# ---- pulse_height_analyzer_flat ----
**pulse_height_analyzer_flat: met4 routing**

Scale bar: 50 um.
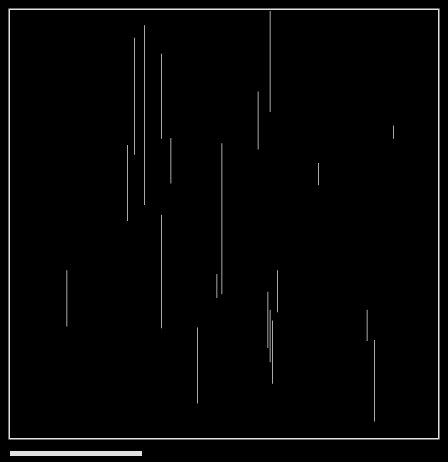
**pulse_height_analyzer_flat: M1 wires**

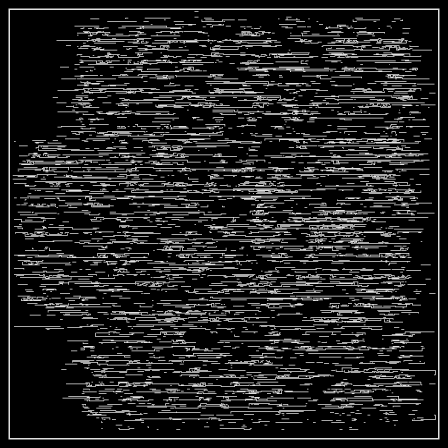
### src/rtl/pha_pkg.sv
// ----------------------------------------------------------------------------
// pha_pkg
// Shared types and constants for the pulse-height analyser.
//   - pha_state_e   : acquisition state (IDLE / PULSE)
//   - pha_event_t   : event record at the default sample/timestamp widths
//   - WIDTH_W       : width of the pulse-width field
//   - DROP_W        : width of the dropped-event counter
//   - width_sat_inc : saturating increment of the pulse-width counter
// ----------------------------------------------------------------------------
package pha_pkg;

    localparam int WIDTH_W    = 8;
    localparam int DROP_W     = 16;
    localparam int DATA_W_DEF = 14;
    localparam int TS_W_DEF   = 32;

    typedef enum logic {
        IDLE  = 1'b0,
        PULSE = 1'b1
    } pha_state_e;

    typedef struct packed {
        logic [DATA_W_DEF-1:0] height;
        logic [WIDTH_W-1:0]    width;
        logic [TS_W_DEF-1:0]   time_stamp;
        logic                  long_flag;
    } pha_event_t;

    // Width grows by one per sample and sticks at the saturation point.
    function automatic logic [WIDTH_W-1:0] width_sat_inc(
        input logic [WIDTH_W-1:0] w,
        input logic [WIDTH_W-1:0] max_w
    );
        if (w < max_w) begin
            return w + WIDTH_W'(1);
        end else begin
            return max_w;
        end
    endfunction

endpackage

### src/rtl/pha_evt_if.sv
// ----------------------------------------------------------------------------
// pha_evt_if
// Valid/ready event stream from the analyser to its consumer.
//   evt_valid  : head event present (master -> slave)
//   evt_ready  : consumer accepts head (slave -> master)
//   evt_height : peak sample
//   evt_width  : samples above threshold, saturating
//   evt_time   : timestamp of the first occurrence of the peak
//   evt_long   : width reached saturation
// ----------------------------------------------------------------------------
interface pha_evt_if #(
    parameter int DATA_W = 14,
    parameter int TS_W   = 32
);
    import pha_pkg::*;

    logic                evt_valid;
    logic                evt_ready;
    logic [DATA_W-1:0]   evt_height;
    logic [WIDTH_W-1:0]  evt_width;
    logic [TS_W-1:0]     evt_time;
    logic                evt_long;

    modport master (
        output evt_valid,
        input  evt_ready,
        output evt_height,
        output evt_width,
        output evt_time,
        output evt_long
    );

    modport slave (
        input  evt_valid,
        output evt_ready,
        input  evt_height,
        input  evt_width,
        input  evt_time,
        input  evt_long
    );

endinterface

### src/rtl/pha_event_fifo.sv
// ----------------------------------------------------------------------------
// pha_event_fifo
// Show-ahead FIFO built as a shift register: entry 0 is always the head, so
// the read data and valid flag come straight from flops with no read latency.
// A push into a full FIFO is accepted when a pop happens in the same cycle.
//   clk, rst_n : clock, asynchronous active-low reset
//   push_i     : write request, wdata_i payload
//   pop_i      : consumer accepts head (ignored while empty)
//   rdata_o    : head payload, valid_o head valid
//   full_o     : no free entry, empty_o no entry
// ----------------------------------------------------------------------------
module pha_event_fifo #(
    parameter int W     = 8,
    parameter int DEPTH = 4
) (
    input  logic         clk,
    input  logic         rst_n,
    input  logic         push_i,
    input  logic [W-1:0] wdata_i,
    input  logic         pop_i,
    output logic [W-1:0] rdata_o,
    output logic         valid_o,
    output logic         full_o,
    output logic         empty_o
);

    localparam int                CNT_W   = $clog2(DEPTH) + 1;
    localparam logic [CNT_W-1:0]  DEPTH_C = CNT_W'(DEPTH);

    logic [W-1:0]     mem_q   [DEPTH];
    logic [W-1:0]     mem_d   [DEPTH];
    logic [W-1:0]     shift_s [DEPTH];
    logic [CNT_W-1:0] count_q;
    logic [CNT_W-1:0] count_d;
    logic [CNT_W-1:0] wr_idx_s;
    logic             valid_q;
    logic             pop_s;
    logic             push_s;

    assign pop_s   = pop_i && valid_q;
    assign full_o  = (count_q == DEPTH_C);
    assign push_s  = push_i && (!full_o || pop_s);
    assign rdata_o = mem_q[0];
    assign valid_o = valid_q;
    assign empty_o = !valid_q;

    // Next storage contents: shift down on pop, then drop the new entry into
    // the first free slot (one lower when a pop frees the head).
    always_comb begin
        for (int i = 0; i < DEPTH - 1; i++) begin
            shift_s[i] = pop_s ? mem_q[i+1] : mem_q[i];
        end
        shift_s[DEPTH-1] = mem_q[DEPTH-1];

        if (pop_s) begin
            wr_idx_s = count_q - CNT_W'(1);
        end else begin
            wr_idx_s = count_q;
        end

        for (int i = 0; i < DEPTH; i++) begin
            mem_d[i] = (push_s && (CNT_W'(i) == wr_idx_s)) ? wdata_i : shift_s[i];
        end

        case ({push_s, pop_s})
            2'b10:   count_d = count_q + CNT_W'(1);
            2'b01:   count_d = count_q - CNT_W'(1);
            default: count_d = count_q;
        endcase
    end

    // Storage, occupancy and registered head-valid flag.
    always_ff @(posedge clk or negedge rst_n) begin
        if (!rst_n) begin
            for (int i = 0; i < DEPTH; i++) begin
                mem_q[i] <= '0;
            end
            count_q <= '0;
            valid_q <= 1'b0;
        end else begin
            for (int i = 0; i < DEPTH; i++) begin
                mem_q[i] <= mem_d[i];
            end
            count_q <= count_d;
            valid_q <= (count_d != '0);
        end
    end

endmodule

### src/rtl/pulse_height_analyzer.sv
// ----------------------------------------------------------------------------
// pulse_height_analyzer
// Single-channel pulse-height analyser. A pulse starts when an armed sample
// exceeds THRESH_HI and ends at the first sample at or below THRESH_LO. The
// peak, its first timestamp and the pulse width are captured; pulses at least
// MIN_WIDTH wide are pushed into an event FIFO, and events that find the FIFO
// full are counted in drop_count.
//   clk, rst_n : sample clock, asynchronous active-low reset
//   ad_data    : ADC sample, one per clock
//   en         : arm; only gates the start of a pulse
//   evt        : valid/ready event stream (master side)
//   drop_count : events lost to a full FIFO, saturating
//   busy       : a pulse is in progress
// ----------------------------------------------------------------------------
module pulse_height_analyzer
    import pha_pkg::*;
#(
    parameter int                DATA_W     = 14,
    parameter logic [DATA_W-1:0] THRESH_HI  = 14'h1900,
    parameter logic [DATA_W-1:0] THRESH_LO  = 14'h1880,
    parameter int                MIN_WIDTH  = 2,
    parameter int                MAX_WIDTH  = 255,
    parameter int                TS_W       = 32,
    parameter int                FIFO_DEPTH = 4
) (
    input  logic              clk,
    input  logic              rst_n,
    input  logic [DATA_W-1:0] ad_data,
    input  logic              en,
    pha_evt_if.master         evt,
    output logic [DROP_W-1:0] drop_count,
    output logic              busy
);

    localparam int                 PAY_W   = DATA_W + WIDTH_W + TS_W + 1;
    localparam logic [WIDTH_W-1:0] MIN_W_C = WIDTH_W'(MIN_WIDTH);
    localparam logic [WIDTH_W-1:0] MAX_W_C = WIDTH_W'(MAX_WIDTH);

    pha_state_e        state_q;
    logic [DATA_W-1:0] peak_q;
    logic [TS_W-1:0]   peak_ts_q;
    logic [WIDTH_W-1:0] width_q;
    logic              busy_q;
    logic [TS_W-1:0]   ts_q;
    logic [DROP_W-1:0] drop_q;

    logic              pulse_end_s;
    logic              push_s;
    logic              pop_s;
    logic              drop_s;
    logic              fifo_full_s;
    logic              fifo_empty_s;
    logic              fifo_valid_s;
    logic [PAY_W-1:0]  push_data_s;
    logic [PAY_W-1:0]  head_s;

    // The ending sample is not part of the pulse, so width_q is final here.
    assign pulse_end_s = (state_q == PULSE) && (ad_data <= THRESH_LO);
    assign push_s      = pulse_end_s && (width_q >= MIN_W_C);
    assign pop_s       = !fifo_empty_s && evt.evt_ready;
    assign drop_s      = push_s && fifo_full_s && !pop_s;
    assign push_data_s = {peak_q, width_q, peak_ts_q, (width_q == MAX_W_C)};

    // Free-running timestamp, wraps naturally.
    always_ff @(posedge clk or negedge rst_n) begin
        if (!rst_n) begin
            ts_q <= '0;
        end else begin
            ts_q <= ts_q + TS_W'(1);
        end
    end

    // Acquisition FSM with peak tracker and width counter; busy is registered
    // alongside the state so it mirrors PULSE exactly.
    always_ff @(posedge clk or negedge rst_n) begin
        if (!rst_n) begin
            state_q   <= IDLE;
            peak_q    <= '0;
            peak_ts_q <= '0;
            width_q   <= '0;
            busy_q    <= 1'b0;
        end else begin
            case (state_q)
                IDLE: begin
                    if (en && (ad_data > THRESH_HI)) begin
                        state_q   <= PULSE;
                        busy_q    <= 1'b1;
                        peak_q    <= ad_data;
                        peak_ts_q <= ts_q;
                        width_q   <= WIDTH_W'(1);
                    end else begin
                        state_q   <= IDLE;
                        busy_q    <= 1'b0;
                    end
                end
                PULSE: begin
                    if (ad_data <= THRESH_LO) begin
                        state_q <= IDLE;
                        busy_q  <= 1'b0;
                    end else begin
                        width_q <= width_sat_inc(width_q, MAX_W_C);
                        // Strict compare keeps the time of the first maximum.
                        if (ad_data > peak_q) begin
                            peak_q    <= ad_data;
                            peak_ts_q <= ts_q;
                        end else begin
                            peak_q    <= peak_q;
                            peak_ts_q <= peak_ts_q;
                        end
                    end
                end
                default: begin
                    state_q <= IDLE;
                    busy_q  <= 1'b0;
                end
            endcase
        end
    end

    // Saturating count of events that found the FIFO full without a pop.
    always_ff @(posedge clk or negedge rst_n) begin
        if (!rst_n) begin
            drop_q <= '0;
        end else if (drop_s && (drop_q != {DROP_W{1'b1}})) begin
            drop_q <= drop_q + DROP_W'(1);
        end else begin
            drop_q <= drop_q;
        end
    end

    pha_event_fifo #(
        .W     (PAY_W),
        .DEPTH (FIFO_DEPTH)
    ) u_fifo (
        .clk     (clk),
        .rst_n   (rst_n),
        .push_i  (push_s),
        .wdata_i (push_data_s),
        .pop_i   (pop_s),
        .rdata_o (head_s),
        .valid_o (fifo_valid_s),
        .full_o  (fifo_full_s),
        .empty_o (fifo_empty_s)
    );

    assign evt.evt_valid  = fifo_valid_s;
    assign evt.evt_height = head_s[PAY_W-1 -: DATA_W];
    assign evt.evt_width  = head_s[TS_W+WIDTH_W : TS_W+1];
    assign evt.evt_time   = head_s[TS_W:1];
    assign evt.evt_long   = head_s[0];
    assign drop_count     = drop_q;
    assign busy           = busy_q;

endmodule

### src/flat_wrapper.sv
// flat-port wrapper written by rule: the top's interface ports become plain ports
module pulse_height_analyzer_flat import pha_pkg::*;
#(
    parameter int                DATA_W     = 14,
    parameter logic [DATA_W-1:0] THRESH_HI  = 14'h1900,
    parameter logic [DATA_W-1:0] THRESH_LO  = 14'h1880,
    parameter int                MIN_WIDTH  = 2,
    parameter int                MAX_WIDTH  = 255,
    parameter int                TS_W       = 32,
    parameter int                FIFO_DEPTH = 4
)
  (clk, rst_n, ad_data, en, drop_count, busy, evt_evt_valid, evt_evt_ready, evt_evt_height, evt_evt_width, evt_evt_time, evt_evt_long);
  pha_evt_if #(.DATA_W(DATA_W), .TS_W(TS_W)) evt_i ();
  input  logic clk;
  input  logic rst_n;
  input  logic [DATA_W-1:0] ad_data;
  input  logic en;
  output logic [DROP_W-1:0] drop_count;
  output logic busy;
  output wire logic [$bits(evt_i.evt_valid)-1:0] evt_evt_valid;
  input wire logic [$bits(evt_i.evt_ready)-1:0] evt_evt_ready;
  output wire logic [$bits(evt_i.evt_height)-1:0] evt_evt_height;
  output wire logic [$bits(evt_i.evt_width)-1:0] evt_evt_width;
  output wire logic [$bits(evt_i.evt_time)-1:0] evt_evt_time;
  output wire logic [$bits(evt_i.evt_long)-1:0] evt_evt_long;
  assign evt_evt_valid = evt_i.evt_valid;
  assign evt_i.evt_ready = evt_evt_ready;
  assign evt_evt_height = evt_i.evt_height;
  assign evt_evt_width = evt_i.evt_width;
  assign evt_evt_time = evt_i.evt_time;
  assign evt_evt_long = evt_i.evt_long;
  pulse_height_analyzer #(.DATA_W(DATA_W), .THRESH_HI(THRESH_HI), .THRESH_LO(THRESH_LO), .MIN_WIDTH(MIN_WIDTH), .MAX_WIDTH(MAX_WIDTH), .TS_W(TS_W), .FIFO_DEPTH(FIFO_DEPTH)) u_core (.clk(clk), .rst_n(rst_n), .ad_data(ad_data), .en(en), .evt(evt_i), .drop_count(drop_count), .busy(busy));
endmodule
### config.mk
export PLATFORM = sky130hd
export DESIGN_NAME = pulse_height_analyzer_flat
export DESIGN_NICKNAME = d
export VERILOG_FILES = /design/src/rtl/pha_pkg.sv /design/src/rtl/pha_evt_if.sv /design/src/rtl/pha_event_fifo.sv /design/src/rtl/pulse_height_analyzer.sv /design/src/flat_wrapper.sv
export SDC_FILE = /design/constraint.sdc
export NUM_CORES = 1
export LEC_CHECK = 0
export CAP_MARGIN = 20
export CORE_UTILIZATION = 60
export DETAILED_ROUTE_END_ITERATION = 6
export PLACE_DENSITY_LB_ADDON = 0.2
export SYNTH_ARGS = -nofsm -noshare
export SYNTH_HDL_FRONTEND = slang
export SYNTH_HIERARCHICAL = 1
export SYNTH_SLANG_ARGS = --single-unit
export TNS_END_PERCENT = 5
### constraint.sdc
create_clock -name clk -period 3.05 [get_ports clk]
set_input_delay 0.4575 -clock clk [delete_from_list [all_inputs] [get_ports clk]]
set_output_delay 0.4575 -clock clk [all_outputs]
set_load 0.005 [all_outputs]
==> impl_metrics.toml <==
# physical design summary
[synthesis]
top_cell_area_share_pct = 53.0
synth_seq_share_pct = 53.0
synth.cells.most_frequent = "476 x nand2_1, 328 x dfrtp_1, 154 x mux2_2"
synthAdderAreaFrac_pct = 1.86
xor_share_pct = 2.37
synth_area_um2 = 15500
synth_warnings = 6

[die]
die_h_um = 163

[grt]
grt.overflow.total = 0
grt-busiest-layer = "met2"

[final_layout]
layout_top_cell = "nand2_1"
final-clk-cell-share_pct = 6.71
nets = 1598
fin_util_pct = 70.8

[worst_setup_path]
critPathLaunch = "ad_data[8]"
crit_end = "u_core/u_fifo/valid_o$_DFF_PN0_"
slowest_stage = "or4_4"

[routing]
wl_per_cell_um = 16.5
drtAntennaViolNets = 0

[clock_network]
htreeDepth = 2
clkSinkCount = 328

[power_and_ir_drop]
power_switching_w = 0.00359

[timing]
hold_ws_ns = 0.482

[placed_design]
place_ws_ns = -0.244
port_buffers = 90

[outcome]
status = "complete, no violations"
## Picture notes: 'met4 routing' of pulse_height_analyzer_flat
The layer holds 1.7% of the routed length. The layer carries 543 um of wire. The wires run mostly vertical.
final WL: 31600 um
vias post-DR: 10700

## Picture notes: 'M1 wires' of pulse_height_analyzer_flat
The longest straight run is 49.7 um. The layer carries 14000 um of wire.
met1 Use GR: 33.8%


# ---- bin_to_bcd_formatter ----
**bin_to_bcd_formatter: M1 wires**

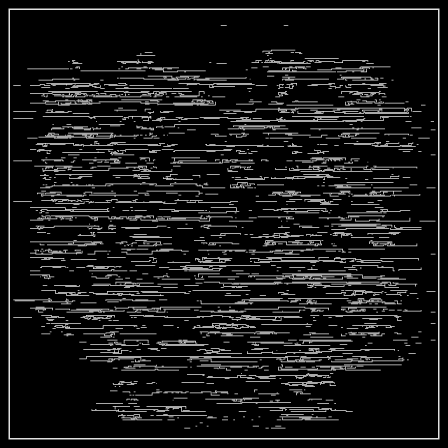
**bin_to_bcd_formatter: routing congestion**

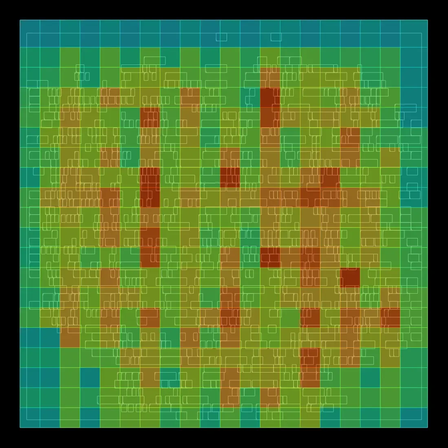
**bin_to_bcd_formatter: metal 2**

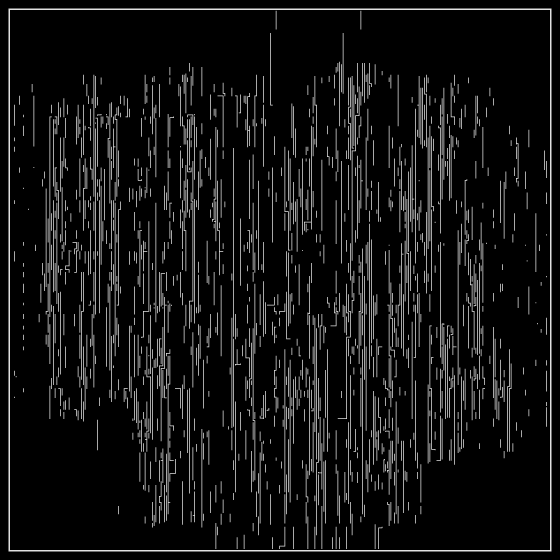
==> src/rtl/ss_display_pkg.sv <==
// ---------------------------------------------------------------------------
// ss_display_pkg
// Shared definitions for the keyboard-adder display path.
//   - Glyph codes understood by SS_display_ultra (dash, 'U', blank).
//   - The word shown after reset or for a zero result: blank digits, one "0".
//   - The state encoding of the binary-to-BCD formatter FSM.
// No ports; imported with "import ss_display_pkg::*;".
// ---------------------------------------------------------------------------
package ss_display_pkg;

    // Display glyph codes; values 0-9 are plain decimal digits
    localparam logic [3:0] DIG_DASH  = 4'hA;
    localparam logic [3:0] DIG_U     = 4'hB;
    localparam logic [3:0] DIG_BLANK = 4'hF;

    // Seven blank digits followed by a single zero in digit 0
    localparam logic [31:0] BCD_ZERO = 32'hFFFF_FFF0;

    // Formatter control states
    typedef enum logic [1:0] {
        IDLE   = 2'd0,
        CONV   = 2'd1,
        FORMAT = 2'd2
    } fmt_state_t;

endpackage

==> src/rtl/bcd_add3_cell.sv <==
// ---------------------------------------------------------------------------
// bcd_add3_cell
// Combinational double-dabble correction for one BCD digit: a digit of 5 or
// more gets 3 added so that the following left shift carries correctly into
// the next decimal digit.
// Ports:
//   digit_i  4-bit BCD digit before correction
//   digit_o  4-bit corrected digit
// ---------------------------------------------------------------------------
module bcd_add3_cell (
    input  logic [3:0] digit_i,
    output logic [3:0] digit_o
);

    // Adding 3 before the doubling is the same as adding 6 after it, which
    // is the decimal carry adjustment for digits that would exceed 9
    assign digit_o = (digit_i >= 4'd5) ? (digit_i + 4'd3) : digit_i;

endmodule

==> src/rtl/bin_to_bcd_formatter.sv <==
// ---------------------------------------------------------------------------
// bin_to_bcd_formatter
// Iterative shift-add-3 binary-to-BCD converter plus display formatter for
// the keyboard adder. One operand bit is consumed per clock; once all bits
// are shifted in, the BCD digits are blanked, signed and overflow-marked and
// the finished word is published on data_BCD together with a done pulse.
// data_BCD and overflow hold the previous result while a conversion runs.
// Ports:
//   clk        system clock
//   rst        synchronous, active-high reset
//   start      single-cycle request, only honoured while idle
//   value      operand, captured on the accepted start edge
//   is_signed  1 = two's-complement operand, 0 = unsigned
//   busy       high from the cycle after acceptance until done
//   done       one-cycle pulse when data_BCD updates
//   overflow   1 = last result did not fit on the display
//   data_BCD   eight glyph codes, digit 7 in the top nibble
// ---------------------------------------------------------------------------
module bin_to_bcd_formatter
    import ss_display_pkg::*;
#(
    parameter int          WIDTH          = 25,
    parameter int unsigned MAX_SIGNED_MAG = 9999999,
    parameter int unsigned MAX_UNSIGNED   = 99999999
) (
    input  logic             clk,
    input  logic             rst,
    input  logic             start,
    input  logic [WIDTH-1:0] value,
    input  logic             is_signed,
    output logic             busy,
    output logic             done,
    output logic             overflow,
    output logic [31:0]      data_BCD
);

    localparam int CW = $clog2(WIDTH + 1);
    localparam logic [CW-1:0] LAST_STEP = CW'(WIDTH - 1);

    fmt_state_t       state_q;
    logic [WIDTH-1:0] mag_q;
    logic [WIDTH-1:0] mag_d;
    logic [31:0]      bcd_q;
    logic [31:0]      bcd_d;
    logic [31:0]      corrected;
    logic [CW-1:0]    cnt_q;
    logic             neg_q;
    logic             ovf_q;
    logic             busy_q;
    logic             done_q;
    logic             overflow_q;
    logic [31:0]      data_q;

    logic             cap_neg;
    logic [WIDTH-1:0] cap_mag;
    logic [31:0]      cap_ext;
    logic             cap_ovf;

    logic [2:0]       msd;
    logic             found;
    logic [31:0]      formatted;

    // Operand capture: sign, magnitude and range check are all decided from
    // the input word itself, so the overflow verdict never depends on BCD
    // digits that may have run past eight nibbles
    always_comb begin
        cap_neg = is_signed & value[WIDTH-1];
        cap_mag = cap_neg ? (-value) : value;
        cap_ext = {{(32 - WIDTH){1'b0}}, cap_mag};
        if (cap_neg || is_signed) begin
            cap_ovf = (cap_ext > MAX_SIGNED_MAG);
        end else begin
            cap_ovf = (cap_ext > MAX_UNSIGNED);
        end
    end

    // Add-3 correction on all eight digits ahead of each shift
    for (genvar g = 0; g < 8; g++) begin : g_add3
        bcd_add3_cell u_cell (
            .digit_i (bcd_q[4*g +: 4]),
            .digit_o (corrected[4*g +: 4])
        );
    end

    // One double-dabble step: the magnitude MSB enters the BCD LSB
    assign {bcd_d, mag_d} = {corrected, mag_q} << 1;

    // Display formatting. The scan walks digits 7..1 and stops at the first
    // nonzero one; everything above it is blanked and, for negatives, the
    // digit directly above it becomes the dash. Overflow and zero override
    // the scanned result.
    always_comb begin
        msd       = 3'd0;
        found     = 1'b0;
        formatted = bcd_q;
        for (int i = 7; i >= 1; i--) begin
            if (!found && (bcd_q[4*i +: 4] != 4'd0)) begin
                msd   = 3'(i);
                found = 1'b1;
            end
        end
        for (int i = 1; i < 8; i++) begin
            if (3'(i) > msd) begin
                formatted[4*i +: 4] = DIG_BLANK;
            end
        end
        if (neg_q && (msd != 3'd7)) begin
            formatted[4*(int'(msd) + 1) +: 4] = DIG_DASH;
        end
        if (ovf_q) begin
            formatted = {8{DIG_DASH}};
        end else if (bcd_q == 32'd0) begin
            formatted = BCD_ZERO;
        end
    end

    // Control FSM with registered outputs. Reset abandons any conversion in
    // flight and restores the zero display. A start seen outside IDLE is
    // dropped, not queued.
    always_ff @(posedge clk) begin
        if (rst) begin
            state_q    <= IDLE;
            busy_q     <= 1'b0;
            done_q     <= 1'b0;
            overflow_q <= 1'b0;
            data_q     <= BCD_ZERO;
            bcd_q      <= '0;
            mag_q      <= '0;
            cnt_q      <= '0;
            neg_q      <= 1'b0;
            ovf_q      <= 1'b0;
        end else begin
            done_q <= 1'b0;
            unique case (state_q)
                IDLE: begin
                    if (start) begin
                        neg_q   <= cap_neg;
                        ovf_q   <= cap_ovf;
                        mag_q   <= cap_mag;
                        bcd_q   <= '0;
                        cnt_q   <= '0;
                        busy_q  <= 1'b1;
                        state_q <= CONV;
                    end
                end
                CONV: begin
                    bcd_q <= bcd_d;
                    mag_q <= mag_d;
                    cnt_q <= cnt_q + 1'b1;
                    if (cnt_q == LAST_STEP) begin
                        state_q <= FORMAT;
                    end
                end
                FORMAT: begin
                    data_q     <= formatted;
                    overflow_q <= ovf_q;
                    done_q     <= 1'b1;
                    busy_q     <= 1'b0;
                    state_q    <= IDLE;
                end
                default: begin
                    state_q <= IDLE;
                end
            endcase
        end
    end

    assign busy     = busy_q;
    assign done     = done_q;
    assign overflow = overflow_q;
    assign data_BCD = data_q;

endmodule

==> config.mk <==
export PLATFORM = sky130hd
export DESIGN_NAME = bin_to_bcd_formatter
export DESIGN_NICKNAME = d
export VERILOG_FILES = /design/src/rtl/ss_display_pkg.sv /design/src/rtl/bcd_add3_cell.sv /design/src/rtl/bin_to_bcd_formatter.sv
export SDC_FILE = /design/constraint.sdc
export NUM_CORES = 1
export LEC_CHECK = 0
export ABC_AREA = 1
export CORE_MARGIN = 2
export CORE_UTILIZATION = 35
export CTS_CLUSTER_SIZE = 25
export DETAILED_ROUTE_END_ITERATION = 6
export MAX_ROUTING_LAYER = met4
export PLACE_DENSITY = 0.53
export SYNTH_ARGS = -nofsm -noshare
export SYNTH_HDL_FRONTEND = slang
export SYNTH_HIERARCHICAL = 1
export SYNTH_SLANG_ARGS = --single-unit
export TNS_END_PERCENT = 5
==> constraint.sdc <==
create_clock -name clk -period 10.2 [get_ports clk]
set_input_delay 2.04 -clock clk [delete_from_list [all_inputs] [get_ports clk]]
set_output_delay 2.04 -clock clk [all_outputs]
set_load 0.01 [all_outputs]
==> impl_metrics.toml <==
# physical design summary
[outcome]
status = "complete, no violations"

[final_layout]
logic_gate_count = 731
comb_area_um2 = 3950
seq_share_pct = 26.5
comb_share_pct = 51.6
instances_no_fill = 1256

[timing]
fin_ws_ns = 5.86

[die]
dieArea_um2 = 19700
core-area_um2 = 18100
initial_utilization_pct = 35.9

[worst_setup_path]
critPathMaxStageDelay_ns = 0.61
crit_end = "mag_q[22]$_SDFFE_PP0P_"
r2r_cells = 18
worstPathCellList = "clkdlybuf4s50_1, nand3_2, clkinv_1, nor2_4, buf_4, nand2_1, a31oi_1"

[placed_design]
gp_congestion = 0.861
hpwl_um = 11700
place_ws_ns = 5.48

[synthesis]
synth_nets = 1033
syn_inst = 978
synth_warnings = 6

[clock_network]
clkSinkCount = 101

[grt]
grt_max_degree = 82
antenna_found_initial = 0

[power_and_ir_drop]
pwr-share-seq_pct = 47.0
swShare_pct = 27.4
seq-power_w = 0.000409
powerClk_w = 0.000355

[job]
drv_cap = 0

[routing]
drtAntennaViolNets = 0
Notes on 'M1 wires' of bin_to_bcd_formatter above:
The layer holds 50% of the routed length. The layer carries 8080 um of wire. 983 nets have wire on it.
vias post-DR: 6212
final WL: 16300 um
met1 Use GR: 22.7%

Notes on 'routing congestion' of bin_to_bcd_formatter above:
met3 Track Usage GR: 1.74%
Core Util, Final: 42.1%

Notes on 'metal 2' of bin_to_bcd_formatter above:
The layer carries 7710 um of wire. 801 nets have wire on it.
M2 GR Usage: 30.0%


# ---- qos ----
**qos: M1 wires**

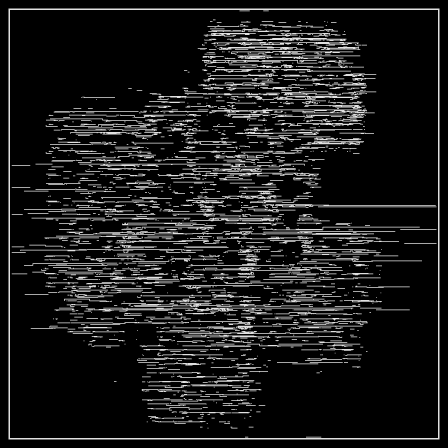
**qos: metal 2**

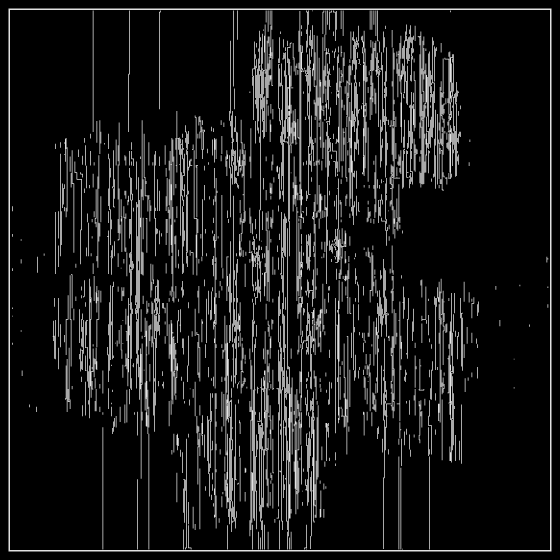
**qos: M3 wires**

Scale bar: 100 um. Cells faint in the background.
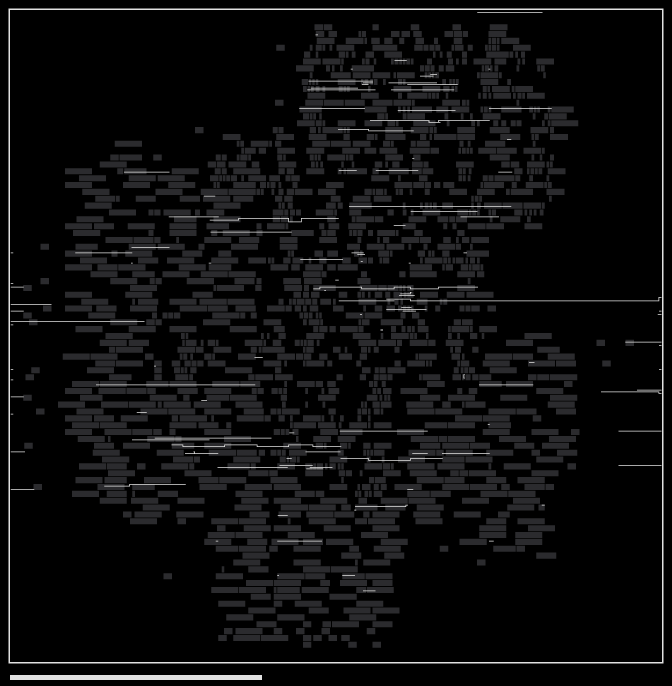
**src/rtl/qos_pkg.sv**
```systemverilog
// Shared constants and types for the four-queue weighted round-robin scheduler.
package qos_pkg;

  localparam int unsigned QUEUE_QUANTITY = 4;
  localparam int unsigned DATA_BITS      = 8;
  localparam int unsigned BUF_WIDTH      = 3;
  localparam int unsigned MAX_WEIGHT     = 64;
  localparam int unsigned TABLE_SIZE     = 8;

  localparam int unsigned QIDX_W   = 2;
  localparam int unsigned WEIGHT_W = 7;
  localparam int unsigned PTR_W    = 3;
  localparam int unsigned CNT_W    = BUF_WIDTH + 1;

  typedef struct packed {
    logic [QIDX_W-1:0]   queue;
    logic [WEIGHT_W-1:0] weight;
  } tbl_entry_t;

  // Reset contents: plain round-robin, one word per visit.
  function automatic tbl_entry_t default_entry(input int idx);
    tbl_entry_t e;
    e.queue  = QIDX_W'(idx % QUEUE_QUANTITY);
    e.weight = WEIGHT_W'(1);
    return e;
  endfunction

  function automatic logic [WEIGHT_W-1:0] clamp_weight(input logic [WEIGHT_W-1:0] w);
    return (w > WEIGHT_W'(MAX_WEIGHT)) ? WEIGHT_W'(MAX_WEIGHT) : w;
  endfunction

endpackage

```
**src/rtl/qos_fifo.sv**
```systemverilog
// Synchronous FIFO with registered full/empty flags derived from an occupancy count.
module qos_fifo
  import qos_pkg::*;
(
  input  logic                 clk_i,
  input  logic                 rst_i,
  input  logic                 push_i,
  input  logic [DATA_BITS-1:0] wdata_i,
  input  logic                 pop_i,
  output logic [DATA_BITS-1:0] rdata_o,
  output logic                 full_o,
  output logic                 empty_o,
  output logic [CNT_W-1:0]     count_o
);

  localparam int unsigned Depth = 2 ** BUF_WIDTH;

  logic [DATA_BITS-1:0] mem_q [Depth];
  logic [BUF_WIDTH-1:0] wr_ptr_q, wr_ptr_d;
  logic [BUF_WIDTH-1:0] rd_ptr_q, rd_ptr_d;
  logic [CNT_W-1:0]     count_q, count_d;
  logic                 full_q, full_d;
  logic                 empty_q, empty_d;
  logic                 push_acc, pop_acc;

  always_comb begin
    push_acc = push_i & ~full_q;
    pop_acc  = pop_i & ~empty_q;
    wr_ptr_d = wr_ptr_q;
    rd_ptr_d = rd_ptr_q;
    count_d  = count_q;
    if (push_acc) wr_ptr_d = wr_ptr_q + BUF_WIDTH'(1);
    if (pop_acc)  rd_ptr_d = rd_ptr_q + BUF_WIDTH'(1);
    if (push_acc && !pop_acc) count_d = count_q + CNT_W'(1);
    if (pop_acc && !push_acc) count_d = count_q - CNT_W'(1);
    full_d  = (count_d == CNT_W'(Depth));
    empty_d = (count_d == '0);
  end

  always_ff @(posedge clk_i) begin
    if (rst_i) begin
      wr_ptr_q <= '0;
      rd_ptr_q <= '0;
      count_q  <= '0;
      full_q   <= 1'b0;
      empty_q  <= 1'b1;
    end else begin
      wr_ptr_q <= wr_ptr_d;
      rd_ptr_q <= rd_ptr_d;
      count_q  <= count_d;
      full_q   <= full_d;
      empty_q  <= empty_d;
    end
  end

  // Storage needs no reset; the pointers define what is valid.
  always_ff @(posedge clk_i) begin
    if (push_acc) mem_q[wr_ptr_q] <= wdata_i;
  end

  assign rdata_o = mem_q[rd_ptr_q];
  assign full_o  = full_q;
  assign empty_o = empty_q;
  assign count_o = count_q;

endmodule

```
**src/rtl/qos.sv**
```systemverilog
// Four-queue scheduler: per-queue FIFOs drained onto one egress port by a programmable
// weighted round-robin table.
module qos
  import qos_pkg::*;
(
  input  logic                                clk,
  input  logic                                rst,
  input  logic                                enb,
  input  logic [QUEUE_QUANTITY-1:0]           push,
  input  logic [QUEUE_QUANTITY*DATA_BITS-1:0] data_in,
  output logic [QUEUE_QUANTITY-1:0]           full,
  output logic [QUEUE_QUANTITY-1:0]           empty,
  input  logic                                out_ready,
  output logic [DATA_BITS-1:0]                data_out,
  output logic                                valid_out,
  output logic [QIDX_W-1:0]                   queue_sel,
  input  logic                                tbl_wr_en,
  input  logic [PTR_W-1:0]                    tbl_wr_addr,
  input  logic [QIDX_W-1:0]                   tbl_wr_queue,
  input  logic [WEIGHT_W-1:0]                 tbl_wr_weight
);

  tbl_entry_t           tbl_q [TABLE_SIZE];
  tbl_entry_t           tbl_d [TABLE_SIZE];
  logic [PTR_W-1:0]     ptr_q, ptr_d;
  logic [WEIGHT_W-1:0]  credit_q, credit_d;
  logic [DATA_BITS-1:0] data_q, data_d;
  logic                 valid_q, valid_d;
  logic [QIDX_W-1:0]    sel_q, sel_d;

  logic [QUEUE_QUANTITY-1:0] pop;
  logic [DATA_BITS-1:0]      fifo_rdata [QUEUE_QUANTITY];
  logic [CNT_W-1:0]          fifo_count [QUEUE_QUANTITY];

  for (genvar g = 0; g < QUEUE_QUANTITY; g++) begin : g_fifo
    qos_fifo u_fifo (
      .clk_i   (clk),
      .rst_i   (rst),
      .push_i  (push[g]),
      .wdata_i (data_in[g*DATA_BITS +: DATA_BITS]),
      .pop_i   (pop[g]),
      .rdata_o (fifo_rdata[g]),
      .full_o  (full[g]),
      .empty_o (empty[g]),
      .count_o (fifo_count[g])
    );
  end

  tbl_entry_t          cur;
  logic                pop_en;
  logic                last_word;
  logic [WEIGHT_W-1:0] credit_inc;

  always_comb begin
    for (int i = 0; i < TABLE_SIZE; i++) tbl_d[i] = tbl_q[i];
    if (tbl_wr_en) begin
      tbl_d[tbl_wr_addr].queue  = tbl_wr_queue;
      tbl_d[tbl_wr_addr].weight = clamp_weight(tbl_wr_weight);
    end

    cur        = tbl_q[ptr_q];
    credit_inc = credit_q + WEIGHT_W'(1);
    // The pop drains the queue unless a same-cycle push refills it.
    last_word  = (fifo_count[cur.queue] == CNT_W'(1)) &&
                 !(push[cur.queue] && !full[cur.queue]);
    ptr_d      = ptr_q;
    credit_d   = credit_q;
    pop        = '0;
    pop_en     = 1'b0;

    if (enb) begin
      if (cur.weight == '0 || empty[cur.queue]) begin
        ptr_d    = ptr_q + PTR_W'(1);
        credit_d = '0;
      end else if (out_ready) begin
        pop_en         = 1'b1;
        pop[cur.queue] = 1'b1;
        // >= also retires an entry whose weight was lowered below the running credit.
        if (credit_inc >= cur.weight || last_word) begin
          ptr_d    = ptr_q + PTR_W'(1);
          credit_d = '0;
        end else begin
          credit_d = credit_inc;
        end
      end
    end

    valid_d = pop_en;
    data_d  = pop_en ? fifo_rdata[cur.queue] : data_q;
    sel_d   = pop_en ? cur.queue : sel_q;
  end

  always_ff @(posedge clk) begin
    if (rst) begin
      for (int i = 0; i < TABLE_SIZE; i++) tbl_q[i] <= default_entry(i);
      ptr_q    <= '0;
      credit_q <= '0;
      data_q   <= '0;
      valid_q  <= 1'b0;
      sel_q    <= '0;
    end else begin
      for (int i = 0; i < TABLE_SIZE; i++) tbl_q[i] <= tbl_d[i];
      ptr_q    <= ptr_d;
      credit_q <= credit_d;
      data_q   <= data_d;
      valid_q  <= valid_d;
      sel_q    <= sel_d;
    end
  end

  assign data_out  = data_q;
  assign valid_out = valid_q;
  assign queue_sel = sel_q;

endmodule

```
**config.mk**
```make
export PLATFORM = sky130hd
export DESIGN_NAME = qos
export DESIGN_NICKNAME = d
export VERILOG_FILES = /design/src/rtl/qos_pkg.sv /design/src/rtl/qos_fifo.sv /design/src/rtl/qos.sv
export SDC_FILE = /design/constraint.sdc
export NUM_CORES = 1
export LEC_CHECK = 0
export CAP_MARGIN = 30
export CORE_MARGIN = 5
export CORE_UTILIZATION = 28
export CTS_CLUSTER_SIZE = 40
export DETAILED_ROUTE_END_ITERATION = 16
export GPL_ROUTABILITY_DRIVEN = 1
export PLACE_DENSITY = 0.51
export SKIP_LAST_GASP = 1
export SLEW_MARGIN = 20
export SYNTH_ARGS = -nofsm -noshare
export SYNTH_HDL_FRONTEND = slang
export SYNTH_SLANG_ARGS = --single-unit
```
**constraint.sdc**
```tcl
create_clock -name clk -period 5.3 [get_ports clk]
set_clock_uncertainty 0.15 [all_clocks]
set_input_delay 1.06 -clock clk [delete_from_list [all_inputs] [get_ports clk]]
set_output_delay 1.06 -clock clk [all_outputs]
set_load 0.005 [all_outputs]
```
==> impl_metrics.toml <==
# physical design summary
[placed_design]
postPlaceCellArea_um2 = 18900

[final_layout]
area_growth_pct = 18.4
inv_count = 11
clockBufferCount = 66
comb_share_pct = 29.9
final-clk-cell-share_pct = 7.43
largest_reg_flops = 256

[worst_setup_path]
startpoint_type = "register"
crit_path_frequent_cell = "a21o_1"

[min_path]
hold_end = "tbl_q[2][7]$_SDFFE_PP0P_"
hold_depth = 2

[power_and_ir_drop]
swShare_pct = 23.0
vdd_ir_drop_max_uv = 220

[timing]
finalHoldViolCount = 0
fmax_mhz = 266

[synthesis]
synth-edff-count = 256
syn_inst = 1274

[outcome]
status = "complete, no violations"

[die]
io_pins = 72
Notes on 'M1 wires' of qos above:
The layer carries 18100 um of wire. The wires run mostly horizontal.
met1 Use GR: 15.8%
vias post-DR: 10200
final WL: 40800 um

Notes on 'metal 2' of qos above:
The layer holds 50% of the routed length. The longest straight run is 84.3 um. 1188 nets have wire on it.
M2 GR Usage: 20.2%

Notes on 'M3 wires' of qos above:
The wires run mostly horizontal. The layer holds 3.9% of the routed length. 64 nets have wire on it. The longest straight run is 98.4 um. The layer carries 1610 um of wire.
met3 Track Usage GR: 2.45%


# ---- cplx_vec_loader ----
[src/rtl/cplx_vec_loader.sv]
`default_nettype none
// ============================================================================
// Module : cplx_vec_loader
// Packs N complex operand pairs per frame into banked parallel vectors for the
// multiplier stage. Define CPLX_LOADER_PINGPONG_EN for two-bank ping-pong.
// Rev    : 1.0
// ============================================================================
module cplx_vec_loader #(
    parameter int N = 4,
    parameter int W = 8
) (
    input  logic           clk,
    input  logic           rst_n,
    input  logic           flush,
    input  logic           in_valid,
    output logic           in_ready,
    input  logic [W-1:0]   in_a_re,
    input  logic [W-1:0]   in_a_im,
    input  logic [W-1:0]   in_b_re,
    input  logic [W-1:0]   in_b_im,
    input  logic           in_last,
    output logic           out_valid,
    input  logic           out_ready,
    output logic [N*W-1:0] out_a_re,
    output logic [N*W-1:0] out_a_im,
    output logic [N*W-1:0] out_b_re,
    output logic [N*W-1:0] out_b_im,
    output logic           err_short,
    output logic           err_long
);

    localparam int              IDX_W      = $clog2(N);
    localparam logic [IDX_W-1:0] c_LAST_IDX = IDX_W'(N - 1);
    localparam logic            c_FILL     = 1'b0;
    localparam logic            c_FULL     = 1'b1;
`ifdef CPLX_LOADER_PINGPONG_EN
    localparam logic            c_PINGPONG = 1'b1;
`else
    localparam logic            c_PINGPONG = 1'b0;
`endif

    logic             r_bank_st     [2];
    logic             w_bank_st_nxt [2];
    logic             r_wr_bank;
    logic             r_rd_bank;
    logic             w_wr_bank_nxt;
    logic             w_rd_bank_nxt;
    logic [IDX_W-1:0] r_elem_idx;
    logic [IDX_W-1:0] w_elem_idx_nxt;
    logic             r_err_short;
    logic             r_err_long;
    logic             w_err_short_nxt;
    logic             w_err_long_nxt;

    logic [N*W-1:0]   r_a_re [2];
    logic [N*W-1:0]   r_a_im [2];
    logic [N*W-1:0]   r_b_re [2];
    logic [N*W-1:0]   r_b_im [2];

    logic             w_in_acc;
    logic             w_out_acc;
    logic             w_at_end;
    logic             w_close;

    assign w_in_acc  = in_valid && in_ready;
    assign w_out_acc = out_valid && out_ready;
    assign w_at_end  = (r_elem_idx == c_LAST_IDX);
    assign w_close   = w_in_acc && (w_at_end || in_last);

    // State register
    always_ff @(posedge clk or negedge rst_n) begin
        if (!rst_n) begin
            r_bank_st[0] <= c_FILL;
            r_bank_st[1] <= c_FILL;
            r_wr_bank    <= 1'b0;
            r_rd_bank    <= 1'b0;
            r_elem_idx   <= '0;
            r_err_short  <= 1'b0;
            r_err_long   <= 1'b0;
        end else begin
            r_bank_st[0] <= w_bank_st_nxt[0];
            r_bank_st[1] <= w_bank_st_nxt[1];
            r_wr_bank    <= w_wr_bank_nxt;
            r_rd_bank    <= w_rd_bank_nxt;
            r_elem_idx   <= w_elem_idx_nxt;
            r_err_short  <= w_err_short_nxt;
            r_err_long   <= w_err_long_nxt;
        end
    end

    // Next-state logic; a close and a release never target the same bank
    always_comb begin
        w_bank_st_nxt[0] = r_bank_st[0];
        w_bank_st_nxt[1] = r_bank_st[1];
        w_wr_bank_nxt    = r_wr_bank;
        w_rd_bank_nxt    = r_rd_bank;
        w_elem_idx_nxt   = r_elem_idx;
        w_err_short_nxt  = 1'b0;
        w_err_long_nxt   = 1'b0;
        if (flush) begin
            w_bank_st_nxt[0] = c_FILL;
            w_bank_st_nxt[1] = c_FILL;
            w_wr_bank_nxt    = 1'b0;
            w_rd_bank_nxt    = 1'b0;
            w_elem_idx_nxt   = '0;
        end else begin
            if (w_close) begin
                w_bank_st_nxt[r_wr_bank] = c_FULL;
                w_elem_idx_nxt           = '0;
                w_wr_bank_nxt            = c_PINGPONG & ~r_wr_bank;
                w_err_short_nxt          = in_last && !w_at_end;
                w_err_long_nxt           = w_at_end && !in_last;
            end else if (w_in_acc) begin
                w_elem_idx_nxt = r_elem_idx + 1'b1;
            end
            if (w_out_acc) begin
                w_bank_st_nxt[r_rd_bank] = c_FILL;
                w_rd_bank_nxt            = c_PINGPONG & ~r_rd_bank;
            end
        end
    end

    // Output decode of registered state only
    always_comb begin
        in_ready  = (r_bank_st[r_wr_bank] == c_FILL);
        out_valid = (r_bank_st[r_rd_bank] == c_FULL);
        out_a_re  = r_a_re[r_rd_bank];
        out_a_im  = r_a_im[r_rd_bank];
        out_b_re  = r_b_re[r_rd_bank];
        out_b_im  = r_b_im[r_rd_bank];
        err_short = r_err_short;
        err_long  = r_err_long;
    end

    // Bank storage: cleared on release so short frames read zero in the tail
    always_ff @(posedge clk or negedge rst_n) begin
        if (!rst_n) begin
            for (int b = 0; b < 2; b++) begin
                r_a_re[b] <= '0;
                r_a_im[b] <= '0;
                r_b_re[b] <= '0;
                r_b_im[b] <= '0;
            end
        end else begin
            for (int b = 0; b < 2; b++) begin
                if (flush || (w_out_acc && (r_rd_bank == b[0]))) begin
                    r_a_re[b] <= '0;
                    r_a_im[b] <= '0;
                    r_b_re[b] <= '0;
                    r_b_im[b] <= '0;
                end else if (w_in_acc && (r_wr_bank == b[0])) begin
                    for (int k = 0; k < N; k++) begin
                        if (r_elem_idx == k[IDX_W-1:0]) begin
                            r_a_re[b][k*W +: W] <= in_a_re;
                            r_a_im[b][k*W +: W] <= in_a_im;
                            r_b_re[b][k*W +: W] <= in_b_re;
                            r_b_im[b][k*W +: W] <= in_b_im;
                        end
                    end
                end
            end
        end
    end

endmodule
`default_nettype wire

[config.mk]
export PLATFORM = sky130hd
export DESIGN_NAME = cplx_vec_loader
export DESIGN_NICKNAME = d
export VERILOG_FILES = /design/src/rtl/cplx_vec_loader.sv
export SDC_FILE = /design/constraint.sdc
export NUM_CORES = 1
export LEC_CHECK = 0
export CAP_MARGIN = 20
export CORE_MARGIN = 4
export CORE_UTILIZATION = 40
export CTS_BUF_LIST = sky130_fd_sc_hd__clkbuf_16
export CTS_CLUSTER_SIZE = 8
export DETAILED_ROUTE_END_ITERATION = 16
export PLACE_DENSITY = 0.74
export SYNTH_ARGS = -nofsm -noshare
export SYNTH_HDL_FRONTEND = slang
export SYNTH_SLANG_ARGS = --single-unit
[constraint.sdc]
create_clock -name clk -period 1.8 [get_ports clk]
set_input_delay 0.36 -clock clk [delete_from_list [all_inputs] [get_ports clk]]
set_output_delay 0.36 -clock clk [all_outputs]
set_load 0.02 [all_outputs]
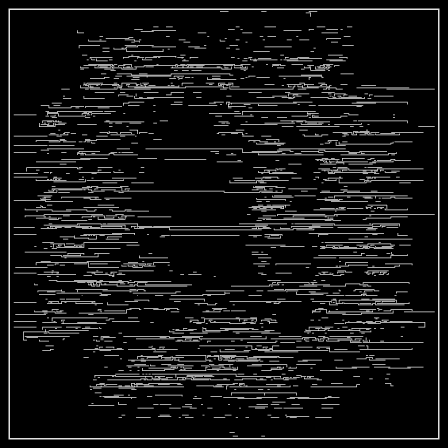
**Above:** cplx_vec_loader (M1 wires).
The layer holds 40% of the routed length. 698 nets have wire on it. The wires run mostly horizontal.
vias post-DR: 4766
final WL: 15500 um
met1 Use GR: 26.9%

==> impl_metrics.toml <==
# physical design summary
[outcome]
status = "complete, no violations"

[final_layout]
flop_area_um2 = 3330
seq_share_pct = 42.0
largest_cell_class = "sequential cells"
comb_share_pct = 22.7

[synthesis]
synthAdderAreaFrac_pct = 0.929
synth-simple-area-share_pct = 20.0
synth-edff-count = 0
top_cell_area_share_pct = 61.7
mux_share_pct = 0

[routing]
met3_length_um = 1430
dr.pass1.iters = 4

[grt]
grt.overflow.total = 0
grt_pass1_wl_um = 24600

[clock_network]
hold_buffers = 1
cts_root_buf = "clkbuf_16"

[power_and_ir_drop]
p_per_area_nw_per_um2 = 901

[die]
dieArea_um2 = 15400

[worst_setup_path]
worstPathCellList = "clkdlybuf4s50_1"
cp.depth = 1

# ---- clock_edge_monitor ----
`config.mk`:
```
export PLATFORM = sky130hd
export DESIGN_NAME = clock_edge_monitor
export DESIGN_NICKNAME = d
export VERILOG_FILES = /design/src/rtl/clock_edge_monitor_pkg.sv /design/src/rtl/bit_synchronizer.sv /design/src/rtl/clock_edge_monitor.sv
export SDC_FILE = /design/constraint.sdc
export NUM_CORES = 1
export LEC_CHECK = 0
export ABC_AREA = 1
export CAP_MARGIN = 10
export CORE_ASPECT_RATIO = 1.2
export CORE_MARGIN = 2
export CORE_UTILIZATION = 58
export DETAILED_ROUTE_END_ITERATION = 16
export PLACE_DENSITY = 0.85
export SLEW_MARGIN = 5
export SYNTH_ARGS = -nofsm -noshare
export SYNTH_HDL_FRONTEND = slang
export SYNTH_SLANG_ARGS = --single-unit
```
`constraint.sdc`:
```
create_clock -name clk -period 4.3 [get_ports clk]
set_clock_uncertainty 0.2 [all_clocks]
set_input_delay 1.075 -clock clk [delete_from_list [all_inputs] [get_ports clk]]
set_output_delay 1.075 -clock clk [all_outputs]
set_load 0.02 [all_outputs]
```
`src/rtl/clock_edge_monitor_pkg.sv`:
```
// Shared constants for the divided-clock edge monitor: FSM encoding and defaults.
package clock_edge_monitor_pkg;

  // Monitor FSM encoding.
  localparam logic [1:0] ST_IDLE  = 2'd0;
  localparam logic [1:0] ST_RUN   = 2'd1;
  localparam logic [1:0] ST_STALL = 2'd2;

  // Default parameter values for the monitor.
  localparam int unsigned DEFAULT_SYNC_STAGES = 2;
  localparam int unsigned DEFAULT_CNT_W       = 16;
  localparam int unsigned DEFAULT_TIMEOUT     = 1000;

endpackage

```
`src/rtl/bit_synchronizer.sv`:
```
// Multi-flop synchroniser for a single asynchronous input bit.
module bit_synchronizer #(
  parameter int unsigned STAGES = 2
) (
  input  logic clk,
  input  logic rst_n,
  input  logic d,
  output logic q
);

  logic [STAGES-1:0] sync_q;
  logic [STAGES-1:0] sync_d;

  // Shift the raw input one stage deeper each cycle.
  always_comb begin
    sync_d = {sync_q[STAGES-2:0], d};
  end

  // Synchroniser flop chain.
  always_ff @(posedge clk or negedge rst_n) begin
    if (!rst_n) begin
      sync_q <= '0;
    end else begin
      sync_q <= sync_d;
    end
  end

  assign q = sync_q[STAGES-1];

endmodule

```
`src/rtl/clock_edge_monitor.sv`:
```
// Samples a divided clock as data, emits rise/fall enable ticks, measures its
// rise-to-rise period in clk cycles and flags a stalled divider.
module clock_edge_monitor
  import clock_edge_monitor_pkg::*;
#(
  parameter int unsigned SYNC_STAGES = DEFAULT_SYNC_STAGES,
  parameter int unsigned CNT_W       = DEFAULT_CNT_W,
  parameter int unsigned TIMEOUT     = DEFAULT_TIMEOUT
) (
  input  logic             clk,
  input  logic             rst_n,
  input  logic             slow_clk_in,
  output logic             tick_rise,
  output logic             tick_fall,
  output logic [CNT_W-1:0] period,
  output logic             period_valid,
  output logic             stalled
);

  localparam logic [CNT_W-1:0] CNT_ONE     = CNT_W'(1);
  localparam logic [CNT_W-1:0] CNT_MAX     = '1;
  localparam logic [CNT_W-1:0] CNT_TIMEOUT = CNT_W'(TIMEOUT);

  logic             sync_last;
  logic             prev_q, prev_d;
  logic             rise_c, fall_c;
  logic [CNT_W-1:0] cnt_q, cnt_d;
  logic [1:0]       state_q, state_d;
  logic [CNT_W-1:0] period_q, period_d;
  logic             period_valid_q, period_valid_d;
  logic             stalled_q, stalled_d;
  logic             tick_rise_q, tick_rise_d;
  logic             tick_fall_q, tick_fall_d;

  bit_synchronizer #(
    .STAGES (SYNC_STAGES)
  ) u_sync (
    .clk   (clk),
    .rst_n (rst_n),
    .d     (slow_clk_in),
    .q     (sync_last)
  );

  // Edge detection against the one-cycle history of the synchronised level.
  always_comb begin
    prev_d      = sync_last;
    rise_c      = sync_last & ~prev_q;
    fall_c      = ~sync_last & prev_q;
    tick_rise_d = rise_c;
    tick_fall_d = fall_c;
  end

  // Saturating cycle counter, restarted at 1 on every detected rise.
  always_comb begin
    cnt_d = cnt_q;
    if (rise_c) begin
      cnt_d = CNT_ONE;
    end else if (cnt_q != CNT_MAX) begin
      cnt_d = cnt_q + CNT_ONE;
    end
  end

  // Period/stall FSM; a rise always takes priority over the timeout.
  always_comb begin
    state_d        = state_q;
    period_d       = period_q;
    period_valid_d = 1'b0;
    stalled_d      = stalled_q;
    case (state_q)
      ST_IDLE: begin
        if (rise_c) begin
          state_d = ST_RUN;
        end
      end
      ST_RUN: begin
        if (rise_c) begin
          period_d       = cnt_q;
          period_valid_d = 1'b1;
        end else if (cnt_q == CNT_TIMEOUT) begin
          state_d   = ST_STALL;
          stalled_d = 1'b1;
        end
      end
      ST_STALL: begin
        // The interval spanning a stall is meaningless, so no period report.
        if (rise_c) begin
          state_d   = ST_RUN;
          stalled_d = 1'b0;
        end
      end
      default: begin
        state_d   = ST_IDLE;
        stalled_d = 1'b0;
      end
    endcase
  end

  // State and output registers.
  always_ff @(posedge clk or negedge rst_n) begin
    if (!rst_n) begin
      prev_q         <= 1'b0;
      cnt_q          <= '0;
      state_q        <= ST_IDLE;
      period_q       <= '0;
      period_valid_q <= 1'b0;
      stalled_q      <= 1'b0;
      tick_rise_q    <= 1'b0;
      tick_fall_q    <= 1'b0;
    end else begin
      prev_q         <= prev_d;
      cnt_q          <= cnt_d;
      state_q        <= state_d;
      period_q       <= period_d;
      period_valid_q <= period_valid_d;
      stalled_q      <= stalled_d;
      tick_rise_q    <= tick_rise_d;
      tick_fall_q    <= tick_fall_d;
    end
  end

  assign tick_rise    = tick_rise_q;
  assign tick_fall    = tick_fall_q;
  assign period       = period_q;
  assign period_valid = period_valid_q;
  assign stalled      = stalled_q;

endmodule

```
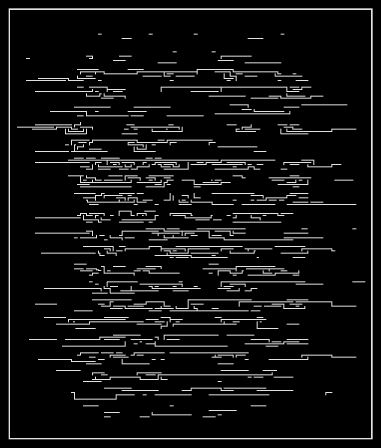
**Above:** clock_edge_monitor (M1 wires).
The wires run mostly horizontal. The layer holds 44% of the routed length. The layer carries 1580 um of wire. The longest straight run is 23.0 um. 220 nets have wire on it.
final WL: 3570 um
met1 Use GR: 27.0%
vias post-DR: 1466

==> impl_metrics.toml <==
# physical design summary
[grt]
met3_usage_pct = 5.91

[power_and_ir_drop]
power_leader = "registers"
power_frac_clock_pct = 27.1
swShare_pct = 30.9

[synthesis]
synthTopCellsByArea = "dfrtp_1 56%, nand2_1 12%, o21ai_0 6.0%"
synth_seq_share_pct = 55.7
synth.avg_cell_area_um2 = 8.73
ys_area_um2 = 1840

[outcome]
status = "complete, no violations"

[worst_setup_path]
r2r_setup_slack_ns = 2.06
endpoint_kind = "primary output"
worstPathCellList = "clkdlybuf4s50_1"

[clock_network]
tritoncts = "yes"

[routing]
drtAntennaViolNets = 0

[final_layout]
comb_area_um2 = 716
nets = 241

[timing]
relSlewSlack_pct = 43.2

[placed_design]
postPlaceCellArea_um2 = 2080
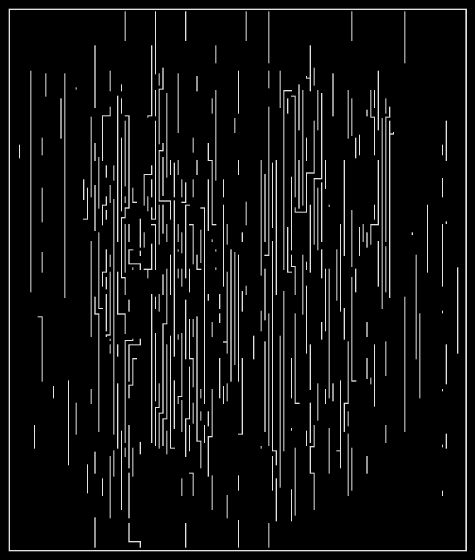
**Above:** clock_edge_monitor (metal 2).
The wires run mostly vertical. 191 nets have wire on it. The layer carries 1780 um of wire. The layer holds 50% of the routed length. The longest straight run is 28.6 um.
M2 GR Usage: 39.3%


# ---- max7219_receiver_flat ----
**max7219_receiver_flat: M1 wires**

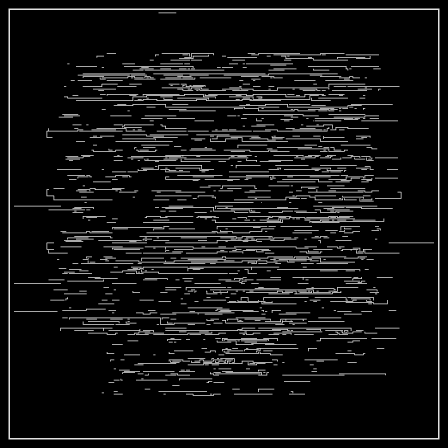
**max7219_receiver_flat: metal 2**

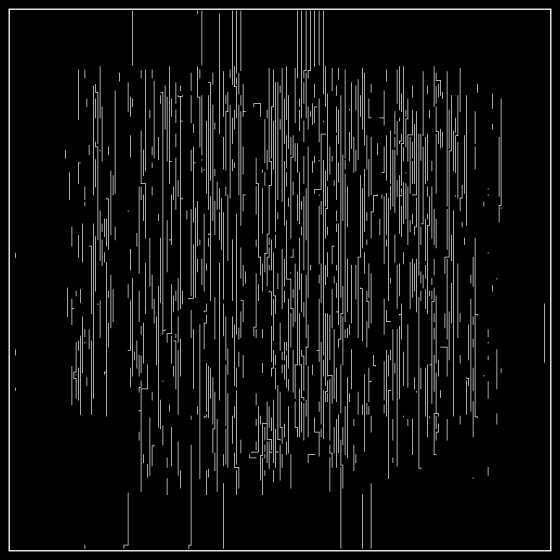
**max7219_receiver_flat: M3 wires**

Scale bar: 20 um. Cells faint in the background.
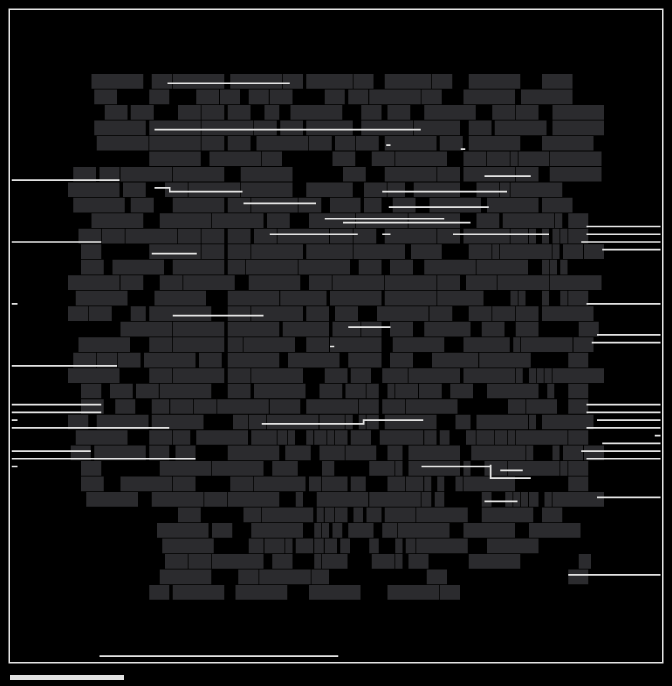
[config.mk]
export PLATFORM = sky130hd
export DESIGN_NAME = max7219_receiver_flat
export DESIGN_NICKNAME = d
export VERILOG_FILES = /design/src/rtl/max7219_receiver_if.sv /design/src/rtl/max7219_receiver.sv /design/src/flat_wrapper.sv
export SDC_FILE = /design/constraint.sdc
export NUM_CORES = 1
export LEC_CHECK = 0
export CORE_MARGIN = 10
export CORE_UTILIZATION = 62
export DETAILED_ROUTE_END_ITERATION = 16
export HOLD_SLACK_MARGIN = 0.05
export PLACE_DENSITY = 0.83
export SYNTH_ARGS = -nofsm -noshare
export SYNTH_HDL_FRONTEND = slang
export SYNTH_SLANG_ARGS = --single-unit
export TNS_END_PERCENT = 100
[constraint.sdc]
create_clock -name i_clk -period 6.35 [get_ports i_clk]
set_input_delay 1.27 -clock i_clk [delete_from_list [all_inputs] [get_ports i_clk]]
set_output_delay 1.27 -clock i_clk [all_outputs]
set_load 0.05 [all_outputs]
[src/rtl/max7219_receiver_if.sv]
// max7219_receiver_if: serial pins, frame status and register outputs of the MAX7219-style receiver
interface max7219_receiver_if;
  logic       i_serial_clk;
  logic       i_serial_din;
  logic       i_serial_load;
  logic       o_serial_dout;
  logic       o_frame_stb;
  logic       o_frame_err;
  logic [3:0] o_addr;
  logic [7:0] o_data;
  logic [2:0] i_rd_addr;
  logic [7:0] o_rd_data;
  logic [7:0] o_decode_mode;
  logic [3:0] o_intensity;
  logic [2:0] o_scan_limit;
  logic       o_shutdown;
  logic       o_test;
  modport slave (
    input  i_serial_clk, i_serial_din, i_serial_load, i_rd_addr,
    output o_serial_dout, o_frame_stb, o_frame_err, o_addr, o_data, o_rd_data,
           o_decode_mode, o_intensity, o_scan_limit, o_shutdown, o_test
  );
  modport master (
    output i_serial_clk, i_serial_din, i_serial_load, i_rd_addr,
    input  o_serial_dout, o_frame_stb, o_frame_err, o_addr, o_data, o_rd_data,
           o_decode_mode, o_intensity, o_scan_limit, o_shutdown, o_test
  );
endinterface

[src/rtl/max7219_receiver.sv]
// max7219_receiver: oversampling MAX7219-compatible serial receiver with frame decode and register file
module max7219_receiver #(
  parameter int SYNC_STAGES = 2
) (
  input logic              i_clk,
  input logic              i_reset,
  max7219_receiver_if.slave bus
);
  logic [SYNC_STAGES-1:0] sclk_sync_q, din_sync_q, load_sync_q;
  logic                   sclk_prev_q, load_prev_q;
  logic [2:0]             arm_q;
  logic                   armed, sclk_rise, load_rise, commit;
  logic [15:0]            shift_q, shift_d;
  logic [4:0]             cnt_q, cnt_d;
  logic                   dout_q, stb_q, err_q;
  logic [3:0]             addr_q, intensity_q, wr_addr;
  logic [7:0]             data_q, decode_q, wr_data;
  logic [2:0]             scan_q;
  logic                   shutdown_q, test_q;
  logic [7:0]             digit_q [8];

  // synchronize the serial pins, keep one delayed copy for edge detection, and hold off edges until the chains have refilled
  always_ff @(posedge i_clk or posedge i_reset)
    if (i_reset) begin
      sclk_sync_q <= '0;
      din_sync_q  <= '0;
      load_sync_q <= '0;
      sclk_prev_q <= 1'b0;
      load_prev_q <= 1'b0;
      arm_q       <= 3'd0;
    end else begin
      sclk_sync_q <= {sclk_sync_q[SYNC_STAGES-2:0], bus.i_serial_clk};
      din_sync_q  <= {din_sync_q[SYNC_STAGES-2:0], bus.i_serial_din};
      load_sync_q <= {load_sync_q[SYNC_STAGES-2:0], bus.i_serial_load};
      sclk_prev_q <= sclk_sync_q[SYNC_STAGES-1];
      load_prev_q <= load_sync_q[SYNC_STAGES-1];
      arm_q       <= armed ? arm_q : arm_q + 3'd1;
    end

  // edge detection, shift and bit-count next state; a load edge clears the count before a coincident shift is counted
  always_comb begin
    armed     = arm_q == 3'(SYNC_STAGES + 1);
    sclk_rise = armed & sclk_sync_q[SYNC_STAGES-1] & ~sclk_prev_q;
    load_rise = armed & load_sync_q[SYNC_STAGES-1] & ~load_prev_q;
    commit    = load_rise & cnt_q[4];
    wr_addr   = shift_q[11:8];
    wr_data   = shift_q[7:0];
    shift_d   = sclk_rise ? {shift_q[14:0], din_sync_q[SYNC_STAGES-1]} : shift_q;
    cnt_d     = load_rise ? {4'd0, sclk_rise}
              : (sclk_rise && cnt_q != 5'd31) ? cnt_q + 5'd1 : cnt_q;
  end

  // shift register, daisy-chain output, bit counter and frame status pulses
  always_ff @(posedge i_clk or posedge i_reset)
    if (i_reset) begin
      shift_q <= '0;
      cnt_q   <= '0;
      dout_q  <= 1'b0;
      stb_q   <= 1'b0;
      err_q   <= 1'b0;
      addr_q  <= '0;
      data_q  <= '0;
    end else begin
      shift_q <= shift_d;
      cnt_q   <= cnt_d;
      stb_q   <= commit;
      err_q   <= load_rise & ~cnt_q[4];
      if (sclk_rise) dout_q <= shift_q[15];
      if (commit) begin
        addr_q <= wr_addr;
        data_q <= wr_data;
      end
    end

  // register file written by committed frames; the display powers up in shutdown
  always_ff @(posedge i_clk or posedge i_reset)
    if (i_reset) begin
      for (int i = 0; i < 8; i++) digit_q[i] <= '0;
      decode_q    <= '0;
      intensity_q <= '0;
      scan_q      <= '0;
      shutdown_q  <= 1'b1;
      test_q      <= 1'b0;
    end else if (commit) begin
      if (wr_addr inside {[4'h1:4'h8]}) digit_q[3'(wr_addr - 4'd1)] <= wr_data;
      if (wr_addr == 4'h9) decode_q <= wr_data;
      if (wr_addr == 4'hA) intensity_q <= wr_data[3:0];
      if (wr_addr == 4'hB) scan_q <= wr_data[2:0];
      if (wr_addr == 4'hC) shutdown_q <= ~wr_data[0];
      if (wr_addr == 4'hF) test_q <= wr_data[0];
    end

  assign bus.o_serial_dout = dout_q;
  assign bus.o_frame_stb   = stb_q;
  assign bus.o_frame_err   = err_q;
  assign bus.o_addr        = addr_q;
  assign bus.o_data        = data_q;
  assign bus.o_rd_data     = digit_q[bus.i_rd_addr];
  assign bus.o_decode_mode = decode_q;
  assign bus.o_intensity   = intensity_q;
  assign bus.o_scan_limit  = scan_q;
  assign bus.o_shutdown    = shutdown_q;
  assign bus.o_test        = test_q;
endmodule

[src/flat_wrapper.sv]
// flat-port wrapper written by rule: the top's interface ports become plain ports
module max7219_receiver_flat 
#(
  parameter int SYNC_STAGES = 2
)
  (i_clk, i_reset, bus_i_serial_clk, bus_i_serial_din, bus_i_serial_load, bus_i_rd_addr, bus_o_serial_dout, bus_o_frame_stb, bus_o_frame_err, bus_o_addr, bus_o_data, bus_o_rd_data, bus_o_decode_mode, bus_o_intensity, bus_o_scan_limit, bus_o_shutdown, bus_o_test);
  max7219_receiver_if bus_i ();
  input logic i_clk;
  input logic i_reset;
  input wire logic [$bits(bus_i.i_serial_clk)-1:0] bus_i_serial_clk;
  input wire logic [$bits(bus_i.i_serial_din)-1:0] bus_i_serial_din;
  input wire logic [$bits(bus_i.i_serial_load)-1:0] bus_i_serial_load;
  input wire logic [$bits(bus_i.i_rd_addr)-1:0] bus_i_rd_addr;
  output wire logic [$bits(bus_i.o_serial_dout)-1:0] bus_o_serial_dout;
  output wire logic [$bits(bus_i.o_frame_stb)-1:0] bus_o_frame_stb;
  output wire logic [$bits(bus_i.o_frame_err)-1:0] bus_o_frame_err;
  output wire logic [$bits(bus_i.o_addr)-1:0] bus_o_addr;
  output wire logic [$bits(bus_i.o_data)-1:0] bus_o_data;
  output wire logic [$bits(bus_i.o_rd_data)-1:0] bus_o_rd_data;
  output wire logic [$bits(bus_i.o_decode_mode)-1:0] bus_o_decode_mode;
  output wire logic [$bits(bus_i.o_intensity)-1:0] bus_o_intensity;
  output wire logic [$bits(bus_i.o_scan_limit)-1:0] bus_o_scan_limit;
  output wire logic [$bits(bus_i.o_shutdown)-1:0] bus_o_shutdown;
  output wire logic [$bits(bus_i.o_test)-1:0] bus_o_test;
  assign bus_i.i_serial_clk = bus_i_serial_clk;
  assign bus_i.i_serial_din = bus_i_serial_din;
  assign bus_i.i_serial_load = bus_i_serial_load;
  assign bus_i.i_rd_addr = bus_i_rd_addr;
  assign bus_o_serial_dout = bus_i.o_serial_dout;
  assign bus_o_frame_stb = bus_i.o_frame_stb;
  assign bus_o_frame_err = bus_i.o_frame_err;
  assign bus_o_addr = bus_i.o_addr;
  assign bus_o_data = bus_i.o_data;
  assign bus_o_rd_data = bus_i.o_rd_data;
  assign bus_o_decode_mode = bus_i.o_decode_mode;
  assign bus_o_intensity = bus_i.o_intensity;
  assign bus_o_scan_limit = bus_i.o_scan_limit;
  assign bus_o_shutdown = bus_i.o_shutdown;
  assign bus_o_test = bus_i.o_test;
  max7219_receiver #(.SYNC_STAGES(SYNC_STAGES)) u_core (.i_clk(i_clk), .i_reset(i_reset), .bus(bus_i));
endmodule
==> impl_metrics.toml <==
# physical design summary
[outcome]
status = "complete, no violations"

[grt]
grt_pass1_vias = 3486
grtUsageTotal_pct = 18.6
grt-busiest-layer = "met2"

[worst_setup_path]
slowest_stage = "clkdlybuf4s50_1"
crit_end = "bus_o_rd_data[5]"
critPathTopFamily = "buffers and inverters"

[final_layout]
fin_util_pct = 75.9
flop_area_um2 = 3200
comb_share_pct = 33.3
largest_register = "u_core.digit_q"
diodes = 0

[clock_network]
clk_latency_ns = 0.52

[synthesis]
compound_area_share_pct = 1.76
synth.avg_cell_area_um2 = 14.7
synth_seq_share_pct = 57.8
synth_nets = 393

[min_path]
hold_depth = 0

[routing]
dr.pass1.iters = 4
remaining_drc_errors = 0

[power_and_ir_drop]
power_switching_w = 0.000597
About 'M1 wires' of max7219_receiver_flat:
The wires run mostly horizontal. The layer carries 5100 um of wire.
final WL: 11600 um
vias post-DR: 3181
met1 Use GR: 24.5%

About 'metal 2' of max7219_receiver_flat:
The longest straight run is 51.3 um. The layer carries 5630 um of wire. The layer holds 49% of the routed length. The wires run mostly vertical. 402 nets have wire on it.
M2 GR Usage: 28.8%

About 'M3 wires' of max7219_receiver_flat:
40 nets have wire on it. The layer holds 6.1% of the routed length. The wires run mostly horizontal.
met3 Track Usage GR: 5.24%


# ---- trap_controller ----
**trap_controller: M1 wires**

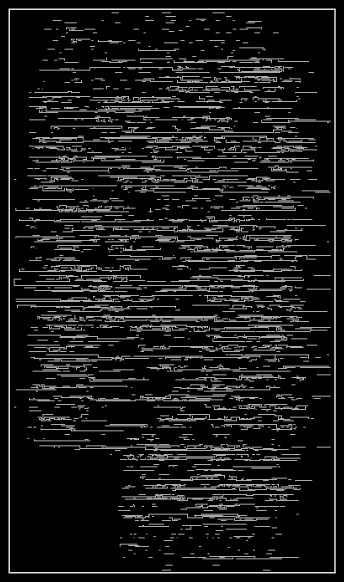
**trap_controller: metal 2**

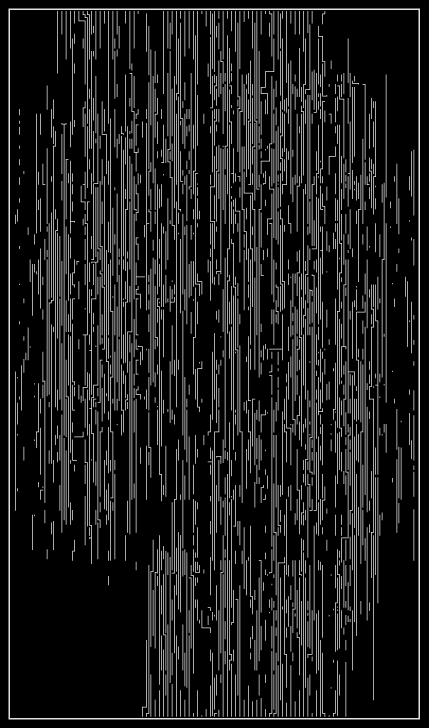
## config.mk

```make
export PLATFORM = sky130hd
export DESIGN_NAME = trap_controller
export DESIGN_NICKNAME = d
export VERILOG_FILES = /design/src/rtl/trap_controller.sv
export SDC_FILE = /design/constraint.sdc
export NUM_CORES = 1
export LEC_CHECK = 0
export ABC_AREA = 1
export CAP_MARGIN = 30
export CORE_ASPECT_RATIO = 1.75
export CORE_UTILIZATION = 40
export DETAILED_ROUTE_END_ITERATION = 16
export PLACE_DENSITY = 0.73
export SLEW_MARGIN = 5
export SYNTH_ARGS = -nofsm -noshare
export SYNTH_HDL_FRONTEND = slang
export SYNTH_SLANG_ARGS = --single-unit
```

## constraint.sdc

```tcl
create_clock -name I_clk -period 3.25 [get_ports I_clk]
set_input_delay 0.65 -clock I_clk [delete_from_list [all_inputs] [get_ports I_clk]]
set_output_delay 0.65 -clock I_clk [all_outputs]
set_load 0.02 [all_outputs]
```

## src/rtl/trap_controller.sv

```systemverilog
// ============================================================================
// Module   : trap_controller
// Purpose  : Machine-mode trap unit. It holds sticky, masked IRQ pending bits,
//            arbitrates them against synchronous exceptions, owns the trap
//            CSRs and drives a one-cycle PC redirect pulse.
// Revision : 1.0 - initial release
// ============================================================================
`default_nettype none

module trap_controller #(
    parameter int          NUM_IRQ  = 4,
    parameter logic [31:0] VECTOR   = 32'h0000_0000,
    parameter bit          VECTORED = 1'b0
) (
    input  logic               I_clk,
    input  logic               I_rst,
    input  logic               I_ecall,
    input  logic               I_ebreak,
    input  logic               I_illegalinst,
    input  logic [NUM_IRQ-1:0] I_irq,
    input  logic               I_mret,
    input  logic [31:0]        I_pc,
    input  logic               I_msrwen,
    input  logic [11:0]        I_csraddr,
    input  logic [3:0]         I_rs1addr,
    input  logic [31:0]        I_rs1data,
    output logic [31:0]        O_csrdata,
    output logic               O_exception,
    output logic [31:0]        O_epcreturn,
    output logic [31:0]        O_evect
);

    logic [2:0]         mstatus;
    logic [4:0]         mcause;
    logic [31:0]        mepc;
    logic [31:0]        mevect;
    logic [NUM_IRQ-1:0] mie;
    logic [NUM_IRQ-1:0] mip;
    logic               exception;

    logic               csr_rw_page;
    logic               csr_ro_page;
    logic [3:0]         csr_sel;
    logic               csr_we;
    logic [NUM_IRQ-1:0] pending;
    logic [NUM_IRQ-1:0] mip_clr;
    logic [3:0]         irq_idx;
    logic [3:0]         sync_code;
    logic               sync_trap;
    logic               irq_trap;
    logic               accept;

    assign csr_rw_page = (I_csraddr[11:4] == 8'h7C);
    assign csr_ro_page = (I_csraddr[11:4] == 8'hFC);
    assign csr_sel     = I_csraddr[3:0];
    assign csr_we      = I_msrwen && (I_rs1addr != 4'd0) && csr_rw_page;

    assign pending   = mip & mie;
    assign sync_trap = I_ecall | I_ebreak | I_illegalinst;
    assign irq_trap  = mstatus[0] && (pending != '0);
    assign accept    = !exception && (sync_trap || irq_trap);
    assign mip_clr   = (csr_we && csr_sel == 4'h5) ? I_rs1data[NUM_IRQ-1:0] : '0;

    always_comb begin
        irq_idx = 4'd0;
        // Scan downward so the lowest pending index is the one that sticks
        for (int i = NUM_IRQ - 1; i >= 0; i--) begin
            if (pending[i]) irq_idx = 4'(i);
        end
    end

    always_comb begin
        sync_code = 4'd11;
        if (I_illegalinst)  sync_code = 4'd2;
        else if (I_ebreak)  sync_code = 4'd3;
    end

    always_ff @(posedge I_clk) begin
        if (I_rst) begin
            mstatus   <= 3'd0;
            mcause    <= 5'd0;
            mepc      <= 32'd0;
            mevect    <= VECTOR;
            mie       <= '0;
            mip       <= '0;
            exception <= 1'b0;
        end else begin
            exception <= accept;
            // A new request outranks a same-cycle W1C clear
            mip <= (mip & ~mip_clr) | I_irq;

            if (csr_we) begin
                case (csr_sel)
                    4'h0:    mstatus <= I_rs1data[2:0];
                    4'h1:    mcause  <= {I_rs1data[31], I_rs1data[3:0]};
                    4'h2:    mepc    <= I_rs1data;
                    4'h3:    mevect  <= I_rs1data;
                    4'h4:    mie     <= I_rs1data[NUM_IRQ-1:0];
                    default: ;
                endcase
            end

            // Later assignments override the CSR write for the trap/mret fields
            if (accept) begin
                mepc       <= I_pc;
                mstatus[1] <= mstatus[0];
                mstatus[0] <= 1'b0;
                mcause     <= sync_trap ? {1'b0, sync_code} : {1'b1, irq_idx};
            end else if (I_mret) begin
                mstatus[0] <= mstatus[1];
                mstatus[1] <= 1'b1;
            end
        end
    end

    always_comb begin
        O_csrdata = 32'hFFFF_FFFF;
        if (csr_rw_page || csr_ro_page) begin
            case (csr_sel)
                4'h0:    O_csrdata = {29'd0, mstatus};
                4'h1:    O_csrdata = {mcause[4], 27'd0, mcause[3:0]};
                4'h2:    O_csrdata = mepc;
                4'h3:    O_csrdata = mevect;
                4'h4:    O_csrdata = {{(32 - NUM_IRQ){1'b0}}, mie};
                4'h5:    O_csrdata = {{(32 - NUM_IRQ){1'b0}}, mip};
                default: O_csrdata = 32'hFFFF_FFFF;
            endcase
        end
    end

    assign O_exception = exception;
    assign O_epcreturn = mcause[4] ? mepc : mepc + 32'd4;
    assign O_evect     = (VECTORED && mcause[4]) ? mevect + {26'd0, mcause[3:0], 2'b00}
                                                 : mevect;

endmodule

`default_nettype wire

```

==> impl_metrics.toml <==
# physical design summary
[final_layout]
flop-count = 81
comb_share_pct = 38.4
most-common-layout-cells = "149 x clkdlybuf4s50_1, 140 x nand2_1, 122 x nand3_1"
flop_area_um2 = 1620
design_area_um2 = 7860
buf_share_pct = 28.3

[worst_setup_path]
r2r_cells = 9
crit_fanout = 10
startpoint_type = "input port"
crit_end = "O_csrdata[6]"

[routing]
wl_per_cell_um = 17.1

[synthesis]
xor_share_pct = 3.00
synth_seq_share_pct = 30.8
synth.cells.most_frequent = "140 x nand2_1, 122 x nand3_1, 97 x inv_1"
ys_area_um2 = 5260
largest_area_cell = "dfxtp_1"
syn_inst = 809

[clock_network]
cts_root_buf = "clkbuf_16"

[outcome]
status = "complete, no violations"

[power_and_ir_drop]
swShare_pct = 26.0
p_leak_nw = 3.40
internal-power_w = 0.00223

[grt]
grt_pass1_wl_um = 30700

[die]
core-area_um2 = 12900

[timing]
drv_slew = 0
min_period_ns = 3.15

[placed_design]
place_ws_ns = -0.135
About 'M1 wires' of trap_controller:
The wires run mostly horizontal. The longest straight run is 35.4 um. The layer holds 35% of the routed length. 962 nets have wire on it. The layer carries 7100 um of wire.
met1 Use GR: 31.1%
final WL: 20100 um

About 'metal 2' of trap_controller:
The layer carries 10700 um of wire. 872 nets have wire on it. The wires run mostly vertical. The layer holds 53% of the routed length. The longest straight run is 67.5 um.
M2 GR Usage: 54.2%
vias post-DR: 6301


# ---- elastic_rr_arbiter ----
<file path="src/rtl/elastic_rr_arbiter.sv">
// Round-robin arbiter with packet locking that merges num_req_p valid/ready
// streams into one registered elastic output stage (one beat per cycle).
module elastic_rr_arbiter #(
  parameter int width_p   = 8,
  parameter int num_req_p = 4,
  parameter int id_w_p    = $clog2(num_req_p)
) (
  input  logic                         clk_i,
  input  logic                         reset_ni,
  input  logic [num_req_p*width_p-1:0] data_i,
  input  logic [num_req_p-1:0]         valid_i,
  input  logic [num_req_p-1:0]         last_i,
  output logic [num_req_p-1:0]         ready_o,
  output logic                         valid_o,
  output logic [width_p-1:0]           data_o,
  output logic                         last_o,
  output logic [id_w_p-1:0]            id_o,
  input  logic                         ready_i
);

  typedef enum logic {
    IDLE   = 1'b0,
    LOCKED = 1'b1
  } state_e;

  state_e              state_q, state_d;
  logic [id_w_p-1:0]   ptr_q, ptr_d;
  logic [id_w_p-1:0]   owner_q, owner_d;
  logic                valid_q, valid_d;
  logic [width_p-1:0]  data_q, data_d;
  logic                last_q, last_d;
  logic [id_w_p-1:0]   id_q, id_d;

  logic                stage_ready;
  logic                gnt_vld;
  logic [id_w_p-1:0]   gnt;
  logic [id_w_p-1:0]   cand;
  int                  scan_idx;
  logic [width_p-1:0]  sel_data;
  logic                accept;

  assign stage_ready = ~valid_q | ready_i;

  // NOTE: every always_comb output gets a default first so no path leaves it unassigned (no latch).
  always_comb begin
    gnt      = owner_q;
    gnt_vld  = 1'b0;
    scan_idx = 0;
    cand     = '0;
    if (state_q == LOCKED) begin
      gnt_vld = 1'b1;
    end else begin
      for (int i = 0; i < num_req_p; i++) begin
        scan_idx = int'(ptr_q) + i;
        if (scan_idx >= num_req_p) scan_idx = scan_idx - num_req_p;
        cand = id_w_p'(scan_idx);
        if (!gnt_vld && valid_i[cand]) begin
          gnt     = cand;
          gnt_vld = 1'b1;
        end
      end
    end
  end

  // Reset gates ready_o directly so upstream never sees a handshake while held in reset.
  always_comb begin
    ready_o = '0;
    if (reset_ni && gnt_vld && stage_ready) ready_o[gnt] = 1'b1;
  end

  assign accept = valid_i[gnt] & ready_o[gnt];

  always_comb begin
    sel_data = '0;
    for (int k = 0; k < num_req_p; k++) begin
      if (gnt == id_w_p'(k)) sel_data = data_i[k*width_p +: width_p];
    end
  end

  always_comb begin
    state_d = state_q;
    ptr_d   = ptr_q;
    owner_d = owner_q;
    valid_d = stage_ready ? accept : valid_q;
    data_d  = data_q;
    last_d  = last_q;
    id_d    = id_q;
    if (accept) begin
      data_d = sel_data;
      last_d = last_i[gnt];
      id_d   = gnt;
      if (last_i[gnt]) begin
        state_d = IDLE;
        ptr_d   = (gnt == id_w_p'(num_req_p - 1)) ? '0 : gnt + id_w_p'(1);
      end else begin
        state_d = LOCKED;
        owner_d = gnt;
      end
    end
  end

  // NOTE: sequential state uses non-blocking assignments so all flops update together at the edge.
  always_ff @(posedge clk_i or negedge reset_ni) begin
    if (!reset_ni) begin
      state_q <= IDLE;
      ptr_q   <= '0;
      owner_q <= '0;
      valid_q <= 1'b0;
      data_q  <= '0;
      last_q  <= 1'b0;
      id_q    <= '0;
    end else begin
      state_q <= state_d;
      ptr_q   <= ptr_d;
      owner_q <= owner_d;
      valid_q <= valid_d;
      data_q  <= data_d;
      last_q  <= last_d;
      id_q    <= id_d;
    end
  end

  assign valid_o = valid_q;
  assign data_o  = data_q;
  assign last_o  = last_q;
  assign id_o    = id_q;

endmodule

</file>
<file path="config.mk">
export PLATFORM = sky130hd
export DESIGN_NAME = elastic_rr_arbiter
export DESIGN_NICKNAME = d
export VERILOG_FILES = /design/src/rtl/elastic_rr_arbiter.sv
export SDC_FILE = /design/constraint.sdc
export NUM_CORES = 1
export LEC_CHECK = 0
export CORE_MARGIN = 10
export CORE_UTILIZATION = 49
export CTS_CLUSTER_DIAMETER = 60
export DETAILED_ROUTE_END_ITERATION = 10
export PLACE_DENSITY = 0.89
export SLEW_MARGIN = 30
export SYNTH_ARGS = -nofsm -noshare
export SYNTH_HDL_FRONTEND = slang
export SYNTH_SLANG_ARGS = --single-unit
</file>
<file path="constraint.sdc">
create_clock -name clk_i -period 14.55 [get_ports clk_i]
set_input_delay 3.6375 -clock clk_i [delete_from_list [all_inputs] [get_ports clk_i]]
set_output_delay 3.6375 -clock clk_i [all_outputs]
set_load 0.05 [all_outputs]
</file>
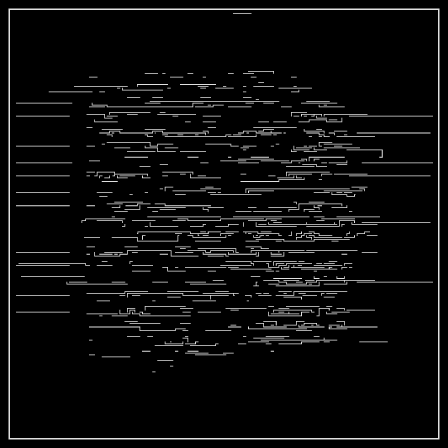
**Above:** elastic_rr_arbiter (M1 wires).
The longest straight run is 23.5 um. 238 nets have wire on it. The wires run mostly horizontal. The layer holds 41% of the routed length. The layer carries 1890 um of wire.
final WL: 4600 um
met1 Use GR: 17.1%
vias post-DR: 1617

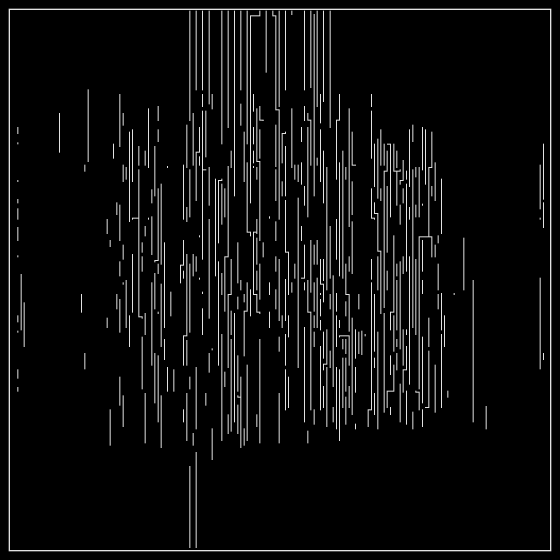
**Above:** elastic_rr_arbiter (metal 2).
The layer holds 49% of the routed length. The layer carries 2250 um of wire. The longest straight run is 27.0 um. 236 nets have wire on it.
M2 GR Usage: 24.6%

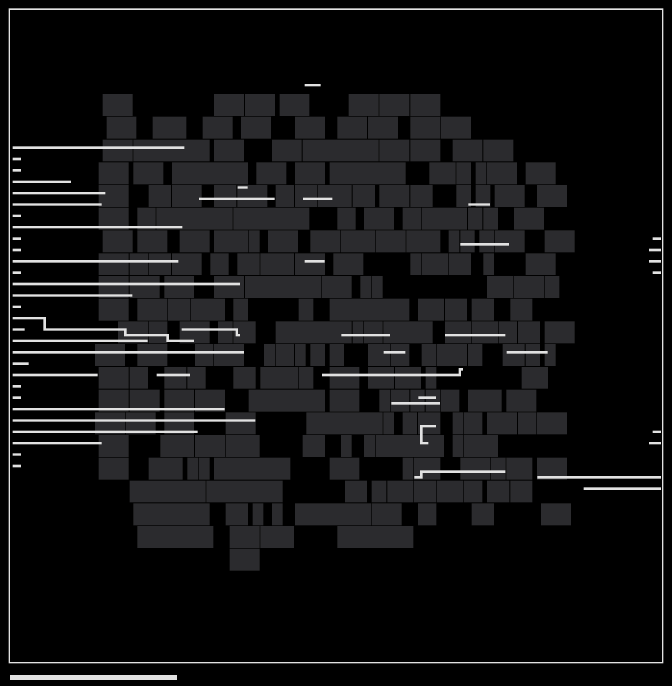
**Above:** elastic_rr_arbiter (M3 wires).
Scale bar: 20 um. Cells faint in the background.
49 nets have wire on it. The wires run mostly horizontal. The layer carries 426 um of wire.
met3 Track Usage GR: 5.69%

==> impl_metrics.toml <==
# physical design summary
[job]
drv_cap = 0

[power_and_ir_drop]
seq-power_w = 0.000103
pwr-share-seq_pct = 20.4
power_switching_w = 0.000264
powerClk_w = 0.0000245
power_frac_clock_pct = 4.8
vdd_ir_drop_max_uv = 142

[synthesis]
yosysUniqueCellTypes = 52
compound_area_share_pct = 24.3
synth_nets = 225
synth.avg_cell_area_um2 = 9.11

[worst_setup_path]
timing.rr.start = "ptr_q[0]$_DFFE_PN0P_"
cp.depth = 9
critPathLaunch = "valid_i[1]"
worstPathCellList = "clkdlybuf4s50_1, or3b_2, a311o_1, a21oi_1, a211o_1, and2_1, ha_1, and2_1, clkdlybuf4s50_1"

[outcome]
status = "complete, no violations"

[final_layout]
most-common-layout-cells = "58 x clkdlybuf4s50_1, 25 x mux2i_1, 17 x dfrtp_1"
num-nonclk-buffers = 59
seq_share_pct = 19.0
inv_count = 9
largest_reg_flops = 8
instances_no_fill = 274

[placed_design]
postPlaceCellArea_um2 = 2220
port_buffers = 58

[grt]
grt-busiest-layer = "met2"
grt_max_degree = 24

[clock_network]
post_cts_buffers = 0

# ---- programmable_clock_divider ----
===== config.mk =====
export PLATFORM = sky130hd
export DESIGN_NAME = programmable_clock_divider
export DESIGN_NICKNAME = d
export VERILOG_FILES = /design/src/rtl/programmable_clock_divider.sv
export SDC_FILE = /design/constraint.sdc
export NUM_CORES = 1
export LEC_CHECK = 0
export CAP_MARGIN = 20
export CORE_MARGIN = 3
export CORE_UTILIZATION = 45
export CTS_BUF_LIST = sky130_fd_sc_hd__clkbuf_8
export CTS_CLUSTER_SIZE = 10
export DETAILED_ROUTE_END_ITERATION = 16
export GPL_TIMING_DRIVEN = 0
export HOLD_SLACK_MARGIN = 0.08
export PLACE_DENSITY = 0.66
export RECOVER_POWER = 100
export SYNTH_ARGS = -nofsm -noshare
export SYNTH_HDL_FRONTEND = slang
export SYNTH_SLANG_ARGS = --single-unit

===== constraint.sdc =====
create_clock -name CLK -period 2.29 [get_ports CLK]
set_clock_uncertainty 0.15 [all_clocks]
set_input_delay 0.3435 -clock CLK [delete_from_list [all_inputs] [get_ports CLK]]
set_output_delay 0.3435 -clock CLK [all_outputs]
set_load 0.05 [all_outputs]

===== src/rtl/programmable_clock_divider.sv =====
// Multi-channel runtime-programmable clock divider.
// Each channel counts system clocks up to its active divisor and produces a
// square wave (toggle mode) or a one-cycle pulse (pulse mode) plus a wrap
// strobe. New divisor/mode values land in a shadow register and are promoted
// to the active set at the next wrap, immediately when the channel is
// stopped, or on a global sync, so a running period is never truncated.
// All outputs are registered signals in the CLK domain, not derived clocks.

module programmable_clock_divider #(
    parameter  int CHANNELS    = 2,
    parameter  int WIDTH       = 16,
    parameter  int DEFAULT_DIV = 0,
    localparam int CH_W        = (CHANNELS > 1) ? $clog2(CHANNELS) : 1
) (
    input  logic                CLK,
    input  logic                RST,
    input  logic [CHANNELS-1:0] en,
    input  logic                sync,
    input  logic                cfg_wr,
    input  logic [CH_W-1:0]     cfg_ch,
    input  logic [WIDTH-1:0]    cfg_div,
    input  logic                cfg_mode,
    output logic                cfg_ack,
    output logic [CHANNELS-1:0] division_CLK,
    output logic [CHANNELS-1:0] tick
);

    localparam logic [WIDTH-1:0] RESET_DIV = WIDTH'(DEFAULT_DIV);

    // Channel select widened once so range and address compares are clean.
    logic [31:0] ch_ext;
    logic        ch_valid;

    assign ch_ext   = 32'(cfg_ch);
    assign ch_valid = (ch_ext < 32'(CHANNELS));

    // Acknowledge a write one cycle after it is accepted; out-of-range writes stay silent.
    always_ff @(posedge CLK) begin
        if (RST) begin
            cfg_ack <= 1'b0;
        end else begin
            cfg_ack <= cfg_wr && ch_valid;
        end
    end

    for (genvar g = 0; g < CHANNELS; g++) begin : g_channel

        logic [WIDTH-1:0] count_q,  count_d;
        logic [WIDTH-1:0] div_a_q,  div_a_d;
        logic             mode_a_q, mode_a_d;
        logic [WIDTH-1:0] div_s_q,  div_s_d;
        logic             mode_s_q, mode_s_d;
        logic             pend_q,   pend_d;
        logic             out_q,    out_d;
        logic             tick_q,   tick_d;
        logic             wr_hit;
        logic             wrap;

        assign wr_hit = cfg_wr && ch_valid && (ch_ext == 32'(g));

        // A stopped channel may have been given a divisor below its frozen
        // count, so wrapping on reaching-or-passing keeps count bounded by div_a.
        assign wrap = (count_q >= div_a_q);

        // Next-state: sync restarts, enabled channels count/wrap, stopped channels hold.
        always_comb begin
            count_d  = count_q;
            div_a_d  = div_a_q;
            mode_a_d = mode_a_q;
            div_s_d  = div_s_q;
            mode_s_d = mode_s_q;
            pend_d   = pend_q;
            out_d    = out_q;
            tick_d   = 1'b0;

            if (sync) begin
                count_d = '0;
                out_d   = 1'b0;
                if (pend_q) begin
                    div_a_d  = div_s_q;
                    mode_a_d = mode_s_q;
                    pend_d   = 1'b0;
                end
            end else if (en[g]) begin
                if (wrap) begin
                    count_d = '0;
                    tick_d  = 1'b1;
                    out_d   = mode_a_q ? 1'b1 : ~out_q;
                    if (pend_q) begin
                        div_a_d  = div_s_q;
                        mode_a_d = mode_s_q;
                        pend_d   = 1'b0;
                        if (mode_s_q != mode_a_q) begin
                            out_d = mode_s_q;
                        end
                    end
                end else begin
                    count_d = count_q + WIDTH'(1);
                    if (mode_a_q) begin
                        out_d = 1'b0;
                    end
                end
            end else begin
                if (mode_a_q) begin
                    out_d = 1'b0;
                end
                if (pend_q) begin
                    div_a_d  = div_s_q;
                    mode_a_d = mode_s_q;
                    pend_d   = 1'b0;
                end
            end

            // A write always lands in the shadow after any promotion above,
            // so a write coinciding with a load stays pending for later.
            if (wr_hit) begin
                div_s_d  = cfg_div;
                mode_s_d = cfg_mode;
                pend_d   = 1'b1;
            end
        end

        // Channel state register with synchronous reset to the default divisor.
        always_ff @(posedge CLK) begin
            if (RST) begin
                count_q  <= '0;
                div_a_q  <= RESET_DIV;
                mode_a_q <= 1'b0;
                div_s_q  <= RESET_DIV;
                mode_s_q <= 1'b0;
                pend_q   <= 1'b0;
                out_q    <= 1'b0;
                tick_q   <= 1'b0;
            end else begin
                count_q  <= count_d;
                div_a_q  <= div_a_d;
                mode_a_q <= mode_a_d;
                div_s_q  <= div_s_d;
                mode_s_q <= mode_s_d;
                pend_q   <= pend_d;
                out_q    <= out_d;
                tick_q   <= tick_d;
            end
        end

        assign division_CLK[g] = out_q;
        assign tick[g]         = tick_q;
    end

endmodule

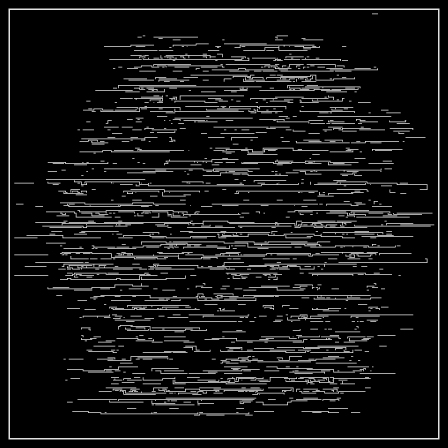
**Above:** programmable_clock_divider (M1 wires).
The longest straight run is 35.4 um. The wires run mostly horizontal. The layer holds 49% of the routed length. 647 nets have wire on it.
vias post-DR: 4025
met1 Use GR: 26.0%
final WL: 11200 um

==> impl_metrics.toml <==
# physical design summary
[outcome]
status = "complete, but fails checks"
failed_checks = "negative setup slack"

[timing]
fin_ws_ns = -0.0879
setup_viol = 51
grt_setup_unrepaired = "true"

[synthesis]
async_reset_ff_share_pct = 0
synth_area_um2 = 5020
synth.comb.largest_family = "simple AND/OR/NAND/NOR gates"
synth.cells.most_frequent = "107 x dfxtp_1, 91 x nand2_1, 58 x nor2_1"

[routing]
wl_per_cell_um = 14.3
remaining_drc_errors = 0

[final_layout]
fin_util_pct = 60.3
inv_count = 35
diodes = 0

[clock_network]
numCtsBuffers = 9

[power_and_ir_drop]
p_leak_nw = 2.30
power_frac_clock_pct = 35.5

[worst_setup_path]
timing.rr.start = "g_channel[0].count_q[1]$_SDFFE_PP0P_"

[die]
rows = 37

[grt]
met3_usage_pct = 2.55
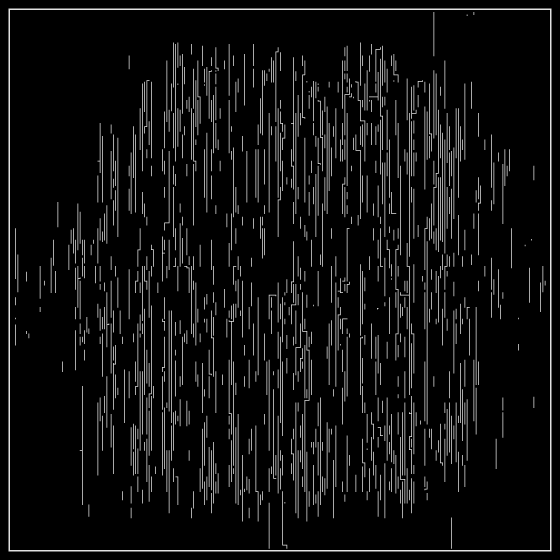
**Above:** programmable_clock_divider (metal 2).
The wires run mostly vertical. 599 nets have wire on it. The layer carries 5080 um of wire. The longest straight run is 37.7 um.
M2 GR Usage: 27.9%


# ---- pc_redirect_sequencer ----
**pc_redirect_sequencer: routing congestion**

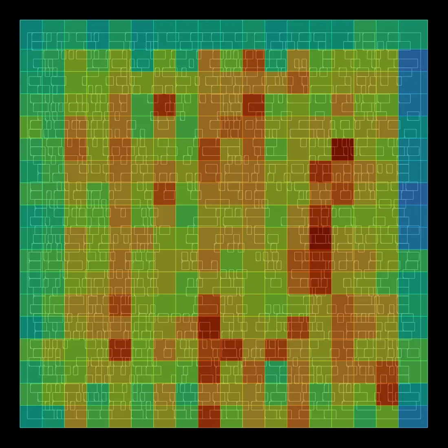
**pc_redirect_sequencer: metal 2**

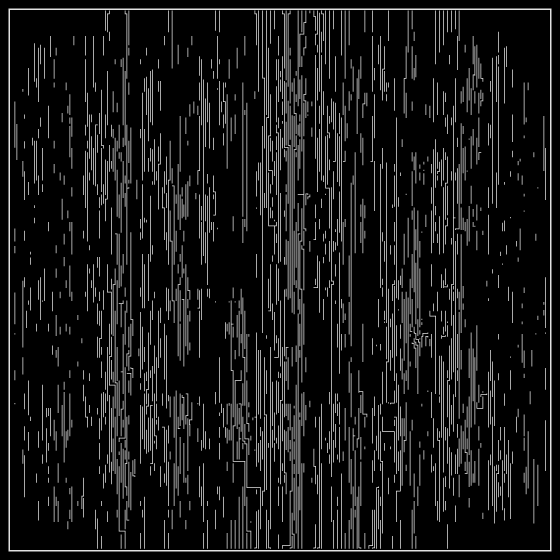
**src/rtl/pc_redirect_sequencer.sv**
```systemverilog
// Fetch-PC redirect sequencer: arbitrates MEM/EX/ID redirects, parks one while fetch stalls,
// drives PC load/hold and stage flushes. Optional perf counters behind `PC_SEQ_PERF_EN.
module pc_redirect_sequencer #(
   parameter int unsigned XLEN   = 32,
   parameter int unsigned PERF_W = 32
) (
   input  logic            clk,
   input  logic            rst,
   input  logic [XLEN-1:0] pc_cur,
   input  logic            imem_ready,
   input  logic            hazard_stall,
   input  logic            mem_mispredict,
   input  logic [XLEN-1:0] mem_pc,
   input  logic            ex_redirect,
   input  logic [XLEN-1:0] ex_target,
   input  logic            id_jump,
   input  logic [XLEN-1:0] id_offset,
   output logic            pc_load,
   output logic [XLEN-1:0] pc_next,
   output logic            pc_hold,
   output logic            flush_if,
   output logic            flush_id,
   output logic            flush_ex,
   output logic [1:0]      seq_state
`ifdef PC_SEQ_PERF_EN
   ,
   output logic [PERF_W-1:0] perf_redirects,
   output logic [PERF_W-1:0] perf_hold_cycles
`endif
);

   typedef enum logic [1:0] {
      StRun   = 2'b00,
      StPend  = 2'b01,
      StDrain = 2'b10
   } seq_state_e;

   // Encoding doubles as priority: larger value wins.
   typedef enum logic [1:0] {
      SrcNone = 2'd0,
      SrcId   = 2'd1,
      SrcEx   = 2'd2,
      SrcMem  = 2'd3
   } src_e;

   seq_state_e      state_q, state_d;
   src_e            slot_src_q, slot_src_d;
   logic [XLEN-1:0] slot_tgt_q, slot_tgt_d;

   src_e            req_src;
   logic [XLEN-1:0] req_tgt;
   src_e            win_src;
   logic [XLEN-1:0] win_tgt;
   logic            id_ok;

   always_ff @(posedge clk) begin
      if (rst) begin
         state_q    <= StRun;
         slot_src_q <= SrcNone;
         slot_tgt_q <= '0;
      end else begin
         state_q    <= state_d;
         slot_src_q <= slot_src_d;
         slot_tgt_q <= slot_tgt_d;
      end
   end

   // Fresh request of this cycle, fixed priority MEM > EX > ID.
   always_comb begin
      req_src = SrcNone;
      req_tgt = '0;
      id_ok   = id_jump && !hazard_stall && (state_q != StDrain);
      if (mem_mispredict) begin
         req_src = SrcMem;
         req_tgt = mem_pc + XLEN'(4);
      end else if (ex_redirect) begin
         req_src = SrcEx;
         req_tgt = ex_target;
      end else if (id_ok) begin
         req_src = SrcId;
         req_tgt = pc_cur + id_offset - XLEN'(4);
      end
   end

   // A parked redirect only yields to a strictly higher-priority newcomer.
   always_comb begin
      win_src = req_src;
      win_tgt = req_tgt;
      if ((state_q == StPend) && (slot_src_q >= req_src)) begin
         win_src = slot_src_q;
         win_tgt = slot_tgt_q;
      end
   end

   always_comb begin
      state_d    = StRun;
      slot_src_d = SrcNone;
      slot_tgt_d = '0;
      pc_load    = 1'b0;
      pc_next    = '0;
      pc_hold    = 1'b0;
      flush_if   = 1'b0;
      flush_id   = 1'b0;
      flush_ex   = 1'b0;
      seq_state  = state_q;

      if (rst) begin
         pc_hold   = 1'b1;
         seq_state = StRun;
      end else if (win_src != SrcNone) begin
         if (imem_ready) begin
            pc_load  = 1'b1;
            pc_next  = win_tgt;
            flush_if = 1'b1;
            unique case (win_src)
               SrcMem: begin
                  flush_id = 1'b1;
                  flush_ex = 1'b1;
               end
               SrcEx:   flush_id = 1'b1;
               default: ;
            endcase
            state_d = StDrain;
         end else begin
            pc_hold    = 1'b1;
            state_d    = StPend;
            slot_src_d = win_src;
            slot_tgt_d = win_tgt;
         end
      end else begin
         // Reachable from RUN or DRAIN only; PEND always holds a valid slot.
         pc_hold = hazard_stall | ~imem_ready;
         state_d = StRun;
      end
   end

`ifdef PC_SEQ_PERF_EN
   logic [PERF_W-1:0] perf_redir_q, perf_hold_q;

   always_ff @(posedge clk) begin
      if (rst) begin
         perf_redir_q <= '0;
         perf_hold_q  <= '0;
      end else begin
         if (pc_load && (perf_redir_q != '1)) begin
            perf_redir_q <= perf_redir_q + PERF_W'(1);
         end
         if (pc_hold && (perf_hold_q != '1)) begin
            perf_hold_q <= perf_hold_q + PERF_W'(1);
         end
      end
   end

   assign perf_redirects   = perf_redir_q;
   assign perf_hold_cycles = perf_hold_q;
`endif

   a_load_hold_excl : assert property (@(posedge clk) !(pc_load && pc_hold));
   a_next_zero_idle : assert property (@(posedge clk) pc_load || (pc_next == '0));

endmodule

```
**config.mk**
```make
export PLATFORM = sky130hd
export DESIGN_NAME = pc_redirect_sequencer
export DESIGN_NICKNAME = d
export VERILOG_FILES = /design/src/rtl/pc_redirect_sequencer.sv
export SDC_FILE = /design/constraint.sdc
export NUM_CORES = 1
export LEC_CHECK = 0
export CAP_MARGIN = 20
export CELL_PAD_IN_SITES_DETAIL_PLACEMENT = 1
export CELL_PAD_IN_SITES_GLOBAL_PLACEMENT = 1
export CORE_MARGIN = 2
export CORE_UTILIZATION = 35
export CTS_CLUSTER_DIAMETER = 100
export DETAILED_ROUTE_END_ITERATION = 16
export PLACE_DENSITY_LB_ADDON = 0.1
export SLEW_MARGIN = 0
export SYNTH_ARGS = -nofsm -noshare
export SYNTH_HDL_FRONTEND = slang
export SYNTH_SLANG_ARGS = --single-unit
```
**constraint.sdc**
```tcl
create_clock -name clk -period 11.3 [get_ports clk]
set_clock_uncertainty 0.05 [all_clocks]
set_input_delay 1.695 -clock clk [delete_from_list [all_inputs] [get_ports clk]]
set_output_delay 1.695 -clock clk [all_outputs]
set_load 0.03 [all_outputs]
```
==> impl_metrics.toml <==
# physical design summary
[worst_setup_path]
timing.rr.start = "state_q[1]$_SDFF_PP0_"
rr_endpoint = "slot_tgt_q[30]$_SDFF_PP0_"
cp.required_ns = 9.56

[synthesis]
largest_area_cell = "ha_1"
mux_share_pct = 0.955
synth.comb.largest_family = "AND-OR/OR-AND gates"
syn_inst = 756
async_reset_ff_share_pct = 0

[timing]
relSlewSlack_pct = 29.4

[final_layout]
largest_reg_flops = 32
logic_gate_count = 553
flop-count = 36
inv_count = 127
area_growth_pct = 37.3

[die]
die_w_um = 126
io_pins = 174
rows = 44

[min_path]
hp-start = "slot_tgt_q[25]$_SDFF_PP0_"

[routing]
dr.pass1.iters = 5
drt_first_iter_violations = 305

[clock_network]
clk_path_buf_depth = 2
clk_pin_slew_ns = 0.06
htreeDepth = 2

[power_and_ir_drop]
pwr-share-seq_pct = 21.0
power_frac_clock_pct = 25.5

[outcome]
status = "complete, no violations"

[grt]
grt_max_degree = 37
Notes on 'routing congestion' of pc_redirect_sequencer above:
routed wire length per instance: 17.9 um
GRT Total Usage: 23.9%
M2 GR Usage: 39.3%
GR peak layer: met2
met3 Track Usage GR: 3.42%

Notes on 'metal 2' of pc_redirect_sequencer above:
The wires run mostly vertical. The layer holds 45% of the routed length. The layer carries 8850 um of wire.
vias post-DR: 5912
final WL: 19500 um


# ---- g_alu32_v2_flat ----
**g_alu32_v2_flat: M1 wires**

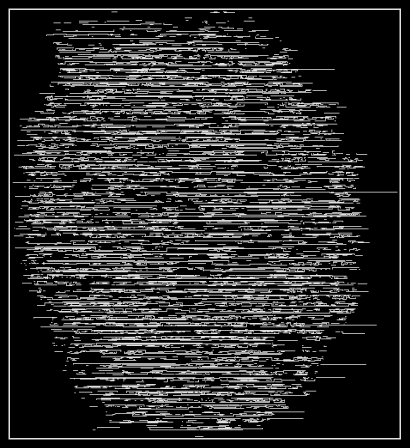
**g_alu32_v2_flat: metal 2**

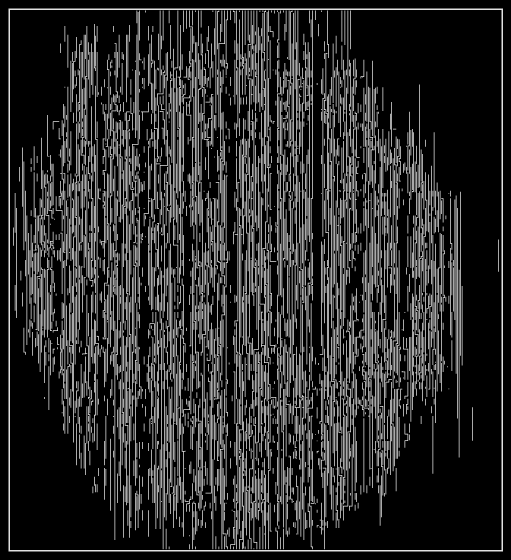
### src/rtl/g_alu32_v2_pkg.sv
// Shared ALU definitions: datapath width, opcode encodings and the word type.
package alu_pkg;

    localparam int ALU_W = 32;

    typedef logic [ALU_W-1:0] word_t;

    localparam logic [2:0] OP_AND   = 3'd0;
    localparam logic [2:0] OP_OR    = 3'd1;
    localparam logic [2:0] OP_XOR   = 3'd2;
    localparam logic [2:0] OP_NOT   = 3'd3;
    localparam logic [2:0] OP_ADD   = 3'd4;
    localparam logic [2:0] OP_LSL   = 3'd5;
    localparam logic [2:0] OP_LSR   = 3'd6;
    localparam logic [2:0] OP_TRUNC = 3'd7;

endpackage

### src/rtl/g_alu32_v2_if.sv
// Operand/result bundle between the register file side and the ALU.
interface g_alu32_v2_if;
    import alu_pkg::*;

    word_t      In1;
    word_t      In2;
    logic       CI;
    logic [2:0] A;
    word_t      FinalOut;
    logic       CO;

    // Operand source (register file / testbench)
    modport master (
        output In1, In2, CI, A,
        input  FinalOut, CO
    );

    // The ALU itself
    modport slave (
        input  In1, In2, CI, A,
        output FinalOut, CO
    );

endinterface

### src/rtl/g_alu32_v2_barrel_shift32.sv
// Five-stage logarithmic shifter; stage gi shifts by 2**gi when amount[gi] is set.
// One instance serves both shift directions, vacated bits are zero filled.
module g_barrel_shift32
    import alu_pkg::*;
(
    input  word_t      dataIn,
    input  logic [4:0] amount,
    input  logic       shiftLeft,
    output word_t      dataOut
);

    for (genvar gi = 0; gi < 5; gi++) begin : gStage
        localparam int Step = 1 << gi;
        word_t stageIn;
        word_t stageOut;

        if (gi == 0) begin : gFirst
            assign stageIn = dataIn;
        end else begin : gChain
            assign stageIn = gStage[gi-1].stageOut;
        end

        assign stageOut = !amount[gi] ? stageIn :
                          shiftLeft   ? (stageIn << Step) :
                                        (stageIn >> Step);
    end

    assign dataOut = gStage[4].stageOut;

endmodule

### src/rtl/g_alu32_v2.sv
// Registered 32-bit ALU: logic ops, add with carry, shifts and low-half truncate.
// Carry-out always reflects In1+In2+CI, whichever opcode is selected.
module g_alu32_v2
    import alu_pkg::*;
(
    input  logic           clk,
    input  logic           rst_n,
    g_alu32_v2_if.slave    bus
);

    word_t sumNext;
    word_t shiftNext;
    word_t resultNext;
    logic  coNext;
    word_t finalOutReg;
    logic  coReg;

    // 33-bit add so the carry falls out as the top bit
    assign {coNext, sumNext} = {1'b0, bus.In1} + {1'b0, bus.In2} + {{ALU_W{1'b0}}, bus.CI};

    // Only In2[4:0] matters as the shift amount, so 0x20 behaves as a shift of 0
    g_barrel_shift32 uShift (
        .dataIn    (bus.In1),
        .amount    (bus.In2[4:0]),
        .shiftLeft (bus.A == OP_LSL),
        .dataOut   (shiftNext)
    );

    // Operation select
    always_comb begin
        resultNext = '0;
        case (bus.A)
            OP_AND:   resultNext = bus.In1 & bus.In2;
            OP_OR:    resultNext = bus.In1 | bus.In2;
            OP_XOR:   resultNext = bus.In1 ^ bus.In2;
            OP_NOT:   resultNext = ~bus.In1;
            OP_ADD:   resultNext = sumNext;
            OP_LSL:   resultNext = shiftNext;
            OP_LSR:   resultNext = shiftNext;
            OP_TRUNC: resultNext = {16'h0000, bus.In1[15:0]};
            default:  resultNext = '0;
        endcase
    end

    // Output register, cleared immediately by reset
    always_ff @(posedge clk or negedge rst_n) begin
        if (!rst_n) begin
            finalOutReg <= '0;
            coReg       <= 1'b0;
        end else begin
            finalOutReg <= resultNext;
            coReg       <= coNext;
        end
    end

    assign bus.FinalOut = finalOutReg;
    assign bus.CO       = coReg;

endmodule

### src/flat_wrapper.sv
// flat-port wrapper written by rule: the top's interface ports become plain ports
module g_alu32_v2_flat import alu_pkg::*;
  (clk, rst_n, bus_In1, bus_In2, bus_CI, bus_A, bus_FinalOut, bus_CO);
  g_alu32_v2_if bus_i ();
  input  logic clk;
  input  logic rst_n;
  input wire logic [$bits(bus_i.In1)-1:0] bus_In1;
  input wire logic [$bits(bus_i.In2)-1:0] bus_In2;
  input wire logic [$bits(bus_i.CI)-1:0] bus_CI;
  input wire logic [$bits(bus_i.A)-1:0] bus_A;
  output wire logic [$bits(bus_i.FinalOut)-1:0] bus_FinalOut;
  output wire logic [$bits(bus_i.CO)-1:0] bus_CO;
  assign bus_i.In1 = bus_In1;
  assign bus_i.In2 = bus_In2;
  assign bus_i.CI = bus_CI;
  assign bus_i.A = bus_A;
  assign bus_FinalOut = bus_i.FinalOut;
  assign bus_CO = bus_i.CO;
  g_alu32_v2 u_core (.clk(clk), .rst_n(rst_n), .bus(bus_i));
endmodule
### config.mk
export PLATFORM = sky130hd
export DESIGN_NAME = g_alu32_v2_flat
export DESIGN_NICKNAME = d
export VERILOG_FILES = /design/src/rtl/g_alu32_v2_pkg.sv /design/src/rtl/g_alu32_v2_if.sv /design/src/rtl/g_alu32_v2_barrel_shift32.sv /design/src/rtl/g_alu32_v2.sv /design/src/flat_wrapper.sv
export SDC_FILE = /design/constraint.sdc
export NUM_CORES = 1
export LEC_CHECK = 0
export ABC_AREA = 1
export CORE_ASPECT_RATIO = 1.1
export CORE_UTILIZATION = 30
export DETAILED_ROUTE_END_ITERATION = 8
export DONT_BUFFER_PORTS = 1
export SLEW_MARGIN = 5
export SYNTH_ARGS = -nofsm -noshare
export SYNTH_HDL_FRONTEND = slang
export SYNTH_SLANG_ARGS = --single-unit
### constraint.sdc
create_clock -name clk -period 0.8 [get_ports clk]
set_clock_uncertainty 0.15 [all_clocks]
set_input_delay 0.16 -clock clk [delete_from_list [all_inputs] [get_ports clk]]
set_output_delay 0.16 -clock clk [all_outputs]
set_load 0.005 [all_outputs]
==> impl_metrics.toml <==
# physical design summary
[placed_design]
dp_cells = 1945

[grt]
grt_pass1_vias = 11300

[timing]
finalHoldViolCount = 36
hold_ws_ns = -0.587
setup_viol = 66
fin_ws_ns = -1.20

[worst_setup_path]
cp.depth = 12

[job]
drv_cap = 0

[synthesis]
synth.avg_cell_area_um2 = 5.40
synth_area_um2 = 7650
synth-edff-count = 0
synth-simple-area-share_pct = 48.5

[routing]
remaining_drc_errors = 0
top_layer_used = "met4"

[outcome]
failed_checks = "negative hold slack, negative setup slack"
status = "complete, but fails checks"

[power_and_ir_drop]
powerClk_w = 0.00238

[final_layout]
final-clk-cell-share_pct = 1.33
buf_share_pct = 21.1
instances_no_fill = 1994
About 'M1 wires' of g_alu32_v2_flat:
The layer holds 38% of the routed length. The longest straight run is 65.3 um. The layer carries 17600 um of wire. 1697 nets have wire on it.
vias post-DR: 11700
final WL: 46400 um
met1 Use GR: 42.5%

About 'metal 2' of g_alu32_v2_flat:
1551 nets have wire on it. The layer holds 46% of the routed length. The layer carries 21.5 mm of wire.
M2 GR Usage: 59.0%


# ---- imdct_block_normalizer ----
**imdct_block_normalizer: M3 wires**

Scale bar: 100 um. Cells faint in the background.
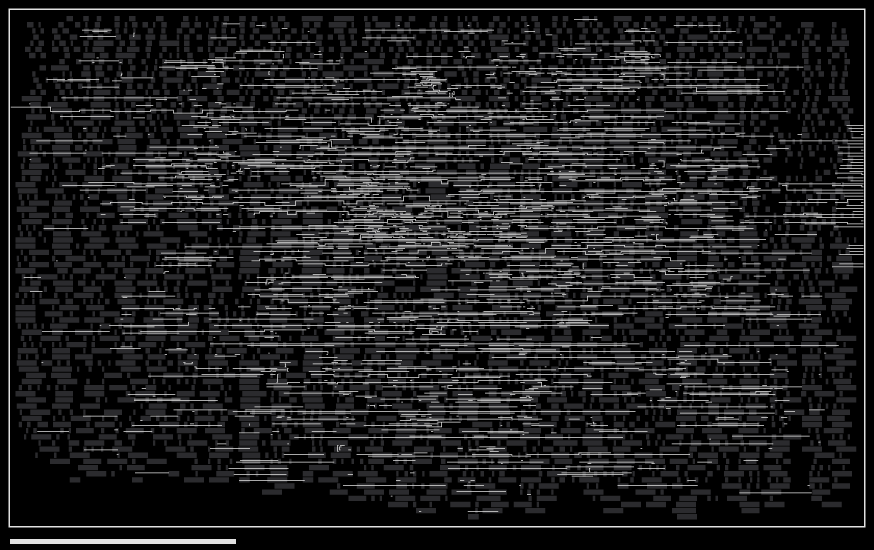
**imdct_block_normalizer: metal 2**

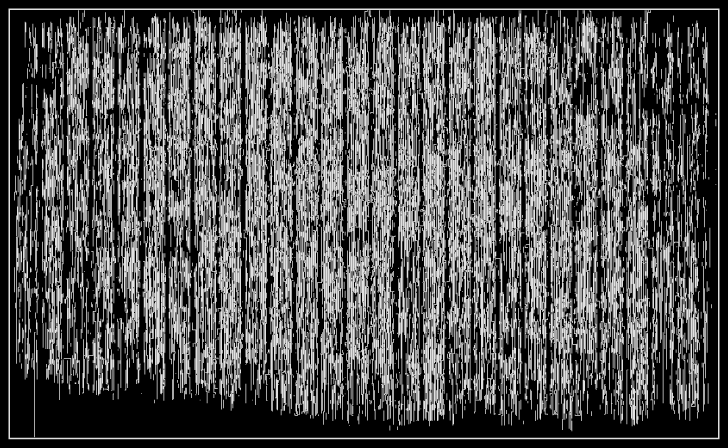
**imdct_block_normalizer: met4 routing**

Scale bar: 100 um.
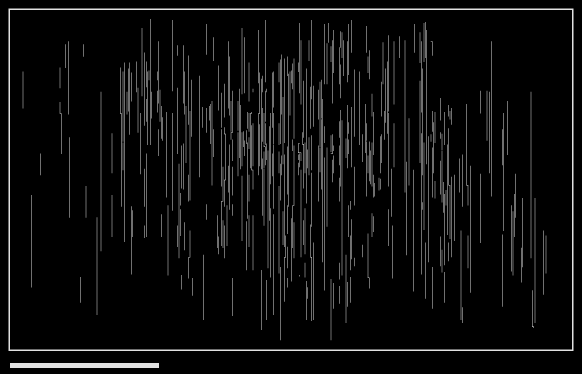
==> src/rtl/imdct_pkg.sv <==
// Shared types and widths for the IMDCT block-floating-point datapath.
package imdct_pkg;

    localparam int SAMPLE_W = 32;
    localparam int SHIFT_W  = 5;

    typedef logic signed [SAMPLE_W-1:0] sample_t;

    typedef enum logic [0:0] {
        FILL  = 1'b0,
        DRAIN = 1'b1
    } state_t;

endpackage

==> src/rtl/barrel_shifter32_left.sv <==
// Combinational 32-bit logical left shifter; the mirror of the arithmetic right shifter.
module barrel_shifter32_left
    import imdct_pkg::*;
(
    input  sample_t              i_data,
    input  logic [SHIFT_W-1:0]   i_ctrl,
    output sample_t              o_data
);

    logic [SAMPLE_W-1:0] w_s0;
    logic [SAMPLE_W-1:0] w_s1;
    logic [SAMPLE_W-1:0] w_s2;
    logic [SAMPLE_W-1:0] w_s3;

    // log2 stages: each ctrl bit moves the word by its binary weight
    assign w_s0   = i_ctrl[0] ? {i_data[30:0], 1'b0}     : i_data;
    assign w_s1   = i_ctrl[1] ? {w_s0[29:0], 2'b00}      : w_s0;
    assign w_s2   = i_ctrl[2] ? {w_s1[27:0], 4'h0}       : w_s1;
    assign w_s3   = i_ctrl[3] ? {w_s2[23:0], 8'h00}      : w_s2;
    assign o_data = i_ctrl[4] ? {w_s3[15:0], 16'h0000}   : w_s3;

endmodule

==> src/rtl/imdct_block_normalizer.sv <==
// Block-floating-point normalizer: buffers a block, finds common headroom,
// and drains it left-shifted by that headroom together with the exponent.
module imdct_block_normalizer
    import imdct_pkg::*;
#(
    parameter int BLOCK_LEN = 18,
    parameter int MAX_SHIFT = 31
) (
    input  logic                 clk,
    input  logic                 rst_n,
    input  logic                 flush,
    input  logic                 in_valid,
    output logic                 in_ready,
    input  sample_t              in_data,
    output logic                 out_valid,
    input  logic                 out_ready,
    output sample_t              out_data,
    output logic [SHIFT_W-1:0]   out_shift,
    output logic                 out_last
);

    localparam int                 CNT_W     = (BLOCK_LEN > 1) ? $clog2(BLOCK_LEN) : 1;
    localparam logic [CNT_W-1:0]   LAST_IDX  = CNT_W'(BLOCK_LEN - 1);
    localparam logic [SHIFT_W-1:0] SHIFT_CAP = SHIFT_W'(MAX_SHIFT);
    localparam logic [SHIFT_W-1:0] HR_INIT   = {SHIFT_W{1'b1}};

    // Redundant sign bits: bits below the MSB that still match it, stopping at the first mismatch.
    function automatic logic [SHIFT_W-1:0] headroom(input sample_t x);
        logic [SHIFT_W-1:0] cnt;
        logic               done;
        cnt  = {SHIFT_W{1'b0}};
        done = 1'b0;
        for (int i = SAMPLE_W - 2; i >= 0; i--) begin
            if (!done && (x[i] == x[SAMPLE_W-1])) begin
                cnt = cnt + SHIFT_W'(1);
            end else begin
                done = 1'b1;
            end
        end
        return cnt;
    endfunction

    state_t               r_state;
    logic [CNT_W-1:0]     r_wr_cnt;
    logic [CNT_W-1:0]     r_rd_cnt;
    logic [SHIFT_W-1:0]   r_min_hr;
    logic [SHIFT_W-1:0]   r_shift;
    sample_t              r_buf [BLOCK_LEN];

    state_t               w_state_next;
    logic [CNT_W-1:0]     w_wr_cnt_next;
    logic [CNT_W-1:0]     w_rd_cnt_next;
    logic [SHIFT_W-1:0]   w_min_hr_next;
    logic [SHIFT_W-1:0]   w_shift_next;
    logic                 w_buf_we;
    logic                 w_in_hs;
    logic                 w_out_hs;
    logic [SHIFT_W-1:0]   w_hr;
    logic [SHIFT_W-1:0]   w_min_cand;
    logic [SHIFT_W-1:0]   w_shift_clamped;

    assign in_ready        = (r_state == FILL);
    assign out_valid       = (r_state == DRAIN);
    assign out_last        = out_valid && (r_rd_cnt == LAST_IDX);
    assign out_shift       = r_shift;
    assign w_in_hs         = in_valid && in_ready;
    assign w_out_hs        = out_valid && out_ready;
    assign w_hr            = headroom(in_data);
    assign w_min_cand      = (w_hr < r_min_hr) ? w_hr : r_min_hr;
    assign w_shift_clamped = (w_min_cand > SHIFT_CAP) ? SHIFT_CAP : w_min_cand;

    barrel_shifter32_left u_shift (
        .i_data (r_buf[r_rd_cnt]),
        .i_ctrl (r_shift),
        .o_data (out_data)
    );

    // Next-state and counter/exponent update; flush overrides any handshake.
    always_comb begin
        w_state_next  = r_state;
        w_wr_cnt_next = r_wr_cnt;
        w_rd_cnt_next = r_rd_cnt;
        w_min_hr_next = r_min_hr;
        w_shift_next  = r_shift;
        w_buf_we      = 1'b0;
        if (flush) begin
            w_state_next  = FILL;
            w_wr_cnt_next = {CNT_W{1'b0}};
            w_rd_cnt_next = {CNT_W{1'b0}};
            w_min_hr_next = HR_INIT;
        end else begin
            case (r_state)
                FILL: begin
                    if (w_in_hs) begin
                        w_buf_we      = 1'b1;
                        w_min_hr_next = w_min_cand;
                        if (r_wr_cnt == LAST_IDX) begin
                            w_state_next = DRAIN;
                            w_shift_next = w_shift_clamped;
                        end else begin
                            w_wr_cnt_next = r_wr_cnt + CNT_W'(1);
                        end
                    end else begin
                        w_state_next = FILL;
                    end
                end
                DRAIN: begin
                    if (w_out_hs) begin
                        if (r_rd_cnt == LAST_IDX) begin
                            w_state_next  = FILL;
                            w_wr_cnt_next = {CNT_W{1'b0}};
                            w_rd_cnt_next = {CNT_W{1'b0}};
                            w_min_hr_next = HR_INIT;
                        end else begin
                            w_rd_cnt_next = r_rd_cnt + CNT_W'(1);
                        end
                    end else begin
                        w_state_next = DRAIN;
                    end
                end
                default: begin
                    w_state_next  = FILL;
                    w_wr_cnt_next = {CNT_W{1'b0}};
                    w_rd_cnt_next = {CNT_W{1'b0}};
                    w_min_hr_next = HR_INIT;
                end
            endcase
        end
    end

    // State, counters and exponent registers.
    always_ff @(posedge clk or negedge rst_n) begin
        if (!rst_n) begin
            r_state  <= FILL;
            r_wr_cnt <= {CNT_W{1'b0}};
            r_rd_cnt <= {CNT_W{1'b0}};
            r_min_hr <= HR_INIT;
            r_shift  <= {SHIFT_W{1'b0}};
        end else begin
            r_state  <= w_state_next;
            r_wr_cnt <= w_wr_cnt_next;
            r_rd_cnt <= w_rd_cnt_next;
            r_min_hr <= w_min_hr_next;
            r_shift  <= w_shift_next;
        end
    end

    // Sample buffer; written only on an accepted, non-flushed input.
    always_ff @(posedge clk or negedge rst_n) begin
        if (!rst_n) begin
            for (int i = 0; i < BLOCK_LEN; i++) begin
                r_buf[i] <= {SAMPLE_W{1'b0}};
            end
        end else if (w_buf_we) begin
            r_buf[r_wr_cnt] <= in_data;
        end else begin
            r_buf[r_wr_cnt] <= r_buf[r_wr_cnt];
        end
    end

endmodule

==> config.mk <==
export PLATFORM = sky130hd
export DESIGN_NAME = imdct_block_normalizer
export DESIGN_NICKNAME = d
export VERILOG_FILES = /design/src/rtl/imdct_pkg.sv /design/src/rtl/barrel_shifter32_left.sv /design/src/rtl/imdct_block_normalizer.sv
export SDC_FILE = /design/constraint.sdc
export NUM_CORES = 2
export LEC_CHECK = 0
export CELL_PAD_IN_SITES_DETAIL_PLACEMENT = 2
export CELL_PAD_IN_SITES_GLOBAL_PLACEMENT = 2
export CORE_ASPECT_RATIO = 0.6
export CORE_MARGIN = 2
export CORE_UTILIZATION = 44
export CTS_BUF_LIST = sky130_fd_sc_hd__clkbuf_8
export DETAILED_ROUTE_END_ITERATION = 8
export DONT_BUFFER_PORTS = 1
export GPL_TIMING_DRIVEN = 1
export PLACE_DENSITY = 0.82
export SYNTH_ARGS = -nofsm -noshare
export SYNTH_HDL_FRONTEND = slang
export SYNTH_HIERARCHICAL = 1
export SYNTH_SLANG_ARGS = --single-unit
==> constraint.sdc <==
create_clock -name clk -period 6.9 [get_ports clk]
set_input_delay 2.07 -clock clk [delete_from_list [all_inputs] [get_ports clk]]
set_output_delay 2.07 -clock clk [all_outputs]
set_load 0.005 [all_outputs]
==> impl_metrics.toml <==
# physical design summary
[outcome]
status = "complete, but fails checks"
failed_checks = "max-slew violations, negative setup slack"

[placed_design]
postPlaceCellArea_um2 = 39800

[routing]
met3_length_um = 19800

[power_and_ir_drop]
p_per_area_nw_per_um2 = 293

[grt]
grt-busiest-layer = "met2"
grt_use_met1_pct = 53.1

[synthesis]
synth-edff-count = 0
ys_area_um2 = 36900
ys_cells = 3644

[timing]
fin_ws_ns = -8.44
setup_viol = 21
drv_slew = 246

[worst_setup_path]
crit_path_frequent_cell = "ha_4"

[die]
io_pins = 77
About 'M3 wires' of imdct_block_normalizer:
The wires run mostly horizontal. The longest straight run is 190 um. 676 nets have wire on it. The layer holds 11% of the routed length. The layer carries 19800 um of wire.
vias post-DR: 35400
final WL: 184000 um

About 'metal 2' of imdct_block_normalizer:
The longest straight run is 123 um. 3670 nets have wire on it. The layer carries 83.5 mm of wire. The wires run mostly vertical. The layer holds 45% of the routed length.
M2 GR Usage: 62.4%

About 'met4 routing' of imdct_block_normalizer:
The wires run mostly vertical. 242 nets have wire on it. The layer holds 6.4% of the routed length. The layer carries 11800 um of wire.


# ---- filter_test_sequencer ----
**filter_test_sequencer: M1 wires**

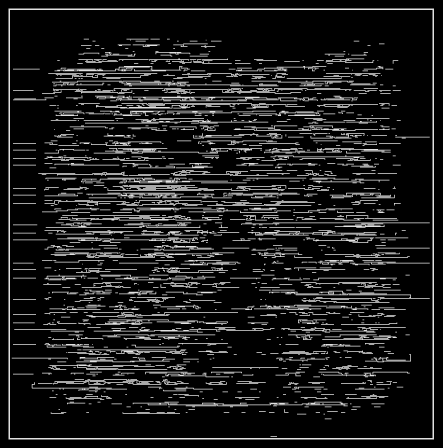
**filter_test_sequencer: metal 2**

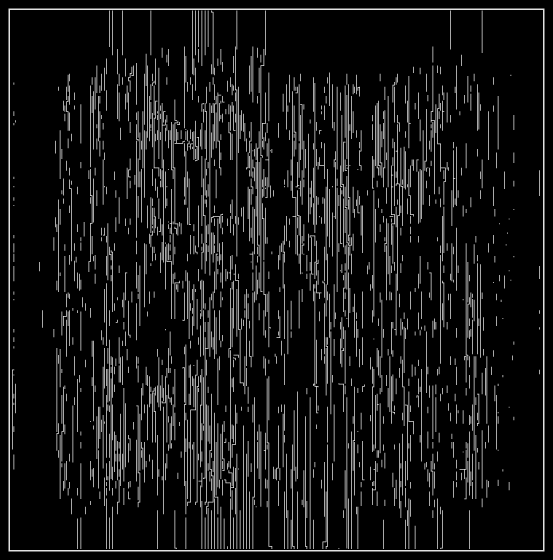
**filter_test_sequencer: M3 wires**

Scale bar: 50 um. Cells faint in the background.
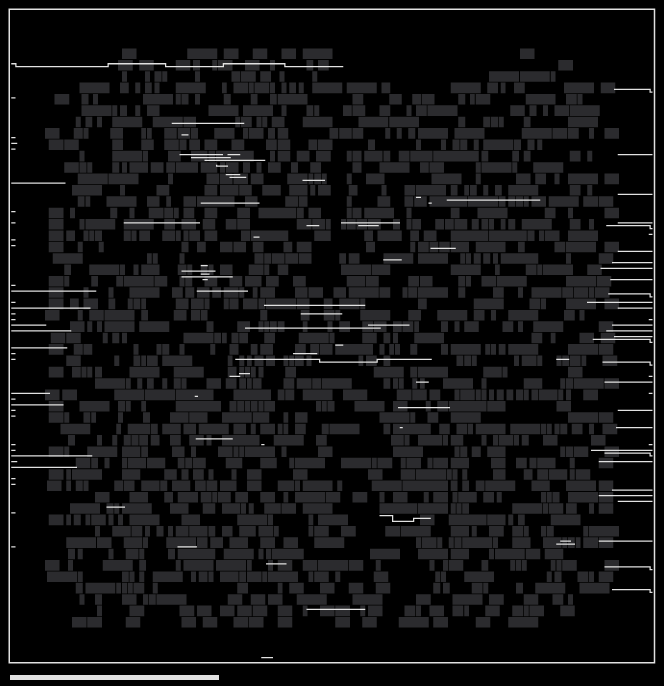
[config.mk]
export PLATFORM = sky130hd
export DESIGN_NAME = filter_test_sequencer
export DESIGN_NICKNAME = d
export VERILOG_FILES = /design/src/rtl/filter_test_sequencer.sv
export SDC_FILE = /design/constraint.sdc
export NUM_CORES = 1
export LEC_CHECK = 0
export CORE_AREA = 8 8 146 148
export CTS_CLUSTER_DIAMETER = 80
export DETAILED_ROUTE_END_ITERATION = 8
export DIE_AREA = 0 0 154 156
export PLACE_DENSITY_LB_ADDON = 0.05
export SYNTH_ARGS = -nofsm -noshare
export SYNTH_HDL_FRONTEND = slang
export SYNTH_SLANG_ARGS = --single-unit
export TNS_END_PERCENT = 30
[constraint.sdc]
create_clock -name clk -period 4.3 [get_ports clk]
set_clock_uncertainty 0.05 [all_clocks]
set_input_delay 0.43 -clock clk [delete_from_list [all_inputs] [get_ports clk]]
set_output_delay 0.43 -clock clk [all_outputs]
set_load 0.01 [all_outputs]
[src/rtl/filter_test_sequencer.sv]
// Delay-sweep test sequencer: steps the pulse generator through a delay range and
// captures the signed peak value and position of one filter output per sweep point.
module filter_test_sequencer #(
    parameter int SIZE_DELAY = 8,
    parameter int SIZE_DATA  = 16,
    parameter int SIZE_CNT   = 16
) (
    input  logic                  clk,
    input  logic                  reset,
    input  logic                  start,
    input  logic                  abort,
    input  logic                  cfg_overlay,
    input  logic [SIZE_DELAY-1:0] cfg_delay_start,
    input  logic [SIZE_DELAY-1:0] cfg_delay_end,
    input  logic [SIZE_DELAY-1:0] cfg_delay_inc,
    input  logic [SIZE_CNT-1:0]   cfg_settle,
    input  logic [SIZE_CNT-1:0]   cfg_measure,
    input  logic [SIZE_DATA-1:0]  filter_data,
    output logic                  test_overlay,
    output logic                  test_rate,
    output logic [SIZE_DELAY-1:0] test_delay,
    output logic                  result_valid,
    input  logic                  result_ready,
    output logic [SIZE_DELAY-1:0] result_delay,
    output logic [SIZE_DATA-1:0]  result_peak,
    output logic [SIZE_CNT-1:0]   result_pos,
    output logic                  busy,
    output logic                  done
);

    typedef enum logic [2:0] {
        S_IDLE,
        S_SETTLE,
        S_MEASURE,
        S_REPORT,
        S_DONE
    } state_t;

    state_t                r_state;
    logic                  r_overlay;
    logic [SIZE_DELAY-1:0] r_end;
    logic [SIZE_DELAY-1:0] r_inc;
    logic [SIZE_CNT-1:0]   r_settle;
    logic [SIZE_CNT-1:0]   r_measure;
    logic [SIZE_DELAY-1:0] r_cur;
    logic [SIZE_CNT-1:0]   r_cnt;
    logic [SIZE_DATA-1:0]  r_peak;
    logic [SIZE_CNT-1:0]   r_pos;

    logic [SIZE_DELAY:0]   w_next;
    logic                  w_sweep_end;
    logic                  w_settle_last;
    logic                  w_meas_last;
    logic                  w_take;
    logic [SIZE_DATA-1:0]  w_peak;
    logic [SIZE_CNT-1:0]   w_pos;

    // r_inc and r_measure hold the already-corrected (nonzero) values
    assign w_next        = {1'b0, r_cur} + {1'b0, r_inc};
    assign w_sweep_end   = w_next[SIZE_DELAY] || (w_next > {1'b0, r_end});
    assign w_settle_last = (r_cnt == r_settle - SIZE_CNT'(1));
    assign w_meas_last   = (r_cnt == r_measure - SIZE_CNT'(1));
    assign w_take        = (r_cnt == '0) ||
                           ($signed(filter_data) > $signed(r_peak));
    assign w_peak        = w_take ? filter_data : r_peak;
    assign w_pos         = w_take ? r_cnt : r_pos;

    always_ff @(posedge clk) begin
        if (reset) begin
            r_state      <= S_IDLE;
            r_overlay    <= 1'b0;
            r_end        <= '0;
            r_inc        <= '0;
            r_settle     <= '0;
            r_measure    <= '0;
            r_cur        <= '0;
            r_cnt        <= '0;
            r_peak       <= '0;
            r_pos        <= '0;
            test_overlay <= 1'b0;
            test_rate    <= 1'b0;
            test_delay   <= '0;
            result_valid <= 1'b0;
            result_delay <= '0;
            result_peak  <= '0;
            result_pos   <= '0;
            busy         <= 1'b0;
            done         <= 1'b0;
        end else if (abort && r_state != S_IDLE) begin
            r_state      <= S_IDLE;
            test_overlay <= 1'b0;
            test_rate    <= 1'b0;
            result_valid <= 1'b0;
            busy         <= 1'b0;
            done         <= 1'b0;
        end else begin
            unique case (r_state)
                S_IDLE: begin
                    done <= 1'b0;
                    if (start && !abort) begin
                        r_overlay    <= cfg_overlay;
                        r_end        <= cfg_delay_end;
                        r_inc        <= (cfg_delay_inc == '0) ? SIZE_DELAY'(1) : cfg_delay_inc;
                        r_settle     <= cfg_settle;
                        r_measure    <= (cfg_measure == '0) ? SIZE_CNT'(1) : cfg_measure;
                        r_cur        <= cfg_delay_start;
                        r_cnt        <= '0;
                        test_delay   <= cfg_delay_start;
                        test_overlay <= cfg_overlay;
                        test_rate    <= 1'b1;
                        busy         <= 1'b1;
                        r_state      <= (cfg_settle == '0) ? S_MEASURE : S_SETTLE;
                    end
                end
                S_SETTLE: begin
                    if (w_settle_last) begin
                        r_cnt   <= '0;
                        r_state <= S_MEASURE;
                    end else begin
                        r_cnt <= r_cnt + SIZE_CNT'(1);
                    end
                end
                S_MEASURE: begin
                    r_peak <= w_peak;
                    r_pos  <= w_pos;
                    if (w_meas_last) begin
                        result_valid <= 1'b1;
                        result_delay <= r_cur;
                        result_peak  <= w_peak;
                        result_pos   <= w_pos;
                        test_rate    <= 1'b0;
                        r_state      <= S_REPORT;
                    end else begin
                        r_cnt <= r_cnt + SIZE_CNT'(1);
                    end
                end
                S_REPORT: begin
                    if (result_ready) begin
                        result_valid <= 1'b0;
                        if (w_sweep_end) begin
                            done    <= 1'b1;
                            r_state <= S_DONE;
                        end else begin
                            r_cur      <= w_next[SIZE_DELAY-1:0];
                            test_delay <= w_next[SIZE_DELAY-1:0];
                            test_rate  <= 1'b1;
                            r_cnt      <= '0;
                            r_state    <= (r_settle == '0) ? S_MEASURE : S_SETTLE;
                        end
                    end
                end
                S_DONE: begin
                    done         <= 1'b0;
                    busy         <= 1'b0;
                    test_overlay <= 1'b0;
                    r_state      <= S_IDLE;
                end
                default: r_state <= S_IDLE;
            endcase
        end
    end

endmodule

==> impl_metrics.toml <==
# physical design summary
[timing]
fmax_mhz = 253
drv_slew = 0
worst_pin_slew_ns = 0.865

[grt]
grt_max_degree = 77
antenna_found_initial = 1

[clock_network]
clk_latency_ns = 0.42
ctsResizeCount = 0
tritoncts = "yes"
hold_buffers = 0
numCtsBuffers = 17

[die]
die_w_um = 154

[power_and_ir_drop]
power_switching_w = 0.00147

[worst_setup_path]
r2r_cells = 17
cp.arrival_ns = 4.25
crit_end = "r_cur[2]$_SDFFE_PP0P_"
cp.required_ns = 4.60
cp.depth = 17

[placed_design]
hpwl_um = 15800
port_buffers = 130

[min_path]
hold_depth = 2
hold_end = "r_pos[11]$_SDFFE_PP0P_"

[synthesis]
yosysUniqueCellTypes = 70
synthTopCellsByArea = "dfxtp_1 37%, nand2_1 7.1%, mux2i_1 6.6%"
synth.cells.most_frequent = "158 x nand2_1, 152 x dfxtp_1, 120 x nor2_1"

[outcome]
status = "complete, no violations"

[routing]
vias_per_cell = 5.39
met3_length_um = 955

[job]
drv_cap = 0

[final_layout]
instances_no_fill = 1388
diodes = 1
About 'M1 wires' of filter_test_sequencer:
The wires run mostly horizontal. The layer holds 49% of the routed length. The layer carries 10800 um of wire. The longest straight run is 57.0 um. 1167 nets have wire on it.
met1 Use GR: 25.0%
vias post-DR: 7480

About 'metal 2' of filter_test_sequencer:
The wires run mostly vertical. The layer holds 46% of the routed length. 981 nets have wire on it. The longest straight run is 49.6 um.
M2 GR Usage: 30.1%
final WL: 22200 um

About 'M3 wires' of filter_test_sequencer:
The layer holds 4.3% of the routed length. The wires run mostly horizontal.
met3 Track Usage GR: 3.82%


# ---- multicycle_control ----
==> src/rtl/multicycle_control.sv <==
// multicycle_control
//   Sequencing FSM for a multi-cycle RV32I-subset datapath (lw, sw, addi/slli,
//   R-type add class, beq/bne/blt) that shares one ALU and one memory port.
//
//   Ports
//     clk, rst_n            clock, asynchronous active-low reset
//     inst[31:0]            instruction register contents (opcode, funct3 used)
//     mem_ready             memory completes the outstanding request this cycle
//     alu_zero, alu_lt      ALU flags used by the branch decision
//     mem_req/mem_we/iord   memory request, write qualifier, address select
//     ir_write, pc_write    IR / PC load enables
//     pc_src                0 = PC+4 from ALU, 1 = branch target register
//     alusrc_a, alusrc_b    ALU operand selects
//     aluop, imm_sel        ALU op class, immediate format
//     regwrite, memtoreg    register write-back enable and source
//     illegal               sticky unsupported-opcode flag
//     retired[31:0]         completed-instruction counter (wraps)
//
//   state   | meaning
//   IDLE    | after reset, all outputs idle, one cycle
//   FETCH   | read instruction, PC <= PC+4 when memory answers
//   DECODE  | decode opcode, precompute branch target
//   EXEC_R  | rs1 op rs2
//   EXEC_I  | rs1 op imm
//   ADDR    | effective address for lw/sw
//   MEM_RD  | load data read
//   MEM_WR  | store data write, retires on completion
//   WB_MEM  | write load data to rd, retires
//   WB_ALU  | write ALU result to rd, retires
//   BRANCH  | compare, conditionally load branch target, retires
module multicycle_control (
  input  logic        clk,
  input  logic        rst_n,
  input  logic [31:0] inst,
  input  logic        mem_ready,
  input  logic        alu_zero,
  input  logic        alu_lt,
  output logic        mem_req,
  output logic        mem_we,
  output logic        iord,
  output logic        ir_write,
  output logic        pc_write,
  output logic        pc_src,
  output logic        alusrc_a,
  output logic [1:0]  alusrc_b,
  output logic [1:0]  aluop,
  output logic [1:0]  imm_sel,
  output logic        regwrite,
  output logic        memtoreg,
  output logic        illegal,
  output logic [31:0] retired
);

  typedef enum logic [3:0] {
    S_IDLE, S_FETCH, S_DECODE, S_EXEC_R, S_EXEC_I, S_ADDR,
    S_MEM_RD, S_MEM_WR, S_WB_MEM, S_WB_ALU, S_BRANCH
  } state_t;

  localparam logic [6:0] OP_R      = 7'b0110011;
  localparam logic [6:0] OP_I      = 7'b0010011;
  localparam logic [6:0] OP_LOAD   = 7'b0000011;
  localparam logic [6:0] OP_STORE  = 7'b0100011;
  localparam logic [6:0] OP_BRANCH = 7'b1100011;

  state_t      state_q, state_d;
  logic [31:0] retired_q, retired_d;
  logic        illegal_q, illegal_d;
  logic        retire;

  logic [6:0] opcode;
  logic [2:0] f3;
  logic       unused_inst;

  assign opcode      = inst[6:0];
  assign f3          = inst[14:12];
  assign unused_inst = ^{inst[31:15], inst[11:7]};

  always_comb begin
    state_d   = state_q;
    illegal_d = illegal_q;
    retire    = 1'b0;
    mem_req   = 1'b0;
    mem_we    = 1'b0;
    iord      = 1'b0;
    ir_write  = 1'b0;
    pc_write  = 1'b0;
    pc_src    = 1'b0;
    alusrc_a  = 1'b0;
    alusrc_b  = 2'b00;
    aluop     = 2'b00;
    imm_sel   = 2'b00;
    regwrite  = 1'b0;
    memtoreg  = 1'b0;

    case (state_q)
      S_IDLE: state_d = S_FETCH;

      S_FETCH: begin
        mem_req  = 1'b1;
        alusrc_b = 2'b01;
        // IR and PC+4 are captured on the same edge the memory answers.
        ir_write = mem_ready;
        pc_write = mem_ready;
        if (mem_ready) state_d = S_DECODE;
      end

      S_DECODE: begin
        alusrc_b = 2'b10;
        imm_sel  = 2'b10;
        case (opcode)
          OP_R:               state_d = S_EXEC_R;
          OP_I:               state_d = S_EXEC_I;
          OP_LOAD, OP_STORE:  state_d = S_ADDR;
          OP_BRANCH:          state_d = S_BRANCH;
          default: begin
            illegal_d = 1'b1;
            retire    = 1'b1;
            state_d   = S_FETCH;
          end
        endcase
      end

      S_EXEC_R: begin
        alusrc_a = 1'b1;
        aluop    = 2'b10;
        state_d  = S_WB_ALU;
      end

      S_EXEC_I: begin
        alusrc_a = 1'b1;
        alusrc_b = 2'b10;
        aluop    = 2'b11;
        state_d  = S_WB_ALU;
      end

      S_ADDR: begin
        alusrc_a = 1'b1;
        alusrc_b = 2'b10;
        if (opcode == OP_STORE) begin
          imm_sel = 2'b01;
          state_d = S_MEM_WR;
        end else begin
          state_d = S_MEM_RD;
        end
      end

      S_MEM_RD: begin
        mem_req = 1'b1;
        iord    = 1'b1;
        if (mem_ready) state_d = S_WB_MEM;
      end

      S_MEM_WR: begin
        mem_req = 1'b1;
        mem_we  = 1'b1;
        iord    = 1'b1;
        if (mem_ready) begin
          retire  = 1'b1;
          state_d = S_FETCH;
        end
      end

      S_WB_MEM: begin
        regwrite = 1'b1;
        memtoreg = 1'b1;
        retire   = 1'b1;
        state_d  = S_FETCH;
      end

      S_WB_ALU: begin
        regwrite = 1'b1;
        retire   = 1'b1;
        state_d  = S_FETCH;
      end

      S_BRANCH: begin
        alusrc_a = 1'b1;
        aluop    = 2'b01;
        pc_src   = 1'b1;
        case (f3)
          3'b000:  pc_write = alu_zero;
          3'b001:  pc_write = !alu_zero;
          3'b100:  pc_write = alu_lt;
          default: pc_write = 1'b0;
        endcase
        retire  = 1'b1;
        state_d = S_FETCH;
      end

      default: state_d = S_IDLE;
    endcase

    retired_d = retire ? retired_q + 32'd1 : retired_q;
  end

  always_ff @(posedge clk or negedge rst_n) begin
    if (!rst_n) begin
      state_q   <= S_IDLE;
      retired_q <= 32'd0;
      illegal_q <= 1'b0;
    end else begin
      state_q   <= state_d;
      retired_q <= retired_d;
      illegal_q <= illegal_d;
    end
  end

  assign illegal = illegal_q;
  assign retired = retired_q;

endmodule

==> config.mk <==
export PLATFORM = sky130hd
export DESIGN_NAME = multicycle_control
export DESIGN_NICKNAME = d
export VERILOG_FILES = /design/src/rtl/multicycle_control.sv
export SDC_FILE = /design/constraint.sdc
export NUM_CORES = 1
export LEC_CHECK = 0
export CAP_MARGIN = 0
export CORE_MARGIN = 2
export CORE_UTILIZATION = 40
export DETAILED_ROUTE_END_ITERATION = 8
export PLACE_DENSITY_LB_ADDON = 0.05
export SLEW_MARGIN = 20
export SYNTH_ARGS = -nofsm -noshare
export SYNTH_HDL_FRONTEND = slang
export SYNTH_SLANG_ARGS = --single-unit
export TNS_END_PERCENT = 100
==> constraint.sdc <==
create_clock -name clk -period 1.8 [get_ports clk]
set_input_delay 0.36 -clock clk [delete_from_list [all_inputs] [get_ports clk]]
set_output_delay 0.36 -clock clk [all_outputs]
set_load 0.03 [all_outputs]
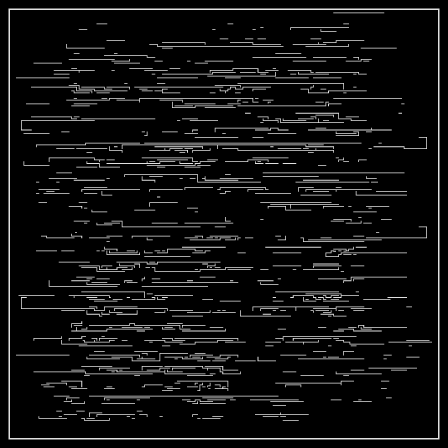
**Above:** multicycle_control (M1 wires).
299 nets have wire on it. The longest straight run is 39.6 um. The layer carries 2740 um of wire. The wires run mostly horizontal. The layer holds 44% of the routed length.
final WL: 6220 um
vias post-DR: 2143
met1 Use GR: 25.3%

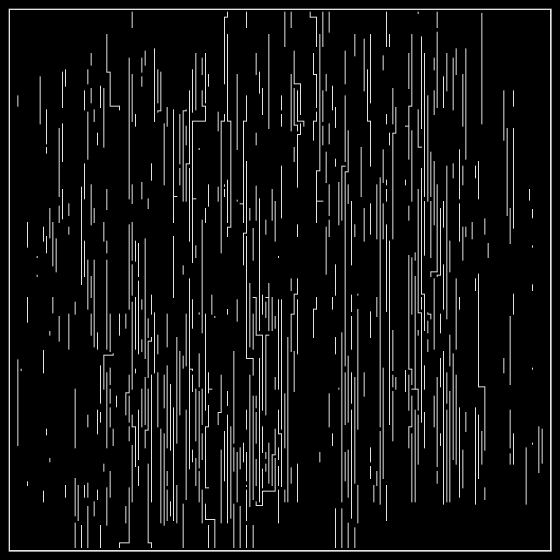
**Above:** multicycle_control (metal 2).
The wires run mostly vertical. The layer carries 3080 um of wire. The longest straight run is 36.0 um. 326 nets have wire on it. The layer holds 50% of the routed length.
M2 GR Usage: 32.2%

==> impl_metrics.toml <==
# physical design summary
[outcome]
status = "complete, but fails checks"
failed_checks = "negative setup slack"

[final_layout]
flop-count = 37

[synthesis]
yosys_most_used_dff = "dfrtp_1"
syn_inst = 219
compound_area_share_pct = 8.07
synth_warnings = 0
synth.avg_cell_area_um2 = 10.1

[clock_network]
ctsResizeCount = 55
hold_buffers = 0
cts_root_buf = "clkbuf_8"

[routing]
vias_per_cell = 5.21
drt_first_iter_violations = 120
top_layer_used = "met4"

[worst_setup_path]
crit_fanout = 5

[die]
die_h_um = 78.2
dieArea_um2 = 6110

[grt]
grt-busiest-layer = "met2"

[power_and_ir_drop]
pwr-share-seq_pct = 22.1
power_leader = "combinational cells"

[timing]
setup_viol = 16
fin_ws_ns = -0.0791
clock_skew_ns = 0.00815

# ---- sha3512_round_ctrl ----
**sha3512_round_ctrl: metal 2**

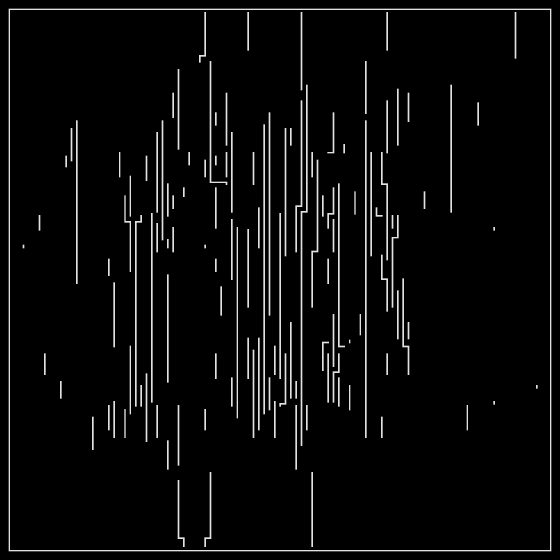
File: config.mk
export PLATFORM = sky130hd
export DESIGN_NAME = sha3512_round_ctrl
export DESIGN_NICKNAME = d
export VERILOG_FILES = /design/src/rtl/sha3512_round_ctrl.sv
export SDC_FILE = /design/constraint.sdc
export NUM_CORES = 1
export LEC_CHECK = 0
export CORE_MARGIN = 2
export CORE_UTILIZATION = 38
export DETAILED_ROUTE_END_ITERATION = 12
export PLACE_DENSITY_LB_ADDON = 0.15
export SLEW_MARGIN = 20
export SYNTH_ARGS = -nofsm -noshare
export SYNTH_HDL_FRONTEND = slang
export SYNTH_SLANG_ARGS = --single-unit
File: constraint.sdc
create_clock -name inClk -period 2 [get_ports inClk]
set_input_delay 0.4 -clock inClk [delete_from_list [all_inputs] [get_ports inClk]]
set_output_delay 0.4 -clock inClk [all_outputs]
set_load 0.05 [all_outputs]
File: src/rtl/sha3512_round_ctrl.sv
// SHA3-512 state-register sequencer: absorbs padded rate blocks, steps keccak-p rounds, flags the digest.
// Optional feature macro SHA3_CTRL_ABORT_EN adds inAbort, which drops the current message back to INIT.
module sha3512_round_ctrl #(
  parameter int unsigned NROUNDS = 24,
  parameter int unsigned RW      = 5
) (
  input  logic          inClk,
  input  logic          inRst,
  input  logic          inBlkValid,
  input  logic          inBlkLast,
`ifdef SHA3_CTRL_ABORT_EN
  input  logic          inAbort,
`endif
  output logic          outBlkReady,
  output logic          outInit,
  output logic          outExtWr,
  output logic          outIntWr,
  output logic [RW-1:0] outRound,
  output logic          outBusy,
  output logic          outDigestValid,
  input  logic          inDigestAck
);

  typedef enum logic [1:0] {INIT, WAIT_BLK, ROUND, DONE} state_e;

  localparam logic [RW-1:0] LAST_RND = RW'(NROUNDS - 1);

  state_e        state_q;
  logic [RW-1:0] cnt_q;
  logic          last_q;
  logic          busy_q;
  logic          init_q;
  logic          ready_q;
  logic          intwr_q;
  logic          dv_q;
  logic          abort_c;
  logic          hs_c;

`ifdef SHA3_CTRL_ABORT_EN
  assign abort_c = inAbort & (state_q != INIT);
`else
  assign abort_c = 1'b0;
`endif

  // An abort masks ready and the round strobe in the same cycle so nothing is written.
  assign outBlkReady    = ready_q & ~abort_c;
  assign hs_c           = inBlkValid & outBlkReady;
  assign outExtWr       = hs_c;
  assign outIntWr       = intwr_q & ~abort_c;
  assign outInit        = init_q;
  assign outRound       = cnt_q;
  assign outBusy        = busy_q;
  assign outDigestValid = dv_q;

  always_ff @(posedge inClk or posedge inRst) begin
    if (inRst) begin
      state_q <= INIT;
      cnt_q   <= '0;
      last_q  <= 1'b0;
      busy_q  <= 1'b0;
      init_q  <= 1'b1;
      ready_q <= 1'b0;
      intwr_q <= 1'b0;
      dv_q    <= 1'b0;
    end else if (abort_c) begin
      state_q <= INIT;
      cnt_q   <= '0;
      last_q  <= 1'b0;
      busy_q  <= 1'b0;
      init_q  <= 1'b1;
      ready_q <= 1'b0;
      intwr_q <= 1'b0;
      dv_q    <= 1'b0;
    end else begin
      case (state_q)
        INIT: begin
          state_q <= WAIT_BLK;
          init_q  <= 1'b0;
          ready_q <= 1'b1;
          last_q  <= 1'b0;
          busy_q  <= 1'b0;
        end
        WAIT_BLK: begin
          if (hs_c) begin
            state_q <= ROUND;
            last_q  <= inBlkLast;
            busy_q  <= 1'b1;
            cnt_q   <= '0;
            ready_q <= 1'b0;
            intwr_q <= 1'b1;
          end
        end
        ROUND: begin
          // The terminal round index is the only way out of ROUND.
          if (cnt_q == LAST_RND) begin
            cnt_q   <= '0;
            intwr_q <= 1'b0;
            if (last_q) begin
              state_q <= DONE;
              dv_q    <= 1'b1;
            end else begin
              state_q <= WAIT_BLK;
              ready_q <= 1'b1;
            end
          end else begin
            cnt_q <= cnt_q + RW'(1);
          end
        end
        DONE: begin
          if (inDigestAck) begin
            state_q <= INIT;
            dv_q    <= 1'b0;
            busy_q  <= 1'b0;
            init_q  <= 1'b1;
          end
        end
        default: begin
          state_q <= INIT;
          init_q  <= 1'b1;
        end
      endcase
    end
  end

endmodule

==> impl_metrics.toml <==
# physical design summary
[outcome]
status = "complete, no violations"

[routing]
met3_length_um = 73

[power_and_ir_drop]
p_per_area_nw_per_um2 = 1360
powerClk_w = 0.000167
pwr-share-seq_pct = 37.8
combPwrFrac_pct = 48.4

[synthesis]
xor_share_pct = 0
synth.avg_cell_area_um2 = 10.2
synth_area_um2 = 684

[die]
die_w_um = 46.4

[final_layout]
num-nonclk-buffers = 16
flop_area_um2 = 327

[clock_network]
numCtsBuffers = 3
clk_latency_ns = 0.28

[worst_setup_path]
rr_endpoint = "outBlkReady$_DFFE_PP0P_"
critPathLaunch = "outRound[1]$_DFFE_PP0P_"

[timing]
relSlewSlack_pct = 64.5

[grt]
grt_use_met1_pct = 22.7
## Picture notes: 'metal 2' of sha3512_round_ctrl
The layer carries 612 um of wire. 73 nets have wire on it. The wires run mostly vertical. The longest straight run is 27.2 um.
final WL: 1450 um
vias post-DR: 566
M2 GR Usage: 21.7%


# ---- tile_scheduler ----
**config.mk**
```make
export PLATFORM = sky130hd
export DESIGN_NAME = tile_scheduler
export DESIGN_NICKNAME = d
export VERILOG_FILES = /design/src/rtl/tile_sched_pkg.sv /design/src/rtl/tile_addr_gen.sv /design/src/rtl/tile_scheduler.sv
export SDC_FILE = /design/constraint.sdc
export NUM_CORES = 2
export LEC_CHECK = 0
export CELL_PAD_IN_SITES_DETAIL_PLACEMENT = 1
export CELL_PAD_IN_SITES_GLOBAL_PLACEMENT = 1
export CORE_MARGIN = 4
export CORE_UTILIZATION = 41
export CTS_BUF_LIST = sky130_fd_sc_hd__clkbuf_16
export CTS_CLUSTER_DIAMETER = 100
export CTS_CLUSTER_SIZE = 16
export DETAILED_ROUTE_END_ITERATION = 7
export HOLD_SLACK_MARGIN = 0.1
export PLACE_DENSITY_LB_ADDON = 0.08
export SLEW_MARGIN = 25
export SYNTH_ARGS = -nofsm -noshare
export SYNTH_HDL_FRONTEND = slang
export SYNTH_SLANG_ARGS = --single-unit
```
**constraint.sdc**
```tcl
create_clock -name clk -period 9.3 [get_ports clk]
set_input_delay 1.86 -clock clk [delete_from_list [all_inputs] [get_ports clk]]
set_output_delay 1.86 -clock clk [all_outputs]
set_load 0.1 [all_outputs]
```
**src/rtl/tile_sched_pkg.sv**
```systemverilog
// Shared constants for the tile scheduler.
// FSM encodings, depthwise kernel size, bias stride and layer-type codes.
package tile_sched_pkg;

  localparam logic [2:0] S_IDLE  = 3'd0;
  localparam logic [2:0] S_LOAD  = 3'd1;
  localparam logic [2:0] S_ISSUE = 3'd2;
  localparam logic [2:0] S_ADV   = 3'd3;
  localparam logic [2:0] S_DONE  = 3'd4;

  localparam int DW_KSZ     = 9;
  localparam int BIAS_BYTES = 4;

  localparam logic [1:0] LT_POINTWISE = 2'd0;
  localparam logic [1:0] LT_DEPTHWISE = 2'd1;

endpackage

```
**src/rtl/tile_addr_gen.sv**
```systemverilog
// Combinational DRAM address generation for one tile command.
// All products are widened to ADDR_W and wrap modulo 2^ADDR_W.
module tile_addr_gen
  import tile_sched_pkg::*;
#(
  parameter int ADDR_W = 32,
  parameter int CH_W   = 11,
  parameter int PL_W   = 14
) (
  input  logic              dw_i,
  input  logic [CH_W-1:0]   in_d_i,
  input  logic [CH_W-1:0]   d_base_i,
  input  logic [CH_W-1:0]   k_base_i,
  input  logic [PL_W-1:0]   plane_i,
  input  logic [PL_W-1:0]   oplane_i,
  input  logic [ADDR_W-1:0] base_ifmap_i,
  input  logic [ADDR_W-1:0] base_weight_i,
  input  logic [ADDR_W-1:0] base_bias_i,
  input  logic [ADDR_W-1:0] base_ofmap_i,
  output logic [ADDR_W-1:0] ifmap_addr_o,
  output logic [ADDR_W-1:0] weight_addr_o,
  output logic [ADDR_W-1:0] bias_addr_o,
  output logic [ADDR_W-1:0] ofmap_addr_o
);

  logic [ADDR_W-1:0] d_w;
  logic [ADDR_W-1:0] k_w;
  logic [ADDR_W-1:0] ind_w;
  logic [ADDR_W-1:0] wt_pw;
  logic [ADDR_W-1:0] wt_dw;

  assign d_w   = ADDR_W'(d_base_i);
  assign k_w   = ADDR_W'(k_base_i);
  assign ind_w = ADDR_W'(in_d_i);

  assign wt_pw = base_weight_i + k_w * ind_w + d_w;
  assign wt_dw = base_weight_i + d_w * ADDR_W'(DW_KSZ);

  assign ifmap_addr_o  = base_ifmap_i + d_w * ADDR_W'(plane_i);
  assign weight_addr_o = dw_i ? wt_dw : wt_pw;
  assign bias_addr_o   = base_bias_i + k_w * ADDR_W'(BIAS_BYTES);
  assign ofmap_addr_o  = base_ofmap_i + k_w * ADDR_W'(oplane_i);

endmodule

```
**src/rtl/tile_scheduler.sv**
```systemverilog
// Walks K (outer) and D (inner) channel tiles of a decoded layer,
// issuing one DMA/PE command per tile over a valid/ready handshake.
module tile_scheduler
  import tile_sched_pkg::*;
#(
  parameter int ADDR_W = 32,
  parameter int CH_W   = 11,
  parameter int TL_W   = 7
) (
  input  logic              clk,
  input  logic              rst_n,
  input  logic              start_i,
  input  logic              flush_i,
  input  logic [1:0]        layer_type_i,
  input  logic [CH_W-1:0]   in_D_i,
  input  logic [CH_W-1:0]   out_K_i,
  input  logic [TL_W-1:0]   tile_D_i,
  input  logic [TL_W-1:0]   tile_K_i,
  input  logic [TL_W-1:0]   padded_R_i,
  input  logic [TL_W-1:0]   padded_C_i,
  input  logic [TL_W-1:0]   out_R_i,
  input  logic [TL_W-1:0]   out_C_i,
  input  logic [ADDR_W-1:0] base_ifmap_i,
  input  logic [ADDR_W-1:0] base_weight_i,
  input  logic [ADDR_W-1:0] base_bias_i,
  input  logic [ADDR_W-1:0] base_ofmap_i,
  output logic              cmd_valid_o,
  input  logic              cmd_ready_i,
  output logic [CH_W-1:0]   d_base_o,
  output logic [CH_W-1:0]   k_base_o,
  output logic [TL_W-1:0]   d_len_o,
  output logic [TL_W-1:0]   k_len_o,
  output logic              first_d_o,
  output logic              last_d_o,
  output logic [ADDR_W-1:0] ifmap_addr_o,
  output logic [ADDR_W-1:0] weight_addr_o,
  output logic [ADDR_W-1:0] bias_addr_o,
  output logic [ADDR_W-1:0] ofmap_addr_o,
  output logic              busy_o,
  output logic              done_o,
  output logic              err_o
);

  localparam int PL_W = 2 * TL_W;
  localparam int CW1  = CH_W + 1;

  logic [2:0]        state_q, state_d;
  logic              dw_q, dw_d;
  logic              err_q, err_d;
  logic [CH_W-1:0]   in_d_q, in_d_d;
  logic [CH_W-1:0]   out_k_q, out_k_d;
  logic [TL_W-1:0]   tile_d_q, tile_d_d;
  logic [TL_W-1:0]   tile_k_q, tile_k_d;
  logic [PL_W-1:0]   plane_q, plane_d;
  logic [PL_W-1:0]   oplane_q, oplane_d;
  logic [ADDR_W-1:0] b_if_q, b_if_d;
  logic [ADDR_W-1:0] b_wt_q, b_wt_d;
  logic [ADDR_W-1:0] b_bs_q, b_bs_d;
  logic [ADDR_W-1:0] b_of_q, b_of_d;
  logic [CH_W-1:0]   d_base_q, d_base_d;
  logic [CH_W-1:0]   k_base_q, k_base_d;

  logic [CH_W-1:0] d_rem, k_rem, k_eff;
  logic [TL_W-1:0] d_len, k_len, k_len_pw;
  logic [CW1-1:0]  d_end, k_end;
  logic            d_more, k_more, bad_cfg, issue;

  assign d_rem    = in_d_q - d_base_q;
  assign k_rem    = out_k_q - k_base_q;
  assign d_len    = (d_rem < CH_W'(tile_d_q)) ? d_rem[TL_W-1:0] : tile_d_q;
  assign k_len_pw = (k_rem < CH_W'(tile_k_q)) ? k_rem[TL_W-1:0] : tile_k_q;
  // Depthwise layers have no K loop: K follows D one-for-one.
  assign k_len    = dw_q ? d_len : k_len_pw;
  assign k_eff    = dw_q ? d_base_q : k_base_q;

  assign d_end  = CW1'(d_base_q) + CW1'(d_len);
  assign k_end  = CW1'(k_base_q) + CW1'(k_len_pw);
  assign d_more = d_end < CW1'(in_d_q);
  assign k_more = k_end < CW1'(out_k_q);

  assign bad_cfg = (tile_d_q == '0) || (in_d_q == '0) ||
                   (!dw_q && ((tile_k_q == '0) || (out_k_q == '0)));

  always_comb begin
    state_d  = state_q;
    dw_d     = dw_q;
    err_d    = err_q;
    in_d_d   = in_d_q;
    out_k_d  = out_k_q;
    tile_d_d = tile_d_q;
    tile_k_d = tile_k_q;
    plane_d  = plane_q;
    oplane_d = oplane_q;
    b_if_d   = b_if_q;
    b_wt_d   = b_wt_q;
    b_bs_d   = b_bs_q;
    b_of_d   = b_of_q;
    d_base_d = d_base_q;
    k_base_d = k_base_q;
    unique case (state_q)
      S_IDLE: begin
        if (start_i) begin
          dw_d     = (layer_type_i == LT_DEPTHWISE);
          err_d    = 1'b0;
          in_d_d   = in_D_i;
          out_k_d  = out_K_i;
          tile_d_d = tile_D_i;
          tile_k_d = tile_K_i;
          plane_d  = PL_W'(padded_R_i) * PL_W'(padded_C_i);
          oplane_d = PL_W'(out_R_i) * PL_W'(out_C_i);
          b_if_d   = base_ifmap_i;
          b_wt_d   = base_weight_i;
          b_bs_d   = base_bias_i;
          b_of_d   = base_ofmap_i;
          state_d  = S_LOAD;
        end
      end
      S_LOAD: begin
        d_base_d = '0;
        k_base_d = '0;
        if (bad_cfg) begin
          err_d   = 1'b1;
          state_d = S_DONE;
        end else begin
          state_d = S_ISSUE;
        end
      end
      S_ISSUE: begin
        if (cmd_ready_i) state_d = S_ADV;
      end
      S_ADV: begin
        state_d = S_ISSUE;
        if (d_more) begin
          d_base_d = d_base_q + CH_W'(tile_d_q);
        end else if (!dw_q && k_more) begin
          d_base_d = '0;
          k_base_d = k_base_q + CH_W'(tile_k_q);
        end else begin
          state_d = S_DONE;
        end
      end
      S_DONE:  state_d = S_IDLE;
      default: state_d = S_IDLE;
    endcase
    if (flush_i) state_d = S_IDLE;
  end

  always_ff @(posedge clk or negedge rst_n) begin
    if (!rst_n) begin
      state_q  <= S_IDLE;
      dw_q     <= 1'b0;
      err_q    <= 1'b0;
      in_d_q   <= '0;
      out_k_q  <= '0;
      tile_d_q <= '0;
      tile_k_q <= '0;
      plane_q  <= '0;
      oplane_q <= '0;
      b_if_q   <= '0;
      b_wt_q   <= '0;
      b_bs_q   <= '0;
      b_of_q   <= '0;
      d_base_q <= '0;
      k_base_q <= '0;
    end else begin
      state_q  <= state_d;
      dw_q     <= dw_d;
      err_q    <= err_d;
      in_d_q   <= in_d_d;
      out_k_q  <= out_k_d;
      tile_d_q <= tile_d_d;
      tile_k_q <= tile_k_d;
      plane_q  <= plane_d;
      oplane_q <= oplane_d;
      b_if_q   <= b_if_d;
      b_wt_q   <= b_wt_d;
      b_bs_q   <= b_bs_d;
      b_of_q   <= b_of_d;
      d_base_q <= d_base_d;
      k_base_q <= k_base_d;
    end
  end

  assign issue       = (state_q == S_ISSUE);
  assign cmd_valid_o = issue;
  assign d_base_o    = d_base_q;
  assign k_base_o    = k_eff;
  assign d_len_o     = d_len;
  assign k_len_o     = k_len;
  // Flags only mean something alongside valid; keep them low otherwise.
  assign first_d_o   = issue && (dw_q || (d_base_q == '0));
  assign last_d_o    = issue && (dw_q || !d_more);
  assign busy_o      = (state_q != S_IDLE);
  assign done_o      = (state_q == S_DONE);
  assign err_o       = done_o && err_q;

  tile_addr_gen #(
    .ADDR_W (ADDR_W),
    .CH_W   (CH_W),
    .PL_W   (PL_W)
  ) u_addr (
    .dw_i          (dw_q),
    .in_d_i        (in_d_q),
    .d_base_i      (d_base_q),
    .k_base_i      (k_eff),
    .plane_i       (plane_q),
    .oplane_i      (oplane_q),
    .base_ifmap_i  (b_if_q),
    .base_weight_i (b_wt_q),
    .base_bias_i   (b_bs_q),
    .base_ofmap_i  (b_of_q),
    .ifmap_addr_o  (ifmap_addr_o),
    .weight_addr_o (weight_addr_o),
    .bias_addr_o   (bias_addr_o),
    .ofmap_addr_o  (ofmap_addr_o)
  );

endmodule

```
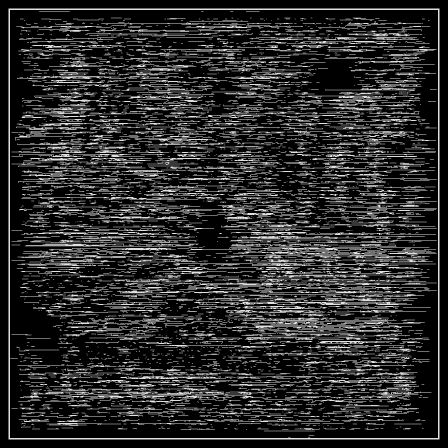
**Above:** tile_scheduler (M1 wires).
The layer carries 50.9 mm of wire. The longest straight run is 64.9 um.
final WL: 115000 um
vias post-DR: 30800

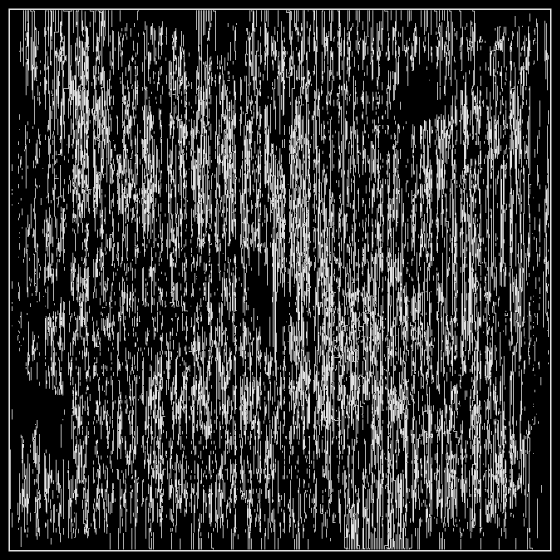
**Above:** tile_scheduler (metal 2).
The longest straight run is 127 um. The wires run mostly vertical.
M2 GR Usage: 43.8%

==> impl_metrics.toml <==
# physical design summary
[power_and_ir_drop]
power_leader = "combinational cells"
power_switching_w = 0.00490

[timing]
fin_ws_ns = -0.679
setup_viol = 49
grt_setup_unrepaired = "true"

[synthesis]
synth_area_um2 = 34700
top_cell_area_share_pct = 21.1

[final_layout]
inv_count = 597
area_growth_pct = 33.7

[outcome]
status = "complete, but fails checks"
failed_checks = "negative setup slack"

[placed_design]
place_ws_ns = -0.167

[job]
drv_cap = 0

[routing]
drtAntennaViolNets = 0
met3_length_um = 4930

[worst_setup_path]
timing.rr.start = "k_base_q[1]$_DFFE_PN0P_"

[clock_network]
numCtsBuffers = 24
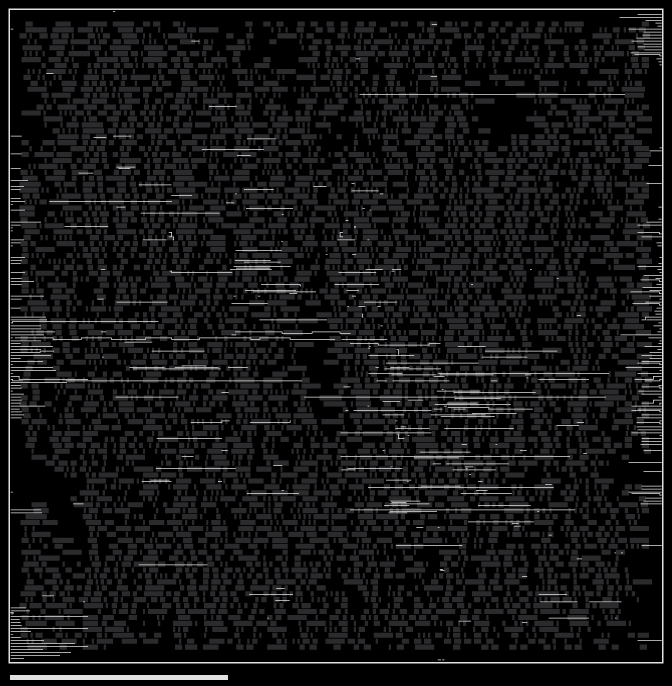
**Above:** tile_scheduler (M3 wires).
Scale bar: 100 um. Cells faint in the background.
The layer carries 4930 um of wire. 331 nets have wire on it. The longest straight run is 138 um. The layer holds 4.3% of the routed length. The wires run mostly horizontal.
met3 Track Usage GR: 3.59%


# ---- mmio_bridge ----
**mmio_bridge: M1 wires**

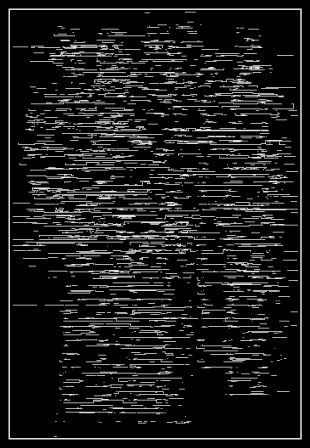
<file path="src/rtl/mmio_bridge.sv">
// mmio_bridge: splits core byte-bus cycles between block RAM and a small I/O
// window at 0x3xxxx holding an RX FIFO, a TX FIFO and a free-running cycle
// counter. Read data is returned one cycle after the address.
module mmio_bridge #(
  parameter int RX_DEPTH = 8,
  parameter int TX_DEPTH = 8
) (
  input  logic        clk_in,
  input  logic        rst_in,
  input  logic        rdy_in,
  input  logic [31:0] cpu_a,
  input  logic [7:0]  cpu_dout,
  input  logic        cpu_wr,
  output logic [7:0]  cpu_din,
  output logic        io_stall,
  output logic [16:0] ram_a,
  output logic [7:0]  ram_dout,
  output logic        ram_we,
  input  logic [7:0]  ram_din,
  input  logic [7:0]  rx_data,
  input  logic        rx_valid,
  output logic [7:0]  tx_data,
  output logic        tx_valid,
  input  logic        tx_ready,
  output logic        rx_overflow,
  output logic        prog_done
);

  localparam int RX_AW = $clog2(RX_DEPTH);
  localparam int TX_AW = $clog2(TX_DEPTH);
  localparam logic [RX_AW:0] RX_PTR_ONE = {{RX_AW{1'b0}}, 1'b1};
  localparam logic [TX_AW:0] TX_PTR_ONE = {{TX_AW{1'b0}}, 1'b1};

  // Address decode and access qualification
  logic is_io_s;
  logic acc_s;
  logic io_rd_s;
  logic io_wr_s;
  logic addr_data_s;   // 0x30000: RX pop on read, TX push on write
  logic addr_cnt_s;    // 0x30004..0x30007: counter snapshot bytes
  logic addr_prog_s;   // 0x30004 exactly: program-stop on write
  logic unused_addr_s;

  assign is_io_s     = (cpu_a[17:16] == 2'b11);
  assign acc_s       = rdy_in;
  assign io_rd_s     = acc_s & ~cpu_wr & is_io_s;
  assign io_wr_s     = acc_s & cpu_wr & is_io_s;
  assign addr_data_s = (cpu_a[15:0] == 16'h0000);
  assign addr_cnt_s  = (cpu_a[15:2] == 14'h0001);
  assign addr_prog_s = (cpu_a[15:0] == 16'h0004);
  assign unused_addr_s = ^cpu_a[31:18];

  // RAM side passes straight through
  assign ram_a    = cpu_a[16:0];
  assign ram_dout = cpu_dout;
  assign ram_we   = cpu_wr & ~is_io_s & rdy_in;

  // ---------------- RX FIFO ----------------
  logic [7:0]       rx_mem_q [RX_DEPTH];
  logic [RX_AW:0]   rx_wr_ptr_q, rx_wr_ptr_d;
  logic [RX_AW:0]   rx_rd_ptr_q, rx_rd_ptr_d;
  logic             rx_empty_s, rx_full_s, rx_pop_s, rx_push_s;
  logic [7:0]       rx_head_s;
  logic             rx_overflow_q, rx_overflow_d;

  assign rx_empty_s = (rx_wr_ptr_q == rx_rd_ptr_q);
  assign rx_full_s  = (rx_wr_ptr_q[RX_AW] != rx_rd_ptr_q[RX_AW]) &&
                      (rx_wr_ptr_q[RX_AW-1:0] == rx_rd_ptr_q[RX_AW-1:0]);
  assign rx_head_s  = rx_mem_q[rx_rd_ptr_q[RX_AW-1:0]];
  assign rx_pop_s   = io_rd_s & addr_data_s & ~rx_empty_s;
  // A pop in the same cycle frees the slot, so a push on full still lands
  assign rx_push_s  = rx_valid & (~rx_full_s | rx_pop_s);

  // RX pointer and overflow next-state
  always_comb begin
    rx_wr_ptr_d   = rx_wr_ptr_q;
    rx_rd_ptr_d   = rx_rd_ptr_q;
    rx_overflow_d = rx_overflow_q;
    if (rx_push_s) begin
      rx_wr_ptr_d = rx_wr_ptr_q + RX_PTR_ONE;
    end else begin
      rx_wr_ptr_d = rx_wr_ptr_q;
    end
    if (rx_pop_s) begin
      rx_rd_ptr_d = rx_rd_ptr_q + RX_PTR_ONE;
    end else begin
      rx_rd_ptr_d = rx_rd_ptr_q;
    end
    if (rx_valid && !rx_push_s) begin
      rx_overflow_d = 1'b1;
    end else begin
      rx_overflow_d = rx_overflow_q;
    end
  end

  // RX storage write (contents are don't-care until pointed at)
  always_ff @(posedge clk_in) begin
    if (rx_push_s) begin
      rx_mem_q[rx_wr_ptr_q[RX_AW-1:0]] <= rx_data;
    end
  end

  // ---------------- TX FIFO ----------------
  logic [7:0]       tx_mem_q [TX_DEPTH];
  logic [TX_AW:0]   tx_wr_ptr_q, tx_wr_ptr_d;
  logic [TX_AW:0]   tx_rd_ptr_q, tx_rd_ptr_d;
  logic             tx_empty_s, tx_full_s, tx_pop_s, tx_push_req_s, tx_push_s;
  logic [7:0]       tx_push_data_s;
  logic             prog_done_q, prog_done_d;

  assign tx_empty_s = (tx_wr_ptr_q == tx_rd_ptr_q);
  assign tx_full_s  = (tx_wr_ptr_q[TX_AW] != tx_rd_ptr_q[TX_AW]) &&
                      (tx_wr_ptr_q[TX_AW-1:0] == tx_rd_ptr_q[TX_AW-1:0]);
  assign tx_pop_s   = ~tx_empty_s & tx_ready;
  // Zero bytes written to the data port are swallowed; the program-stop
  // write always queues a 0x00 so the host sees the end marker.
  assign tx_push_req_s  = io_wr_s & ((addr_data_s & (cpu_dout != 8'h00)) | addr_prog_s);
  assign tx_push_data_s = addr_data_s ? cpu_dout : 8'h00;
  assign tx_push_s      = tx_push_req_s & (~tx_full_s | tx_pop_s);

  // TX pointer and program-stop next-state
  always_comb begin
    tx_wr_ptr_d = tx_wr_ptr_q;
    tx_rd_ptr_d = tx_rd_ptr_q;
    prog_done_d = prog_done_q;
    if (tx_push_s) begin
      tx_wr_ptr_d = tx_wr_ptr_q + TX_PTR_ONE;
    end else begin
      tx_wr_ptr_d = tx_wr_ptr_q;
    end
    if (tx_pop_s) begin
      tx_rd_ptr_d = tx_rd_ptr_q + TX_PTR_ONE;
    end else begin
      tx_rd_ptr_d = tx_rd_ptr_q;
    end
    if (io_wr_s && addr_prog_s) begin
      prog_done_d = 1'b1;
    end else begin
      prog_done_d = prog_done_q;
    end
  end

  // TX storage write
  always_ff @(posedge clk_in) begin
    if (tx_push_s) begin
      tx_mem_q[tx_wr_ptr_q[TX_AW-1:0]] <= tx_push_data_s;
    end
  end

  // ---------------- Counter and read return ----------------
  logic [31:0] cnt_q, cnt_d;
  logic [31:0] cnt_snap_q, cnt_snap_d;
  logic [7:0]  io_rdata_q, io_rdata_d;
  logic        sel_io_q, sel_io_d;

  assign cnt_d = cnt_q + 32'd1;

  // I/O read data, counter snapshot and return-path select
  always_comb begin
    io_rdata_d = io_rdata_q;
    cnt_snap_d = cnt_snap_q;
    sel_io_d   = sel_io_q;
    if (acc_s && !cpu_wr) begin
      sel_io_d = is_io_s;
      if (is_io_s && addr_data_s) begin
        io_rdata_d = rx_empty_s ? 8'h00 : rx_head_s;
      end else if (is_io_s && addr_cnt_s) begin
        case (cpu_a[1:0])
          2'b00: begin
            cnt_snap_d = cnt_q;
            io_rdata_d = cnt_q[7:0];
          end
          2'b01:   io_rdata_d = cnt_snap_q[15:8];
          2'b10:   io_rdata_d = cnt_snap_q[23:16];
          2'b11:   io_rdata_d = cnt_snap_q[31:24];
          default: io_rdata_d = 8'h00;
        endcase
      end else if (is_io_s) begin
        io_rdata_d = 8'h00;
      end else begin
        io_rdata_d = io_rdata_q;
      end
    end else begin
      sel_io_d = sel_io_q;
    end
  end

  // State registers with asynchronous clear
  always_ff @(posedge clk_in or negedge rst_in) begin
    if (!rst_in) begin
      rx_wr_ptr_q   <= '0;
      rx_rd_ptr_q   <= '0;
      tx_wr_ptr_q   <= '0;
      tx_rd_ptr_q   <= '0;
      rx_overflow_q <= 1'b0;
      prog_done_q   <= 1'b0;
      cnt_q         <= 32'h0000_0000;
      cnt_snap_q    <= 32'h0000_0000;
      io_rdata_q    <= 8'h00;
      sel_io_q      <= 1'b0;
    end else begin
      rx_wr_ptr_q   <= rx_wr_ptr_d;
      rx_rd_ptr_q   <= rx_rd_ptr_d;
      tx_wr_ptr_q   <= tx_wr_ptr_d;
      tx_rd_ptr_q   <= tx_rd_ptr_d;
      rx_overflow_q <= rx_overflow_d;
      prog_done_q   <= prog_done_d;
      cnt_q         <= cnt_d;
      cnt_snap_q    <= cnt_snap_d;
      io_rdata_q    <= io_rdata_d;
      sel_io_q      <= sel_io_d;
    end
  end

  assign cpu_din     = sel_io_q ? io_rdata_q : ram_din;
  assign io_stall    = tx_full_s;
  assign tx_valid    = ~tx_empty_s;
  assign tx_data     = tx_mem_q[tx_rd_ptr_q[TX_AW-1:0]];
  assign rx_overflow = rx_overflow_q;
  assign prog_done   = prog_done_q;

endmodule

</file>
<file path="config.mk">
export PLATFORM = sky130hd
export DESIGN_NAME = mmio_bridge
export DESIGN_NICKNAME = d
export VERILOG_FILES = /design/src/rtl/mmio_bridge.sv
export SDC_FILE = /design/constraint.sdc
export NUM_CORES = 1
export LEC_CHECK = 0
export CORE_ASPECT_RATIO = 1.5
export CORE_MARGIN = 3
export CORE_UTILIZATION = 50
export DETAILED_ROUTE_END_ITERATION = 16
export PLACE_DENSITY = 0.72
export SETUP_SLACK_MARGIN = 0.5
export SYNTH_ARGS = -nofsm -noshare
export SYNTH_HDL_FRONTEND = slang
export SYNTH_SLANG_ARGS = --single-unit
export TNS_END_PERCENT = 5
</file>
<file path="constraint.sdc">
create_clock -name clk_in -period 2.5 [get_ports clk_in]
set_input_delay 0.5 -clock clk_in [delete_from_list [all_inputs] [get_ports clk_in]]
set_output_delay 0.5 -clock clk_in [all_outputs]
set_load 0.01 [all_outputs]
</file>
==> impl_metrics.toml <==
# physical design summary
[final_layout]
design_area_um2 = 11900
flop_area_um2 = 5930

[timing]
relSlewSlack_pct = 64.7
hold_ws_ns = -0.0137
setup_viol = 8
drv_slew = 0
finalHoldViolCount = 9
fin_ws_ns = -0.102

[synthesis]
syn_inst = 575
synth_nets = 642
synth.comb.largest_family = "multiplexers"
synth_area_um2 = 9110

[power_and_ir_drop]
power_switching_w = 0.00224
powerClk_w = 0.00269
seq-power_w = 0.00407

[routing]
drt_first_iter_violations = 336
dr.pass1.iters = 4

[placed_design]
dp_cells = 899

[outcome]
failed_checks = "negative hold slack, negative setup slack"
status = "complete, but fails checks"

[clock_network]
cts_root_buf = "clkbuf_16"
tritoncts = "yes"
clk_latency_ns = 0.48

[grt]
grtUsageTotal_pct = 20.6
met3_usage_pct = 2.60

[min_path]
min_path_type = "in2async"

[worst_setup_path]
crit_end = "tx_data[0]"

[die]
die_h_um = 171
About 'M1 wires' of mmio_bridge:
The longest straight run is 39.1 um. 717 nets have wire on it. The layer carries 7670 um of wire. The wires run mostly horizontal. The layer holds 38% of the routed length.
vias post-DR: 5298
final WL: 20000 um
met1 Use GR: 25.3%


# ---- dtm_jtag_tap_multi_flat ----
**src/rtl/dtm_jtag_tap_multi_if.sv**
```systemverilog
// rtl/dtm_jtag_tap_multi_if.sv - user DR channel bundle between the TAP and its data registers
interface dtm_jtag_tap_multi_if #(
  parameter int unsigned NumChannels = 2
);
  logic [NumChannels-1:0] chan_select_o;
  logic [NumChannels-1:0] chan_capture_o;
  logic [NumChannels-1:0] chan_shift_o;
  logic [NumChannels-1:0] chan_update_o;
  logic [NumChannels-1:0] chan_tdo_i;

  modport master (
    output chan_select_o, chan_capture_o, chan_shift_o, chan_update_o,
    input  chan_tdo_i
  );

  modport slave (
    input  chan_select_o, chan_capture_o, chan_shift_o, chan_update_o,
    output chan_tdo_i
  );
endinterface

```
**src/rtl/dtm_jtag_tap_multi.sv**
```systemverilog
// rtl/dtm_jtag_tap_multi.sv - parametrised JTAG TAP with per-channel user DR strobes
module dtm_jtag_tap_multi #(
  parameter int unsigned IrLength       = 5,
  parameter logic [31:0] IdCodeValue    = 32'h00000001,
  parameter int unsigned NumChannels    = 2,
  parameter int unsigned ChanIrBase     = 'h10,
  parameter int unsigned IrCaptureValue = 'b00101
) (
  input  logic                tck_i,
  input  logic                trst_i,
  input  logic                tms_i,
  input  logic                td_i,
  output logic                td_o,
  output logic                tdo_oe_o,
  output logic                tdi_o,
  output logic                tlr_o,
  output logic [IrLength-1:0] ir_o,
  output logic [3:0]          tap_state_o,
  dtm_jtag_tap_multi_if.master chan
);

  if (IrLength < 2 || IrLength > 8) begin : g_bad_ir_length
    $error("IrLength must be 2..8");
  end
  if (NumChannels < 1 || NumChannels > 8) begin : g_bad_num_channels
    $error("NumChannels must be 1..8");
  end
  if (IdCodeValue[0] != 1'b1) begin : g_bad_idcode
    $error("IdCodeValue bit 0 must be 1");
  end
  if ((IrCaptureValue % 4) != 1 || IrCaptureValue >= (1 << IrLength)) begin : g_bad_ir_capture
    $error("IrCaptureValue must fit IrLength and end in 2'b01");
  end
  if (ChanIrBase < 2 || ChanIrBase + NumChannels > (1 << IrLength) - 1) begin : g_bad_chan_base
    $error("channel IR codes must avoid 0, 1 and all-ones");
  end

  typedef enum logic [3:0] {
    TestLogicReset = 4'd0,
    RunTestIdle    = 4'd1,
    SelectDrScan   = 4'd2,
    CaptureDr      = 4'd3,
    ShiftDr        = 4'd4,
    Exit1Dr        = 4'd5,
    PauseDr        = 4'd6,
    Exit2Dr        = 4'd7,
    UpdateDr       = 4'd8,
    SelectIrScan   = 4'd9,
    CaptureIr      = 4'd10,
    ShiftIr        = 4'd11,
    Exit1Ir        = 4'd12,
    PauseIr        = 4'd13,
    Exit2Ir        = 4'd14,
    UpdateIr       = 4'd15
  } tap_state_e;

  localparam logic [IrLength-1:0] IrIdcode  = IrLength'(1);
  localparam logic [IrLength-1:0] IrCapture = IrLength'(IrCaptureValue);

  tap_state_e             state_q, state_d;
  logic [IrLength-1:0]    ir_q;
  logic [IrLength-1:0]    ir_sh_q;
  logic [31:0]            idcode_q;
  logic                   bypass_q;
  logic                   td_q;
  logic                   tdo_oe_q;
  logic                   tdo_d;

  logic [31:0]            ir_ext;
  logic                   ir_special;
  logic                   sel_idcode;
  logic                   sel_bypass;
  logic [NumChannels-1:0] chan_hit;
  logic [NumChannels-1:0] chan_sel;

  // IR decode: reserved codes win over the channel window, leftovers fall to bypass
  assign ir_ext     = 32'(ir_q);
  assign ir_special = ~|ir_q | &ir_q;
  assign sel_idcode = ~ir_special & (ir_q == IrIdcode);

  for (genvar k = 0; k < NumChannels; k++) begin : g_chan_decode
    assign chan_hit[k] = (ir_ext == ChanIrBase + k);
  end

  assign chan_sel   = (ir_special | sel_idcode) ? '0 : chan_hit;
  assign sel_bypass = ~sel_idcode & ~|chan_sel;

  assign chan.chan_select_o  = chan_sel;
  assign chan.chan_capture_o = (state_q == CaptureDr) ? chan_sel : '0;
  assign chan.chan_shift_o   = (state_q == ShiftDr)   ? chan_sel : '0;
  assign chan.chan_update_o  = (state_q == UpdateDr)  ? chan_sel : '0;

  assign td_o        = td_q;
  assign tdo_oe_o    = tdo_oe_q;
  assign tdi_o       = td_i;
  assign tlr_o       = (state_q == TestLogicReset);
  assign ir_o        = ir_q;
  assign tap_state_o = state_q;

  always_comb begin
    tdo_d = bypass_q;
    if (state_q == ShiftIr) begin
      tdo_d = ir_sh_q[0];
    end else if (sel_idcode) begin
      tdo_d = idcode_q[0];
    end else if (|chan_sel) begin
      tdo_d = |(chan_sel & chan.chan_tdo_i);
    end
  end

  always_comb begin
    state_d = state_q;
    case (state_q)
      TestLogicReset: state_d = tms_i ? TestLogicReset : RunTestIdle;
      RunTestIdle:    state_d = tms_i ? SelectDrScan   : RunTestIdle;
      SelectDrScan:   state_d = tms_i ? SelectIrScan   : CaptureDr;
      CaptureDr:      state_d = tms_i ? Exit1Dr        : ShiftDr;
      ShiftDr:        state_d = tms_i ? Exit1Dr        : ShiftDr;
      Exit1Dr:        state_d = tms_i ? UpdateDr       : PauseDr;
      PauseDr:        state_d = tms_i ? Exit2Dr        : PauseDr;
      Exit2Dr:        state_d = tms_i ? UpdateDr       : ShiftDr;
      UpdateDr:       state_d = tms_i ? SelectDrScan   : RunTestIdle;
      SelectIrScan:   state_d = tms_i ? TestLogicReset : CaptureIr;
      CaptureIr:      state_d = tms_i ? Exit1Ir        : ShiftIr;
      ShiftIr:        state_d = tms_i ? Exit1Ir        : ShiftIr;
      Exit1Ir:        state_d = tms_i ? UpdateIr       : PauseIr;
      PauseIr:        state_d = tms_i ? Exit2Ir        : PauseIr;
      Exit2Ir:        state_d = tms_i ? UpdateIr       : ShiftIr;
      UpdateIr:       state_d = tms_i ? SelectDrScan   : RunTestIdle;
      default:        state_d = TestLogicReset;
    endcase
  end

  // Pause and Exit states fall through the case untouched, so every scan register holds
  always_ff @(posedge tck_i) begin
    if (trst_i) begin
      state_q  <= TestLogicReset;
      ir_q     <= IrIdcode;
      ir_sh_q  <= '0;
      idcode_q <= IdCodeValue;
      bypass_q <= 1'b0;
      td_q     <= 1'b0;
      tdo_oe_q <= 1'b0;
    end else begin
      state_q  <= state_d;
      td_q     <= tdo_d;
      tdo_oe_q <= (state_q == ShiftIr) | (state_q == ShiftDr);
      case (state_q)
        TestLogicReset: begin
          ir_q     <= IrIdcode;
          ir_sh_q  <= '0;
          idcode_q <= IdCodeValue;
          bypass_q <= 1'b0;
        end
        CaptureIr: ir_sh_q <= IrCapture;
        ShiftIr:   ir_sh_q <= {td_i, ir_sh_q[IrLength-1:1]};
        UpdateIr:  ir_q    <= ir_sh_q;
        CaptureDr: begin
          if (sel_idcode) idcode_q <= IdCodeValue;
          if (sel_bypass) bypass_q <= 1'b0;
        end
        ShiftDr: begin
          if (sel_idcode) idcode_q <= {td_i, idcode_q[31:1]};
          if (sel_bypass) bypass_q <= td_i;
        end
        default: ;
      endcase
    end
  end

endmodule

```
**src/flat_wrapper.sv**
```systemverilog
// flat-port wrapper written by rule: the top's interface ports become plain ports
module dtm_jtag_tap_multi_flat 
#(
  parameter int unsigned IrLength       = 5,
  parameter logic [31:0] IdCodeValue    = 32'h00000001,
  parameter int unsigned NumChannels    = 2,
  parameter int unsigned ChanIrBase     = 'h10,
  parameter int unsigned IrCaptureValue = 'b00101
)
  (tck_i, trst_i, tms_i, td_i, td_o, tdo_oe_o, tdi_o, tlr_o, ir_o, tap_state_o, chan_chan_select_o, chan_chan_capture_o, chan_chan_shift_o, chan_chan_update_o, chan_chan_tdo_i);
  dtm_jtag_tap_multi_if #(.NumChannels(NumChannels)) chan_i ();
  input  logic tck_i;
  input  logic trst_i;
  input  logic tms_i;
  input  logic td_i;
  output logic td_o;
  output logic tdo_oe_o;
  output logic tdi_o;
  output logic tlr_o;
  output logic [IrLength-1:0] ir_o;
  output logic [3:0] tap_state_o;
  output wire logic [$bits(chan_i.chan_select_o)-1:0] chan_chan_select_o;
  output wire logic [$bits(chan_i.chan_capture_o)-1:0] chan_chan_capture_o;
  output wire logic [$bits(chan_i.chan_shift_o)-1:0] chan_chan_shift_o;
  output wire logic [$bits(chan_i.chan_update_o)-1:0] chan_chan_update_o;
  input wire logic [$bits(chan_i.chan_tdo_i)-1:0] chan_chan_tdo_i;
  assign chan_chan_select_o = chan_i.chan_select_o;
  assign chan_chan_capture_o = chan_i.chan_capture_o;
  assign chan_chan_shift_o = chan_i.chan_shift_o;
  assign chan_chan_update_o = chan_i.chan_update_o;
  assign chan_i.chan_tdo_i = chan_chan_tdo_i;
  dtm_jtag_tap_multi #(.IrLength(IrLength), .IdCodeValue(IdCodeValue), .NumChannels(NumChannels), .ChanIrBase(ChanIrBase), .IrCaptureValue(IrCaptureValue)) u_core (.tck_i(tck_i), .trst_i(trst_i), .tms_i(tms_i), .td_i(td_i), .td_o(td_o), .tdo_oe_o(tdo_oe_o), .tdi_o(tdi_o), .tlr_o(tlr_o), .ir_o(ir_o), .tap_state_o(tap_state_o), .chan(chan_i));
endmodule
```
**config.mk**
```make
export PLATFORM = sky130hd
export DESIGN_NAME = dtm_jtag_tap_multi_flat
export DESIGN_NICKNAME = d
export VERILOG_FILES = /design/src/rtl/dtm_jtag_tap_multi_if.sv /design/src/rtl/dtm_jtag_tap_multi.sv /design/src/flat_wrapper.sv
export SDC_FILE = /design/constraint.sdc
export NUM_CORES = 1
export LEC_CHECK = 0
export CAP_MARGIN = 20
export CORE_ASPECT_RATIO = 0.6
export CORE_MARGIN = 2
export CORE_UTILIZATION = 40
export DETAILED_ROUTE_END_ITERATION = 6
export GPL_TIMING_DRIVEN = 0
export PLACE_DENSITY = 0.71
export SYNTH_ARGS = -nofsm -noshare
export SYNTH_HDL_FRONTEND = slang
export SYNTH_SLANG_ARGS = --single-unit
```
**constraint.sdc**
```tcl
create_clock -name tck_i -period 2.56 [get_ports tck_i]
set_clock_uncertainty 0.05 [all_clocks]
set_input_delay 0.384 -clock tck_i [delete_from_list [all_inputs] [get_ports tck_i]]
set_output_delay 0.384 -clock tck_i [all_outputs]
set_load 0.005 [all_outputs]
```
==> impl_metrics.toml <==
# physical design summary
[synthesis]
xor_share_pct = 0.400
synth-edff-count = 0
synthAdderAreaFrac_pct = 0

[worst_setup_path]
r2r_cells = 6
critPathKind = "reg2out"
critPathTopFamily = "buffers and inverters"
slowest_stage = "clkdlybuf4s50_1"
endpoint_kind = "primary output"

[outcome]
status = "complete, no violations"

[min_path]
hold_end = "u_core.idcode_q[25]$_SDFFE_PP0P_"

[grt]
grt-busiest-layer = "met1"
met3_usage_pct = 4.77
grtUsageTotal_pct = 19.0

[routing]
wl_per_cell_um = 14.9
m1WireLength_um = 2930
top_layer_used = "met4"
remaining_drc_errors = 0

[final_layout]
design_area_um2 = 2640
nFillCells = 515
instances_no_fill = 371

[timing]
finalCritPeriodShare_pct = 94.2
worst_pin_slew_ns = 0.518
grt_setup_unrepaired = "false"

[clock_network]
clk_path_buf_depth = 2

[power_and_ir_drop]
power_leader = "registers"

[job]
warnings = 26
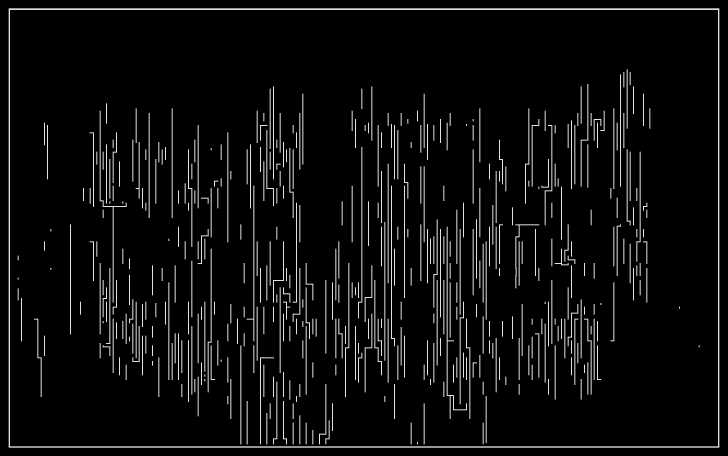
**Above:** dtm_jtag_tap_multi_flat (metal 2).
The layer carries 2220 um of wire. 250 nets have wire on it. The layer holds 40% of the routed length.
vias post-DR: 2126
final WL: 5530 um
M2 GR Usage: 26.4%

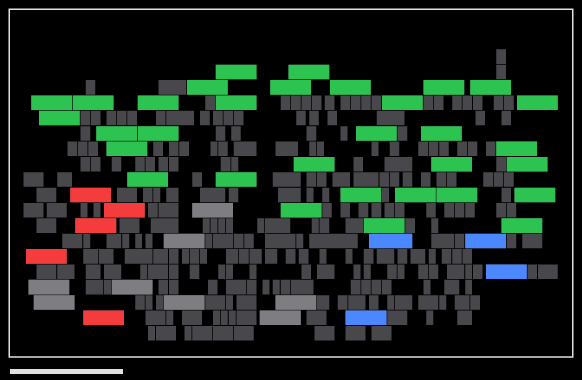
**Above:** dtm_jtag_tap_multi_flat (sequential cells colored by netlist name).
Scale bar: 20 um. Other sequential cells in the stronger gray, the rest of the logic in the fainter gray.
Blue shows `u_core.tap_state_o`, flops 4. Red shows `u_core.ir_o`, flops 5. Green shows `u_core.idcode_q`, flops 32.
Another 8 sequential cells are not colored.
Core Util, Final: 51.2%
Seq group: 0.000773 W


# ---- dm_store_packer_flat ----
**dm_store_packer_flat: M1 wires**

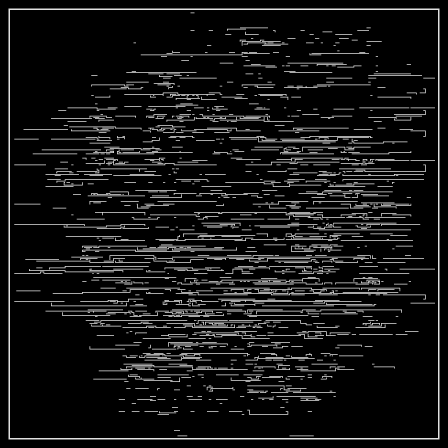
**dm_store_packer_flat: metal 2**

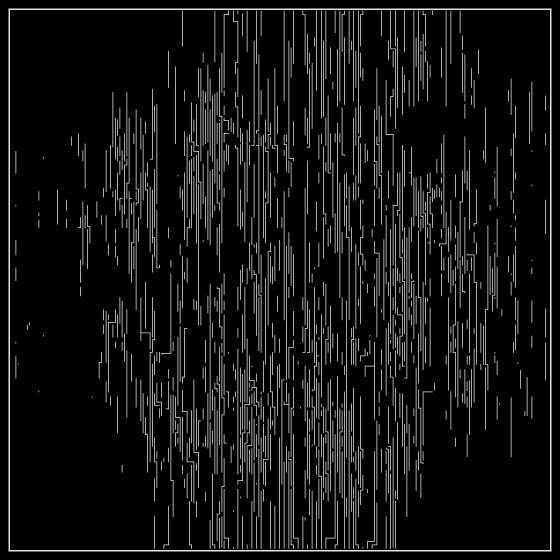
===== src/rtl/dm_store_packer_if.sv =====
// Store request / data-memory bus between the MEM stage, dm_store_packer and word-organised DM.
// slave = packer side, master = core + memory side.
interface dm_store_packer_if #(
    parameter int unsigned ADDR_W = 10
);
    logic              req_valid;
    logic              req_ready;
    logic [31:0]       req_addr;
    logic [31:0]       req_data;
    logic [1:0]        req_type;
    logic              done;
    logic              err;
    logic [ADDR_W-1:0] mem_addr;
    logic              mem_re;
    logic [31:0]       mem_rdata;
    logic              mem_we;
    logic [31:0]       mem_wdata;

    modport slave (
        input  req_valid, req_addr, req_data, req_type, mem_rdata,
        output req_ready, done, err, mem_addr, mem_re, mem_we, mem_wdata
    );

    modport master (
        output req_valid, req_addr, req_data, req_type, mem_rdata,
        input  req_ready, done, err, mem_addr, mem_re, mem_we, mem_wdata
    );
endinterface


===== src/rtl/dm_store_packer.sv =====
// sw/sh/sb store packer: full-word writes directly, partial stores via read-modify-write of DM.
// Optional macro ALIGN_CHECK_EN: reject misaligned/reserved stores with err instead of ignoring low bits.
module dm_store_packer #(
    parameter int unsigned ADDR_W     = 10,
    parameter int unsigned RD_LATENCY = 1
) (
    input logic              clk,
    input logic              reset,
    dm_store_packer_if.slave bus
);
    localparam int unsigned CNT_W = 3;
    localparam logic [1:0]  T_SW  = 2'b00;
    localparam logic [1:0]  T_SH  = 2'b01;
    localparam logic [1:0]  T_SB  = 2'b10;
    localparam logic [1:0]  T_RSV = 2'b11;

    typedef enum logic [2:0] {
        S_IDLE,
        S_READ,
        S_WAIT,
        S_WRITE,
        S_DONE
    } state_t;

    state_t           state;
    logic [CNT_W-1:0] cnt;
    logic [15:0]      data_q;
    logic [1:0]       type_q;
    logic [1:0]       lane_q;

    logic             err_c;
    logic             skip_c;
    logic [31:0]      merged_c;

    // A rejected or reserved request retires straight from IDLE without touching DM.
`ifdef ALIGN_CHECK_EN
    assign err_c = (bus.req_type == T_SW && bus.req_addr[1:0] != 2'b00) ||
                   (bus.req_type == T_SH && bus.req_addr[0]) ||
                   (bus.req_type == T_RSV);
`else
    assign err_c = 1'b0;
`endif
    assign skip_c = err_c || (bus.req_type == T_RSV);

    // Little-endian lane merge of the latched store data into the word read back from DM.
    always_comb begin
        merged_c = bus.mem_rdata;
        case (type_q)
            T_SH: begin
                if (lane_q[1]) merged_c[31:16] = data_q;
                else           merged_c[15:0]  = data_q;
            end
            T_SB:    merged_c[{lane_q, 3'b000} +: 8] = data_q[7:0];
            default: merged_c = bus.mem_rdata;
        endcase
    end

    always_ff @(posedge clk or posedge reset) begin
        if (reset) begin
            state         <= S_IDLE;
            cnt           <= '0;
            data_q        <= '0;
            type_q        <= '0;
            lane_q        <= '0;
            bus.req_ready <= 1'b1;
            bus.done      <= 1'b0;
            bus.err       <= 1'b0;
            bus.mem_re    <= 1'b0;
            bus.mem_we    <= 1'b0;
            bus.mem_addr  <= '0;
            bus.mem_wdata <= '0;
        end else begin
            bus.done   <= 1'b0;
            bus.err    <= 1'b0;
            bus.mem_re <= 1'b0;
            bus.mem_we <= 1'b0;
            case (state)
                S_IDLE: begin
                    if (bus.req_valid && bus.req_ready) begin
                        bus.req_ready <= 1'b0;
                        data_q        <= bus.req_data[15:0];
                        type_q        <= bus.req_type;
                        lane_q        <= bus.req_addr[1:0];
                        if (skip_c) begin
                            state    <= S_DONE;
                            bus.done <= 1'b1;
                            bus.err  <= err_c;
                        end else if (bus.req_type == T_SW) begin
                            state         <= S_WRITE;
                            bus.mem_we    <= 1'b1;
                            bus.mem_addr  <= bus.req_addr[ADDR_W+1:2];
                            bus.mem_wdata <= bus.req_data;
                        end else begin
                            state        <= S_READ;
                            bus.mem_re   <= 1'b1;
                            bus.mem_addr <= bus.req_addr[ADDR_W+1:2];
                        end
                    end
                end
                S_READ: begin
                    cnt   <= CNT_W'(1);
                    state <= S_WAIT;
                end
                S_WAIT: begin
                    if (cnt == CNT_W'(RD_LATENCY)) begin
                        state         <= S_WRITE;
                        bus.mem_we    <= 1'b1;
                        bus.mem_wdata <= merged_c;
                    end else begin
                        cnt <= cnt + CNT_W'(1);
                    end
                end
                S_WRITE: begin
                    state    <= S_DONE;
                    bus.done <= 1'b1;
                end
                S_DONE: begin
                    state         <= S_IDLE;
                    cnt           <= '0;
                    bus.req_ready <= 1'b1;
                end
                default: begin
                    state         <= S_IDLE;
                    bus.req_ready <= 1'b1;
                end
            endcase
        end
    end
endmodule

===== src/flat_wrapper.sv =====
// flat-port wrapper written by rule: the top's interface ports become plain ports
module dm_store_packer_flat 
#(
    parameter int unsigned ADDR_W     = 10,
    parameter int unsigned RD_LATENCY = 1
)
  (clk, reset, bus_req_valid, bus_req_addr, bus_req_data, bus_req_type, bus_mem_rdata, bus_req_ready, bus_done, bus_err, bus_mem_addr, bus_mem_re, bus_mem_we, bus_mem_wdata);
  dm_store_packer_if #(.ADDR_W(ADDR_W)) bus_i ();
  input logic clk;
  input logic reset;
  input wire logic [$bits(bus_i.req_valid)-1:0] bus_req_valid;
  input wire logic [$bits(bus_i.req_addr)-1:0] bus_req_addr;
  input wire logic [$bits(bus_i.req_data)-1:0] bus_req_data;
  input wire logic [$bits(bus_i.req_type)-1:0] bus_req_type;
  input wire logic [$bits(bus_i.mem_rdata)-1:0] bus_mem_rdata;
  output wire logic [$bits(bus_i.req_ready)-1:0] bus_req_ready;
  output wire logic [$bits(bus_i.done)-1:0] bus_done;
  output wire logic [$bits(bus_i.err)-1:0] bus_err;
  output wire logic [$bits(bus_i.mem_addr)-1:0] bus_mem_addr;
  output wire logic [$bits(bus_i.mem_re)-1:0] bus_mem_re;
  output wire logic [$bits(bus_i.mem_we)-1:0] bus_mem_we;
  output wire logic [$bits(bus_i.mem_wdata)-1:0] bus_mem_wdata;
  assign bus_i.req_valid = bus_req_valid;
  assign bus_i.req_addr = bus_req_addr;
  assign bus_i.req_data = bus_req_data;
  assign bus_i.req_type = bus_req_type;
  assign bus_i.mem_rdata = bus_mem_rdata;
  assign bus_req_ready = bus_i.req_ready;
  assign bus_done = bus_i.done;
  assign bus_err = bus_i.err;
  assign bus_mem_addr = bus_i.mem_addr;
  assign bus_mem_re = bus_i.mem_re;
  assign bus_mem_we = bus_i.mem_we;
  assign bus_mem_wdata = bus_i.mem_wdata;
  dm_store_packer #(.ADDR_W(ADDR_W), .RD_LATENCY(RD_LATENCY)) u_core (.clk(clk), .reset(reset), .bus(bus_i));
endmodule

===== config.mk =====
export PLATFORM = sky130hd
export DESIGN_NAME = dm_store_packer_flat
export DESIGN_NICKNAME = d
export VERILOG_FILES = /design/src/rtl/dm_store_packer_if.sv /design/src/rtl/dm_store_packer.sv /design/src/flat_wrapper.sv
export SDC_FILE = /design/constraint.sdc
export NUM_CORES = 1
export LEC_CHECK = 0
export CORE_MARGIN = 3
export CORE_UTILIZATION = 40
export CTS_CLUSTER_SIZE = 8
export DETAILED_ROUTE_END_ITERATION = 16
export GPL_TIMING_DRIVEN = 1
export PLACE_DENSITY = 0.87
export SLEW_MARGIN = 20
export SYNTH_ARGS = -nofsm -noshare
export SYNTH_HDL_FRONTEND = slang
export SYNTH_SLANG_ARGS = --single-unit

===== constraint.sdc =====
create_clock -name clk -period 2.08 [get_ports clk]
set_input_delay 0.416 -clock clk [delete_from_list [all_inputs] [get_ports clk]]
set_output_delay 0.416 -clock clk [all_outputs]
set_load 0.01 [all_outputs]

==> impl_metrics.toml <==
# physical design summary
[final_layout]
design_area_um2 = 5960
nets = 682
inv_count = 12

[worst_setup_path]
endpoint_kind = "register"
critPathTopFamily = "buffers and inverters"
cp.arrival_ns = 2.21
r2r_cells = 7

[synthesis]
synth.comb.largest_family = "AND-OR/OR-AND gates"
synth.cells.most_frequent = "71 x dfrtp_1, 47 x nor2_1, 38 x nand2_1"
top_cell = "dfrtp_1"
synth-simple-area-share_pct = 19.4
synth_flops = 72
synth_area_um2 = 4110

[die]
taps = 133
rows = 36

[clock_network]
clk_path_buf_depth = 2

[outcome]
status = "complete, no violations"

[power_and_ir_drop]
power_leader = "combinational cells"

[grt]
antenna_found_initial = 0

[placed_design]
gp_congestion = 0.901
## Picture notes: 'M1 wires' of dm_store_packer_flat
The longest straight run is 26.7 um. The layer holds 42% of the routed length. 573 nets have wire on it. The layer carries 5150 um of wire.
met1 Use GR: 27.7%
final WL: 12300 um

## Picture notes: 'metal 2' of dm_store_packer_flat
583 nets have wire on it. The wires run mostly vertical.
vias post-DR: 3888
M2 GR Usage: 35.8%


# ---- param_load_sequencer_flat ----
<file path="src/rtl/param_load_if.sv">
// -----------------------------------------------------------------------------
// param_load_if
// Stream bundle between the external loader, the parameter load sequencer and
// the downstream 1-to-3 parameter demultiplexer.
//
//   s_data / s_valid / s_ready       : incoming word stream from the loader
//   sel / out_data / out_valid       : tagged word toward the demux
//   out_ready                        : downstream buffer can take out_data
//
// Modports:
//   slave  : the sequencer (consumes s_*, produces sel/out_data/out_valid)
//   master : the environment around it (loader + demux side)
// -----------------------------------------------------------------------------
interface param_load_if #(
  parameter int DATA_WIDTH = 32
);
  logic [DATA_WIDTH-1:0] s_data;
  logic                  s_valid;
  logic                  s_ready;
  logic                  out_ready;
  logic [1:0]            sel;
  logic [DATA_WIDTH-1:0] out_data;
  logic                  out_valid;

  modport slave (
    input  s_data, s_valid, out_ready,
    output s_ready, sel, out_data, out_valid
  );

  modport master (
    output s_data, s_valid, out_ready,
    input  s_ready, sel, out_data, out_valid
  );
endinterface

</file>
<file path="src/rtl/param_load_sequencer.sv">
// -----------------------------------------------------------------------------
// param_load_sequencer
// Front-end load controller for the parameter demultiplexer. A single
// valid/ready word stream is tagged BIAS, then WGT, then IFM by counting
// against region lengths latched on start. Tagged words leave through a
// one-deep registered output stage (1 cycle latency, 1 word/cycle). Regions
// with zero length are skipped; after the last word has left the output
// stage, done pulses for one cycle.
//
// Ports:
//   clk, rst_n            clock, asynchronous active-low reset
//   start                 begin a load (sampled only in IDLE)
//   num_bias/wgt/ifm      region word counts, latched on start
//   bus (slave modport)   s_data/s_valid/s_ready in, sel/out_data/out_valid
//                         /out_ready toward the demux
//   busy                  high whenever the sequencer is not IDLE
//   done                  one-cycle pulse at the end of a load
//
// Optional build macro PARAM_LOAD_SEQ_STATUS_EN adds:
//   err_start             sticky: start seen while busy; cleared by next
//                         accepted start
//   words_loaded          output handshakes of the current load; cleared by
//                         accepted start, held after done
// -----------------------------------------------------------------------------
module param_load_sequencer #(
  parameter int         DATA_WIDTH = 32,
  parameter int         CNT_WIDTH  = 16,
  parameter logic [1:0] IFM        = 2'b01,
  parameter logic [1:0] WGT        = 2'b10,
  parameter logic [1:0] BIAS       = 2'b11
) (
  input  logic                 clk,
  input  logic                 rst_n,
  input  logic                 start,
  input  logic [CNT_WIDTH-1:0] num_bias,
  input  logic [CNT_WIDTH-1:0] num_wgt,
  input  logic [CNT_WIDTH-1:0] num_ifm,
  param_load_if.slave          bus,
  output logic                 busy,
  output logic                 done
`ifdef PARAM_LOAD_SEQ_STATUS_EN
  ,
  output logic                 err_start,
  output logic [CNT_WIDTH+1:0] words_loaded
`endif
);

  localparam logic [CNT_WIDTH-1:0] CNT_ONE = {{(CNT_WIDTH-1){1'b0}}, 1'b1};

  typedef enum logic [2:0] {
    S_IDLE,
    S_LD_BIAS,
    S_LD_WGT,
    S_LD_IFM,
    S_DRAIN,
    S_FIN
  } state_t;

  state_t                state;
  logic [CNT_WIDTH-1:0]  rem_bias;
  logic [CNT_WIDTH-1:0]  rem_wgt;
  logic [CNT_WIDTH-1:0]  rem_ifm;

  logic [DATA_WIDTH-1:0] out_data_p0;
  logic [1:0]            sel_p0;
  logic                  vld_p0;

  logic                  in_load;
  logic                  last_word;
  logic [1:0]            phase_code;
  logic                  s_ready_int;
  logic                  s_hs;
  logic                  o_hs;

  // First region (in fixed BIAS, WGT, IFM order) that still has words;
  // DRAIN when none do.
  function automatic state_t route(input logic has_bias,
                                   input logic has_wgt,
                                   input logic has_ifm);
    if (has_bias)     return S_LD_BIAS;
    else if (has_wgt) return S_LD_WGT;
    else if (has_ifm) return S_LD_IFM;
    else              return S_DRAIN;
  endfunction

  always_comb begin
    in_load    = 1'b0;
    last_word  = 1'b0;
    phase_code = 2'b00;
    case (state)
      S_LD_BIAS: begin
        in_load    = 1'b1;
        last_word  = (rem_bias == CNT_ONE);
        phase_code = BIAS;
      end
      S_LD_WGT: begin
        in_load    = 1'b1;
        last_word  = (rem_wgt == CNT_ONE);
        phase_code = WGT;
      end
      S_LD_IFM: begin
        in_load    = 1'b1;
        last_word  = (rem_ifm == CNT_ONE);
        phase_code = IFM;
      end
      default: ;
    endcase
  end

  // Accept a word only when the output slot is empty or being emptied now.
  assign s_ready_int = in_load && (!vld_p0 || bus.out_ready);
  assign s_hs        = s_ready_int && bus.s_valid;
  assign o_hs        = vld_p0 && bus.out_ready;

  assign bus.s_ready   = s_ready_int;
  assign bus.sel       = sel_p0;
  assign bus.out_data  = out_data_p0;
  assign bus.out_valid = vld_p0;

  always_ff @(posedge clk or negedge rst_n) begin
    if (!rst_n) begin
      state       <= S_IDLE;
      rem_bias    <= '0;
      rem_wgt     <= '0;
      rem_ifm     <= '0;
      out_data_p0 <= '0;
      sel_p0      <= 2'b00;
      vld_p0      <= 1'b0;
      busy        <= 1'b0;
      done        <= 1'b0;
    end else begin
      done <= 1'b0;

      // ---- stage p0: registered output toward the demux ----
      if (s_hs) begin
        out_data_p0 <= bus.s_data;
        sel_p0      <= phase_code;
        vld_p0      <= 1'b1;
      end else if (o_hs) begin
        out_data_p0 <= '0;
        sel_p0      <= 2'b00;
        vld_p0      <= 1'b0;
      end

      // ---- sequencing ----
      case (state)
        S_IDLE: begin
          if (start) begin
            rem_bias <= num_bias;
            rem_wgt  <= num_wgt;
            rem_ifm  <= num_ifm;
            state    <= route(num_bias != '0, num_wgt != '0, num_ifm != '0);
            busy     <= 1'b1;
          end
        end
        S_LD_BIAS: begin
          if (s_hs) begin
            rem_bias <= rem_bias - CNT_ONE;
            if (last_word) state <= route(1'b0, rem_wgt != '0, rem_ifm != '0);
          end
        end
        S_LD_WGT: begin
          if (s_hs) begin
            rem_wgt <= rem_wgt - CNT_ONE;
            if (last_word) state <= route(1'b0, 1'b0, rem_ifm != '0);
          end
        end
        S_LD_IFM: begin
          if (s_hs) begin
            rem_ifm <= rem_ifm - CNT_ONE;
            if (last_word) state <= S_DRAIN;
          end
        end
        S_DRAIN: begin
          // Finish only once the last word has left (or is leaving) p0.
          if (!vld_p0 || bus.out_ready) begin
            state <= S_FIN;
            done  <= 1'b1;
          end
        end
        S_FIN: begin
          state <= S_IDLE;
          busy  <= 1'b0;
        end
        default: begin
          state <= S_IDLE;
          busy  <= 1'b0;
        end
      endcase
    end
  end

`ifdef PARAM_LOAD_SEQ_STATUS_EN
  localparam logic [CNT_WIDTH+1:0] WL_ONE = {{(CNT_WIDTH+1){1'b0}}, 1'b1};

  always_ff @(posedge clk or negedge rst_n) begin
    if (!rst_n) begin
      err_start    <= 1'b0;
      words_loaded <= '0;
    end else if (state == S_IDLE && start) begin
      err_start    <= 1'b0;
      words_loaded <= '0;
    end else begin
      if (start && busy) err_start <= 1'b1;
      if (o_hs)          words_loaded <= words_loaded + WL_ONE;
    end
  end
`endif

endmodule

</file>
<file path="src/flat_wrapper.sv">
// flat-port wrapper written by rule: the top's interface ports become plain ports
module param_load_sequencer_flat 
#(
  parameter int         DATA_WIDTH = 32,
  parameter int         CNT_WIDTH  = 16,
  parameter logic [1:0] IFM        = 2'b01,
  parameter logic [1:0] WGT        = 2'b10,
  parameter logic [1:0] BIAS       = 2'b11
)
  (clk, rst_n, start, num_bias, num_wgt, num_ifm, busy, done, bus_s_data, bus_s_valid, bus_out_ready, bus_s_ready, bus_sel, bus_out_data, bus_out_valid);
  param_load_if #(.DATA_WIDTH(DATA_WIDTH)) bus_i ();
  input  logic clk;
  input  logic rst_n;
  input  logic start;
  input  logic [CNT_WIDTH-1:0] num_bias;
  input  logic [CNT_WIDTH-1:0] num_wgt;
  input  logic [CNT_WIDTH-1:0] num_ifm;
  output logic busy;
  output logic done;
  input wire logic [$bits(bus_i.s_data)-1:0] bus_s_data;
  input wire logic [$bits(bus_i.s_valid)-1:0] bus_s_valid;
  input wire logic [$bits(bus_i.out_ready)-1:0] bus_out_ready;
  output wire logic [$bits(bus_i.s_ready)-1:0] bus_s_ready;
  output wire logic [$bits(bus_i.sel)-1:0] bus_sel;
  output wire logic [$bits(bus_i.out_data)-1:0] bus_out_data;
  output wire logic [$bits(bus_i.out_valid)-1:0] bus_out_valid;
  assign bus_i.s_data = bus_s_data;
  assign bus_i.s_valid = bus_s_valid;
  assign bus_i.out_ready = bus_out_ready;
  assign bus_s_ready = bus_i.s_ready;
  assign bus_sel = bus_i.sel;
  assign bus_out_data = bus_i.out_data;
  assign bus_out_valid = bus_i.out_valid;
  param_load_sequencer #(.DATA_WIDTH(DATA_WIDTH), .CNT_WIDTH(CNT_WIDTH), .IFM(IFM), .WGT(WGT), .BIAS(BIAS)) u_core (.clk(clk), .rst_n(rst_n), .start(start), .num_bias(num_bias), .num_wgt(num_wgt), .num_ifm(num_ifm), .bus(bus_i), .busy(busy), .done(done));
endmodule
</file>
<file path="config.mk">
export PLATFORM = sky130hd
export DESIGN_NAME = param_load_sequencer_flat
export DESIGN_NICKNAME = d
export VERILOG_FILES = /design/src/rtl/param_load_if.sv /design/src/rtl/param_load_sequencer.sv /design/src/flat_wrapper.sv
export SDC_FILE = /design/constraint.sdc
export NUM_CORES = 1
export LEC_CHECK = 0
export ABC_AREA = 1
export CORE_MARGIN = 8
export CORE_UTILIZATION = 35
export DETAILED_ROUTE_END_ITERATION = 10
export MAX_ROUTING_LAYER = met4
export SLEW_MARGIN = 10
export SYNTH_ARGS = -nofsm -noshare
export SYNTH_HDL_FRONTEND = slang
export SYNTH_SLANG_ARGS = --single-unit
</file>
<file path="constraint.sdc">
create_clock -name clk -period 1.7 [get_ports clk]
set_input_delay 0.34 -clock clk [delete_from_list [all_inputs] [get_ports clk]]
set_output_delay 0.34 -clock clk [all_outputs]
set_load 0.02 [all_outputs]
</file>
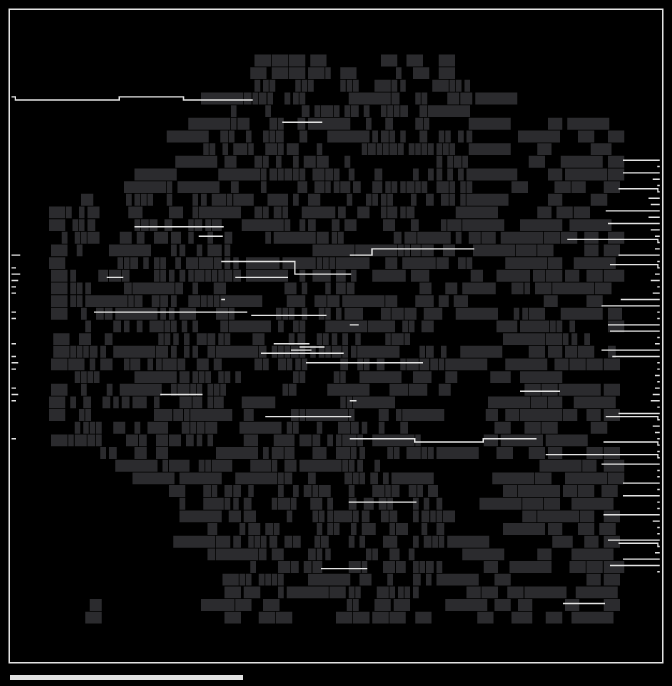
**Above:** param_load_sequencer_flat (M3 wires).
Scale bar: 50 um. Cells faint in the background.
The longest straight run is 32.7 um. The wires run mostly horizontal.
vias post-DR: 5393
final WL: 15400 um
met3 Track Usage GR: 3.26%

==> impl_metrics.toml <==
# physical design summary
[outcome]
status = "complete, no violations"

[worst_setup_path]
critPathLaunch = "u_core.bus.out_data[22]$_DFFE_PN0P_"
path_buffers = 1
r2r_cells = 9

[synthesis]
synth.comb.largest_family = "simple AND/OR/NAND/NOR gates"
synth_seq_share_pct = 40.9

[power_and_ir_drop]
comb_cell_power_w = 0.00758
swShare_pct = 43.1

[clock_network]
htreeDepth = 3

[job]
warnings = 32

[final_layout]
largest_cell_class = "combinational gates"
fin_util_pct = 52.0
comb_share_pct = 36.0

[placed_design]
place_ws_ns = -0.282
postPlaceCellArea_um2 = 7340
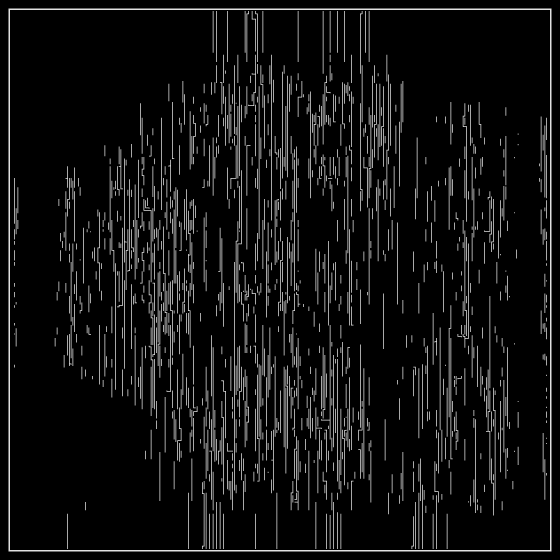
**Above:** param_load_sequencer_flat (metal 2).
The longest straight run is 59.2 um. The layer holds 45% of the routed length.
M2 GR Usage: 25.6%


# ---- dreg_universal ----
**dreg_universal: M1 wires**

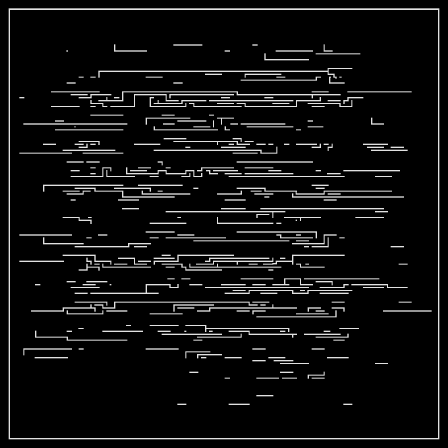
**dreg_universal: metal 2**

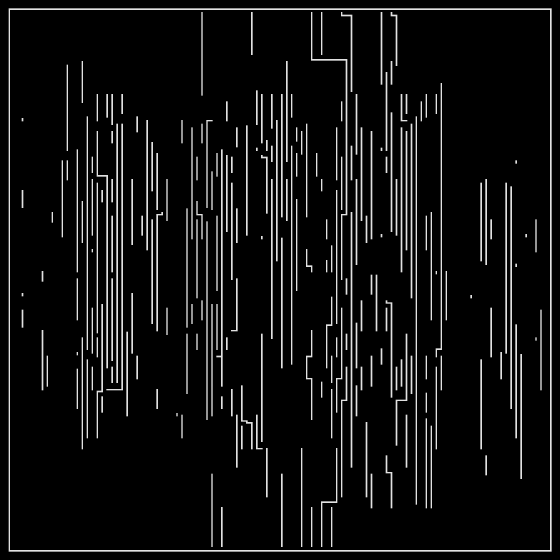
**dreg_universal: routing congestion**

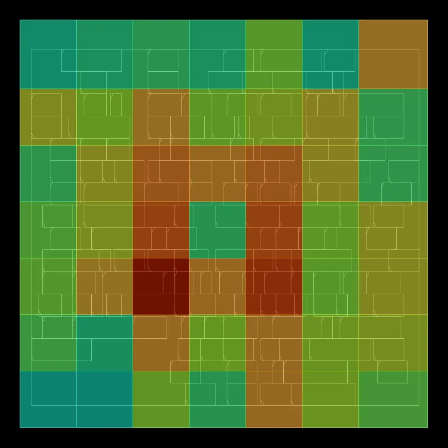
File: src/rtl/dreg_universal.sv
// dreg_universal: WIDTH-bit universal register with synchronous clear/preset,
// enable, parallel load, shift, rotate and invert, plus serial chaining taps.
module dreg_universal #(
  parameter int unsigned      WIDTH        = 8,
  parameter logic [WIDTH-1:0] PRESET_VALUE = {WIDTH{1'b1}},
  parameter logic [WIDTH-1:0] CLEAR_VALUE  = {WIDTH{1'b0}}
) (
  input  logic             clk,
  input  logic             clr,
  input  logic             pre,
  input  logic             en,
  input  logic [2:0]       mode,
  input  logic [WIDTH-1:0] d,
  input  logic             sin_l,
  input  logic             sin_r,
  output logic [WIDTH-1:0] q,
  output logic [WIDTH-1:0] qnot,
  output logic             sout_l,
  output logic             sout_r
);

  localparam logic [2:0] MODE_HOLD = 3'b000;
  localparam logic [2:0] MODE_LOAD = 3'b001;
  localparam logic [2:0] MODE_SHL  = 3'b010;
  localparam logic [2:0] MODE_SHR  = 3'b011;
  localparam logic [2:0] MODE_ROL  = 3'b100;
  localparam logic [2:0] MODE_ROR  = 3'b101;
  localparam logic [2:0] MODE_INV  = 3'b110;

  logic [WIDTH-1:0] q_next;

  // Next-value selection: clr over pre over enable/mode; mode is only looked at when en=1.
  always_comb begin
    q_next = q;
    if (clr) begin
      q_next = CLEAR_VALUE;
    end else if (pre) begin
      q_next = PRESET_VALUE;
    end else if (en) begin
      case (mode)
        MODE_HOLD: q_next = q;
        MODE_LOAD: q_next = d;
        MODE_SHL:  q_next = {q[WIDTH-2:0], sin_r};
        MODE_SHR:  q_next = {sin_l, q[WIDTH-1:1]};
        MODE_ROL:  q_next = {q[WIDTH-2:0], q[WIDTH-1]};
        MODE_ROR:  q_next = {q[0], q[WIDTH-1:1]};
        MODE_INV:  q_next = ~q;
        default:   q_next = q;
      endcase
    end
  end

  // q and its complement are registered from the same next value so they never disagree.
  always_ff @(posedge clk) begin
    q    <= q_next;
    qnot <= ~q_next;
  end

  // Serial taps come straight off q so chained instances shift in the same edge.
  assign sout_l = q[WIDTH-1];
  assign sout_r = q[0];

endmodule

File: config.mk
export PLATFORM = sky130hd
export DESIGN_NAME = dreg_universal
export DESIGN_NICKNAME = d
export VERILOG_FILES = /design/src/rtl/dreg_universal.sv
export SDC_FILE = /design/constraint.sdc
export NUM_CORES = 1
export LEC_CHECK = 0
export CORE_UTILIZATION = 44
export CTS_CLUSTER_DIAMETER = 40
export CTS_CLUSTER_SIZE = 16
export DETAILED_ROUTE_END_ITERATION = 7
export GPL_TIMING_DRIVEN = 0
export PLACE_DENSITY = 0.78
export SKIP_LAST_GASP = 1
export SLEW_MARGIN = 20
export SYNTH_ARGS = -nofsm -noshare
export SYNTH_HDL_FRONTEND = slang
export SYNTH_SLANG_ARGS = --single-unit
File: constraint.sdc
create_clock -name clk -period 2.2 [get_ports clk]
set_input_delay 0.55 -clock clk [delete_from_list [all_inputs] [get_ports clk]]
set_output_delay 0.55 -clock clk [all_outputs]
set_load 0.005 [all_outputs]
==> impl_metrics.toml <==
# physical design summary
[job]
drv_cap = 0

[min_path]
hold_depth = 2

[power_and_ir_drop]
p_per_area_nw_per_um2 = 522
powerClk_w = 0.000149

[final_layout]
layout_top_cell = "clkdlybuf4s50_1"
seq_share_pct = 22.7
instances_no_fill = 169
num-nonclk-buffers = 43
area_growth_pct = 40.3

[synthesis]
synth_flops = 16
synth_seq_share_pct = 31.8
largest_area_cell = "dfxtp_1"
ys_cells = 105
async_reset_ff_share_pct = 0
synthAdderAreaFrac_pct = 0
synth-simple-area-share_pct = 16.8

[routing]
drt_first_iter_violations = 26

[outcome]
status = "complete, no violations"

[clock_network]
cts_root_buf = "clkbuf_4"
clk_path_buf_depth = 2

[worst_setup_path]
cp.depth = 5

[grt]
met3_usage_pct = 6.48

[timing]
grt_setup_unrepaired = "false"
## Picture notes: 'M1 wires' of dreg_universal
The layer carries 1090 um of wire. The layer holds 43% of the routed length. The wires run mostly horizontal.
vias post-DR: 984
final WL: 2510 um

## Picture notes: 'metal 2' of dreg_universal
The longest straight run is 35.7 um. 144 nets have wire on it. The layer holds 50% of the routed length.
M2 GR Usage: 37.8%

## Picture notes: 'routing congestion' of dreg_universal
GRT Total Usage: 21.9%
GR peak layer: met2



==> screenshots <==
Met4 routing.
image #1
Scale bar: 20 um.
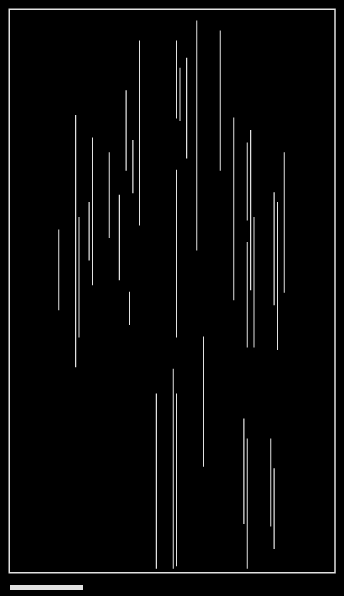
image #2
Scale bar: 50 um.
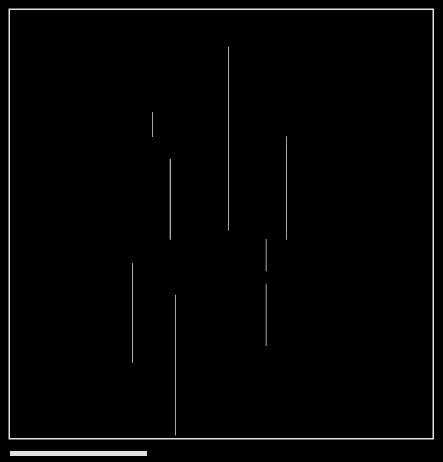
image #3
Scale bar: 20 um.
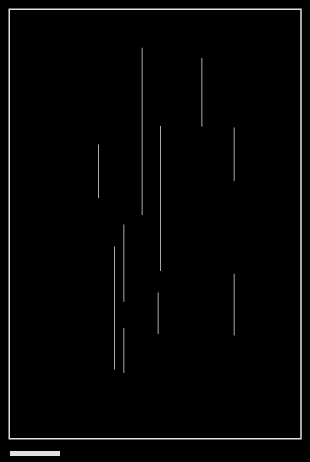
image #4
Scale bar: 20 um.
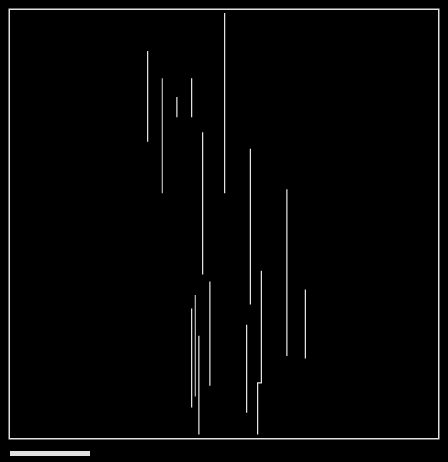
image #5
Scale bar: 20 um.
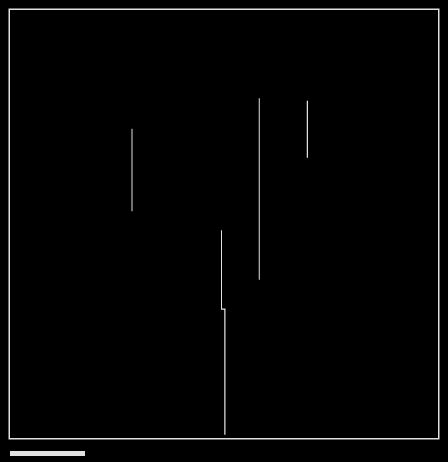
image #6
Scale bar: 100 um.
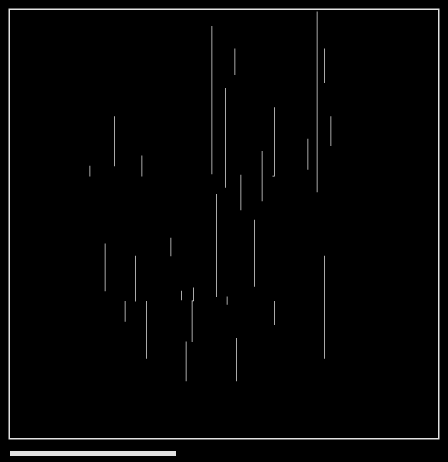
- largest die: image #6
image #3 -> mmio_bridge
image #4 -> dm_store_packer_flat
image #1 -> trap_controller
image #6 -> qos
image #5 -> max7219_receiver_flat
image #2 -> filter_test_sequencer


## Gallery

M1 wires.
(a)
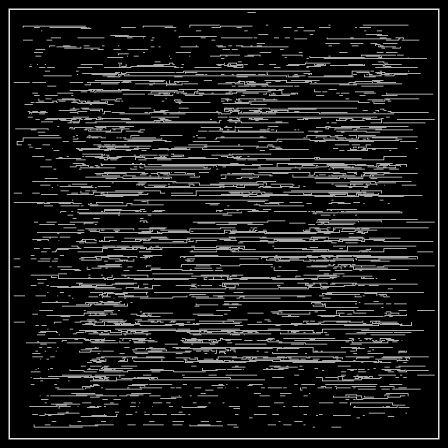
(b)
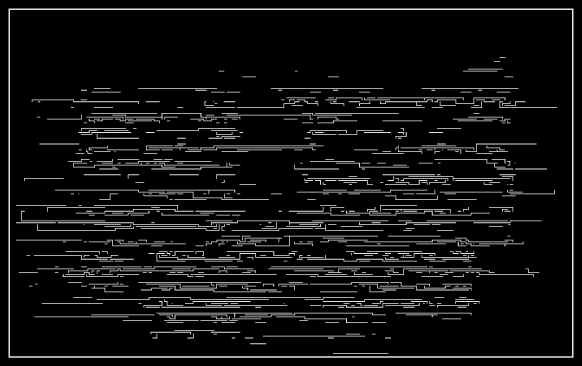
(c)
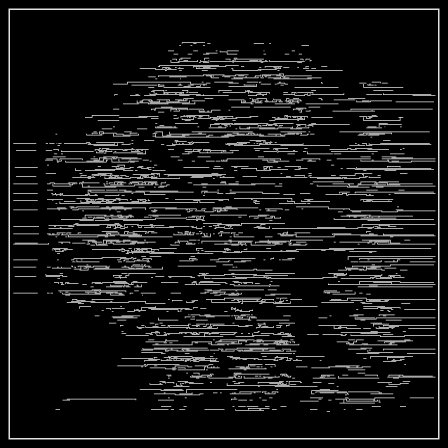
(d)
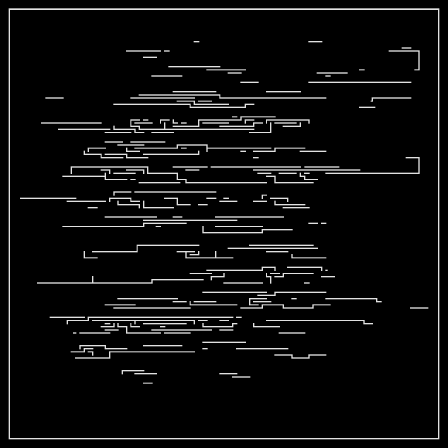
(e)
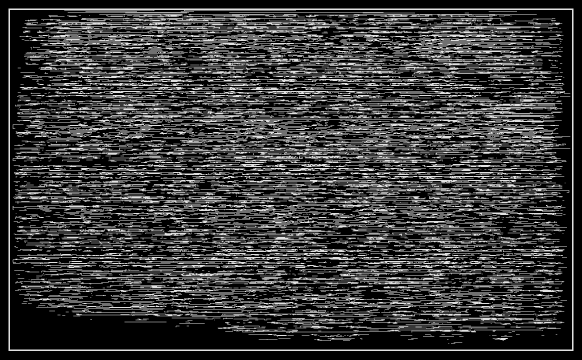
sha3512_round_ctrl is (d).
imdct_block_normalizer is (e).
pc_redirect_sequencer is (a).
param_load_sequencer_flat is (c).
dtm_jtag_tap_multi_flat is (b).

Key to (d):
The layer holds 52% of the routed length. The layer carries 748 um of wire. The wires run mostly horizontal. 81 nets have wire on it. The longest straight run is 15.6 um.

No activity file was given, so power comes from the tool's default toggle rates.
